# keypad_cursor_nav

### Clock routing, keypad_cursor_nav

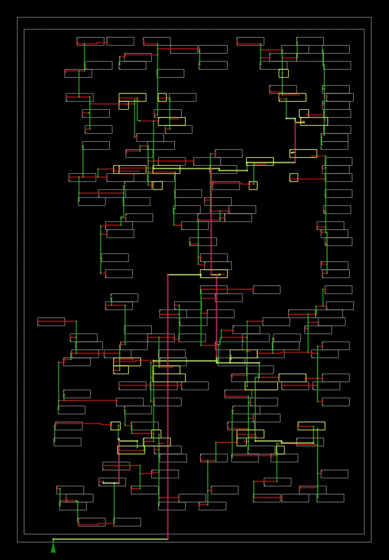

`config.mk`:
```
export PLATFORM = sky130hd
export DESIGN_NAME = keypad_cursor_nav
export DESIGN_NICKNAME = d
export VERILOG_FILES = /design/src/rtl/calc_keys_pkg.sv /design/src/rtl/btn_debounce.sv /design/src/rtl/keypad_cursor_nav.sv
export SDC_FILE = /design/constraint.sdc
export NUM_CORES = 1
export LEC_CHECK = 0
export CAP_MARGIN = 10
export CORE_ASPECT_RATIO = 1.5
export CORE_MARGIN = 2
export CORE_UTILIZATION = 40
export DETAILED_ROUTE_END_ITERATION = 16
export MAX_ROUTING_LAYER = met4
export SLEW_MARGIN = 20
export SYNTH_ARGS = -nofsm -noshare
export SYNTH_HDL_FRONTEND = slang
export SYNTH_HIERARCHICAL = 1
export SYNTH_SLANG_ARGS = --single-unit
```
`constraint.sdc`:
```
create_clock -name clk -period 3 [get_ports clk]
set_input_delay 0.45 -clock clk [delete_from_list [all_inputs] [get_ports clk]]
set_output_delay 0.45 -clock clk [all_outputs]
set_load 0.005 [all_outputs]
```
`src/rtl/calc_keys_pkg.sv`:
```
// Shared key-grid definitions for the on-screen 3x9 calculator keypad.
// The cursor navigator, the border highlighter and the calculator core all use
// these helpers, so they agree on the cell-to-key mapping.
package calc_keys_pkg;

  localparam int ROWS     = 3;
  localparam int COLS     = 9;
  localparam int ORIGIN_X = 10;  // screen X of column 0
  localparam int ORIGIN_Y = 6;   // screen Y of row 0
  localparam int KEY_W    = 26;  // width of the one-hot key strobe

  typedef logic [1:0] row_t;
  typedef logic [3:0] col_t;
  typedef logic [4:0] pos_t;
  typedef logic [4:0] key_idx_t;

  // The only grid cell that holds no key.
  localparam row_t EMPTY_ROW = 2'd0;
  localparam col_t EMPTY_COL = 4'd8;
  localparam pos_t POS_NONE  = 5'd31;

  typedef enum logic [1:0] {
    NAV_IDLE,
    NAV_FIRE,
    NAV_HOLD
  } nav_state_e;

  // Position code drawn by the border highlighter for a grid cell.
  function automatic pos_t key_pos(input row_t r, input col_t c);
    pos_t p;
    p = POS_NONE;
    case ({r, c})
      {2'd0, 4'd0}: p = 5'd20;
      {2'd0, 4'd1}: p = 5'd21;
      {2'd0, 4'd2}: p = 5'd22;
      {2'd0, 4'd3}: p = 5'd23;
      {2'd0, 4'd4}: p = 5'd15;
      {2'd0, 4'd5}: p = 5'd16;
      {2'd0, 4'd6}: p = 5'd17;
      {2'd0, 4'd7}: p = 5'd18;
      {2'd1, 4'd0}: p = 5'd10;
      {2'd1, 4'd1}: p = 5'd11;
      {2'd1, 4'd2}: p = 5'd12;
      {2'd1, 4'd3}: p = 5'd13;
      {2'd1, 4'd4}: p = 5'd5;
      {2'd1, 4'd5}: p = 5'd6;
      {2'd1, 4'd6}: p = 5'd7;
      {2'd1, 4'd7}: p = 5'd8;
      {2'd1, 4'd8}: p = 5'd4;
      {2'd2, 4'd0}: p = 5'd25;
      {2'd2, 4'd1}: p = 5'd9;
      {2'd2, 4'd2}: p = 5'd2;
      {2'd2, 4'd3}: p = 5'd3;
      {2'd2, 4'd4}: p = 5'd0;
      {2'd2, 4'd5}: p = 5'd1;
      {2'd2, 4'd6}: p = 5'd19;
      {2'd2, 4'd7}: p = 5'd14;
      {2'd2, 4'd8}: p = 5'd24;
      default:      p = POS_NONE;
    endcase
    return p;
  endfunction

  // Bit index of the one-hot key strobe for a grid cell. Row 0 and the first
  // eight cells of row 1 are packed in order; row 2 follows from bit 16 and
  // the lone ninth key of row 1 sits at the top, bit 25.
  function automatic key_idx_t key_index(input row_t r, input col_t c);
    key_idx_t idx;
    idx = '0;
    if (r == EMPTY_ROW && c == EMPTY_COL) begin
      idx = '0;  // no key here; the cursor never rests on this cell
    end else begin
      case (r)
        2'd0:    idx = {1'b0, c};
        2'd1:    idx = (c == EMPTY_COL) ? 5'd25 : 5'd8 + {1'b0, c};
        default: idx = 5'd16 + {1'b0, c};
      endcase
    end
    return idx;
  endfunction

endpackage

```
`src/rtl/btn_debounce.sv`:
```
// One push-button conditioner: two-flop synchronizer, stability counter and
// registered rising-edge detector on the debounced level.
module btn_debounce #(
  parameter int DEB_CYCLES = 500000
) (
  input  logic clk,
  input  logic rst,
  input  logic btn,
  output logic level,
  output logic press
);

  localparam int CW = (DEB_CYCLES > 1) ? $clog2(DEB_CYCLES) : 1;

  logic          sync1_q, sync2_q;
  logic [CW-1:0] cnt_q, cnt_d;
  logic          level_q, level_d;
  logic          level_prev_q;
  logic          press_q;

  // Count consecutive disagreeing samples; flip the level once they persist.
  always_comb begin
    // NOTE: every combinational output gets a default first so no path can
    // leave it unassigned and infer a latch.
    cnt_d   = cnt_q;
    level_d = level_q;
    if (sync2_q == level_q) begin
      cnt_d = '0;
    end else if (cnt_q == CW'(DEB_CYCLES - 1)) begin
      level_d = ~level_q;
      cnt_d   = '0;
    end else begin
      cnt_d = cnt_q + 1'b1;
    end
  end

  // Synchronizer, debounce state and edge detector registers.
  always_ff @(posedge clk or posedge rst) begin
    if (rst) begin
      sync1_q      <= 1'b0;
      sync2_q      <= 1'b0;
      cnt_q        <= '0;
      level_q      <= 1'b0;
      level_prev_q <= 1'b0;
      press_q      <= 1'b0;
    end else begin
      // NOTE: non-blocking assignments let each flop sample the pre-edge
      // value of its neighbour, which is what makes the synchronizer a chain.
      sync1_q      <= btn;
      sync2_q      <= sync1_q;
      cnt_q        <= cnt_d;
      level_q      <= level_d;
      level_prev_q <= level_q;
      press_q      <= level_q & ~level_prev_q;
    end
  end

  assign level = level_q;
  assign press = press_q;

endmodule

```
`src/rtl/keypad_cursor_nav.sv`:
```
// Five-button cursor navigator for the 3x9 calculator key grid. Moves the
// highlight frame on U/D/L/R presses and strobes the selected key on C.
module keypad_cursor_nav
  import calc_keys_pkg::*;
#(
  parameter int DEB_CYCLES = 500000
) (
  input  logic              clk,
  input  logic              rst,
  input  logic              BTN_U,
  input  logic              BTN_D,
  input  logic              BTN_L,
  input  logic              BTN_R,
  input  logic              BTN_C,
  output logic [4:0]        POS,
  output logic [1:0]        ROW,
  output logic [3:0]        COL,
  output logic [KEY_W-1:0]  KEY,
  output logic              BUSY
);

  localparam int BI_U = 0;
  localparam int BI_D = 1;
  localparam int BI_L = 2;
  localparam int BI_R = 3;
  localparam int BI_C = 4;

  logic [4:0] btn_raw, lvl, press;
  logic       unused_levels;

  assign btn_raw = {BTN_C, BTN_R, BTN_L, BTN_D, BTN_U};

  for (genvar i = 0; i < 5; i++) begin : g_btn
    btn_debounce #(
      .DEB_CYCLES(DEB_CYCLES)
    ) u_deb (
      .clk  (clk),
      .rst  (rst),
      .btn  (btn_raw[i]),
      .level(lvl[i]),
      .press(press[i])
    );
  end

  // Only the centre button's held level matters (it gates leaving HOLD).
  assign unused_levels = ^lvl[BI_R:BI_U];

  // Row 0 has one cell fewer, so its horizontal wrap point is column 7.
  function automatic col_t last_col(input row_t r);
    return (r == EMPTY_ROW) ? col_t'(COLS - 2) : col_t'(COLS - 1);
  endfunction

  function automatic col_t move_left(input row_t r, input col_t c);
    return (c == '0) ? last_col(r) : c - 1'b1;
  endfunction

  function automatic col_t move_right(input row_t r, input col_t c);
    return (c == last_col(r)) ? '0 : c + 1'b1;
  endfunction

  // Column 8 only spans rows 1 and 2, so vertical moves there just swap them.
  function automatic row_t move_up(input row_t r, input col_t c);
    if (c == EMPTY_COL) return (r == 2'd2) ? 2'd1 : 2'd2;
    return (r == '0) ? row_t'(ROWS - 1) : r - 1'b1;
  endfunction

  function automatic row_t move_down(input row_t r, input col_t c);
    if (c == EMPTY_COL) return (r == 2'd1) ? 2'd2 : 2'd1;
    return (r == row_t'(ROWS - 1)) ? '0 : r + 1'b1;
  endfunction

  nav_state_e       state_q, state_d;
  row_t             row_q, row_d;
  col_t             col_q, col_d;
  pos_t             pos_q, pos_d;
  logic [KEY_W-1:0] key_q, key_d;

  // Next-state logic: act on the highest-priority press in IDLE only.
  always_comb begin
    state_d = state_q;
    row_d   = row_q;
    col_d   = col_q;
    key_d   = '0;
    case (state_q)
      NAV_IDLE: begin
        if (press[BI_C]) begin
          key_d   = KEY_W'(1) << key_index(row_q, col_q);
          state_d = NAV_FIRE;
        end else if (press[BI_U]) begin
          row_d = move_up(row_q, col_q);
        end else if (press[BI_D]) begin
          row_d = move_down(row_q, col_q);
        end else if (press[BI_L]) begin
          col_d = move_left(row_q, col_q);
        end else if (press[BI_R]) begin
          col_d = move_right(row_q, col_q);
        end
      end
      NAV_FIRE: state_d = NAV_HOLD;
      NAV_HOLD: if (!lvl[BI_C]) state_d = NAV_IDLE;
      default:  state_d = NAV_IDLE;
    endcase
    // Position is looked up from the next cursor so POS leaves a register.
    pos_d = key_pos(row_d, col_d);
  end

  // Cursor, strobe and state registers.
  always_ff @(posedge clk or posedge rst) begin
    if (rst) begin
      state_q <= NAV_IDLE;
      row_q   <= '0;
      col_q   <= '0;
      pos_q   <= 5'd20;
      key_q   <= '0;
    end else begin
      state_q <= state_d;
      row_q   <= row_d;
      col_q   <= col_d;
      pos_q   <= pos_d;
      key_q   <= key_d;
    end
  end

  assign ROW  = row_q;
  assign COL  = col_q;
  assign POS  = pos_q;
  assign KEY  = key_q;
  assign BUSY = (state_q != NAV_IDLE);

endmodule

```
# mc_controller_flat

==> config.mk <==
export PLATFORM = sky130hd
export DESIGN_NAME = mc_controller_flat
export DESIGN_NICKNAME = d
export VERILOG_FILES = /design/src/rtl/mc_controller_if.sv /design/src/rtl/mc_controller.sv /design/src/flat_wrapper.sv
export SDC_FILE = /design/constraint.sdc
export NUM_CORES = 1
export LEC_CHECK = 0
export CORE_MARGIN = 1
export CORE_UTILIZATION = 45
export DETAILED_ROUTE_END_ITERATION = 10
export DONT_BUFFER_PORTS = 1
export PLACE_DENSITY = 0.58
export SETUP_SLACK_MARGIN = 0.1
export SYNTH_ARGS = -nofsm -noshare
export SYNTH_HDL_FRONTEND = slang
export SYNTH_SLANG_ARGS = --single-unit
==> constraint.sdc <==
create_clock -name clock -period 2.8 [get_ports clock]
set_input_delay 0.42 -clock clock [delete_from_list [all_inputs] [get_ports clock]]
set_output_delay 0.42 -clock clock [all_outputs]
set_load 0.01 [all_outputs]
==> src/rtl/mc_controller_if.sv <==
// rtl/mc_controller_if.sv - request/ready handshake to the shared instruction/data memory
interface mc_controller_if;
    logic mem_req;
    logic iord;
    logic memwrite;
    logic mem_ready;

    modport master (
        output mem_req,
        output iord,
        output memwrite,
        input  mem_ready
    );

    modport slave (
        input  mem_req,
        input  iord,
        input  memwrite,
        output mem_ready
    );
endinterface

==> src/rtl/mc_controller.sv <==
// rtl/mc_controller.sv - multi-cycle MIPS sequencing FSM; MC_PERF_CNT_EN adds cycle/instret counters
module mc_controller #(
    parameter int unsigned MEM_TIMEOUT = 0
) (
    input  logic            clock,
    input  logic            reset,
    input  logic [5:0]      opcode,
    input  logic [5:0]      func,
    input  logic            zero,
    mc_controller_if.master mem,
    output logic            irwrite,
    output logic            pcwrite,
    output logic [1:0]      pcsrc,
    output logic            regwrite,
    output logic [1:0]      regdst,
    output logic [1:0]      wbsel,
    output logic            alusrc,
    output logic [1:0]      extop,
    output logic [1:0]      aluop,
    output logic [2:0]      state,
    output logic            halted,
    output logic [1:0]      fault
`ifdef MC_PERF_CNT_EN
    ,
    output logic [31:0]     cycle_cnt,
    output logic [31:0]     instret_cnt
`endif
);

    typedef enum logic [2:0] {
        S_FETCH  = 3'd0,
        S_DECODE = 3'd1,
        S_EXE    = 3'd2,
        S_MEM    = 3'd3,
        S_WB     = 3'd4,
        S_HALT   = 3'd5
    } state_t;

    typedef enum logic [2:0] {
        CL_NONE = 3'd0,
        CL_R    = 3'd1,
        CL_ORI  = 3'd2,
        CL_LUI  = 3'd3,
        CL_LW   = 3'd4,
        CL_SW   = 3'd5,
        CL_BEQ  = 3'd6
    } class_t;

    localparam logic [5:0] OP_RTYPE = 6'b000000;
    localparam logic [5:0] OP_J     = 6'b000010;
    localparam logic [5:0] OP_JAL   = 6'b000011;
    localparam logic [5:0] OP_BEQ   = 6'b000100;
    localparam logic [5:0] OP_ORI   = 6'b001101;
    localparam logic [5:0] OP_LUI   = 6'b001111;
    localparam logic [5:0] OP_LW    = 6'b100011;
    localparam logic [5:0] OP_SW    = 6'b101011;

    localparam logic [5:0] FN_HALT  = 6'b000000;
    localparam logic [5:0] FN_JR    = 6'b001000;
    localparam logic [5:0] FN_ADDU  = 6'b100001;
    localparam logic [5:0] FN_SUBU  = 6'b100011;
    localparam logic [5:0] FN_SLT   = 6'b101010;

    // Counter value at which the current wait cycle is the MEM_TIMEOUT-th one.
    localparam logic [31:0] WAIT_LIMIT = 32'(MEM_TIMEOUT - 1);

    state_t      state_q;
    state_t      state_d;
    class_t      class_q;
    class_t      dec_class;
    logic [1:0]  fault_q;
    logic [31:0] wait_q;

    logic        is_jump;
    logic        is_halt_instr;
    logic        waiting;
    logic        timeout_now;
    logic        illegal;

    logic        mem_req_c;
    logic        iord_c;
    logic        memwrite_c;
    logic        irwrite_c;
    logic        pcwrite_c;
    logic [1:0]  pcsrc_c;
    logic        regwrite_c;
    logic [1:0]  regdst_c;
    logic [1:0]  wbsel_c;
    logic        alusrc_c;
    logic [1:0]  extop_c;
    logic [1:0]  aluop_c;

    assign is_halt_instr = (opcode == OP_RTYPE) && (func == FN_HALT);
    assign is_jump       = (opcode == OP_J) || (opcode == OP_JAL) ||
                           ((opcode == OP_RTYPE) && (func == FN_JR));

    // A memory stall cycle: request outstanding and memory not done yet.
    assign waiting     = ((state_q == S_FETCH) || (state_q == S_MEM)) && !mem.mem_ready;
    assign timeout_now = (MEM_TIMEOUT != 0) && waiting && (wait_q == WAIT_LIMIT);

    // Classify the instruction that goes through EXE; jumps/halt never need a class.
    always_comb begin
        dec_class = CL_NONE;
        case (opcode)
            OP_RTYPE: begin
                if ((func == FN_ADDU) || (func == FN_SUBU) || (func == FN_SLT)) begin
                    dec_class = CL_R;
                end
            end
            OP_ORI:  dec_class = CL_ORI;
            OP_LUI:  dec_class = CL_LUI;
            OP_LW:   dec_class = CL_LW;
            OP_SW:   dec_class = CL_SW;
            OP_BEQ:  dec_class = CL_BEQ;
            default: dec_class = CL_NONE;
        endcase
    end

    // State register.
    always_ff @(posedge clock or negedge reset) begin
        if (!reset) begin
            state_q <= S_FETCH;
        end else begin
            state_q <= state_d;
        end
    end

    // Next-state selection; mem_ready beats a timeout landing in the same cycle.
    always_comb begin
        state_d = state_q;
        illegal = 1'b0;
        case (state_q)
            S_FETCH: begin
                if (mem.mem_ready) begin
                    state_d = S_DECODE;
                end else if (timeout_now) begin
                    state_d = S_HALT;
                end
            end
            S_DECODE: begin
                if (is_halt_instr) begin
                    state_d = S_HALT;
                end else if (is_jump) begin
                    state_d = S_FETCH;
                end else if (dec_class != CL_NONE) begin
                    state_d = S_EXE;
                end else begin
                    state_d = S_HALT;
                    illegal = 1'b1;
                end
            end
            S_EXE: begin
                case (class_q)
                    CL_LW, CL_SW: state_d = S_MEM;
                    CL_BEQ:       state_d = S_FETCH;
                    default:      state_d = S_WB;
                endcase
            end
            S_MEM: begin
                if (mem.mem_ready) begin
                    state_d = (class_q == CL_SW) ? S_FETCH : S_WB;
                end else if (timeout_now) begin
                    state_d = S_HALT;
                end
            end
            S_WB:    state_d = S_FETCH;
            S_HALT:  state_d = S_HALT;
            default: state_d = S_FETCH;
        endcase
    end

    // Datapath controls from state, latched class, and the live mem_ready/zero.
    always_comb begin
        mem_req_c  = 1'b0;
        iord_c     = 1'b0;
        memwrite_c = 1'b0;
        irwrite_c  = 1'b0;
        pcwrite_c  = 1'b0;
        pcsrc_c    = 2'b00;
        regwrite_c = 1'b0;
        regdst_c   = 2'b00;
        wbsel_c    = 2'b00;
        alusrc_c   = 1'b0;
        extop_c    = 2'b00;
        aluop_c    = 2'b00;
        case (state_q)
            S_FETCH: begin
                mem_req_c = 1'b1;
                if (mem.mem_ready) begin
                    irwrite_c = 1'b1;
                    pcwrite_c = 1'b1;
                end
            end
            S_DECODE: begin
                if (opcode == OP_J) begin
                    pcwrite_c = 1'b1;
                    pcsrc_c   = 2'b10;
                end else if (opcode == OP_JAL) begin
                    pcwrite_c  = 1'b1;
                    pcsrc_c    = 2'b10;
                    regwrite_c = 1'b1;
                    regdst_c   = 2'b10;
                    wbsel_c    = 2'b10;
                end else if (is_jump) begin
                    pcwrite_c = 1'b1;
                    pcsrc_c   = 2'b11;
                end
            end
            S_EXE: begin
                case (class_q)
                    CL_R: aluop_c = 2'b10;
                    CL_ORI: begin
                        alusrc_c = 1'b1;
                        aluop_c  = 2'b11;
                    end
                    CL_LUI: begin
                        alusrc_c = 1'b1;
                        extop_c  = 2'b10;
                    end
                    CL_LW, CL_SW: begin
                        alusrc_c = 1'b1;
                        extop_c  = 2'b01;
                    end
                    CL_BEQ: begin
                        aluop_c = 2'b01;
                        if (zero) begin
                            pcwrite_c = 1'b1;
                            pcsrc_c   = 2'b01;
                        end
                    end
                    default: ;
                endcase
            end
            S_MEM: begin
                mem_req_c  = 1'b1;
                iord_c     = 1'b1;
                alusrc_c   = 1'b1;
                extop_c    = 2'b01;
                // The store strobe drops in the cycle a timeout aborts the access.
                memwrite_c = (class_q == CL_SW) && !timeout_now;
            end
            S_WB: begin
                regwrite_c = 1'b1;
                if (class_q == CL_R) begin
                    regdst_c = 2'b01;
                end else if (class_q == CL_LW) begin
                    wbsel_c = 2'b01;
                end
            end
            default: ;
        endcase
    end

    // Class latch, sticky fault code and memory wait counter.
    always_ff @(posedge clock or negedge reset) begin
        if (!reset) begin
            class_q <= CL_NONE;
            fault_q <= 2'b00;
            wait_q  <= 32'd0;
        end else begin
            if (state_q == S_DECODE) begin
                class_q <= dec_class;
            end
            if (illegal) begin
                fault_q <= 2'b01;
            end else if (timeout_now) begin
                fault_q <= 2'b10;
            end
            if (state_d != state_q) begin
                wait_q <= 32'd0;
            end else if (waiting) begin
                wait_q <= wait_q + 32'd1;
            end
        end
    end

`ifdef MC_PERF_CNT_EN
    // Free-running cycle count outside HALT and retired-instruction count.
    always_ff @(posedge clock or negedge reset) begin
        if (!reset) begin
            cycle_cnt   <= 32'd0;
            instret_cnt <= 32'd0;
        end else begin
            if (state_q != S_HALT) begin
                cycle_cnt <= cycle_cnt + 32'd1;
            end
            if ((state_q != S_FETCH) && (state_d == S_FETCH)) begin
                instret_cnt <= instret_cnt + 32'd1;
            end
        end
    end
`endif

    // Everything reads zero while reset is held low.
    assign mem.mem_req  = reset & mem_req_c;
    assign mem.iord     = reset & iord_c;
    assign mem.memwrite = reset & memwrite_c;
    assign irwrite      = reset & irwrite_c;
    assign pcwrite      = reset & pcwrite_c;
    assign pcsrc        = reset ? pcsrc_c  : 2'b00;
    assign regwrite     = reset & regwrite_c;
    assign regdst       = reset ? regdst_c : 2'b00;
    assign wbsel        = reset ? wbsel_c  : 2'b00;
    assign alusrc       = reset & alusrc_c;
    assign extop        = reset ? extop_c  : 2'b00;
    assign aluop        = reset ? aluop_c  : 2'b00;
    assign state        = reset ? state_q  : 3'd0;
    assign halted       = reset & (state_q == S_HALT);
    assign fault        = reset ? fault_q  : 2'b00;

endmodule

==> src/flat_wrapper.sv <==
// flat-port wrapper written by rule: the top's interface ports become plain ports
module mc_controller_flat 
#(
    parameter int unsigned MEM_TIMEOUT = 0
)
  (clock, reset, opcode, func, zero, irwrite, pcwrite, pcsrc, regwrite, regdst, wbsel, alusrc, extop, aluop, state, halted, fault, mem_mem_req, mem_iord, mem_memwrite, mem_mem_ready);
  mc_controller_if mem_i ();
  input  logic clock;
  input  logic reset;
  input  logic [5:0] opcode;
  input  logic [5:0] func;
  input  logic zero;
  output logic irwrite;
  output logic pcwrite;
  output logic [1:0] pcsrc;
  output logic regwrite;
  output logic [1:0] regdst;
  output logic [1:0] wbsel;
  output logic alusrc;
  output logic [1:0] extop;
  output logic [1:0] aluop;
  output logic [2:0] state;
  output logic halted;
  output logic [1:0] fault;
  output wire logic [$bits(mem_i.mem_req)-1:0] mem_mem_req;
  output wire logic [$bits(mem_i.iord)-1:0] mem_iord;
  output wire logic [$bits(mem_i.memwrite)-1:0] mem_memwrite;
  input wire logic [$bits(mem_i.mem_ready)-1:0] mem_mem_ready;
  assign mem_mem_req = mem_i.mem_req;
  assign mem_iord = mem_i.iord;
  assign mem_memwrite = mem_i.memwrite;
  assign mem_i.mem_ready = mem_mem_ready;
  mc_controller #(.MEM_TIMEOUT(MEM_TIMEOUT)) u_core (.clock(clock), .reset(reset), .opcode(opcode), .func(func), .zero(zero), .mem(mem_i), .irwrite(irwrite), .pcwrite(pcwrite), .pcsrc(pcsrc), .regwrite(regwrite), .regdst(regdst), .wbsel(wbsel), .alusrc(alusrc), .extop(extop), .aluop(aluop), .state(state), .halted(halted), .fault(fault));
endmodule
# dual_edge_write_arbiter

===== src/rtl/dual_edge_write_arbiter.sv =====
// Two-requester round-robin write arbiter driving an 8-bit dual-edge register input.
// Define WR_COUNT_EN to add the wr_cnt completed-write counter port.
module dual_edge_write_arbiter #(
  parameter int HOLD_CYCLES = 2
) (
  input  logic       clk,
  input  logic       rst,
  input  logic       req0,
  input  logic [7:0] data0,
  input  logic       req1,
  input  logic [7:0] data1,
  output logic       gnt0,
  output logic       gnt1,
  output logic       ack0,
  output logic       ack1,
  output logic [7:0] D,
  output logic       busy
`ifdef WR_COUNT_EN
  ,
  output logic [7:0] wr_cnt
`endif
);

  typedef enum logic [1:0] {
    IDLE  = 2'd0,
    GRANT = 2'd1,
    HOLD  = 2'd2,
    ACK   = 2'd3
  } state_t;

  // Last HOLD count value; HOLD is skipped entirely when HOLD_CYCLES is 1.
  localparam logic [3:0] HOLD_LAST = (HOLD_CYCLES > 1) ? 4'(HOLD_CYCLES - 2) : 4'd0;

  state_t     state, state_nxt;
  logic       owner, owner_nxt;   // 0: requester 0 holds the bus, 1: requester 1
  logic       last;               // requester served by the most recent ACK
  logic [3:0] hold_cnt, hold_cnt_nxt;
  logic       req0_q, req1_q;
  logic       owner_req;
  logic       busy_nxt;

  assign owner_req = owner ? req1 : req0;
  assign busy_nxt  = (state_nxt != IDLE);

  always_comb begin
    // NOTE: every output of this block gets a default first so no path can infer a latch.
    state_nxt    = state;
    owner_nxt    = owner;
    hold_cnt_nxt = 4'd0;
    unique case (state)
      IDLE: begin
        if (req0_q || req1_q) begin
          state_nxt = GRANT;
          if (req0_q && req1_q) owner_nxt = ~last;
          else                  owner_nxt = req1_q;
        end
      end
      GRANT: begin
        if (!owner_req)            state_nxt = IDLE;
        else if (HOLD_CYCLES == 1) state_nxt = ACK;
        else                       state_nxt = HOLD;
      end
      HOLD: begin
        if (!owner_req)                state_nxt = IDLE;
        else if (hold_cnt == HOLD_LAST) state_nxt = ACK;
        else                           hold_cnt_nxt = hold_cnt + 4'd1;
      end
      ACK:     state_nxt = IDLE;
      default: state_nxt = IDLE;
    endcase
  end

  always_ff @(posedge clk) begin
    // NOTE: reset is sampled on the clock edge and all state uses non-blocking assignments.
    if (!rst) begin
      state    <= IDLE;
      owner    <= 1'b0;
      hold_cnt <= 4'd0;
    end else begin
      state    <= state_nxt;
      owner    <= owner_nxt;
      hold_cnt <= hold_cnt_nxt;
    end
  end

  // Requests are only sampled while idle, so a held request after ACK
  // sees one clean IDLE cycle before it is arbitrated again.
  always_ff @(posedge clk) begin
    if (!rst) begin
      req0_q <= 1'b0;
      req1_q <= 1'b0;
      last   <= 1'b1;
      gnt0   <= 1'b0;
      gnt1   <= 1'b0;
      ack0   <= 1'b0;
      ack1   <= 1'b0;
      busy   <= 1'b0;
      D      <= 8'h00;
    end else begin
      req0_q <= (state == IDLE) && req0;
      req1_q <= (state == IDLE) && req1;
      if (state == ACK) last <= owner;
      gnt0   <= busy_nxt && !owner_nxt;
      gnt1   <= busy_nxt && owner_nxt;
      ack0   <= (state_nxt == ACK) && !owner_nxt;
      ack1   <= (state_nxt == ACK) && owner_nxt;
      busy   <= busy_nxt;
      if (state == IDLE && state_nxt == GRANT) D <= owner_nxt ? data1 : data0;
    end
  end

`ifdef WR_COUNT_EN
  always_ff @(posedge clk) begin
    if (!rst)                   wr_cnt <= 8'h00;
    else if (state_nxt == ACK)  wr_cnt <= wr_cnt + 8'h01;
  end
`endif

endmodule


===== config.mk =====
export PLATFORM = sky130hd
export DESIGN_NAME = dual_edge_write_arbiter
export DESIGN_NICKNAME = d
export VERILOG_FILES = /design/src/rtl/dual_edge_write_arbiter.sv
export SDC_FILE = /design/constraint.sdc
export NUM_CORES = 1
export LEC_CHECK = 0
export ABC_AREA = 1
export ABC_CLOCK_PERIOD_IN_PS = 1400
export CAP_MARGIN = 20
export CORE_MARGIN = 3
export CORE_UTILIZATION = 45
export CTS_CLUSTER_SIZE = 30
export DETAILED_ROUTE_END_ITERATION = 16
export PLACE_DENSITY = 0.84
export SLEW_MARGIN = 25
export SYNTH_ARGS = -nofsm -noshare
export SYNTH_HDL_FRONTEND = slang
export SYNTH_SLANG_ARGS = --single-unit

===== constraint.sdc =====
create_clock -name clk -period 1.4 [get_ports clk]
set_input_delay 0.28 -clock clk [delete_from_list [all_inputs] [get_ports clk]]
set_output_delay 0.28 -clock clk [all_outputs]
set_load 0.05 [all_outputs]

### Drive-strength map, mc_controller_flat

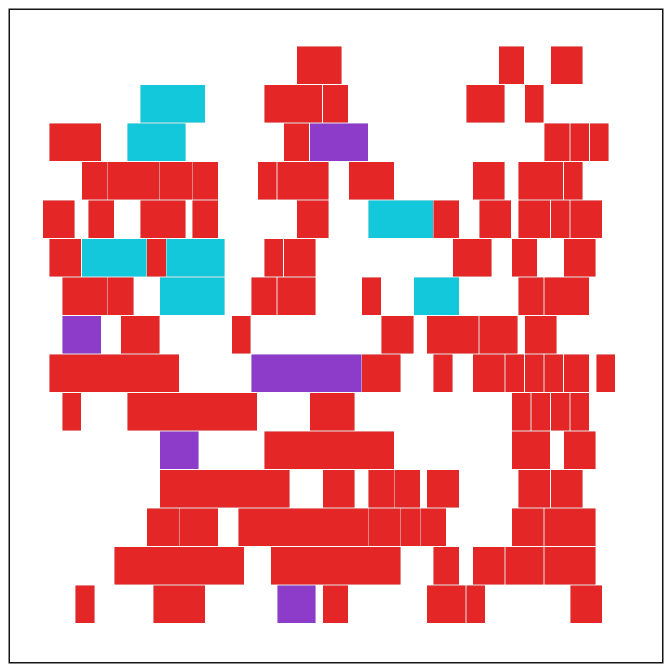
- x2: cyan (cells 7)
- x1 and smaller: red (cells 98)
- x3 and x4: purple (cells 5)
layout overhead on the synthesized area: 2.149%
non-clock buffer count: 1

==> impl_metrics.json, mc_controller_flat <==
{
  "drive_above_1_share_pct": 10.91,
  "post_cts_setup_inserts": 0,
  "grt_start_max_net_pins": 15,
  "finalWorstPathRequiredPeriod_ns": 2.102,
  "worst_r2r_path_depth": 4,
  "antenna_violating_nets_remaining": 0,
  "sw_frac_of_total_pct": 45.92,
  "layout.area.comb_um2": 641.9,
  "run_status": "finished, final reports clean",
  "critical_path.reg2reg.startpoint": "u_core.state_q[0]",
  "xor_xnor_area_share_pct": 2.006,
  "tool_warnings": 26,
  "postSynth.asyncResetShare_pct": 100.0,
  "stdcell_area_um2": 892.1,
  "synthAdderAreaFrac_pct": 0,
  "gr_busiest_metal": "met2"
}
mc_controller_flat: how the worst min path moves through the flow:
stage	cells past startpoint	from	endpoint
6_report	1	opcode[4]	u_core.class_q[2]
5_1_grt	1	opcode[4]	u_core.class_q[2]
4_1_cts	1	opcode[4]	u_core.class_q[1]
3_5_place_dp	0	reset	u_core.fault_q[0]
3_3_place_gp	0	reset	u_core.fault_q[0]
2_1_floorplan	0	reset	u_core.class_q[0]
mc_controller_flat: critical path: stages, from the launching register on:
cell      delay (ns)
dfrtp_1         0.49
nand2b_1        0.21
nor2_1          0.20
and4_1          0.37
a21o_1          0.16
mc_controller_flat: cells in the final DEF, fill, tap and decap left out, types with 2 or more instances in the layout:
| cell type | instances |
|---|---|
| a21o_1 | 2 |
| a21oi_1 | 7 |
| and2_1 | 5 |
| and4b_1 | 2 |
| clkbuf_4 | 3 |
| dfrtp_1 | 7 |
| inv_1 | 2 |
| nand2_1 | 8 |
| nand2b_1 | 9 |
| nor2_1 | 11 |
| nor2b_1 | 6 |
| nor3_1 | 6 |
| nor4_2 | 2 |
| o211a_1 | 2 |
| o21a_1 | 3 |
| o21ai_0 | 4 |
| o21ai_1 | 2 |
| o21bai_1 | 2 |
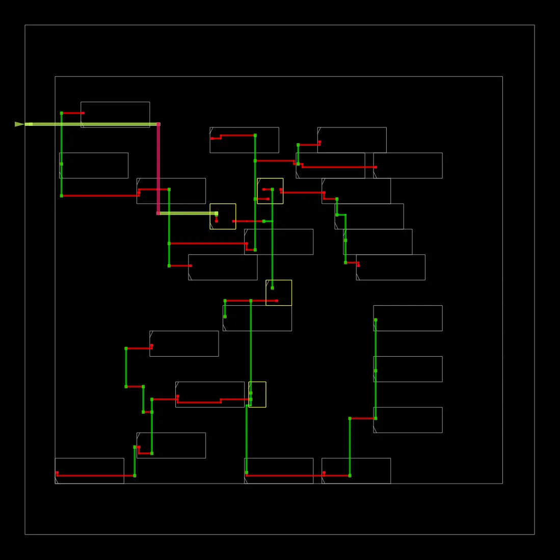
*Clock routing, dual_edge_write_arbiter*
number of buffers created by CTS: 3
sequential cell count: 23
clk sinks: 23

==> impl_metrics.json, dual_edge_write_arbiter <==
{
  "run_status": "finished, final reports clean",
  "pwr.group.combinational_uw": 648,
  "stdcell_area_mm2": 0.001544,
  "wl_per_cell_um": 11.42,
  "critPathMaxStageDelay_ns": 0.40,
  "cap_violations": 0,
  "area_share_nonclk_buffers_pct": 30.15,
  "wl_met3_um": 194,
  "grt-ovfl-total": 0,
  "hold_viol_final": 0,
  "firstDrtPassIters": 4,
  "worst_ir_drop_vdd_mv": 0.6913,
  "met2_track_demand_over_resource_in_global_routing_pct": 34.26,
  "wl_um": 2272,
  "finalWorstPathRequiredPeriod_ns": 1.275,
  "dp_cells": 195,
  "cts_tree": "yes",
  "gp_congestion": 0.8715,
  "diodes_inserted": 0,
  "netlist.area_leader.share_pct": 43.55,
  "cts_resized": 0,
  "setup-violations-final": 0,
  "library_cell_used_as_clock_root_buffer": "clkbuf_4",
  "nMultiInputCombCells": 88
}
## dual_edge_write_arbiter: final timing paths
path | endpoint | slack (ns) | cells past startpoint
setup / recovery | gnt1 | 0.13 | 8
hold / removal | hold_cnt[0] | 0.48 | 1
setup reg to reg | gnt1 | 0.13 | 8
hold reg to reg | hold_cnt[0] | 0.48 | 1
## dual_edge_write_arbiter: flip-flops by register name, indices dropped and copies added (netlist names)
| register | cells |
|---|---|
| gnt0 | 1 |
| last | 1 |
| busy | 1 |
| req1_q | 1 |
| gnt1 | 1 |
| D | 8 |
| req0_q | 1 |
| ack0 | 1 |
| hold_cnt | 4 |
| owner | 1 |
| ack1 | 1 |
| state | 2 |
## dual_edge_write_arbiter: stage by stage
stage / power [µW] / hold slack, ns / setup WS, ns / utilization [%]
3_5_place_dp: 1427 / 0.4550 / -0.2324 / 72.84
5_1_grt: 1805 / 0.5229 / 0.02795 / 74.16
3_3_place_gp: 1407 / 0.4411 / -0.1374 / 72.84
6_report: 1713 / 0.4786 / 0.1253 / 74.16
2_1_floorplan: 1164 / 0.3992 / 0.2525 / -
4_1_cts: 1722 / 0.4862 / 0.08874 / 74.16
### Met1 routing, keypad_cursor_nav

Supply wires on this layer in gray. Cells faint in the background.
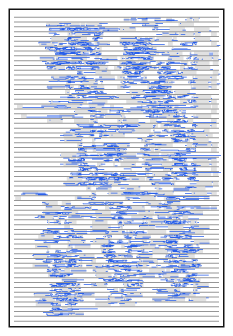
- wire length on this layer: 6680 µm
- share of all routed wire: 43%
- main direction: horizontal
- longest straight run: 29.4 µm
- nets with wire on the layer: 770
routed vias: 5682
Final Routed Wirelength: 15500 µm
GR Util met1: 18.39%

### Drive-strength map, keypad_cursor_nav

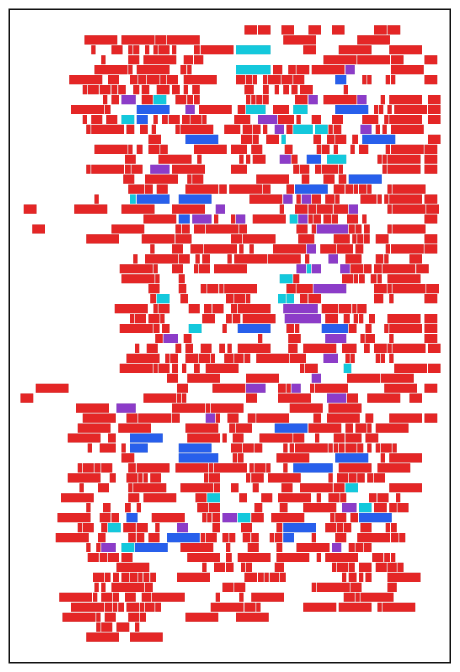
- x2: cyan (cells 25)
- x3 and x4: purple (cells 40)
- x6 and larger: blue (cells 27)
- x1 and smaller: red (cells 743)
layout overhead on the synthesized area: 15.93%
worst setup slack after layout: 0.2232 ns
non-clock buffer count: 62
Post-Layout Inst Area: 0.009376 mm²

Notes on 'Clock routing' of keypad_cursor_nav above:
clk sinks: 159
number of buffers created by CTS: 17
layout clock buffer count: 18

==> impl_metrics.json, keypad_cursor_nav <==
{
  "whs_path_depth": 0,
  "ys_sh_mux_pct": 2.119,
  "finalCritPeriodShare_pct": 92.56,
  "grt_setup_unrepaired": "false",
  "timing.critical_path.buf_inv": 2,
  "vias_in_the_first_global_route": 5681,
  "hold_path_end": "g_btn[1].u_deb/sync2_q",
  "hold_class": "flop to flop",
  "run_status": "finished, final reports clean",
  "yosys-dominant-comb-family": "simple AND/OR/NAND/NOR gates",
  "firstDrtPassIters": 4,
  "worstSetupStartpoint": "ROW[0]",
  "number_of_flops_mapped_to_enable_cells_by_yosys": 0,
  "nMultiInputCombCells": 565,
  "die_h_um": 178.2,
  "grt-ovfl-total": 0,
  "xor_xnor_area_share_pct": 8.122,
  "total_of_buffers_placed_on_input_and_output_ports": 44
}
==> keypad_cursor_nav: per-stage QoR <==
step	power, µW	util [%]	setup WS, ns	instances
final	4450	47.39	0.2232	1095
after global routing	4637	47.39	0.02049	1095
after CTS	4520	47.27	0.05525	1095
after detailed placement	2342	44.25	0.002333	1063
after global placement	2340	44.25	0.09179	1063
after floorplan	2317	-	0.05566	770
==> keypad_cursor_nav: worst register-to-register path, stage by stage (launching register included) <==
cell,delay [ns]
dfrtp_1,0.36
inv_2,0.07
ha_4,0.18
buf_4,0.17
ha_1,0.28
nor4b_4,0.27
a21oi_1,0.15
a21o_1,0.17
a211o_2,0.40
mux2_4,0.32
o32a_1,0.29
==> keypad_cursor_nav: sequential cells by signal (all words and copies together) (netlist names) <==
| signal | cells |
|---|---|
| ROW | 2 |
| g_btn.u_deb/sync1_q | 5 |
| g_btn.u_deb/sync2_q | 5 |
| state_q | 2 |
| KEY | 26 |
| g_btn.u_deb/cnt_q | 95 |
| POS | 5 |
| g_btn.u_deb/press | 5 |
| COL | 4 |
| g_btn.u_deb/level | 5 |
| g_btn.u_deb/level_prev_q | 5 |

==> notes/layouts.md <==
Pictures saved along the way, in no particular order.

Placement by cell class.
picture 1
Bar = 10 µm.
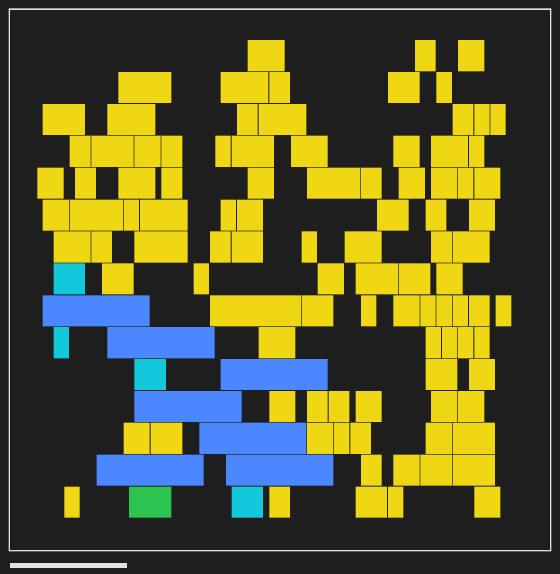
picture 2
Bar = 20 µm.
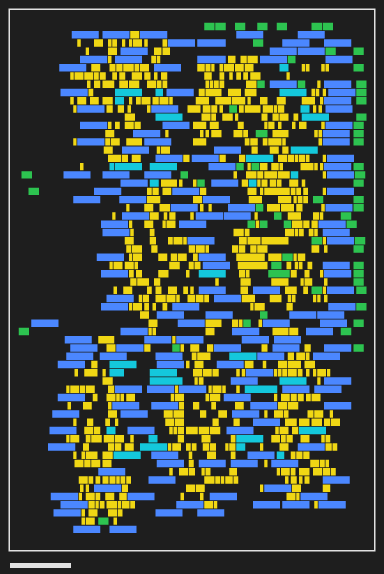
picture 3
Bar = 20 µm.
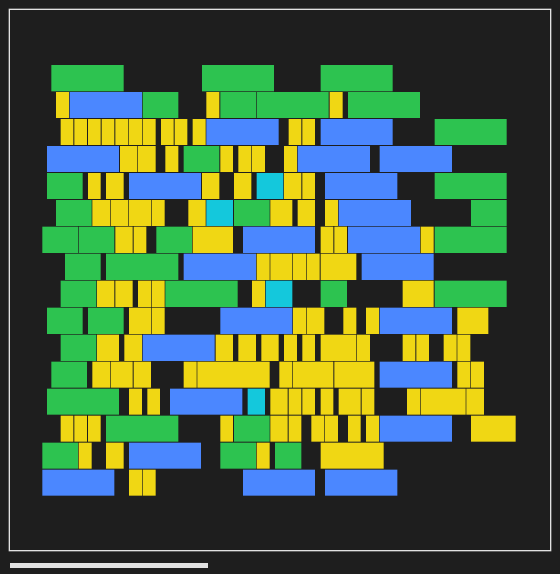
For keypad_cursor_nav, see picture 2.
For mc_controller_flat, see picture 1.
For dual_edge_write_arbiter, see picture 3.
- smallest die: picture 1


# uart_reg_responder_flat

### Clock routing, uart_reg_responder_flat

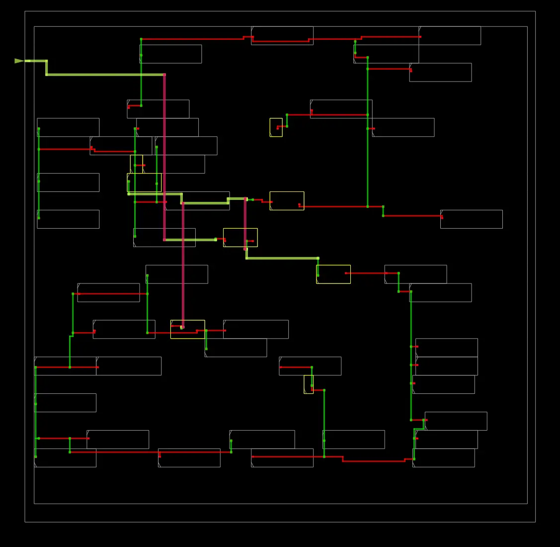

**config.mk**
```make
export PLATFORM = sky130hd
export DESIGN_NAME = uart_reg_responder_flat
export DESIGN_NICKNAME = d
export VERILOG_FILES = /design/src/rtl/uart_reg_responder_if.sv /design/src/rtl/uart_reg_responder.sv /design/src/flat_wrapper.sv
export SDC_FILE = /design/constraint.sdc
export NUM_CORES = 1
export LEC_CHECK = 0
export CAP_MARGIN = 10
export CORE_UTILIZATION = 37
export DETAILED_ROUTE_END_ITERATION = 8
export SLEW_MARGIN = 10
export SYNTH_ARGS = -nofsm -noshare
export SYNTH_HDL_FRONTEND = slang
export SYNTH_SLANG_ARGS = --single-unit
```
**constraint.sdc**
```tcl
create_clock -name clk32 -period 1.5 [get_ports clk32]
set_input_delay 0.3 -clock clk32 [delete_from_list [all_inputs] [get_ports clk32]]
set_output_delay 0.3 -clock clk32 [all_outputs]
set_load 0.05 [all_outputs]
```
**src/rtl/uart_reg_responder_if.sv**
```systemverilog
// Byte-stream and register-bus signals between the UART, the register
// responder and the register bank.
interface uart_reg_responder_if;
  logic [7:0] rxdata;
  logic       rx_enable;
  logic [7:0] txdata;
  logic       tx_enable;
  logic [7:0] reg_addr;
  logic [7:0] reg_wdata;
  logic       reg_wr;
  logic       reg_rd;
  logic [7:0] reg_rdata;
  logic       busy;

  // master: the UART receiver and register bank that surround the responder
  modport master (
    output rxdata, rx_enable, reg_rdata,
    input  txdata, tx_enable, reg_addr, reg_wdata, reg_wr, reg_rd, busy
  );

  modport slave (
    input  rxdata, rx_enable, reg_rdata,
    output txdata, tx_enable, reg_addr, reg_wdata, reg_wr, reg_rd, busy
  );
endinterface

```
**src/rtl/uart_reg_responder.sv**
```systemverilog
// Decodes 'W' addr data / 'R' addr commands from UART bytes, drives the register
// bus and returns one response byte. Optional inter-byte timeout: UART_RESP_TIMEOUT_EN.
module uart_reg_responder #(
  parameter int CLK32_FREQ = 32_000_000,
  parameter int BAUD_FREQ  = 115_200,
  parameter int TX_GAP     = (CLK32_FREQ / BAUD_FREQ) * 11,
  parameter int NUM_REGS   = 16,
  parameter int TIMEOUT    = (CLK32_FREQ / BAUD_FREQ) * 40
) (
  input  logic                 clk32,
  input  logic                 reset_,
  uart_reg_responder_if.slave  bus
);
  localparam int GAP_W = (TX_GAP > 1) ? $clog2(TX_GAP) : 1;
  localparam logic [7:0] CMD_WR = 8'h57;
  localparam logic [7:0] CMD_RD = 8'h52;
  localparam logic [7:0] ACK    = 8'h06;
  localparam logic [7:0] NAK    = 8'h15;

  typedef enum logic [2:0] {
    IDLE, GET_ADDR, GET_DATA, BUS, RD_WAIT, SEND, GAP
  } state_t;

  state_t           state_reg, state_next;
  logic             rx_en_q_reg;
  logic             is_wr_reg, is_wr_next;
  logic [7:0]       addr_reg, addr_next;
  logic [7:0]       wdata_reg, wdata_next;
  logic [7:0]       resp_reg, resp_next;
  logic [GAP_W-1:0] gap_ctr_reg, gap_ctr_next;
  logic             byte_evt;
  logic             addr_ok;
  logic             wr_strobe, rd_strobe, tx_pulse;

  assign byte_evt = bus.rx_enable & ~rx_en_q_reg;
  assign addr_ok  = ({1'b0, addr_reg} < 9'(NUM_REGS));

`ifdef UART_RESP_TIMEOUT_EN
  localparam int TO_W = (TIMEOUT > 1) ? $clog2(TIMEOUT) : 1;
  logic [TO_W-1:0] to_ctr_reg, to_ctr_next;
  logic            to_expired;

  assign to_expired = (to_ctr_reg == TO_W'(TIMEOUT - 1));

  always_ff @(posedge clk32 or negedge reset_) begin
    if (!reset_) to_ctr_reg <= '0;
    else         to_ctr_reg <= to_ctr_next;
  end
`endif

  always_ff @(posedge clk32 or negedge reset_) begin
    if (!reset_) begin
      state_reg   <= IDLE;
      rx_en_q_reg <= 1'b0;
      is_wr_reg   <= 1'b0;
      addr_reg    <= 8'h00;
      wdata_reg   <= 8'h00;
      resp_reg    <= 8'h00;
      gap_ctr_reg <= '0;
    end else begin
      state_reg   <= state_next;
      rx_en_q_reg <= bus.rx_enable;
      is_wr_reg   <= is_wr_next;
      addr_reg    <= addr_next;
      wdata_reg   <= wdata_next;
      resp_reg    <= resp_next;
      gap_ctr_reg <= gap_ctr_next;
    end
  end

  always_comb begin
    state_next   = state_reg;
    is_wr_next   = is_wr_reg;
    addr_next    = addr_reg;
    wdata_next   = wdata_reg;
    resp_next    = resp_reg;
    gap_ctr_next = gap_ctr_reg;
    wr_strobe    = 1'b0;
    rd_strobe    = 1'b0;
    tx_pulse     = 1'b0;
`ifdef UART_RESP_TIMEOUT_EN
    to_ctr_next  = '0;
`endif
    unique case (state_reg)
      IDLE: begin
        if (byte_evt) begin
          if (bus.rxdata == CMD_WR || bus.rxdata == CMD_RD) begin
            is_wr_next = (bus.rxdata == CMD_WR);
            state_next = GET_ADDR;
          end else begin
            resp_next  = NAK;
            state_next = SEND;
          end
        end
      end
      GET_ADDR: begin
        if (byte_evt) begin
          addr_next  = bus.rxdata;
          state_next = is_wr_reg ? GET_DATA : BUS;
        end
`ifdef UART_RESP_TIMEOUT_EN
        else if (to_expired) state_next = IDLE;
        else to_ctr_next = to_ctr_reg + 1'b1;
`endif
      end
      GET_DATA: begin
        if (byte_evt) begin
          wdata_next = bus.rxdata;
          state_next = BUS;
        end
`ifdef UART_RESP_TIMEOUT_EN
        else if (to_expired) state_next = IDLE;
        else to_ctr_next = to_ctr_reg + 1'b1;
`endif
      end
      BUS: begin
        // Out-of-range addresses still consume the whole command but never strobe
        if (!addr_ok) begin
          resp_next  = NAK;
          state_next = SEND;
        end else if (is_wr_reg) begin
          wr_strobe  = 1'b1;
          resp_next  = ACK;
          state_next = SEND;
        end else begin
          rd_strobe  = 1'b1;
          state_next = RD_WAIT;
        end
      end
      RD_WAIT: begin
        resp_next  = bus.reg_rdata;
        state_next = SEND;
      end
      SEND: begin
        tx_pulse     = 1'b1;
        gap_ctr_next = GAP_W'(TX_GAP - 1);
        state_next   = (TX_GAP > 1) ? GAP : IDLE;
      end
      GAP: begin
        // Leaving as the counter reaches zero makes busy fall TX_GAP cycles after tx_enable
        gap_ctr_next = gap_ctr_reg - 1'b1;
        if (gap_ctr_reg <= GAP_W'(1)) begin
          gap_ctr_next = '0;
          state_next   = IDLE;
        end
      end
      default: state_next = IDLE;
    endcase
  end

  assign bus.txdata    = resp_reg;
  assign bus.tx_enable = tx_pulse;
  assign bus.reg_addr  = addr_reg;
  assign bus.reg_wdata = wdata_reg;
  assign bus.reg_wr    = wr_strobe;
  assign bus.reg_rd    = rd_strobe;
  assign bus.busy      = (state_reg != IDLE);
endmodule

```
**src/flat_wrapper.sv**
```systemverilog
// flat-port wrapper written by rule: the top's interface ports become plain ports
module uart_reg_responder_flat 
#(
  parameter int CLK32_FREQ = 32_000_000,
  parameter int BAUD_FREQ  = 115_200,
  parameter int TX_GAP     = (CLK32_FREQ / BAUD_FREQ) * 11,
  parameter int NUM_REGS   = 16,
  parameter int TIMEOUT    = (CLK32_FREQ / BAUD_FREQ) * 40
)
  (clk32, reset_, bus_rxdata, bus_rx_enable, bus_reg_rdata, bus_txdata, bus_tx_enable, bus_reg_addr, bus_reg_wdata, bus_reg_wr, bus_reg_rd, bus_busy);
  uart_reg_responder_if bus_i ();
  input  logic clk32;
  input  logic reset_;
  input wire logic [$bits(bus_i.rxdata)-1:0] bus_rxdata;
  input wire logic [$bits(bus_i.rx_enable)-1:0] bus_rx_enable;
  input wire logic [$bits(bus_i.reg_rdata)-1:0] bus_reg_rdata;
  output wire logic [$bits(bus_i.txdata)-1:0] bus_txdata;
  output wire logic [$bits(bus_i.tx_enable)-1:0] bus_tx_enable;
  output wire logic [$bits(bus_i.reg_addr)-1:0] bus_reg_addr;
  output wire logic [$bits(bus_i.reg_wdata)-1:0] bus_reg_wdata;
  output wire logic [$bits(bus_i.reg_wr)-1:0] bus_reg_wr;
  output wire logic [$bits(bus_i.reg_rd)-1:0] bus_reg_rd;
  output wire logic [$bits(bus_i.busy)-1:0] bus_busy;
  assign bus_i.rxdata = bus_rxdata;
  assign bus_i.rx_enable = bus_rx_enable;
  assign bus_i.reg_rdata = bus_reg_rdata;
  assign bus_txdata = bus_i.txdata;
  assign bus_tx_enable = bus_i.tx_enable;
  assign bus_reg_addr = bus_i.reg_addr;
  assign bus_reg_wdata = bus_i.reg_wdata;
  assign bus_reg_wr = bus_i.reg_wr;
  assign bus_reg_rd = bus_i.reg_rd;
  assign bus_busy = bus_i.busy;
  uart_reg_responder #(.CLK32_FREQ(CLK32_FREQ), .BAUD_FREQ(BAUD_FREQ), .TX_GAP(TX_GAP), .NUM_REGS(NUM_REGS), .TIMEOUT(TIMEOUT)) u_core (.clk32(clk32), .reset_(reset_), .bus(bus_i));
endmodule
```
# instr_encoder_loader

`src/rtl/instr_encoder_loader.sv`:
```
`default_nettype none
// +----------------------------------------------------------------------------+
// | Module   : instr_encoder_loader                                            |
// | Purpose  : Packs MIPS instruction-field commands into 32-bit words, streams |
// |            them into imem and holds the core in reset until loading ends.  |
// |            Optional macro NOP_PAD_EN fills the remaining words with NOPs.  |
// | Revision : 1.0 - initial release                                           |
// +----------------------------------------------------------------------------+
module instr_encoder_loader #(
   parameter int ADDR_W    = 6,
   parameter int BASE_ADDR = 0
) (
   input  logic              clk,
   input  logic              reset,
   input  logic              start,
   input  logic              finish,
   input  logic              cmd_valid,
   output logic              cmd_ready,
   input  logic [2:0]        cmd_kind,
   input  logic [4:0]        cmd_rs,
   input  logic [4:0]        cmd_rt,
   input  logic [4:0]        cmd_rd,
   input  logic [5:0]        cmd_funct,
   input  logic [15:0]       cmd_imm,
   output logic              imem_we,
   output logic [ADDR_W-1:0] imem_waddr,
   output logic [31:0]       imem_wdata,
   output logic              cpu_hold,
   output logic              load_done,
   output logic              err_illegal,
   output logic              err_overflow
);

   localparam int              c_depth    = 1 << ADDR_W;
   localparam logic [ADDR_W:0] c_cap      = (ADDR_W+1)'(c_depth - BASE_ADDR);
   localparam logic [ADDR_W-1:0] c_base   = ADDR_W'(BASE_ADDR);

   localparam logic [5:0] c_op_rtype = 6'b000000;
   localparam logic [5:0] c_op_addi  = 6'b001000;
   localparam logic [5:0] c_op_beq   = 6'b000100;
   localparam logic [5:0] c_op_lw    = 6'b100011;
   localparam logic [5:0] c_op_sw    = 6'b101011;

   typedef enum logic [1:0] {
      S_IDLE = 2'd0,
      S_LOAD = 2'd1,
      S_PAD  = 2'd2,
      S_DONE = 2'd3
   } state_t;

   state_t          r_state;
   state_t          w_next;
   logic [ADDR_W:0] r_count;
   logic            r_fin;
   logic            w_full;
   logic            w_start;
   logic            w_accept;
   logic            w_legal;
   logic            w_pad_wr;
   logic [5:0]      w_op;
   logic [31:0]     w_enc;

   assign w_full    = (r_count >= c_cap);
   assign w_start   = start && ((r_state == S_IDLE) || (r_state == S_DONE));
   assign w_accept  = cmd_valid && cmd_ready;
   assign cpu_hold  = (r_state != S_DONE);
   assign load_done = (r_state == S_DONE);

   always_comb begin
      w_legal = 1'b1;
      w_op    = c_op_rtype;
      case (cmd_kind)
         3'd0:    w_op = c_op_rtype;
         3'd1:    w_op = c_op_addi;
         3'd2:    w_op = c_op_beq;
         3'd3:    w_op = c_op_lw;
         3'd4:    w_op = c_op_sw;
         default: w_legal = 1'b0;
      endcase
      if (cmd_kind == 3'd0) begin
         w_enc = {w_op, cmd_rs, cmd_rt, cmd_rd, 5'd0, cmd_funct};
      end else begin
         w_enc = {w_op, cmd_rs, cmd_rt, cmd_imm};
      end
   end

   always_ff @(posedge clk) begin
      if (reset) begin
         r_state <= S_IDLE;
      end else begin
         r_state <= w_next;
      end
   end

   // Once finish is latched, LOAD lingers one cycle so the final accepted
   // word is on the bus before the core is released or padding begins.
   always_comb begin
      w_next    = r_state;
      cmd_ready = 1'b0;
      w_pad_wr  = 1'b0;
      case (r_state)
         S_IDLE: begin
            if (start) w_next = S_LOAD;
         end
         S_LOAD: begin
            cmd_ready = !r_fin && !w_full;
            if (r_fin) begin
`ifdef NOP_PAD_EN
               w_next = S_PAD;
`else
               w_next = S_DONE;
`endif
            end
         end
         S_PAD: begin
`ifdef NOP_PAD_EN
            w_pad_wr = !w_full;
            if (w_full && !imem_we) w_next = S_DONE;
`else
            w_next = S_DONE;
`endif
         end
         S_DONE: begin
            if (start) w_next = S_LOAD;
         end
         default: w_next = S_IDLE;
      endcase
   end

   always_ff @(posedge clk) begin
      if (reset) begin
         r_count      <= '0;
         r_fin        <= 1'b0;
         imem_we      <= 1'b0;
         imem_waddr   <= '0;
         imem_wdata   <= '0;
         err_illegal  <= 1'b0;
         err_overflow <= 1'b0;
      end else begin
         imem_we <= 1'b0;
         if (w_start) begin
            r_count      <= '0;
            r_fin        <= 1'b0;
            err_illegal  <= 1'b0;
            err_overflow <= 1'b0;
         end else begin
            if ((r_state == S_LOAD) && !r_fin) begin
               if (finish) r_fin <= 1'b1;
               if (cmd_valid && w_full) err_overflow <= 1'b1;
            end
            if (w_accept) begin
               if (w_legal) begin
                  imem_we    <= 1'b1;
                  imem_waddr <= c_base + r_count[ADDR_W-1:0];
                  imem_wdata <= w_enc;
                  r_count    <= r_count + 1'b1;
               end else begin
                  err_illegal <= 1'b1;
               end
            end
            if (w_pad_wr) begin
               imem_we    <= 1'b1;
               imem_waddr <= c_base + r_count[ADDR_W-1:0];
               imem_wdata <= 32'h0000_0000;
               r_count    <= r_count + 1'b1;
            end
         end
      end
   end

endmodule
`default_nettype wire
```
`config.mk`:
```
export PLATFORM = sky130hd
export DESIGN_NAME = instr_encoder_loader
export DESIGN_NICKNAME = d
export VERILOG_FILES = /design/src/rtl/instr_encoder_loader.sv
export SDC_FILE = /design/constraint.sdc
export NUM_CORES = 1
export LEC_CHECK = 0
export CAP_MARGIN = 0
export CORE_MARGIN = 3
export CORE_UTILIZATION = 40
export CTS_CLUSTER_DIAMETER = 40
export CTS_CLUSTER_SIZE = 12
export DETAILED_ROUTE_END_ITERATION = 16
export DONT_BUFFER_PORTS = 1
export PLACE_DENSITY_LB_ADDON = 0.12
export SLEW_MARGIN = 10
export SYNTH_ARGS = -nofsm -noshare
export SYNTH_HDL_FRONTEND = slang
export SYNTH_SLANG_ARGS = --single-unit
```
`constraint.sdc`:
```
create_clock -name clk -period 2.3 [get_ports clk]
set_input_delay 0.23 -clock clk [delete_from_list [all_inputs] [get_ports clk]]
set_output_delay 0.23 -clock clk [all_outputs]
set_load 0.1 [all_outputs]
```
# rr_ex_issue_ctrl_flat

[src/rtl/rr_ex_issue_ctrl_if.sv]
// Handshake bundle between the RR stage, writeback, EX redirect logic and
// the RR->EX issue controller. The controller connects through the slave
// modport; the pipeline side that drives it uses the master modport.
interface rr_ex_issue_ctrl_if;
  logic       rr_valid;
  logic [2:0] rr_src1_idx;
  logic       rr_src1_used;
  logic [2:0] rr_src2_idx;
  logic       rr_src2_used;
  logic [2:0] rr_dst_idx;
  logic       rr_dst_wr;
  logic       rr_multi;
  logic       wb_valid;
  logic [2:0] wb_dst_idx;
  logic       ex_redirect;
  logic       rr_stall;
  logic       pr_stall;
  logic       pr_flush;
  logic       pr_valid_in;
  logic [7:0] sb_pending;

  modport master (
    output rr_valid, rr_src1_idx, rr_src1_used, rr_src2_idx, rr_src2_used,
           rr_dst_idx, rr_dst_wr, rr_multi, wb_valid, wb_dst_idx, ex_redirect,
    input  rr_stall, pr_stall, pr_flush, pr_valid_in, sb_pending
  );

  modport slave (
    input  rr_valid, rr_src1_idx, rr_src1_used, rr_src2_idx, rr_src2_used,
           rr_dst_idx, rr_dst_wr, rr_multi, wb_valid, wb_dst_idx, ex_redirect,
    output rr_stall, pr_stall, pr_flush, pr_valid_in, sb_pending
  );
endinterface

[src/rtl/rr_ex_issue_ctrl.sv]
// RR->EX issue/hazard controller: decides issue vs bubble vs hold for the
// RR->EX pipeline register, flushes on EX redirect and keeps an 8-entry
// scoreboard of registers with outstanding writes.
// Optional macro RR_EX_WB_BYPASS_EN: a source being written back this cycle
// is treated as ready (no RAW stall on the writeback cycle).
//
// state    | meaning
// ST_RUN   | normal issue, RAW hazards stall RR
// ST_BUSY  | multi-cycle op occupies EX, EX held, RR stalled
// ST_REDIR | bubbles after a redirect, issue suppressed
module rr_ex_issue_ctrl #(
  parameter int EX_LAT        = 3,
  parameter int REDIR_BUBBLES = 1
) (
  input logic               clk,
  input logic               rst_bar,
  rr_ex_issue_ctrl_if.slave bus
);

  typedef enum logic [1:0] {ST_RUN, ST_BUSY, ST_REDIR} state_t;

  // BUSY is entered after the issue edge, so it lasts EX_LAT-1 cycles
  localparam logic [2:0] BUSY_LOAD  = 3'(EX_LAT - 2);
  localparam logic [2:0] REDIR_LOAD = (REDIR_BUBBLES == 0) ? 3'd0 : 3'(REDIR_BUBBLES - 1);

  state_t     r_state, w_state_nxt;
  logic [2:0] r_cnt, w_cnt_nxt;
  logic [7:0] r_pend, w_pend_nxt;
  logic [7:0] w_wb_onehot;
  logic [7:0] w_pend_chk;
  logic       w_hazard;
  logic       w_issue;

  // Writeback one-hot and the pending view used by the hazard check
  always_comb begin
    w_wb_onehot = bus.wb_valid ? (8'd1 << bus.wb_dst_idx) : 8'd0;
`ifdef RR_EX_WB_BYPASS_EN
    w_pend_chk  = r_pend & ~w_wb_onehot;
`else
    w_pend_chk  = r_pend;
`endif
  end

  assign w_hazard = bus.rr_valid &
                    ((bus.rr_src1_used & w_pend_chk[bus.rr_src1_idx]) |
                     (bus.rr_src2_used & w_pend_chk[bus.rr_src2_idx]));
  assign w_issue  = bus.rr_valid & ~w_hazard & (r_state == ST_RUN) & ~bus.ex_redirect;

  assign bus.sb_pending = r_pend;

  // Next-state, countdown and pipeline-register controls
  always_comb begin
    w_state_nxt     = r_state;
    w_cnt_nxt       = r_cnt;
    bus.rr_stall    = w_hazard;
    bus.pr_stall    = 1'b0;
    bus.pr_flush    = 1'b0;
    bus.pr_valid_in = w_issue;
    case (r_state)
      ST_RUN: begin
        if (w_issue && bus.rr_multi) begin
          w_state_nxt = ST_BUSY;
          w_cnt_nxt   = BUSY_LOAD;
        end
      end
      ST_BUSY: begin
        bus.rr_stall    = 1'b1;
        bus.pr_stall    = 1'b1;
        bus.pr_valid_in = 1'b0;
        if (r_cnt == 3'd0) w_state_nxt = ST_RUN;
        else               w_cnt_nxt   = r_cnt - 3'd1;
      end
      ST_REDIR: begin
        bus.rr_stall    = 1'b1;
        bus.pr_valid_in = 1'b0;
        if (r_cnt == 3'd0) w_state_nxt = ST_RUN;
        else               w_cnt_nxt   = r_cnt - 3'd1;
      end
      default: begin
        w_state_nxt = ST_RUN;
        w_cnt_nxt   = 3'd0;
      end
    endcase
    // Redirect overrides any countdown in progress, including BUSY
    if (bus.ex_redirect) begin
      bus.pr_flush = 1'b1;
      bus.rr_stall = 1'b1;
      if (REDIR_BUBBLES == 0) begin
        w_state_nxt = ST_RUN;
        w_cnt_nxt   = 3'd0;
      end else begin
        w_state_nxt = ST_REDIR;
        w_cnt_nxt   = REDIR_LOAD;
      end
    end
  end

  // Scoreboard update: clear applied first so a same-index set wins
  always_comb begin
    w_pend_nxt = r_pend;
    if (bus.wb_valid) w_pend_nxt[bus.wb_dst_idx] = 1'b0;
    if (w_issue && bus.rr_dst_wr) w_pend_nxt[bus.rr_dst_idx] = 1'b1;
  end

  // State, counter and scoreboard registers
  always_ff @(posedge clk or negedge rst_bar) begin
    if (!rst_bar) begin
      r_state <= ST_RUN;
      r_cnt   <= 3'd0;
      r_pend  <= 8'h00;
    end else begin
      r_state <= w_state_nxt;
      r_cnt   <= w_cnt_nxt;
      r_pend  <= w_pend_nxt;
    end
  end

endmodule

[src/flat_wrapper.sv]
// flat-port wrapper written by rule: the top's interface ports become plain ports
module rr_ex_issue_ctrl_flat 
#(
  parameter int EX_LAT        = 3,
  parameter int REDIR_BUBBLES = 1
)
  (clk, rst_bar, bus_rr_valid, bus_rr_src1_idx, bus_rr_src1_used, bus_rr_src2_idx, bus_rr_src2_used, bus_rr_dst_idx, bus_rr_dst_wr, bus_rr_multi, bus_wb_valid, bus_wb_dst_idx, bus_ex_redirect, bus_rr_stall, bus_pr_stall, bus_pr_flush, bus_pr_valid_in, bus_sb_pending);
  rr_ex_issue_ctrl_if bus_i ();
  input logic clk;
  input logic rst_bar;
  input wire logic [$bits(bus_i.rr_valid)-1:0] bus_rr_valid;
  input wire logic [$bits(bus_i.rr_src1_idx)-1:0] bus_rr_src1_idx;
  input wire logic [$bits(bus_i.rr_src1_used)-1:0] bus_rr_src1_used;
  input wire logic [$bits(bus_i.rr_src2_idx)-1:0] bus_rr_src2_idx;
  input wire logic [$bits(bus_i.rr_src2_used)-1:0] bus_rr_src2_used;
  input wire logic [$bits(bus_i.rr_dst_idx)-1:0] bus_rr_dst_idx;
  input wire logic [$bits(bus_i.rr_dst_wr)-1:0] bus_rr_dst_wr;
  input wire logic [$bits(bus_i.rr_multi)-1:0] bus_rr_multi;
  input wire logic [$bits(bus_i.wb_valid)-1:0] bus_wb_valid;
  input wire logic [$bits(bus_i.wb_dst_idx)-1:0] bus_wb_dst_idx;
  input wire logic [$bits(bus_i.ex_redirect)-1:0] bus_ex_redirect;
  output wire logic [$bits(bus_i.rr_stall)-1:0] bus_rr_stall;
  output wire logic [$bits(bus_i.pr_stall)-1:0] bus_pr_stall;
  output wire logic [$bits(bus_i.pr_flush)-1:0] bus_pr_flush;
  output wire logic [$bits(bus_i.pr_valid_in)-1:0] bus_pr_valid_in;
  output wire logic [$bits(bus_i.sb_pending)-1:0] bus_sb_pending;
  assign bus_i.rr_valid = bus_rr_valid;
  assign bus_i.rr_src1_idx = bus_rr_src1_idx;
  assign bus_i.rr_src1_used = bus_rr_src1_used;
  assign bus_i.rr_src2_idx = bus_rr_src2_idx;
  assign bus_i.rr_src2_used = bus_rr_src2_used;
  assign bus_i.rr_dst_idx = bus_rr_dst_idx;
  assign bus_i.rr_dst_wr = bus_rr_dst_wr;
  assign bus_i.rr_multi = bus_rr_multi;
  assign bus_i.wb_valid = bus_wb_valid;
  assign bus_i.wb_dst_idx = bus_wb_dst_idx;
  assign bus_i.ex_redirect = bus_ex_redirect;
  assign bus_rr_stall = bus_i.rr_stall;
  assign bus_pr_stall = bus_i.pr_stall;
  assign bus_pr_flush = bus_i.pr_flush;
  assign bus_pr_valid_in = bus_i.pr_valid_in;
  assign bus_sb_pending = bus_i.sb_pending;
  rr_ex_issue_ctrl #(.EX_LAT(EX_LAT), .REDIR_BUBBLES(REDIR_BUBBLES)) u_core (.clk(clk), .rst_bar(rst_bar), .bus(bus_i));
endmodule
[config.mk]
export PLATFORM = sky130hd
export DESIGN_NAME = rr_ex_issue_ctrl_flat
export DESIGN_NICKNAME = d
export VERILOG_FILES = /design/src/rtl/rr_ex_issue_ctrl_if.sv /design/src/rtl/rr_ex_issue_ctrl.sv /design/src/flat_wrapper.sv
export SDC_FILE = /design/constraint.sdc
export NUM_CORES = 1
export LEC_CHECK = 0
export CAP_MARGIN = 15
export CORE_MARGIN = 2
export CORE_UTILIZATION = 48
export CTS_CLUSTER_DIAMETER = 50
export CTS_CLUSTER_SIZE = 24
export DETAILED_ROUTE_END_ITERATION = 6
export PLACE_DENSITY = 0.84
export SYNTH_ARGS = -nofsm -noshare
export SYNTH_HDL_FRONTEND = slang
export SYNTH_SLANG_ARGS = --single-unit
[constraint.sdc]
create_clock -name clk -period 3.53 [get_ports clk]
set_input_delay 0.353 -clock clk [delete_from_list [all_inputs] [get_ports clk]]
set_output_delay 0.353 -clock clk [all_outputs]
set_load 0.05 [all_outputs]
# semaforo_escalonador_flat

<file path="config.mk">
export PLATFORM = sky130hd
export DESIGN_NAME = semaforo_escalonador_flat
export DESIGN_NICKNAME = d
export VERILOG_FILES = /design/src/rtl/semaforo_pkg.sv /design/src/rtl/semaforo_escalonador_if.sv /design/src/rtl/semaforo_timer.sv /design/src/rtl/semaforo_escalonador.sv /design/src/flat_wrapper.sv
export SDC_FILE = /design/constraint.sdc
export NUM_CORES = 1
export LEC_CHECK = 0
export ABC_AREA = 0
export CAP_MARGIN = 20
export CELL_PAD_IN_SITES_DETAIL_PLACEMENT = 1
export CELL_PAD_IN_SITES_GLOBAL_PLACEMENT = 2
export CORE_AREA = 4 4 71 73
export CTS_CLUSTER_SIZE = 28
export DETAILED_ROUTE_END_ITERATION = 10
export DIE_AREA = 0 0 75 77
export PLACE_DENSITY = 0.86
export REMOVE_ABC_BUFFERS = 1
export SETUP_SLACK_MARGIN = 0.02
export SLEW_MARGIN = 20
export SYNTH_ARGS = -nofsm -noshare
export SYNTH_HDL_FRONTEND = slang
export SYNTH_HIERARCHICAL = 1
export SYNTH_SLANG_ARGS = --single-unit
</file>
<file path="constraint.sdc">
create_clock -name clk -period 6.9 [get_ports clk]
set_input_delay 1.38 -clock clk [delete_from_list [all_inputs] [get_ports clk]]
set_output_delay 1.38 -clock clk [all_outputs]
set_load 0.02 [all_outputs]
</file>
<file path="src/rtl/semaforo_pkg.sv">
// Shared types and constants for the two-road phase scheduler.
// Lamp encodings are one-hot: bit2 vermelho, bit1 amarelo, bit0 verde.
package semaforo_pkg;

    typedef enum logic [2:0] {
        A_VERDE,
        A_AMARELO,
        VERM_A,
        B_VERDE,
        B_AMARELO,
        VERM_B,
        PED
    } state_t;

    typedef enum logic {
        ROAD_A,
        ROAD_B
    } road_t;

    localparam logic [2:0] LAMP_VERDE    = 3'b001;
    localparam logic [2:0] LAMP_AMARELO  = 3'b010;
    localparam logic [2:0] LAMP_VERMELHO = 3'b100;

    localparam logic [7:0] VERDE     = 8'd3;
    localparam logic [7:0] VERDE_MAX = 8'd8;
    localparam logic [7:0] AMARELO   = 8'd1;
    localparam logic [7:0] VERMELHO  = 8'd2;
    localparam logic [7:0] WALK      = 8'd4;

    // Packed {A, B} head lamps for a given phase.
    function automatic logic [5:0] lamps(state_t s);
        unique case (s)
            A_VERDE:   return {LAMP_VERDE, LAMP_VERMELHO};
            A_AMARELO: return {LAMP_AMARELO, LAMP_VERMELHO};
            B_VERDE:   return {LAMP_VERMELHO, LAMP_VERDE};
            B_AMARELO: return {LAMP_VERMELHO, LAMP_AMARELO};
            default:   return {LAMP_VERMELHO, LAMP_VERMELHO};
        endcase
    endfunction

endpackage

</file>
<file path="src/rtl/semaforo_escalonador_if.sv">
// Sensor inputs and lamp outputs of the phase scheduler.
// The scheduler sits on the slave side.
interface semaforo_escalonador_if;
    logic       bt;
    logic       req_a;
    logic       req_b;
    logic [2:0] A;
    logic [2:0] B;
    logic       ped_walk;

    modport master (
        output bt, req_a, req_b,
        input  A, B, ped_walk
    );

    modport slave (
        input  bt, req_a, req_b,
        output A, B, ped_walk
    );
endinterface

</file>
<file path="src/rtl/semaforo_timer.sv">
// Shared phase timer: 8-bit saturating count, cleared on phase change.
// o_done flags the last cycle of a phase lasting i_t cycles.
module semaforo_timer (
    input  logic       clk,
    input  logic       rst,
    input  logic       i_clr,
    input  logic [7:0] i_t,
    output logic [7:0] o_cnt,
    output logic       o_done
);
    logic [7:0] r_cnt;

    always_ff @(posedge clk) begin
        if (rst || i_clr) begin
            r_cnt <= 8'd0;
        end else if (r_cnt != 8'hFF) begin
            r_cnt <= r_cnt + 8'd1;
        end
    end

    assign o_cnt  = r_cnt;
    assign o_done = (r_cnt == i_t - 8'd1);
endmodule

</file>
<file path="src/rtl/semaforo_escalonador.sv">
// Demand-driven phase scheduler for two roads and a pedestrian crossing.
// Lamps are registered from the next state, so they track the state register.
module semaforo_escalonador
    import semaforo_pkg::*;
#(
    parameter logic [7:0] T_VERDE_MIN = VERDE,
    parameter logic [7:0] T_VERDE_MAX = VERDE_MAX,
    parameter logic [7:0] T_AMARELO   = AMARELO,
    parameter logic [7:0] T_VERMELHO  = VERMELHO,
    parameter logic [7:0] T_PED       = WALK
) (
    input  logic                         clk,
    input  logic                         rst,
    semaforo_escalonador_if.slave        bus
);
    state_t     r_state;
    state_t     w_next;
    road_t      r_nxt;
    logic       r_pend_a;
    logic       r_pend_b;
    logic       r_ped_pend;
    logic [2:0] r_a;
    logic [2:0] r_b;
    logic       r_walk;

    logic [7:0] w_t;
    logic [7:0] w_cnt;
    logic       w_done;
    logic       w_chg;
    logic [8:0] w_elapsed;
    logic       w_min;
    logic       w_max;

    assign w_elapsed = {1'b0, w_cnt} + 9'd1;
    assign w_min     = w_elapsed >= {1'b0, T_VERDE_MIN};
    assign w_max     = w_elapsed >= {1'b0, T_VERDE_MAX};
    assign w_chg     = (w_next != r_state);

    always_comb begin
        w_t = T_VERDE_MIN;
        unique case (r_state)
            A_AMARELO, B_AMARELO: w_t = T_AMARELO;
            VERM_A, VERM_B:       w_t = T_VERMELHO;
            PED:                  w_t = T_PED;
            default:              w_t = T_VERDE_MIN;
        endcase
    end

    semaforo_timer u_timer (
        .clk    (clk),
        .rst    (rst),
        .i_clr  (w_chg),
        .i_t    (w_t),
        .o_cnt  (w_cnt),
        .o_done (w_done)
    );

    // Green is held while its own road keeps asking, up to the max.
    always_comb begin
        w_next = r_state;
        unique case (r_state)
            A_VERDE:
                if (w_min && (r_pend_b || r_ped_pend)
                    && (!bus.req_a || w_max))
                    w_next = A_AMARELO;
            A_AMARELO:
                if (w_done) w_next = VERM_A;
            VERM_A:
                if (w_done) w_next = r_ped_pend ? PED : B_VERDE;
            B_VERDE:
                if (w_min && (r_pend_a || r_ped_pend)
                    && (!bus.req_b || w_max))
                    w_next = B_AMARELO;
            B_AMARELO:
                if (w_done) w_next = VERM_B;
            VERM_B:
                if (w_done) w_next = r_ped_pend ? PED : A_VERDE;
            PED:
                if (w_done)
                    w_next = (r_nxt == ROAD_A) ? A_VERDE : B_VERDE;
            default:
                w_next = A_VERDE;
        endcase
    end

    always_ff @(posedge clk) begin
        if (rst) begin
            r_state    <= A_VERDE;
            r_nxt      <= ROAD_B;
            r_pend_a   <= 1'b0;
            r_pend_b   <= 1'b0;
            r_ped_pend <= 1'b0;
            r_a        <= LAMP_VERDE;
            r_b        <= LAMP_VERMELHO;
            r_walk     <= 1'b0;
        end else begin
            r_state      <= w_next;
            {r_a, r_b}   <= lamps(w_next);
            r_walk       <= (w_next == PED);
            if (r_state == VERM_A && w_chg) r_nxt <= ROAD_B;
            if (r_state == VERM_B && w_chg) r_nxt <= ROAD_A;
            // Entry into the serving phase wins over a same-edge set.
            if (w_next == A_VERDE && r_state != A_VERDE)
                r_pend_a <= 1'b0;
            else if (bus.req_a && r_state != A_VERDE)
                r_pend_a <= 1'b1;
            if (w_next == B_VERDE && r_state != B_VERDE)
                r_pend_b <= 1'b0;
            else if (bus.req_b && r_state != B_VERDE)
                r_pend_b <= 1'b1;
            if (w_next == PED && r_state != PED)
                r_ped_pend <= 1'b0;
            else if (bus.bt && r_state != PED)
                r_ped_pend <= 1'b1;
        end
    end

    assign bus.A        = r_a;
    assign bus.B        = r_b;
    assign bus.ped_walk = r_walk;
endmodule

</file>
<file path="src/flat_wrapper.sv">
// flat-port wrapper written by rule: the top's interface ports become plain ports
module semaforo_escalonador_flat import semaforo_pkg::*;
#(
    parameter logic [7:0] T_VERDE_MIN = VERDE,
    parameter logic [7:0] T_VERDE_MAX = VERDE_MAX,
    parameter logic [7:0] T_AMARELO   = AMARELO,
    parameter logic [7:0] T_VERMELHO  = VERMELHO,
    parameter logic [7:0] T_PED       = WALK
)
  (clk, rst, bus_bt, bus_req_a, bus_req_b, bus_A, bus_B, bus_ped_walk);
  semaforo_escalonador_if bus_i ();
  input  logic clk;
  input  logic rst;
  input wire logic [$bits(bus_i.bt)-1:0] bus_bt;
  input wire logic [$bits(bus_i.req_a)-1:0] bus_req_a;
  input wire logic [$bits(bus_i.req_b)-1:0] bus_req_b;
  output wire logic [$bits(bus_i.A)-1:0] bus_A;
  output wire logic [$bits(bus_i.B)-1:0] bus_B;
  output wire logic [$bits(bus_i.ped_walk)-1:0] bus_ped_walk;
  assign bus_i.bt = bus_bt;
  assign bus_i.req_a = bus_req_a;
  assign bus_i.req_b = bus_req_b;
  assign bus_A = bus_i.A;
  assign bus_B = bus_i.B;
  assign bus_ped_walk = bus_i.ped_walk;
  semaforo_escalonador #(.T_VERDE_MIN(T_VERDE_MIN), .T_VERDE_MAX(T_VERDE_MAX), .T_AMARELO(T_AMARELO), .T_VERMELHO(T_VERMELHO), .T_PED(T_PED)) u_core (.clk(clk), .rst(rst), .bus(bus_i));
endmodule
</file>
### Met1 routing, rr_ex_issue_ctrl_flat

Supply wires on this layer in gray. Cells faint in the background.
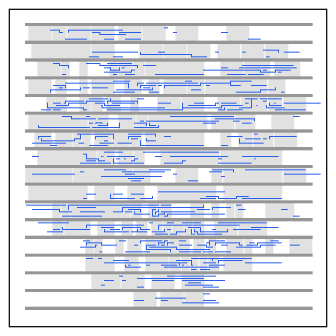
- longest straight run: 13.8 µm
- nets with wire on the layer: 137
- share of all routed wire: 41%
routed vias: 947
Final Routed Wirelength: 2363 µm
GR Util met1: 26.27%

==> impl_metrics.json, rr_ex_issue_ctrl_flat <==
{
  "run_status": "finished, final reports clean",
  "design.final.nets": 163,
  "critical_path.reg2reg.startpoint": "u_core.bus.sb_pending[3]",
  "setup-tns-final_ns": 0,
  "fp_nets": 128,
  "synth-main-ff-cell": "dfrtp_1",
  "synth.yosys.warnings": 0,
  "drcViolationCount": 0,
  "finalMaxSlewViolations": 0,
  "wl_met3_um": 127,
  "met2_track_demand_over_resource_in_global_routing_pct": 37.50,
  "total_of_buffers_placed_on_input_and_output_ports": 32,
  "stdcell_area_mm2": 0.001321,
  "grt-ovfl-total": 0,
  "post_cts_setup_inserts": 0,
  "routed-wl-met2_um": 1225,
  "rrSetupSlack_ns": 1.16,
  "max-clock-path-buffers": 2,
  "cts_buffers": 3,
  "gp_congestion": 0.8754,
  "endpoint_kind": "primary output"
}
## rr_ex_issue_ctrl_flat: area by class of cell
type,count,area [µm²],area share [%]
Sequential cell,13,325.3,24.62
Timing Repair Buffer,32,330.3,25.00
Inverter,7,26.28,1.989
Tap cell,27,33.78,2.557
Multi-Input combinational cell,80,579.3,43.84
Clock buffer,4,26.28,1.989
## rr_ex_issue_ctrl_flat: where the power goes
| part | switching [µW] | leakage, µW | total [µW] | internal, µW |
|---|---|---|---|---|
| clock network | 47.1 | 0.0000150 | 91.0 | 43.9 |
| logic | 209 | 0.000369 | 365 | 157 |
| registers | 31.1 | 0.000174 | 211 | 180 |
| total | 287 | 0.000558 | 668 | 381 |
## rr_ex_issue_ctrl_flat: critical path, stage by stage
cell	delay, ns
clkdlybuf4s50_1	0.52
mux4_1	0.56
nand2b_1	0.15
a32o_2	0.29
a211o_2	0.34
clkdlybuf4s50_1	0.70
## rr_ex_issue_ctrl_flat: registers in the layout (all words and copies together) (netlist names)
signal                 count
u_core.bus.sb_pending      8
u_core.r_cnt               3
u_core.r_state             2
### Clock network drawn from the DEF, semaforo_escalonador_flat

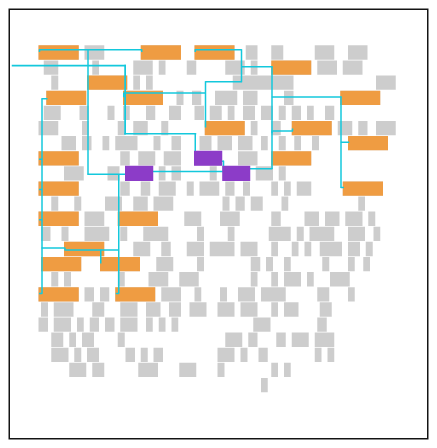
- clock wires: cyan (length 307 µm)
- clock-net drivers: purple (count 3)
- flip-flops: orange (count 22)
- routed clock nets: 4
Clk pwr share: 29.9%
clock network power: 121 µW
Clock Skew: 0.001900 ns
latest clock arrival within the worst-skew pair: 0.26 ns

==> impl_metrics.json, semaforo_escalonador_flat <==
{
  "endpoint_of_the_lowest_slack_register_to_register_path": "u_core/u_timer/o_cnt[6]",
  "synth.largest_area_cell": "dfxtp_1",
  "finalMaxSlewViolations": 0,
  "diodes_inserted": 0,
  "post_synth.cell_area_avg_um2": 7.723,
  "crit_type": "flop to flop",
  "cts_max_level": 1,
  "cts_tree": "yes",
  "dp_cells": 275,
  "crit_required_ns": 7.09,
  "cts_resized": 0,
  "hold_viol_final": 0,
  "tool_warnings": 26,
  "top_cells_by_area": "dfxtp_1 (28%), nor2_1 (7.9%), xnor2_1 (4.5%)",
  "timing_worst_slew_pin_value_ns": 0.7283,
  "run_status": "finished, final reports clean"
}
-- semaforo_escalonador_flat: sequential cells by signal, summed over array words and instances, names as in the netlist --
name,flops
u_core/r_nxt,1
u_core/r_pend_a,1
u_core/bus.ped_walk,1
u_core/bus.B,3
u_core/r_state,3
u_core/u_timer/o_cnt,8
u_core/bus.A,3
u_core/r_ped_pend,1
u_core/r_pend_b,1
-- semaforo_escalonador_flat: per-layer routing --
metal / share of wire (%) / routed length (µm) / global-route usage, % / vias up
met5: 0 / 0 / 0 / -
met4: 0.30 / 12 / 1.779 / 0
met3: 3.2 / 127 / 2.745 / 2
met2: 47 / 1882 / 23.26 / 15
met1: 49 / 1981 / 22.09 / 688
li1: - / - / - / 759
-- semaforo_escalonador_flat: power by group --
group | internal, µW | leakage [µW] | switching, µW | total [µW]
logic | 54.3 | 0.000522 | 65.8 | 120
clock network | 77.4 | 0.0000357 | 43.3 | 121
registers | 140 | 0.000179 | 24.1 | 164
total | 271 | 0.000737 | 133 | 405
-- semaforo_escalonador_flat: worst max-delay path: cells and delay by family, from the launching register on --
kind	cells	cell delay, ns
flip-flops	1	0.63
multiplexers	1	0.25
AND/OR/NAND/NOR	7	2.21
AND-OR/OR-AND	7	1.68
### Met1 routing, uart_reg_responder_flat

Supply wires on this layer in gray. Cells faint in the background.
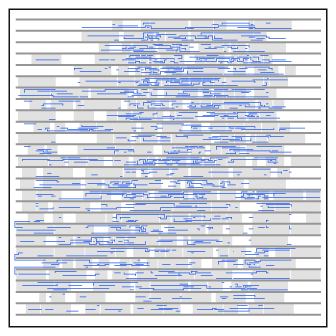
- longest straight run: 23.9 µm
- share of all routed wire: 43%
Final Routed Wirelength: 5938 µm
routed vias: 1997
GR Util met1: 27.98%

## Picture notes: 'Clock routing' of uart_reg_responder_flat
clk sinks: 41
latest clock arrival within the worst-skew pair: 0.30 ns
clock network power: 698 µW
layout clock buffer count: 6
number of buffers created by CTS: 5

==> impl_metrics.json, uart_reg_responder_flat <==
{
  "power.net_switching_uw": 3715,
  "yosysChipArea_mm2": 0.002011,
  "timing.fmax_ghz": 0.4884,
  "worst-endpoint-arrival_ns": 1.75,
  "failed_checks": "negative setup slack",
  "clockPowerShare_pct": 8.0,
  "setup_slack_ns": -0.5474,
  "largest_reg_flops": 12,
  "grt-ovfl-total": 0,
  "run_status": "finished, violations left",
  "die_h_um": 75.72,
  "synth.yosys.num_cells": 185,
  "pwr.group.sequential_uw": 2010,
  "ys_sh_mux_pct": 8.961,
  "worstPathCellList": "or4_4 -> buf_6 -> nor3_4 -> buf_12",
  "pwr.group.combinational_uw": 6070,
  "wl_met3_um": 278,
  "sequential_cell_area_mm2": 0.001032,
  "synth.ff_latch_count": 41,
  "setup-violations-final": 35,
  "finalMaxSlewViolations": 0,
  "met2_track_demand_over_resource_in_global_routing_pct": 36.81,
  "seqPwrFrac_pct": 22.9,
  "synthAoiAreaFrac_pct": 17.86
}
[uart_reg_responder_flat: worst register-to-register path, stage by stage (launching register included)]
cell,delay [ns]
dfrtp_2,0.41
or4_4,0.54
buf_4,0.15
buf_6,0.11
o21ai_4,0.13
buf_6,0.11
and3_4,0.20
a221o_1,0.13
[uart_reg_responder_flat: placed cells by master, fill, tap and decap left out, drive strengths merged, types with 2 or more instances in the layout]
cell type and instances:
nor2b 2, o21ai 15, o22ai 2, nor3 5, o221a 2, mux2 16
a22o 4, nand2 11, and3b 4, a2bb2oi 6, o31ai 2, nand3b 3
nor2 12, o211ai 3, clkdlybuf4s50 16, nor3b 2, ha 2, dfrtp 41
clkinv 2, a21oi 9, clkbuf 6, nand3 9, buf 104, nor4 3
inv 6
[uart_reg_responder_flat: stage by stage]
stage               hold slack [ns]  setup TNS, ns  worst slack, ns
floorplan                  0.004409         -2.322          -0.3673
global placement             0.2207         -10.12          -0.5172
detailed placement           0.2243         -10.59          -0.5421
CTS                          0.4472         -3.194          -0.5565
global route                 0.2790         -8.502          -0.5935
finish                       0.2681         -6.284          -0.5474
### Drive-strength map, instr_encoder_loader

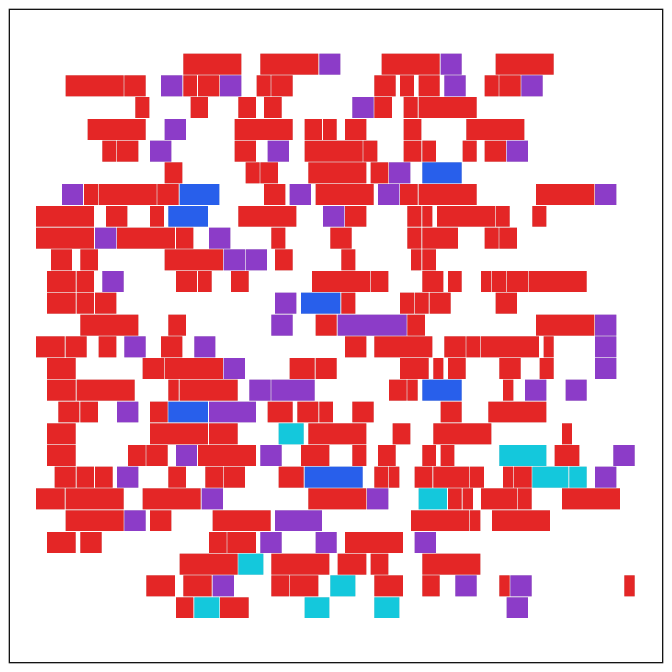
- x1 and smaller: red (cells 205)
- x6 and larger: blue (cells 7)
- x2: cyan (cells 10)
- x3 and x4: purple (cells 53)
Post-Layout Inst Area: 0.002720 mm²
layout overhead on the synthesized area: 19.06%
worst setup slack after layout: 0.3951 ns
non-clock buffer count: 51

==> impl_metrics.json, instr_encoder_loader <==
{
  "worstPathCellList": "ha_1 -> and4bb_2 -> buf_4 -> nand4_1 -> a21oi_1",
  "max-clock-path-buffers": 2,
  "endpoint_kind": "flop",
  "run_status": "finished, final reports clean",
  "cts_tree": "yes",
  "dieArea_mm2": 0.006654,
  "cp_top_family": "simple AND/OR/NAND/NOR gates",
  "post_cts_setup_inserts": 0,
  "rrSetupSlack_ns": 0.40,
  "antenna_found_initial": 0,
  "gr_busiest_metal": "met2",
  "endpoint_of_the_lowest_slack_register_to_register_path": "imem_wdata[18]",
  "timing.max_slew.rel_slack_pct": 48.17,
  "latest_clock_arrival_within_the_worst_skew_pair_ns": 0.30,
  "synth.ff_latch_count": 48,
  "fp_nets": 293,
  "cts_buffers": 5
}
-- instr_encoder_loader: area by class of cell --
type	count	area [µm²]
multi-input combinational	164	1165
timing repair buffer	51	397.9
inverter	4	15.01
sequential	48	964.7
fill	516	2582
clock buffer	8	90.09
tap	70	87.58
-- instr_encoder_loader: kinds of logic after synthesis --
family	Yosys count	share of synthesized area, %
AOI/OAI and AO/OA	83	23.66
and+or+nand+nor	58	17.14
DFF	48	42.06
buffers and inverters	33	7.064
muxes	18	7.886
adders and majority gates	3	1.643
other	1	0.1641
xor gates and xnor gates	1	0.3834
-- instr_encoder_loader: how the worst max path moves through the flow --
stage               startpoint        endpoint  depth (start not counted)
floorplan           r_state[1]       cmd_ready                          4
global placement    r_state[0]   imem_waddr[0]                          5
detailed placement  r_state[1]  imem_wdata[18]                          6
CTS                 r_state[0]  imem_wdata[18]                          5
global route        r_state[1]  imem_wdata[18]                          6
finish              r_state[0]  imem_wdata[18]                          5
-- instr_encoder_loader: sequential cells by signal, indices dropped and copies added (netlist names) --
register,cells
err_illegal,1
err_overflow,1
imem_waddr,6
imem_wdata,29
imem_we,1
r_count,7
r_fin,1
r_state,2

# mips_hazard_ctrl

### Met1 routing, mips_hazard_ctrl

Supply wires on this layer in gray. Cells faint in the background.
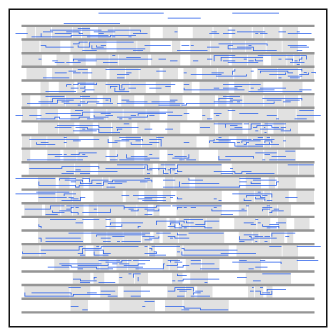

==> config.mk <==
export PLATFORM = sky130hd
export DESIGN_NAME = mips_hazard_ctrl
export DESIGN_NICKNAME = d
export VERILOG_FILES = /design/src/rtl/mips_hazard_ctrl.sv
export SDC_FILE = /design/constraint.sdc
export NUM_CORES = 1
export LEC_CHECK = 0
export CAP_MARGIN = 20
export CORE_MARGIN = 2
export CORE_UTILIZATION = 41
export DETAILED_ROUTE_END_ITERATION = 10
export PLACE_DENSITY_LB_ADDON = 0.25
export SYNTH_ARGS = -nofsm -noshare
export SYNTH_HDL_FRONTEND = slang
export SYNTH_SLANG_ARGS = --single-unit
==> constraint.sdc <==
create_clock -name Clk -period 2.72 [get_ports Clk]
set_input_delay 0.816 -clock Clk [delete_from_list [all_inputs] [get_ports Clk]]
set_output_delay 0.816 -clock Clk [all_outputs]
set_load 0.005 [all_outputs]
==> src/rtl/mips_hazard_ctrl.sv <==
// Pipeline hazard controller: EX operand forwarding, load-use bubbles, branch flushes
// and a multi-cycle multiply stall sequencer with a saturating stall-cycle counter.
module mips_hazard_ctrl #(
    parameter int unsigned MUL_LAT = 4,
    parameter int unsigned CNT_W   = 16
) (
    input  logic             Clk,
    input  logic             Reset,
    input  logic [4:0]       ID_Rs,
    input  logic [4:0]       ID_Rt,
    input  logic [4:0]       EX_Rs,
    input  logic [4:0]       EX_Rt,
    input  logic [4:0]       EX_Rd,
    input  logic             EX_MemRead,
    input  logic             EX_MulOp,
    input  logic [4:0]       MEM_Rd,
    input  logic [4:0]       WB_Rd,
    input  logic             MEM_RegWrite,
    input  logic             WB_RegWrite,
    input  logic             BranchTaken,
    output logic [1:0]       ForwardA,
    output logic [1:0]       ForwardB,
    output logic             PCWrite,
    output logic             IFIDWrite,
    output logic             IDEXWrite,
    output logic             IFIDFlush,
    output logic             IDEXFlush,
    output logic             EXMEMFlush,
    output logic             MulBusy,
    output logic [CNT_W-1:0] StallCycles
);

    typedef enum logic [0:0] {StRun, StMulWait} state_e;

    state_e           state_q, state_d;
    logic [3:0]       mul_cnt_q, mul_cnt_d;
    logic [CNT_W-1:0] stall_q;
    logic             load_use;

    // Forwarding is purely input-driven so it stays valid through reset and stalls.
    always_comb begin
        ForwardA = 2'b00;
        ForwardB = 2'b00;
        if (MEM_RegWrite && (MEM_Rd != 5'd0) && (MEM_Rd == EX_Rs)) begin
            ForwardA = 2'b10;
        end else if (WB_RegWrite && (WB_Rd != 5'd0) && (WB_Rd == EX_Rs)) begin
            ForwardA = 2'b01;
        end
        if (MEM_RegWrite && (MEM_Rd != 5'd0) && (MEM_Rd == EX_Rt)) begin
            ForwardB = 2'b10;
        end else if (WB_RegWrite && (WB_Rd != 5'd0) && (WB_Rd == EX_Rt)) begin
            ForwardB = 2'b01;
        end
    end

    assign load_use = EX_MemRead && (EX_Rd != 5'd0) && ((EX_Rd == ID_Rs) || (EX_Rd == ID_Rt));

    always_comb begin
        state_d    = state_q;
        mul_cnt_d  = mul_cnt_q;
        PCWrite    = 1'b1;
        IFIDWrite  = 1'b1;
        IDEXWrite  = 1'b1;
        IFIDFlush  = 1'b0;
        IDEXFlush  = 1'b0;
        EXMEMFlush = 1'b0;
        MulBusy    = 1'b0;
        // Held in reset, the controls show RUN defaults regardless of inputs.
        if (!Reset) begin
            unique case (state_q)
                StRun: begin
                    if (BranchTaken) begin
                        IFIDFlush = 1'b1;
                        IDEXFlush = 1'b1;
                    end else if (EX_MulOp) begin
                        state_d   = StMulWait;
                        mul_cnt_d = 4'(MUL_LAT - 1);
                    end else if (load_use) begin
                        PCWrite   = 1'b0;
                        IFIDWrite = 1'b0;
                        IDEXFlush = 1'b1;
                    end
                end
                StMulWait: begin
                    PCWrite    = 1'b0;
                    IFIDWrite  = 1'b0;
                    IDEXWrite  = 1'b0;
                    EXMEMFlush = 1'b1;
                    MulBusy    = 1'b1;
                    mul_cnt_d  = mul_cnt_q - 4'd1;
                    // <= 1 also recovers from an unreachable zero count.
                    if (mul_cnt_q <= 4'd1) begin
                        state_d = StRun;
                    end
                end
                default: state_d = StRun;
            endcase
        end
    end

    always_ff @(posedge Clk or posedge Reset) begin
        if (Reset) begin
            state_q   <= StRun;
            mul_cnt_q <= 4'd0;
            stall_q   <= '0;
        end else begin
            state_q   <= state_d;
            mul_cnt_q <= mul_cnt_d;
            if (!PCWrite && (stall_q != {CNT_W{1'b1}})) begin
                stall_q <= stall_q + CNT_W'(1);
            end
        end
    end

    assign StallCycles = stall_q;

endmodule
# reg_file_scoreboard

**config.mk**
```make
export PLATFORM = sky130hd
export DESIGN_NAME = reg_file_scoreboard
export DESIGN_NICKNAME = d
export VERILOG_FILES = /design/src/rtl/reg_file_scoreboard_pkg.sv /design/src/rtl/reg_file_scoreboard_sb_counter.sv /design/src/rtl/reg_file_scoreboard.sv
export SDC_FILE = /design/constraint.sdc
export NUM_CORES = 2
export LEC_CHECK = 0
export CAP_MARGIN = 15
export CORE_MARGIN = 4
export CORE_UTILIZATION = 50
export DETAILED_ROUTE_END_ITERATION = 6
export DONT_BUFFER_PORTS = 1
export PLACE_DENSITY = 0.62
export SLEW_MARGIN = 20
export SYNTH_ARGS = -nofsm -noshare
export SYNTH_HDL_FRONTEND = slang
export SYNTH_HIERARCHICAL = 1
export SYNTH_SLANG_ARGS = --single-unit
```
**constraint.sdc**
```tcl
create_clock -name clk -period 9.13 [get_ports clk]
set_clock_uncertainty 0.2 [all_clocks]
set_input_delay 1.3695 -clock clk [delete_from_list [all_inputs] [get_ports clk]]
set_output_delay 1.3695 -clock clk [all_outputs]
set_load 0.02 [all_outputs]
```
**src/rtl/reg_file_scoreboard_pkg.sv**
```systemverilog
// reg_file_scoreboard_pkg: shared register-file widths and index/data types for the pipeline stages
package reg_file_scoreboard_pkg;
  localparam int NUM_REGS = 32;
  localparam int ADDR_W   = 5;
  localparam int DATA_W   = 32;
  localparam int CNT_W    = 2;
  typedef logic [ADDR_W-1:0] reg_idx_t;
  typedef logic [DATA_W-1:0] reg_data_t;
endpackage

```
**src/rtl/reg_file_scoreboard_sb_counter.sv**
```systemverilog
// sb_counter: saturating up/down count of in-flight writers for one register
module sb_counter
  import reg_file_scoreboard_pkg::*;
(
  input  logic             clk,
  input  logic             rst_n,
  input  logic             inc,
  input  logic             dec_wb,
  input  logic             dec_kill,
  output logic [CNT_W-1:0] cnt,
  output logic             error
);
  localparam logic [CNT_W:0] MAX = (CNT_W+1)'((1 << CNT_W) - 1);
  logic [CNT_W-1:0] cnt_q, cnt_d;
  logic [CNT_W:0]   up, net;
  logic [1:0]       dn;
  logic             under, over;
  // net of all three events in one step; clamp at 0 / max and flag the clamp
  always_comb begin
    up    = {1'b0, cnt_q} + (CNT_W+1)'(inc);
    dn    = 2'(dec_wb) + 2'(dec_kill);
    under = up < (CNT_W+1)'(dn);
    net   = up - (CNT_W+1)'(dn);
    over  = !under && net > MAX;
    cnt_d = under ? '0 : over ? MAX[CNT_W-1:0] : net[CNT_W-1:0];
    error = under || over;
  end
  // counter state
  always_ff @(posedge clk or negedge rst_n)
    if (!rst_n) cnt_q <= '0;
    else        cnt_q <= cnt_d;
  assign cnt = cnt_q;
endmodule

```
**src/rtl/reg_file_scoreboard.sv**
```systemverilog
// reg_file_scoreboard: register file with WB bypass and per-register pending-writer scoreboard
module reg_file_scoreboard
  import reg_file_scoreboard_pkg::*;
(
  input  logic      clk,
  input  logic      rst_n,
  input  reg_idx_t  src1,
  input  reg_idx_t  src2,
  output reg_data_t reg1,
  output reg_data_t reg2,
  output logic      hazard1,
  output logic      hazard2,
  input  logic      issue_en,
  input  reg_idx_t  issue_dest,
  input  logic      kill_en,
  input  reg_idx_t  kill_dest,
  input  logic      WB_en,
  input  reg_idx_t  WB_Dest,
  input  reg_data_t WB_Value,
  output logic      sb_error
);
  reg_data_t        regs_q [1:NUM_REGS-1];
  reg_data_t        regs_d [1:NUM_REGS-1];
  logic [CNT_W-1:0] cnt [NUM_REGS];
  logic [NUM_REGS-1:0] err;
  logic             sb_error_q, sb_error_d;
  logic             wb1, wb2;
  assign cnt[0] = '0;
  assign err[0] = 1'b0;
  for (genvar g = 1; g < NUM_REGS; g++) begin : g_cnt
    sb_counter u_cnt (
      .clk      (clk),
      .rst_n    (rst_n),
      .inc      (issue_en && issue_dest == ADDR_W'(g)),
      .dec_wb   (WB_en && WB_Dest == ADDR_W'(g)),
      .dec_kill (kill_en && kill_dest == ADDR_W'(g)),
      .cnt      (cnt[g]),
      .error    (err[g])
    );
  end
  // next array contents and sticky error
  always_comb begin
    regs_d = regs_q;
    if (WB_en && WB_Dest != '0) regs_d[WB_Dest] = WB_Value;
    sb_error_d = sb_error_q || (|err);
  end
  // register array and error flag
  always_ff @(posedge clk or negedge rst_n)
    if (!rst_n) begin
      for (int i = 1; i < NUM_REGS; i++) regs_q[i] <= '0;
      sb_error_q <= 1'b0;
    end else begin
      regs_q     <= regs_d;
      sb_error_q <= sb_error_d;
    end
  // read ports with same-cycle WB bypass; a writer retiring now no longer counts as a hazard
  always_comb begin
    wb1     = WB_en && WB_Dest == src1;
    wb2     = WB_en && WB_Dest == src2;
    reg1    = (!rst_n || src1 == '0) ? '0 : wb1 ? WB_Value : regs_q[src1];
    reg2    = (!rst_n || src2 == '0) ? '0 : wb2 ? WB_Value : regs_q[src2];
    hazard1 = rst_n && src1 != '0 && cnt[src1] > CNT_W'(wb1);
    hazard2 = rst_n && src2 != '0 && cnt[src2] > CNT_W'(wb2);
  end
  assign sb_error = sb_error_q;
endmodule

```
# mem_arbiter_flat

<file path="config.mk">
export PLATFORM = sky130hd
export DESIGN_NAME = mem_arbiter_flat
export DESIGN_NICKNAME = d
export VERILOG_FILES = /design/src/rtl/mem_arbiter_pkg.sv /design/src/rtl/mem_arbiter_if.sv /design/src/rtl/mem_arbiter.sv /design/src/flat_wrapper.sv
export SDC_FILE = /design/constraint.sdc
export NUM_CORES = 1
export LEC_CHECK = 0
export ABC_AREA = 1
export CAP_MARGIN = 15
export CELL_PAD_IN_SITES_DETAIL_PLACEMENT = 1
export CELL_PAD_IN_SITES_GLOBAL_PLACEMENT = 1
export CORE_MARGIN = 4
export CORE_UTILIZATION = 24
export CTS_CLUSTER_SIZE = 8
export DETAILED_ROUTE_END_ITERATION = 10
export PLACE_DENSITY = 0.87
export SLEW_MARGIN = 10
export SYNTH_ARGS = -nofsm -noshare
export SYNTH_HDL_FRONTEND = slang
export SYNTH_SLANG_ARGS = --single-unit
export TNS_END_PERCENT = 5
</file>
<file path="constraint.sdc">
create_clock -name clk -period 4.9 [get_ports clk]
set_input_delay 0.98 -clock clk [delete_from_list [all_inputs] [get_ports clk]]
set_output_delay 0.98 -clock clk [all_outputs]
set_load 0.005 [all_outputs]
</file>
<file path="src/rtl/mem_arbiter_pkg.sv">
// Shared types and constants for the two-requester memory arbiter.
// Latency: n/a (declarations only).
// Backpressure: n/a (declarations only).
package mem_arbiter_pkg;

  localparam int DATA_BUS = 32;
  localparam logic [DATA_BUS-1:0] DATA_ZERO = '0;

  // Load/store direction on mem_rw.
  localparam logic MEM_READ  = 1'b0;
  localparam logic MEM_WRITE = 1'b1;

  // Which requester owns the read data returning next cycle.
  typedef enum logic [1:0] {
    OWN_NONE = 2'd0,
    OWN_IF   = 2'd1,
    OWN_MEM  = 2'd2
  } owner_e;

  // True when the byte address is word aligned and inside the RAM.
  function automatic logic addr_ok(input logic [DATA_BUS-1:0] addr, input int unsigned words);
    return (addr[1:0] == 2'b00) && ({2'b00, addr[DATA_BUS-1:2]} < words);
  endfunction

endpackage

</file>
<file path="src/rtl/mem_arbiter_if.sv">
// Bundle of fetch, load/store and RAM-port signals around the arbiter.
// Latency: n/a (wires only).
// Backpressure: requesters hold req/addr/wdata until their gnt.
interface mem_arbiter_if;
  import mem_arbiter_pkg::*;

  // Instruction fetch port
  logic                if_req;
  logic [DATA_BUS-1:0] if_addr;
  logic                if_gnt;
  logic                if_rvalid;
  logic [DATA_BUS-1:0] if_rdata;

  // Load/store port
  logic                mem_req;
  logic                mem_rw;
  logic [DATA_BUS-1:0] mem_addr;
  logic [DATA_BUS-1:0] mem_wdata;
  logic                mem_gnt;
  logic                mem_rvalid;
  logic [DATA_BUS-1:0] mem_rdata;

  // Single shared RAM port
  logic                ram_en;
  logic                ram_we;
  logic [DATA_BUS-1:0] ram_addr;
  logic [DATA_BUS-1:0] ram_wdata;
  logic [DATA_BUS-1:0] ram_rdata;

  // Requesters and the RAM itself
  modport master (
    output if_req, if_addr, mem_req, mem_rw, mem_addr, mem_wdata, ram_rdata,
    input  if_gnt, if_rvalid, if_rdata, mem_gnt, mem_rvalid, mem_rdata,
           ram_en, ram_we, ram_addr, ram_wdata
  );

  // The arbiter
  modport slave (
    input  if_req, if_addr, mem_req, mem_rw, mem_addr, mem_wdata, ram_rdata,
    output if_gnt, if_rvalid, if_rdata, mem_gnt, mem_rvalid, mem_rdata,
           ram_en, ram_we, ram_addr, ram_wdata
  );

endinterface

</file>
<file path="src/rtl/mem_arbiter.sv">
// Arbitrates instruction fetch and load/store onto one single-port RAM; MEM preferred, IF forced after STREAK_MAX losses.
// Latency: grant is same-cycle combinational; read data returns one cycle after grant.
// Backpressure: loser sees gnt low and must hold its request; bad addresses are granted and read as zero.
module mem_arbiter
  import mem_arbiter_pkg::*;
#(
  parameter int unsigned STREAK_MAX = 4,
  parameter int unsigned RAM_WORDS  = 4096
) (
  input logic          clk,
  input logic          rst,
  mem_arbiter_if.slave bus
);

  localparam int SW = (STREAK_MAX < 1) ? 1 : $clog2(STREAK_MAX + 1);
  localparam logic [SW-1:0] STREAK_TOP = SW'(STREAK_MAX);

  logic [SW-1:0]       streak;
  owner_e              owner;
  logic                own_zero;
  logic [DATA_BUS-1:0] if_hold;
  logic [DATA_BUS-1:0] mem_hold;
  logic                if_ok;
  logic                mem_ok;
  logic                if_win;
  logic                mem_win;
  logic                mem_wr;
  logic [DATA_BUS-1:0] rd_data;

  // Pick a winner from this cycle's requests; nothing is granted while in reset.
  always_comb begin
    if_ok   = addr_ok(bus.if_addr, RAM_WORDS);
    mem_ok  = addr_ok(bus.mem_addr, RAM_WORDS);
    if_win  = 1'b0;
    mem_win = 1'b0;
    if (!rst) begin
      if (bus.if_req && bus.mem_req) begin
        if (streak == STREAK_TOP) if_win = 1'b1;
        else                      mem_win = 1'b1;
      end else begin
        if_win  = bus.if_req;
        mem_win = bus.mem_req;
      end
    end
  end

  // Steer the granted request onto the RAM port; bad addresses never enable the RAM.
  always_comb begin
    mem_wr        = mem_win && (bus.mem_rw == MEM_WRITE);
    bus.if_gnt    = if_win;
    bus.mem_gnt   = mem_win;
    bus.ram_en    = (if_win && if_ok) || (mem_win && mem_ok);
    bus.ram_we    = mem_wr && mem_ok;
    bus.ram_addr  = if_win ? bus.if_addr : (mem_win ? bus.mem_addr : DATA_ZERO);
    bus.ram_wdata = mem_wr ? bus.mem_wdata : DATA_ZERO;
  end

  // Count consecutive cycles IF lost to MEM; saturates so IF wins the next contention.
  always_ff @(posedge clk or posedge rst) begin
    if (rst)                         streak <= '0;
    else if (!bus.if_req || if_win)  streak <= '0;
    else if (mem_win && streak != STREAK_TOP) streak <= streak + 1'b1;
  end

  // Remember who owns next cycle's read data and whether it must read as zero.
  always_ff @(posedge clk or posedge rst) begin
    if (rst) begin
      owner    <= OWN_NONE;
      own_zero <= 1'b0;
    end else if (if_win) begin
      owner    <= OWN_IF;
      own_zero <= !if_ok;
    end else if (mem_win && !mem_wr) begin
      owner    <= OWN_MEM;
      own_zero <= !mem_ok;
    end else begin
      owner    <= OWN_NONE;
      own_zero <= 1'b0;
    end
  end

  assign rd_data = own_zero ? DATA_ZERO : bus.ram_rdata;

  // Capture the delivered word so a non-owner's rdata stays put instead of following the RAM.
  always_ff @(posedge clk or posedge rst) begin
    if (rst) begin
      if_hold  <= DATA_ZERO;
      mem_hold <= DATA_ZERO;
    end else begin
      if (owner == OWN_IF)  if_hold  <= rd_data;
      if (owner == OWN_MEM) mem_hold <= rd_data;
    end
  end

  // Owner sees live RAM data with rvalid; the other side keeps its last word.
  always_comb begin
    bus.if_rvalid  = (owner == OWN_IF);
    bus.mem_rvalid = (owner == OWN_MEM);
    bus.if_rdata   = bus.if_rvalid  ? rd_data : if_hold;
    bus.mem_rdata  = bus.mem_rvalid ? rd_data : mem_hold;
  end

endmodule

</file>
<file path="src/flat_wrapper.sv">
// flat-port wrapper written by rule: the top's interface ports become plain ports
module mem_arbiter_flat import mem_arbiter_pkg::*;
#(
  parameter int unsigned STREAK_MAX = 4,
  parameter int unsigned RAM_WORDS  = 4096
)
  (clk, rst, bus_if_req, bus_if_addr, bus_mem_req, bus_mem_rw, bus_mem_addr, bus_mem_wdata, bus_ram_rdata, bus_if_gnt, bus_if_rvalid, bus_if_rdata, bus_mem_gnt, bus_mem_rvalid, bus_mem_rdata, bus_ram_en, bus_ram_we, bus_ram_addr, bus_ram_wdata);
  mem_arbiter_if bus_i ();
  input logic clk;
  input logic rst;
  input wire logic [$bits(bus_i.if_req)-1:0] bus_if_req;
  input wire logic [$bits(bus_i.if_addr)-1:0] bus_if_addr;
  input wire logic [$bits(bus_i.mem_req)-1:0] bus_mem_req;
  input wire logic [$bits(bus_i.mem_rw)-1:0] bus_mem_rw;
  input wire logic [$bits(bus_i.mem_addr)-1:0] bus_mem_addr;
  input wire logic [$bits(bus_i.mem_wdata)-1:0] bus_mem_wdata;
  input wire logic [$bits(bus_i.ram_rdata)-1:0] bus_ram_rdata;
  output wire logic [$bits(bus_i.if_gnt)-1:0] bus_if_gnt;
  output wire logic [$bits(bus_i.if_rvalid)-1:0] bus_if_rvalid;
  output wire logic [$bits(bus_i.if_rdata)-1:0] bus_if_rdata;
  output wire logic [$bits(bus_i.mem_gnt)-1:0] bus_mem_gnt;
  output wire logic [$bits(bus_i.mem_rvalid)-1:0] bus_mem_rvalid;
  output wire logic [$bits(bus_i.mem_rdata)-1:0] bus_mem_rdata;
  output wire logic [$bits(bus_i.ram_en)-1:0] bus_ram_en;
  output wire logic [$bits(bus_i.ram_we)-1:0] bus_ram_we;
  output wire logic [$bits(bus_i.ram_addr)-1:0] bus_ram_addr;
  output wire logic [$bits(bus_i.ram_wdata)-1:0] bus_ram_wdata;
  assign bus_i.if_req = bus_if_req;
  assign bus_i.if_addr = bus_if_addr;
  assign bus_i.mem_req = bus_mem_req;
  assign bus_i.mem_rw = bus_mem_rw;
  assign bus_i.mem_addr = bus_mem_addr;
  assign bus_i.mem_wdata = bus_mem_wdata;
  assign bus_i.ram_rdata = bus_ram_rdata;
  assign bus_if_gnt = bus_i.if_gnt;
  assign bus_if_rvalid = bus_i.if_rvalid;
  assign bus_if_rdata = bus_i.if_rdata;
  assign bus_mem_gnt = bus_i.mem_gnt;
  assign bus_mem_rvalid = bus_i.mem_rvalid;
  assign bus_mem_rdata = bus_i.mem_rdata;
  assign bus_ram_en = bus_i.ram_en;
  assign bus_ram_we = bus_i.ram_we;
  assign bus_ram_addr = bus_i.ram_addr;
  assign bus_ram_wdata = bus_i.ram_wdata;
  mem_arbiter #(.STREAK_MAX(STREAK_MAX), .RAM_WORDS(RAM_WORDS)) u_core (.clk(clk), .rst(rst), .bus(bus_i));
endmodule
</file>
# gpio_bank

--- src/rtl/gpio_bank.sv ---
// AXI4-Lite GPIO bank: per-channel OUT/DIR/IN/IRQ_EN/IRQ_STAT registers, write response 1 cycle after AW+W,
// read data 1 cycle after AR; AW/W held independently, no new request accepted while B or R is outstanding.
module gpio_bank #(
  parameter int CHANNELS    = 2,
  parameter int DATA_WIDTH  = 32,
  parameter int SYNC_STAGES = 2,
  parameter int ADDR_WIDTH  = $clog2(CHANNELS) + 5
) (
  input  logic                           clk,
  input  logic                           rst_n,
  input  logic [ADDR_WIDTH-1:0]          awaddr,
  input  logic [2:0]                     awprot,
  input  logic                           awvalid,
  output logic                           awready,
  input  logic [DATA_WIDTH-1:0]          wdata,
  input  logic [DATA_WIDTH/8-1:0]        wstrb,
  input  logic                           wvalid,
  output logic                           wready,
  output logic [1:0]                     bresp,
  output logic                           bvalid,
  input  logic                           bready,
  input  logic [ADDR_WIDTH-1:0]          araddr,
  input  logic [2:0]                     arprot,
  input  logic                           arvalid,
  output logic                           arready,
  output logic [DATA_WIDTH-1:0]          rdata,
  output logic [1:0]                     rresp,
  output logic                           rvalid,
  input  logic                           rready,
  output logic [CHANNELS*DATA_WIDTH-1:0] gpio_out,
  output logic [CHANNELS*DATA_WIDTH-1:0] gpio_oe,
  input  logic [CHANNELS*DATA_WIDTH-1:0] gpio_in,
  output logic                           irq
);
  localparam int                    NB    = DATA_WIDTH / 8;
  localparam int                    CW    = CHANNELS * DATA_WIDTH;
  localparam logic [ADDR_WIDTH-1:0] LP_CH = ADDR_WIDTH'(CHANNELS);

  logic                  r_aw_held, r_w_held, r_bvalid, r_rvalid, r_irq;
  logic [ADDR_WIDTH-1:0] r_awaddr;
  logic [DATA_WIDTH-1:0] r_wdata, r_rdata;
  logic [NB-1:0]         r_wstrb;
  logic [1:0]            r_bresp, r_rresp;
  logic [CW-1:0]         r_sync [SYNC_STAGES];
  logic [CW-1:0]         r_prev;

  logic                  w_aw_fire, w_w_fire, w_ar_fire, w_commit;
  logic [ADDR_WIDTH-1:0] w_waddr, w_wr_ch, w_rd_ch;
  logic [2:0]            w_wr_off, w_rd_off;
  logic                  w_wr_ok, w_rd_ok;
  logic [DATA_WIDTH-1:0] w_wdat, w_mask, w_rd_dat;
  logic [NB-1:0]         w_strb;
  logic [CW-1:0]         w_sync, w_edge, w_en_flat, w_stat_flat;
  logic                  w_unused;

  assign awready   = !r_aw_held && !r_bvalid;
  assign wready    = !r_w_held && !r_bvalid;
  assign arready   = !r_rvalid;
  assign bvalid    = r_bvalid;
  assign bresp     = r_bresp;
  assign rvalid    = r_rvalid;
  assign rresp     = r_rresp;
  assign rdata     = r_rdata;
  assign irq       = r_irq;

  assign w_aw_fire = awvalid && awready;
  assign w_w_fire  = wvalid && wready;
  assign w_ar_fire = arvalid && arready;
  assign w_commit  = (r_aw_held || w_aw_fire) && (r_w_held || w_w_fire);

  // Held beats take priority; otherwise the beat handshaking this cycle is used directly.
  assign w_waddr   = r_aw_held ? r_awaddr : awaddr;
  assign w_wdat    = r_w_held ? r_wdata : wdata;
  assign w_strb    = r_w_held ? r_wstrb : wstrb;
  assign w_wr_ch   = w_waddr >> 5;
  assign w_wr_off  = w_waddr[4:2];
  assign w_wr_ok   = w_wr_ch < LP_CH;
  assign w_rd_ch   = araddr >> 5;
  assign w_rd_off  = araddr[4:2];
  assign w_rd_ok   = w_rd_ch < LP_CH;

  for (genvar i = 0; i < NB; i++) begin : g_mask
    assign w_mask[i*8 +: 8] = {8{w_strb[i]}};
  end

  assign w_sync   = r_sync[SYNC_STAGES-1];
  assign w_edge   = w_sync & ~r_prev;
  assign w_unused = ^{awprot, arprot, w_waddr[1:0], araddr[1:0]};

  always_ff @(posedge clk or negedge rst_n) begin
    if (!rst_n) begin
      for (int s = 0; s < SYNC_STAGES; s++) r_sync[s] <= '0;
      r_prev <= '0;
    end else begin
      r_sync[0] <= gpio_in;
      for (int s = 1; s < SYNC_STAGES; s++) r_sync[s] <= r_sync[s-1];
      r_prev <= w_sync;
    end
  end

  for (genvar c = 0; c < CHANNELS; c++) begin : g_ch
    logic                  w_sel;
    logic [DATA_WIDTH-1:0] w_clr;
    logic [DATA_WIDTH-1:0] r_out, r_dir, r_irq_en, r_irq_stat;

    assign w_sel = w_commit && w_wr_ok && (w_wr_ch == ADDR_WIDTH'(c));
    assign w_clr = (w_sel && w_wr_off == 3'd4) ? (w_wdat & w_mask) : '0;

    always_ff @(posedge clk or negedge rst_n) begin
      if (!rst_n) begin
        r_out      <= '0;
        r_dir      <= '0;
        r_irq_en   <= '0;
        r_irq_stat <= '0;
      end else begin
        if (w_sel && w_wr_off == 3'd0) r_out    <= (r_out & ~w_mask) | (w_wdat & w_mask);
        if (w_sel && w_wr_off == 3'd1) r_dir    <= (r_dir & ~w_mask) | (w_wdat & w_mask);
        if (w_sel && w_wr_off == 3'd3) r_irq_en <= (r_irq_en & ~w_mask) | (w_wdat & w_mask);
        // New edges are ORed in after the clear so a coincident edge survives the W1C.
        r_irq_stat <= (r_irq_stat & ~w_clr) | w_edge[c*DATA_WIDTH +: DATA_WIDTH];
      end
    end

    assign gpio_out[c*DATA_WIDTH +: DATA_WIDTH]    = r_out;
    assign gpio_oe[c*DATA_WIDTH +: DATA_WIDTH]     = r_dir;
    assign w_en_flat[c*DATA_WIDTH +: DATA_WIDTH]   = r_irq_en;
    assign w_stat_flat[c*DATA_WIDTH +: DATA_WIDTH] = r_irq_stat;
  end

  always_comb begin
    w_rd_dat = '0;
    for (int c = 0; c < CHANNELS; c++) begin
      if (w_rd_ch == ADDR_WIDTH'(c)) begin
        case (w_rd_off)
          3'd0:    w_rd_dat = gpio_out[c*DATA_WIDTH +: DATA_WIDTH];
          3'd1:    w_rd_dat = gpio_oe[c*DATA_WIDTH +: DATA_WIDTH];
          3'd2:    w_rd_dat = w_sync[c*DATA_WIDTH +: DATA_WIDTH];
          3'd3:    w_rd_dat = w_en_flat[c*DATA_WIDTH +: DATA_WIDTH];
          3'd4:    w_rd_dat = w_stat_flat[c*DATA_WIDTH +: DATA_WIDTH];
          default: w_rd_dat = '0;
        endcase
      end
    end
  end

  always_ff @(posedge clk or negedge rst_n) begin
    if (!rst_n) begin
      r_aw_held <= 1'b0;
      r_w_held  <= 1'b0;
      r_awaddr  <= '0;
      r_wdata   <= '0;
      r_wstrb   <= '0;
      r_bvalid  <= 1'b0;
      r_bresp   <= 2'b00;
    end else if (w_commit) begin
      r_aw_held <= 1'b0;
      r_w_held  <= 1'b0;
      r_bvalid  <= 1'b1;
      r_bresp   <= w_wr_ok ? 2'b00 : 2'b10;
    end else begin
      if (w_aw_fire) begin
        r_aw_held <= 1'b1;
        r_awaddr  <= awaddr;
      end
      if (w_w_fire) begin
        r_w_held <= 1'b1;
        r_wdata  <= wdata;
        r_wstrb  <= wstrb;
      end
      if (r_bvalid && bready) r_bvalid <= 1'b0;
    end
  end

  always_ff @(posedge clk or negedge rst_n) begin
    if (!rst_n) begin
      r_rvalid <= 1'b0;
      r_rdata  <= '0;
      r_rresp  <= 2'b00;
      r_irq    <= 1'b0;
    end else begin
      if (w_ar_fire) begin
        r_rvalid <= 1'b1;
        r_rdata  <= w_rd_dat;
        r_rresp  <= w_rd_ok ? 2'b00 : 2'b10;
      end else if (r_rvalid && rready) begin
        r_rvalid <= 1'b0;
        r_rdata  <= '0;
      end
      r_irq <= |(w_stat_flat & w_en_flat);
    end
  end
endmodule

--- config.mk ---
export PLATFORM = sky130hd
export DESIGN_NAME = gpio_bank
export DESIGN_NICKNAME = d
export VERILOG_FILES = /design/src/rtl/gpio_bank.sv
export SDC_FILE = /design/constraint.sdc
export NUM_CORES = 1
export LEC_CHECK = 0
export ABC_CLOCK_PERIOD_IN_PS = 2800
export CORE_ASPECT_RATIO = 2
export CORE_MARGIN = 3
export CORE_UTILIZATION = 35
export DETAILED_ROUTE_END_ITERATION = 12
export SLEW_MARGIN = 30
export SYNTH_ARGS = -nofsm -noshare
export SYNTH_HDL_FRONTEND = slang
export SYNTH_SLANG_ARGS = --single-unit
--- constraint.sdc ---
create_clock -name clk -period 2.8 [get_ports clk]
set_clock_uncertainty 0.05 [all_clocks]
set_input_delay 0.7 -clock clk [delete_from_list [all_inputs] [get_ports clk]]
set_output_delay 0.7 -clock clk [all_outputs]
set_load 0.02 [all_outputs]
### Placement by cell class, gpio_bank

Bar = 50 µm.
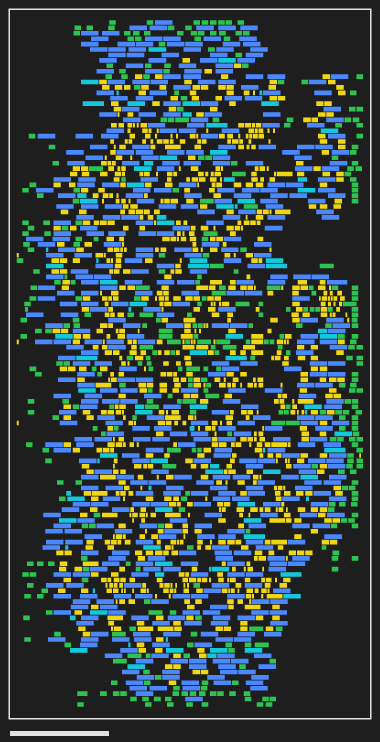
- registers: blue (cells 525)
- remaining buffers and delay cells: green (cells 385)
- remaining logic cells: yellow (cells 897)
- clock drivers and dummy loads: cyan (cells 89)
Post-Layout Inst Area: 0.02780 mm²
register share of the cell area: 47.28%
area of the core: 0.06022 mm²
standard-cell rows: 127
end-of-flow core utilization: 46.15%

==> impl_metrics.json, gpio_bank <==
{
  "worst-endpoint-arrival_ns": 1.80,
  "hold_class": "flop to flop",
  "signal_buffers": 385,
  "timing.fmax_ghz": 0.3919,
  "clock_cell_area_share_pct": 6.356,
  "tapCellCount": 774,
  "clockPowerShare_pct": 27.8,
  "layout.non_clock_inverters": 71,
  "initial_utilization_pct": 35.55,
  "grt_usage_pct": 23.80,
  "antenna_found_initial": 2,
  "synth.cell_area_mm2": 0.02141,
  "areaGrowthSynthToFinish_pct": 29.81,
  "ys_types": 48,
  "finalNonFillerCells": 2671,
  "dieArea_mm2": 0.06436,
  "highest-signal-layer": "met4",
  "intPower_uw": 17550,
  "finalMaxSlewViolations": 0,
  "detailedRoute.firstIterationViolations": 973,
  "gr_busiest_metal": "met2",
  "synth.ff_latch_count": 525,
  "die_h_um": 355.8,
  "run_status": "finished, final reports clean",
  "timing.max_slew.rel_slack_pct": 58.78
}
## gpio_bank: final timing paths
| kind | from | slack [ns] | cells past startpoint | to |
|---|---|---|---|---|
| worst max-delay path | rvalid | 0.25 | 2 | arready |
| worst max register to register | r_aw_held | 0.34 | 6 | g_ch[0].r_irq_stat[24] |
| max in group asynchronous | rst_n | 1.26 | 3 | r_w_held |
| min in group asynchronous | rst_n | 0.54 | 2 | g_ch[0].r_irq_stat[18] |
| worst min-delay path | r_sync[117] | 0.29 | 0 | w_sync[53] |
| worst min register to register | r_sync[117] | 0.29 | 0 | w_sync[53] |
## gpio_bank: layout by cell type, fill, tap and decap left out, types with 23 or more instances in the layout
cell and instances:
mux2_2 283, o2bb2ai_1 30, mux2i_1 37, a22o_1 90, a221oi_1 56, clkbuf_16 50, nand4_1 68, buf_4 70
dfrtp_1 524, nand2_1 53, buf_12 35, a221o_1 28, a21oi_1 23, clkdlybuf4s50_1 275, inv_1 71
## gpio_bank: timing repair
item,4_1_cts,5_1_grt
hold endpoints to repair,28,0
resized,2,0
hold buffers,1,0
setup endpoints to repair,1,0
### Clock network drawn from the DEF, mem_arbiter_flat

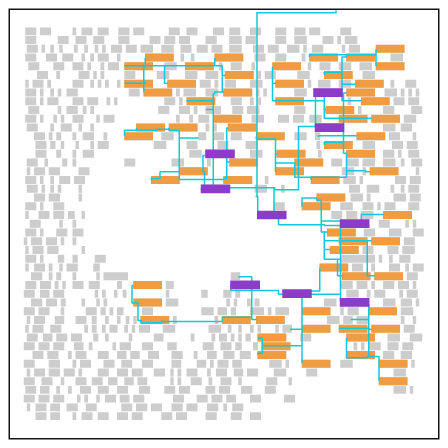
- flip-flops: orange (count 70)
- clock-net drivers: purple (count 9)
- clock wires: cyan (length 944 µm)
- routed clock nets: 10
clock network power: 655 µW
Clk pwr share: 31.4%

==> impl_metrics.json, mem_arbiter_flat <==
{
  "final.hold.worst_slack_ns": 0.4960,
  "whs_path_depth": 1,
  "pwr.group.sequential_uw": 729,
  "drcViolationCount": 0,
  "library_cell_used_as_clock_root_buffer": "clkbuf_16",
  "run_status": "finished, final reports clean",
  "synth_cells": 405,
  "most-common-layout-cells": "clkdlybuf4s50_1 (266), nor2_1 (86), inv_1 (82)",
  "diodes_inserted": 0,
  "synth.largest_area_cell": "dfrtp_1",
  "worstPathCellList": "clkdlybuf4s50_1 -> inv_2 -> nor2_4 -> nand2_4 -> inv_4 -> nand2_1 -> buf_4 -> nor2_1 -> clkdlybuf4s50_1",
  "gp_congestion": 0.8447,
  "finalCritPeriodShare_pct": 83.78,
  "fp_nets": 540,
  "die_h_um": 133.1,
  "worst_r2r_path_depth": 3,
  "finalNonFillerCells": 884
}
## mem_arbiter_flat: flip-flops by register name (all words and copies together), names as in the netlist
name,flops
u_core.if_hold,32
u_core.streak,3
u_core.own_zero,1
u_core.mem_hold,32
u_core.owner,2
## mem_arbiter_flat: cells by family after synthesis
kind of cell / share of synthesized area, %
AND/OR/NAND/NOR: 14.25
adder cells (fa/ha/maj): 0.6659
AND-OR/OR-AND: 7.293
multiplexers: 19.18
flip-flops: 46.62
buffers and inverters: 11.99
## mem_arbiter_flat: layout make-up
type | count | area, µm² | area share (%)
clock buffer | 10 | 239.0 | 3.462
multi-input combinational | 232 | 1565 | 22.68
sequential | 70 | 1752 | 25.38
tap | 211 | 264.0 | 3.825
clock inverter | 6 | 68.82 | 0.9969
timing repair buffer | 270 | 2693 | 39.01
inverter | 85 | 321.6 | 4.658
## mem_arbiter_flat: through the flow
stage / worst slack [ns] / instance area, µm² / util (%)
2_1_floorplan: 0.5945 / 3757 / -
3_3_place_gp: 0.8839 / 6595 / 43.22
3_5_place_dp: 0.7778 / 6595 / 43.22
4_1_cts: 0.7735 / 6903 / 45.24
5_1_grt: 0.6490 / 6903 / 45.24
6_report: 0.7950 / 6903 / 45.24
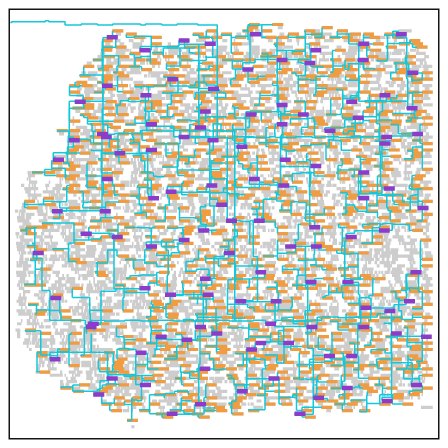
*Clock network drawn from the DEF, reg_file_scoreboard*
- flip-flops: orange (count 1055)
- clock-net drivers: purple (count 116)
- clock wires: cyan (length 14500 µm)
- flops lie: widely spread
latest clock arrival within the worst-skew pair: 0.74 ns
clock network power: 4990 µW
Clk pwr share: 34.0%

==> impl_metrics.json, reg_file_scoreboard <==
{
  "timing_worst_slew_pin_value_ns": 1.458,
  "cpMostUsedCell": "buf_16",
  "power.net_switching_uw": 4328,
  "hold_viol_final": 0,
  "routed-wl-met2_um": 98250,
  "core_region_area_mm2": 0.1240,
  "wl_per_cell_um": 32.56,
  "cap_violations": 0,
  "run_status": "finished, violations left",
  "firstDrtPassIters": 7,
  "intPower_uw": 10350,
  "drcViolationCount": 10,
  "cts_hold_buf": 0,
  "vias_in_the_first_global_route": 45670,
  "failed_checks": "design-rule violations",
  "pwr.group.sequential_uw": 6410,
  "synthAoiAreaFrac_pct": 7.380,
  "synth.cell_area_mm2": 0.06258,
  "postSynth.asyncResetShare_pct": 100.0,
  "endpoint_kind": "primary output",
  "crit_type": "primary input to primary output",
  "top_level_ports": 129,
  "post_synth.cell_area_avg_um2": 11.56,
  "xor_xnor_area_share_pct": 0.1400,
  "dp.final_hpwl_um": 134200
}
==> reg_file_scoreboard: worst max-delay path, delay by kind of cell <==
| family | cells | cell delay, ns |
|---|---|---|
| AND-OR/OR-AND | 2 | 0.93 |
| buffers and inverters | 3 | 1.68 |
| AND/OR/NAND/NOR | 2 | 1.71 |
==> reg_file_scoreboard: sequential cells by signal, indices dropped and copies added, names as in the netlist <==
signal	count
regs_q	992
g_cnt.u_cnt/cnt	62
sb_error	1
==> reg_file_scoreboard: cell type report <==
cell class / instances / area share, %
repair buffers: 93 / 1.242
clock inverters: 47 / 0.9673
multi-input cells: 3754 / 49.80
well taps: 1637 / 3.034
inverters: 146 / 0.8117
flip-flops and latches: 1055 / 39.10
clock buffers: 167 / 4.985
diodes: 15 / 0.05559
==> reg_file_scoreboard: metrics by stage <==
step	instances	power (µW)	instance area [µm²]	utilization, %
6_report	6914	14680	67520	54.47
5_1_grt	6899	15300	67480	54.44
4_1_cts	6892	14570	67280	54.27
3_5_place_dp	6678	9589	63260	51.03
3_3_place_gp	6678	9466	63250	51.03
2_1_floorplan	5414	8810	62580	-
### Clock network drawn from the DEF, mips_hazard_ctrl

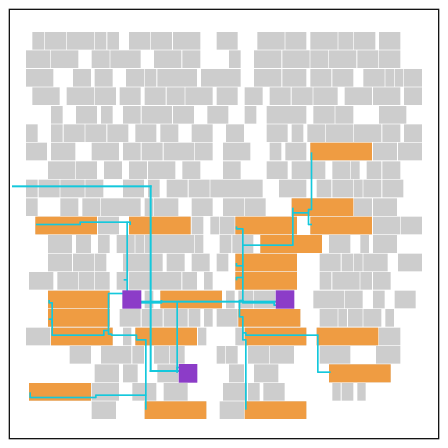
- flip-flops: orange (count 21)
- clock-net drivers: purple (count 3)
- clock wires: cyan (length 261 µm)
- routed clock nets: 4
latest clock arrival within the worst-skew pair: 0.30 ns
Clk pwr share: 12.1%
Clock Skew: 0.002593 ns
clock network power: 149 µW

### Drive-strength map, mips_hazard_ctrl

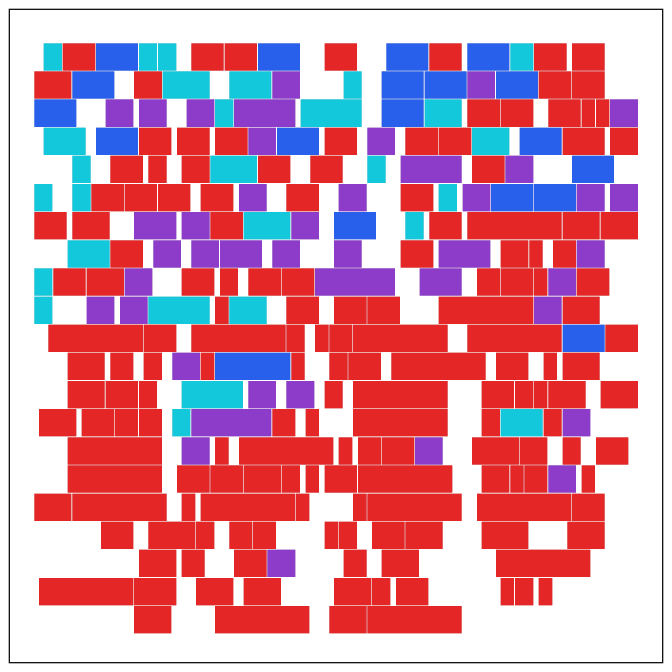
- x6 and larger: blue (cells 19)
- x3 and x4: purple (cells 42)
- x1 and smaller: red (cells 165)
- x2: cyan (cells 28)
worst setup slack after layout: -0.2048 ns
non-clock buffer count: 104
layout overhead on the synthesized area: 76.34%
Post-Layout Inst Area: 0.002517 mm²

About 'Met1 routing' of mips_hazard_ctrl:
- nets with wire on the layer: 270
- main direction: horizontal
routed vias: 1481
Final Routed Wirelength: 4355 µm
GR Util met1: 28.62%

==> impl_metrics.json, mips_hazard_ctrl <==
{
  "run_status": "finished, violations left",
  "failed_checks": "negative setup slack",
  "critPathMaxStageDelay_ns": 0.54,
  "synth_cells": 149,
  "ys_types": 29,
  "firstDrtPassIters": 4,
  "synth.largest_area_cell": "dfrtp_1",
  "hold_viol_final": 0,
  "setup-violations-final": 7,
  "timing_worst_slew_pin_value_ns": 0.5359,
  "tool_warnings": 29,
  "setup_slack_ns": -0.2048,
  "library_cell_used_as_clock_root_buffer": "clkbuf_4",
  "cp_capture_point": "ForwardA[0]",
  "ys_seq_share_pct": 36.81,
  "synth.cell_area_mm2": 0.001428
}
-- mips_hazard_ctrl: per-layer routing --
| layer | part of all wire (%) | wire (µm) | vias up | track usage, % |
|---|---|---|---|---|
| met1 | 40 | 1760 | 705 | 28.62 |
| li1 | - | - | 732 | - |
| met5 | 0 | 0 | - | 0 |
| met4 | 0.90 | 39 | 0 | 4.167 |
| met2 | 55 | 2383 | 40 | 39.10 |
| met3 | 3.9 | 171 | 4 | 3.423 |
-- mips_hazard_ctrl: layout by cell type (no fill, tap or decap), types with 8 or more instances in the layout --
cell type        netlist  routed
clkdlybuf4s50_1        0      19
xnor2_1               19      17
nand3_1                9       8
buf_4                  2      31
dlygate4sd2_1          0      15
dfrtp_1               21      21
nor2_1                10       9
buf_6                  1      18
buf_2                  0      12
xor2_1                25      24
-- mips_hazard_ctrl: flip-flops by register name, summed over array words and instances, names as in the netlist --
register     flops
mul_cnt_q        4
state_q          1
StallCycles     16
-- mips_hazard_ctrl: final cells by class --
type / instances / area (µm²)
well taps: 46 / 57.56
fillers: 247 / 819.5
inverters: 6 / 22.52
multi-input cells: 119 / 968.4
clock inverters: 1 / 5.005
flip-flops and latches: 21 / 525.5
clock buffers: 3 / 22.52
repair buffers: 104 / 915.9


==> screenshots <==
Met1 routing.
Supply wires on this layer in gray. Cells faint in the background.
image #1
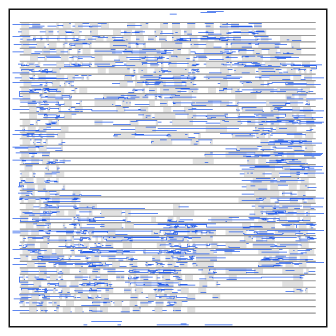
image #2
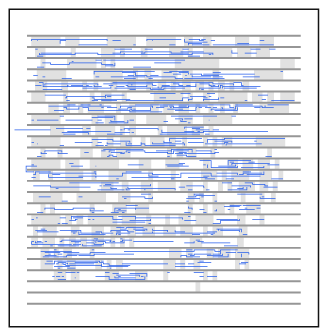
image #3
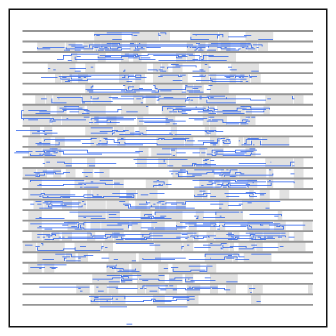
image #4
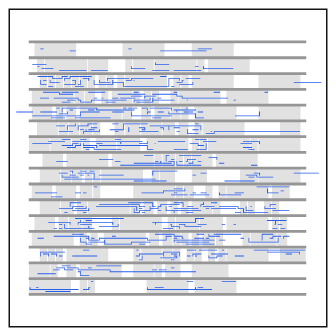
image #5
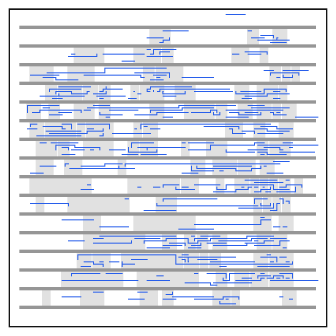
image #6
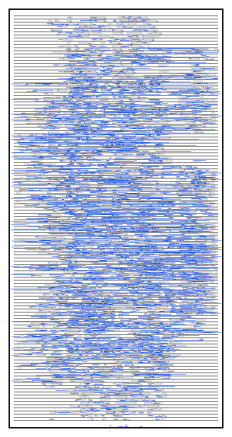
- image #3 = instr_encoder_loader
- image #1 = mem_arbiter_flat
- image #5 = mc_controller_flat
- image #4 = dual_edge_write_arbiter
- image #6 = gpio_bank
- image #2 = semaforo_escalonador_flat

Key to image #1:
- wire length on this layer: 5420 µm
- share of all routed wire: 34%
- nets with wire on the layer: 715
- main direction: horizontal


==> notes/layouts.md <==
Pictures saved along the way, in no particular order.

Placement by cell class.
Plate I
Bar = 20 µm.
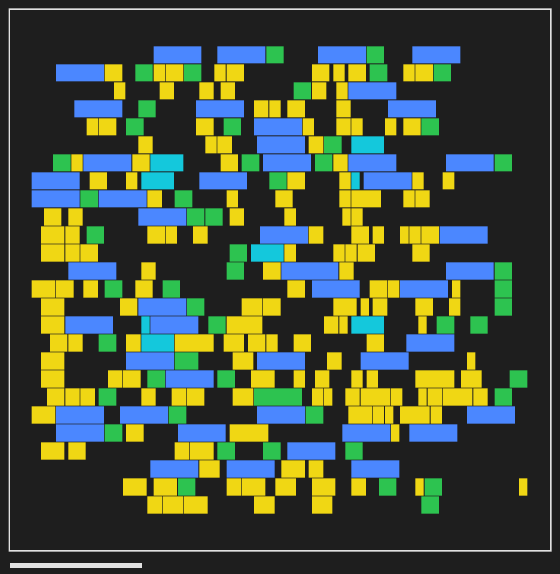
Plate II
Bar = 20 µm.
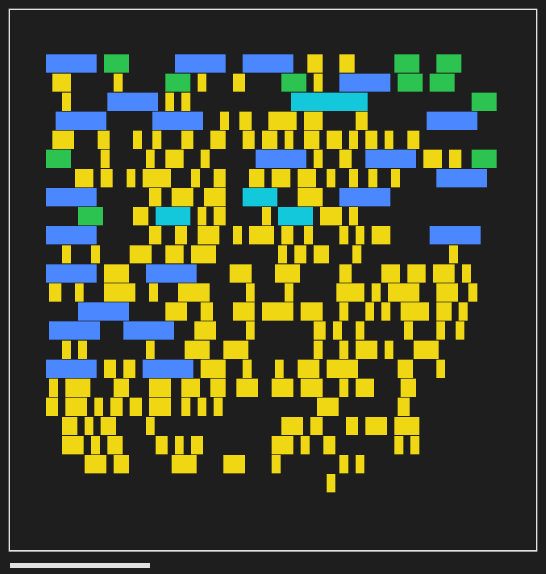
Plate III
Bar = 10 µm.
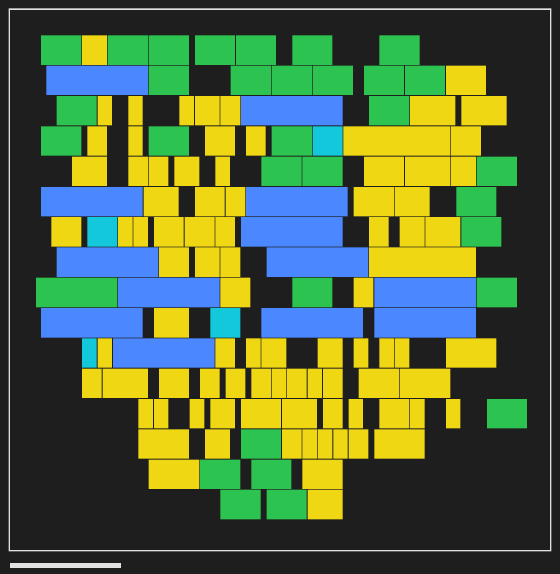
Plate IV
Bar = 50 µm.
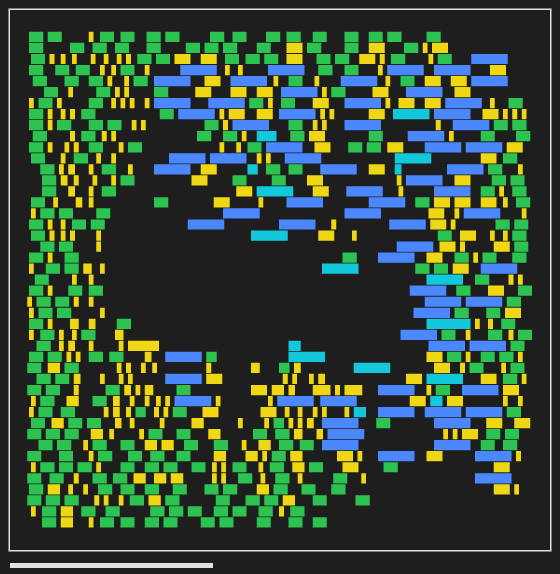
Plate V
Bar = 20 µm.
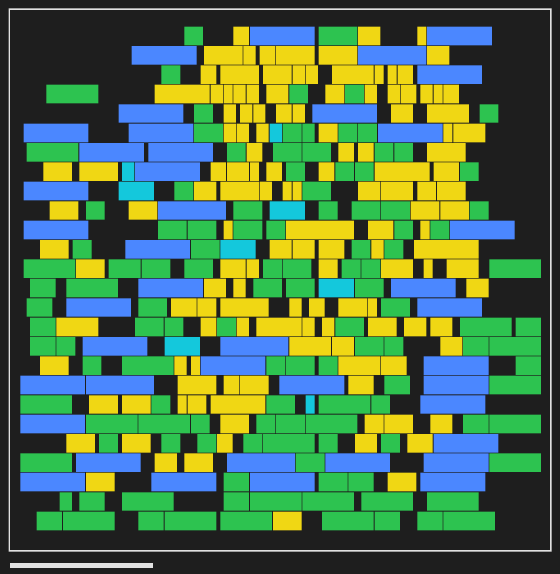
Plate VI
Bar = 20 µm.
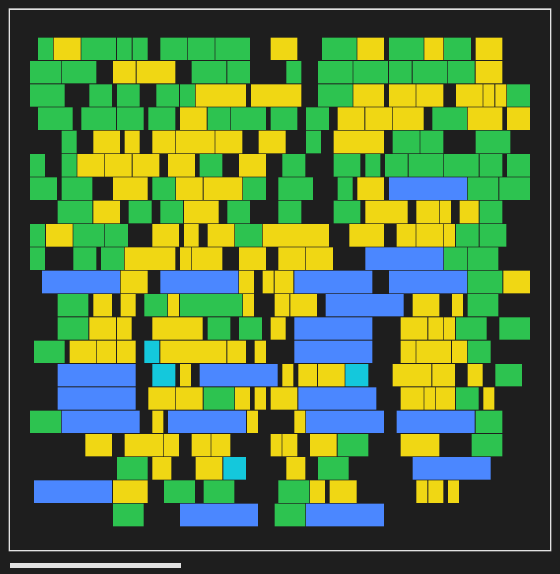
Plate II is semaforo_escalonador_flat.
Plate III is rr_ex_issue_ctrl_flat.
Plate VI is mips_hazard_ctrl.
Plate V is uart_reg_responder_flat.
Plate I is instr_encoder_loader.
Plate IV is mem_arbiter_flat.

Power and IR drop assume default switching activity.
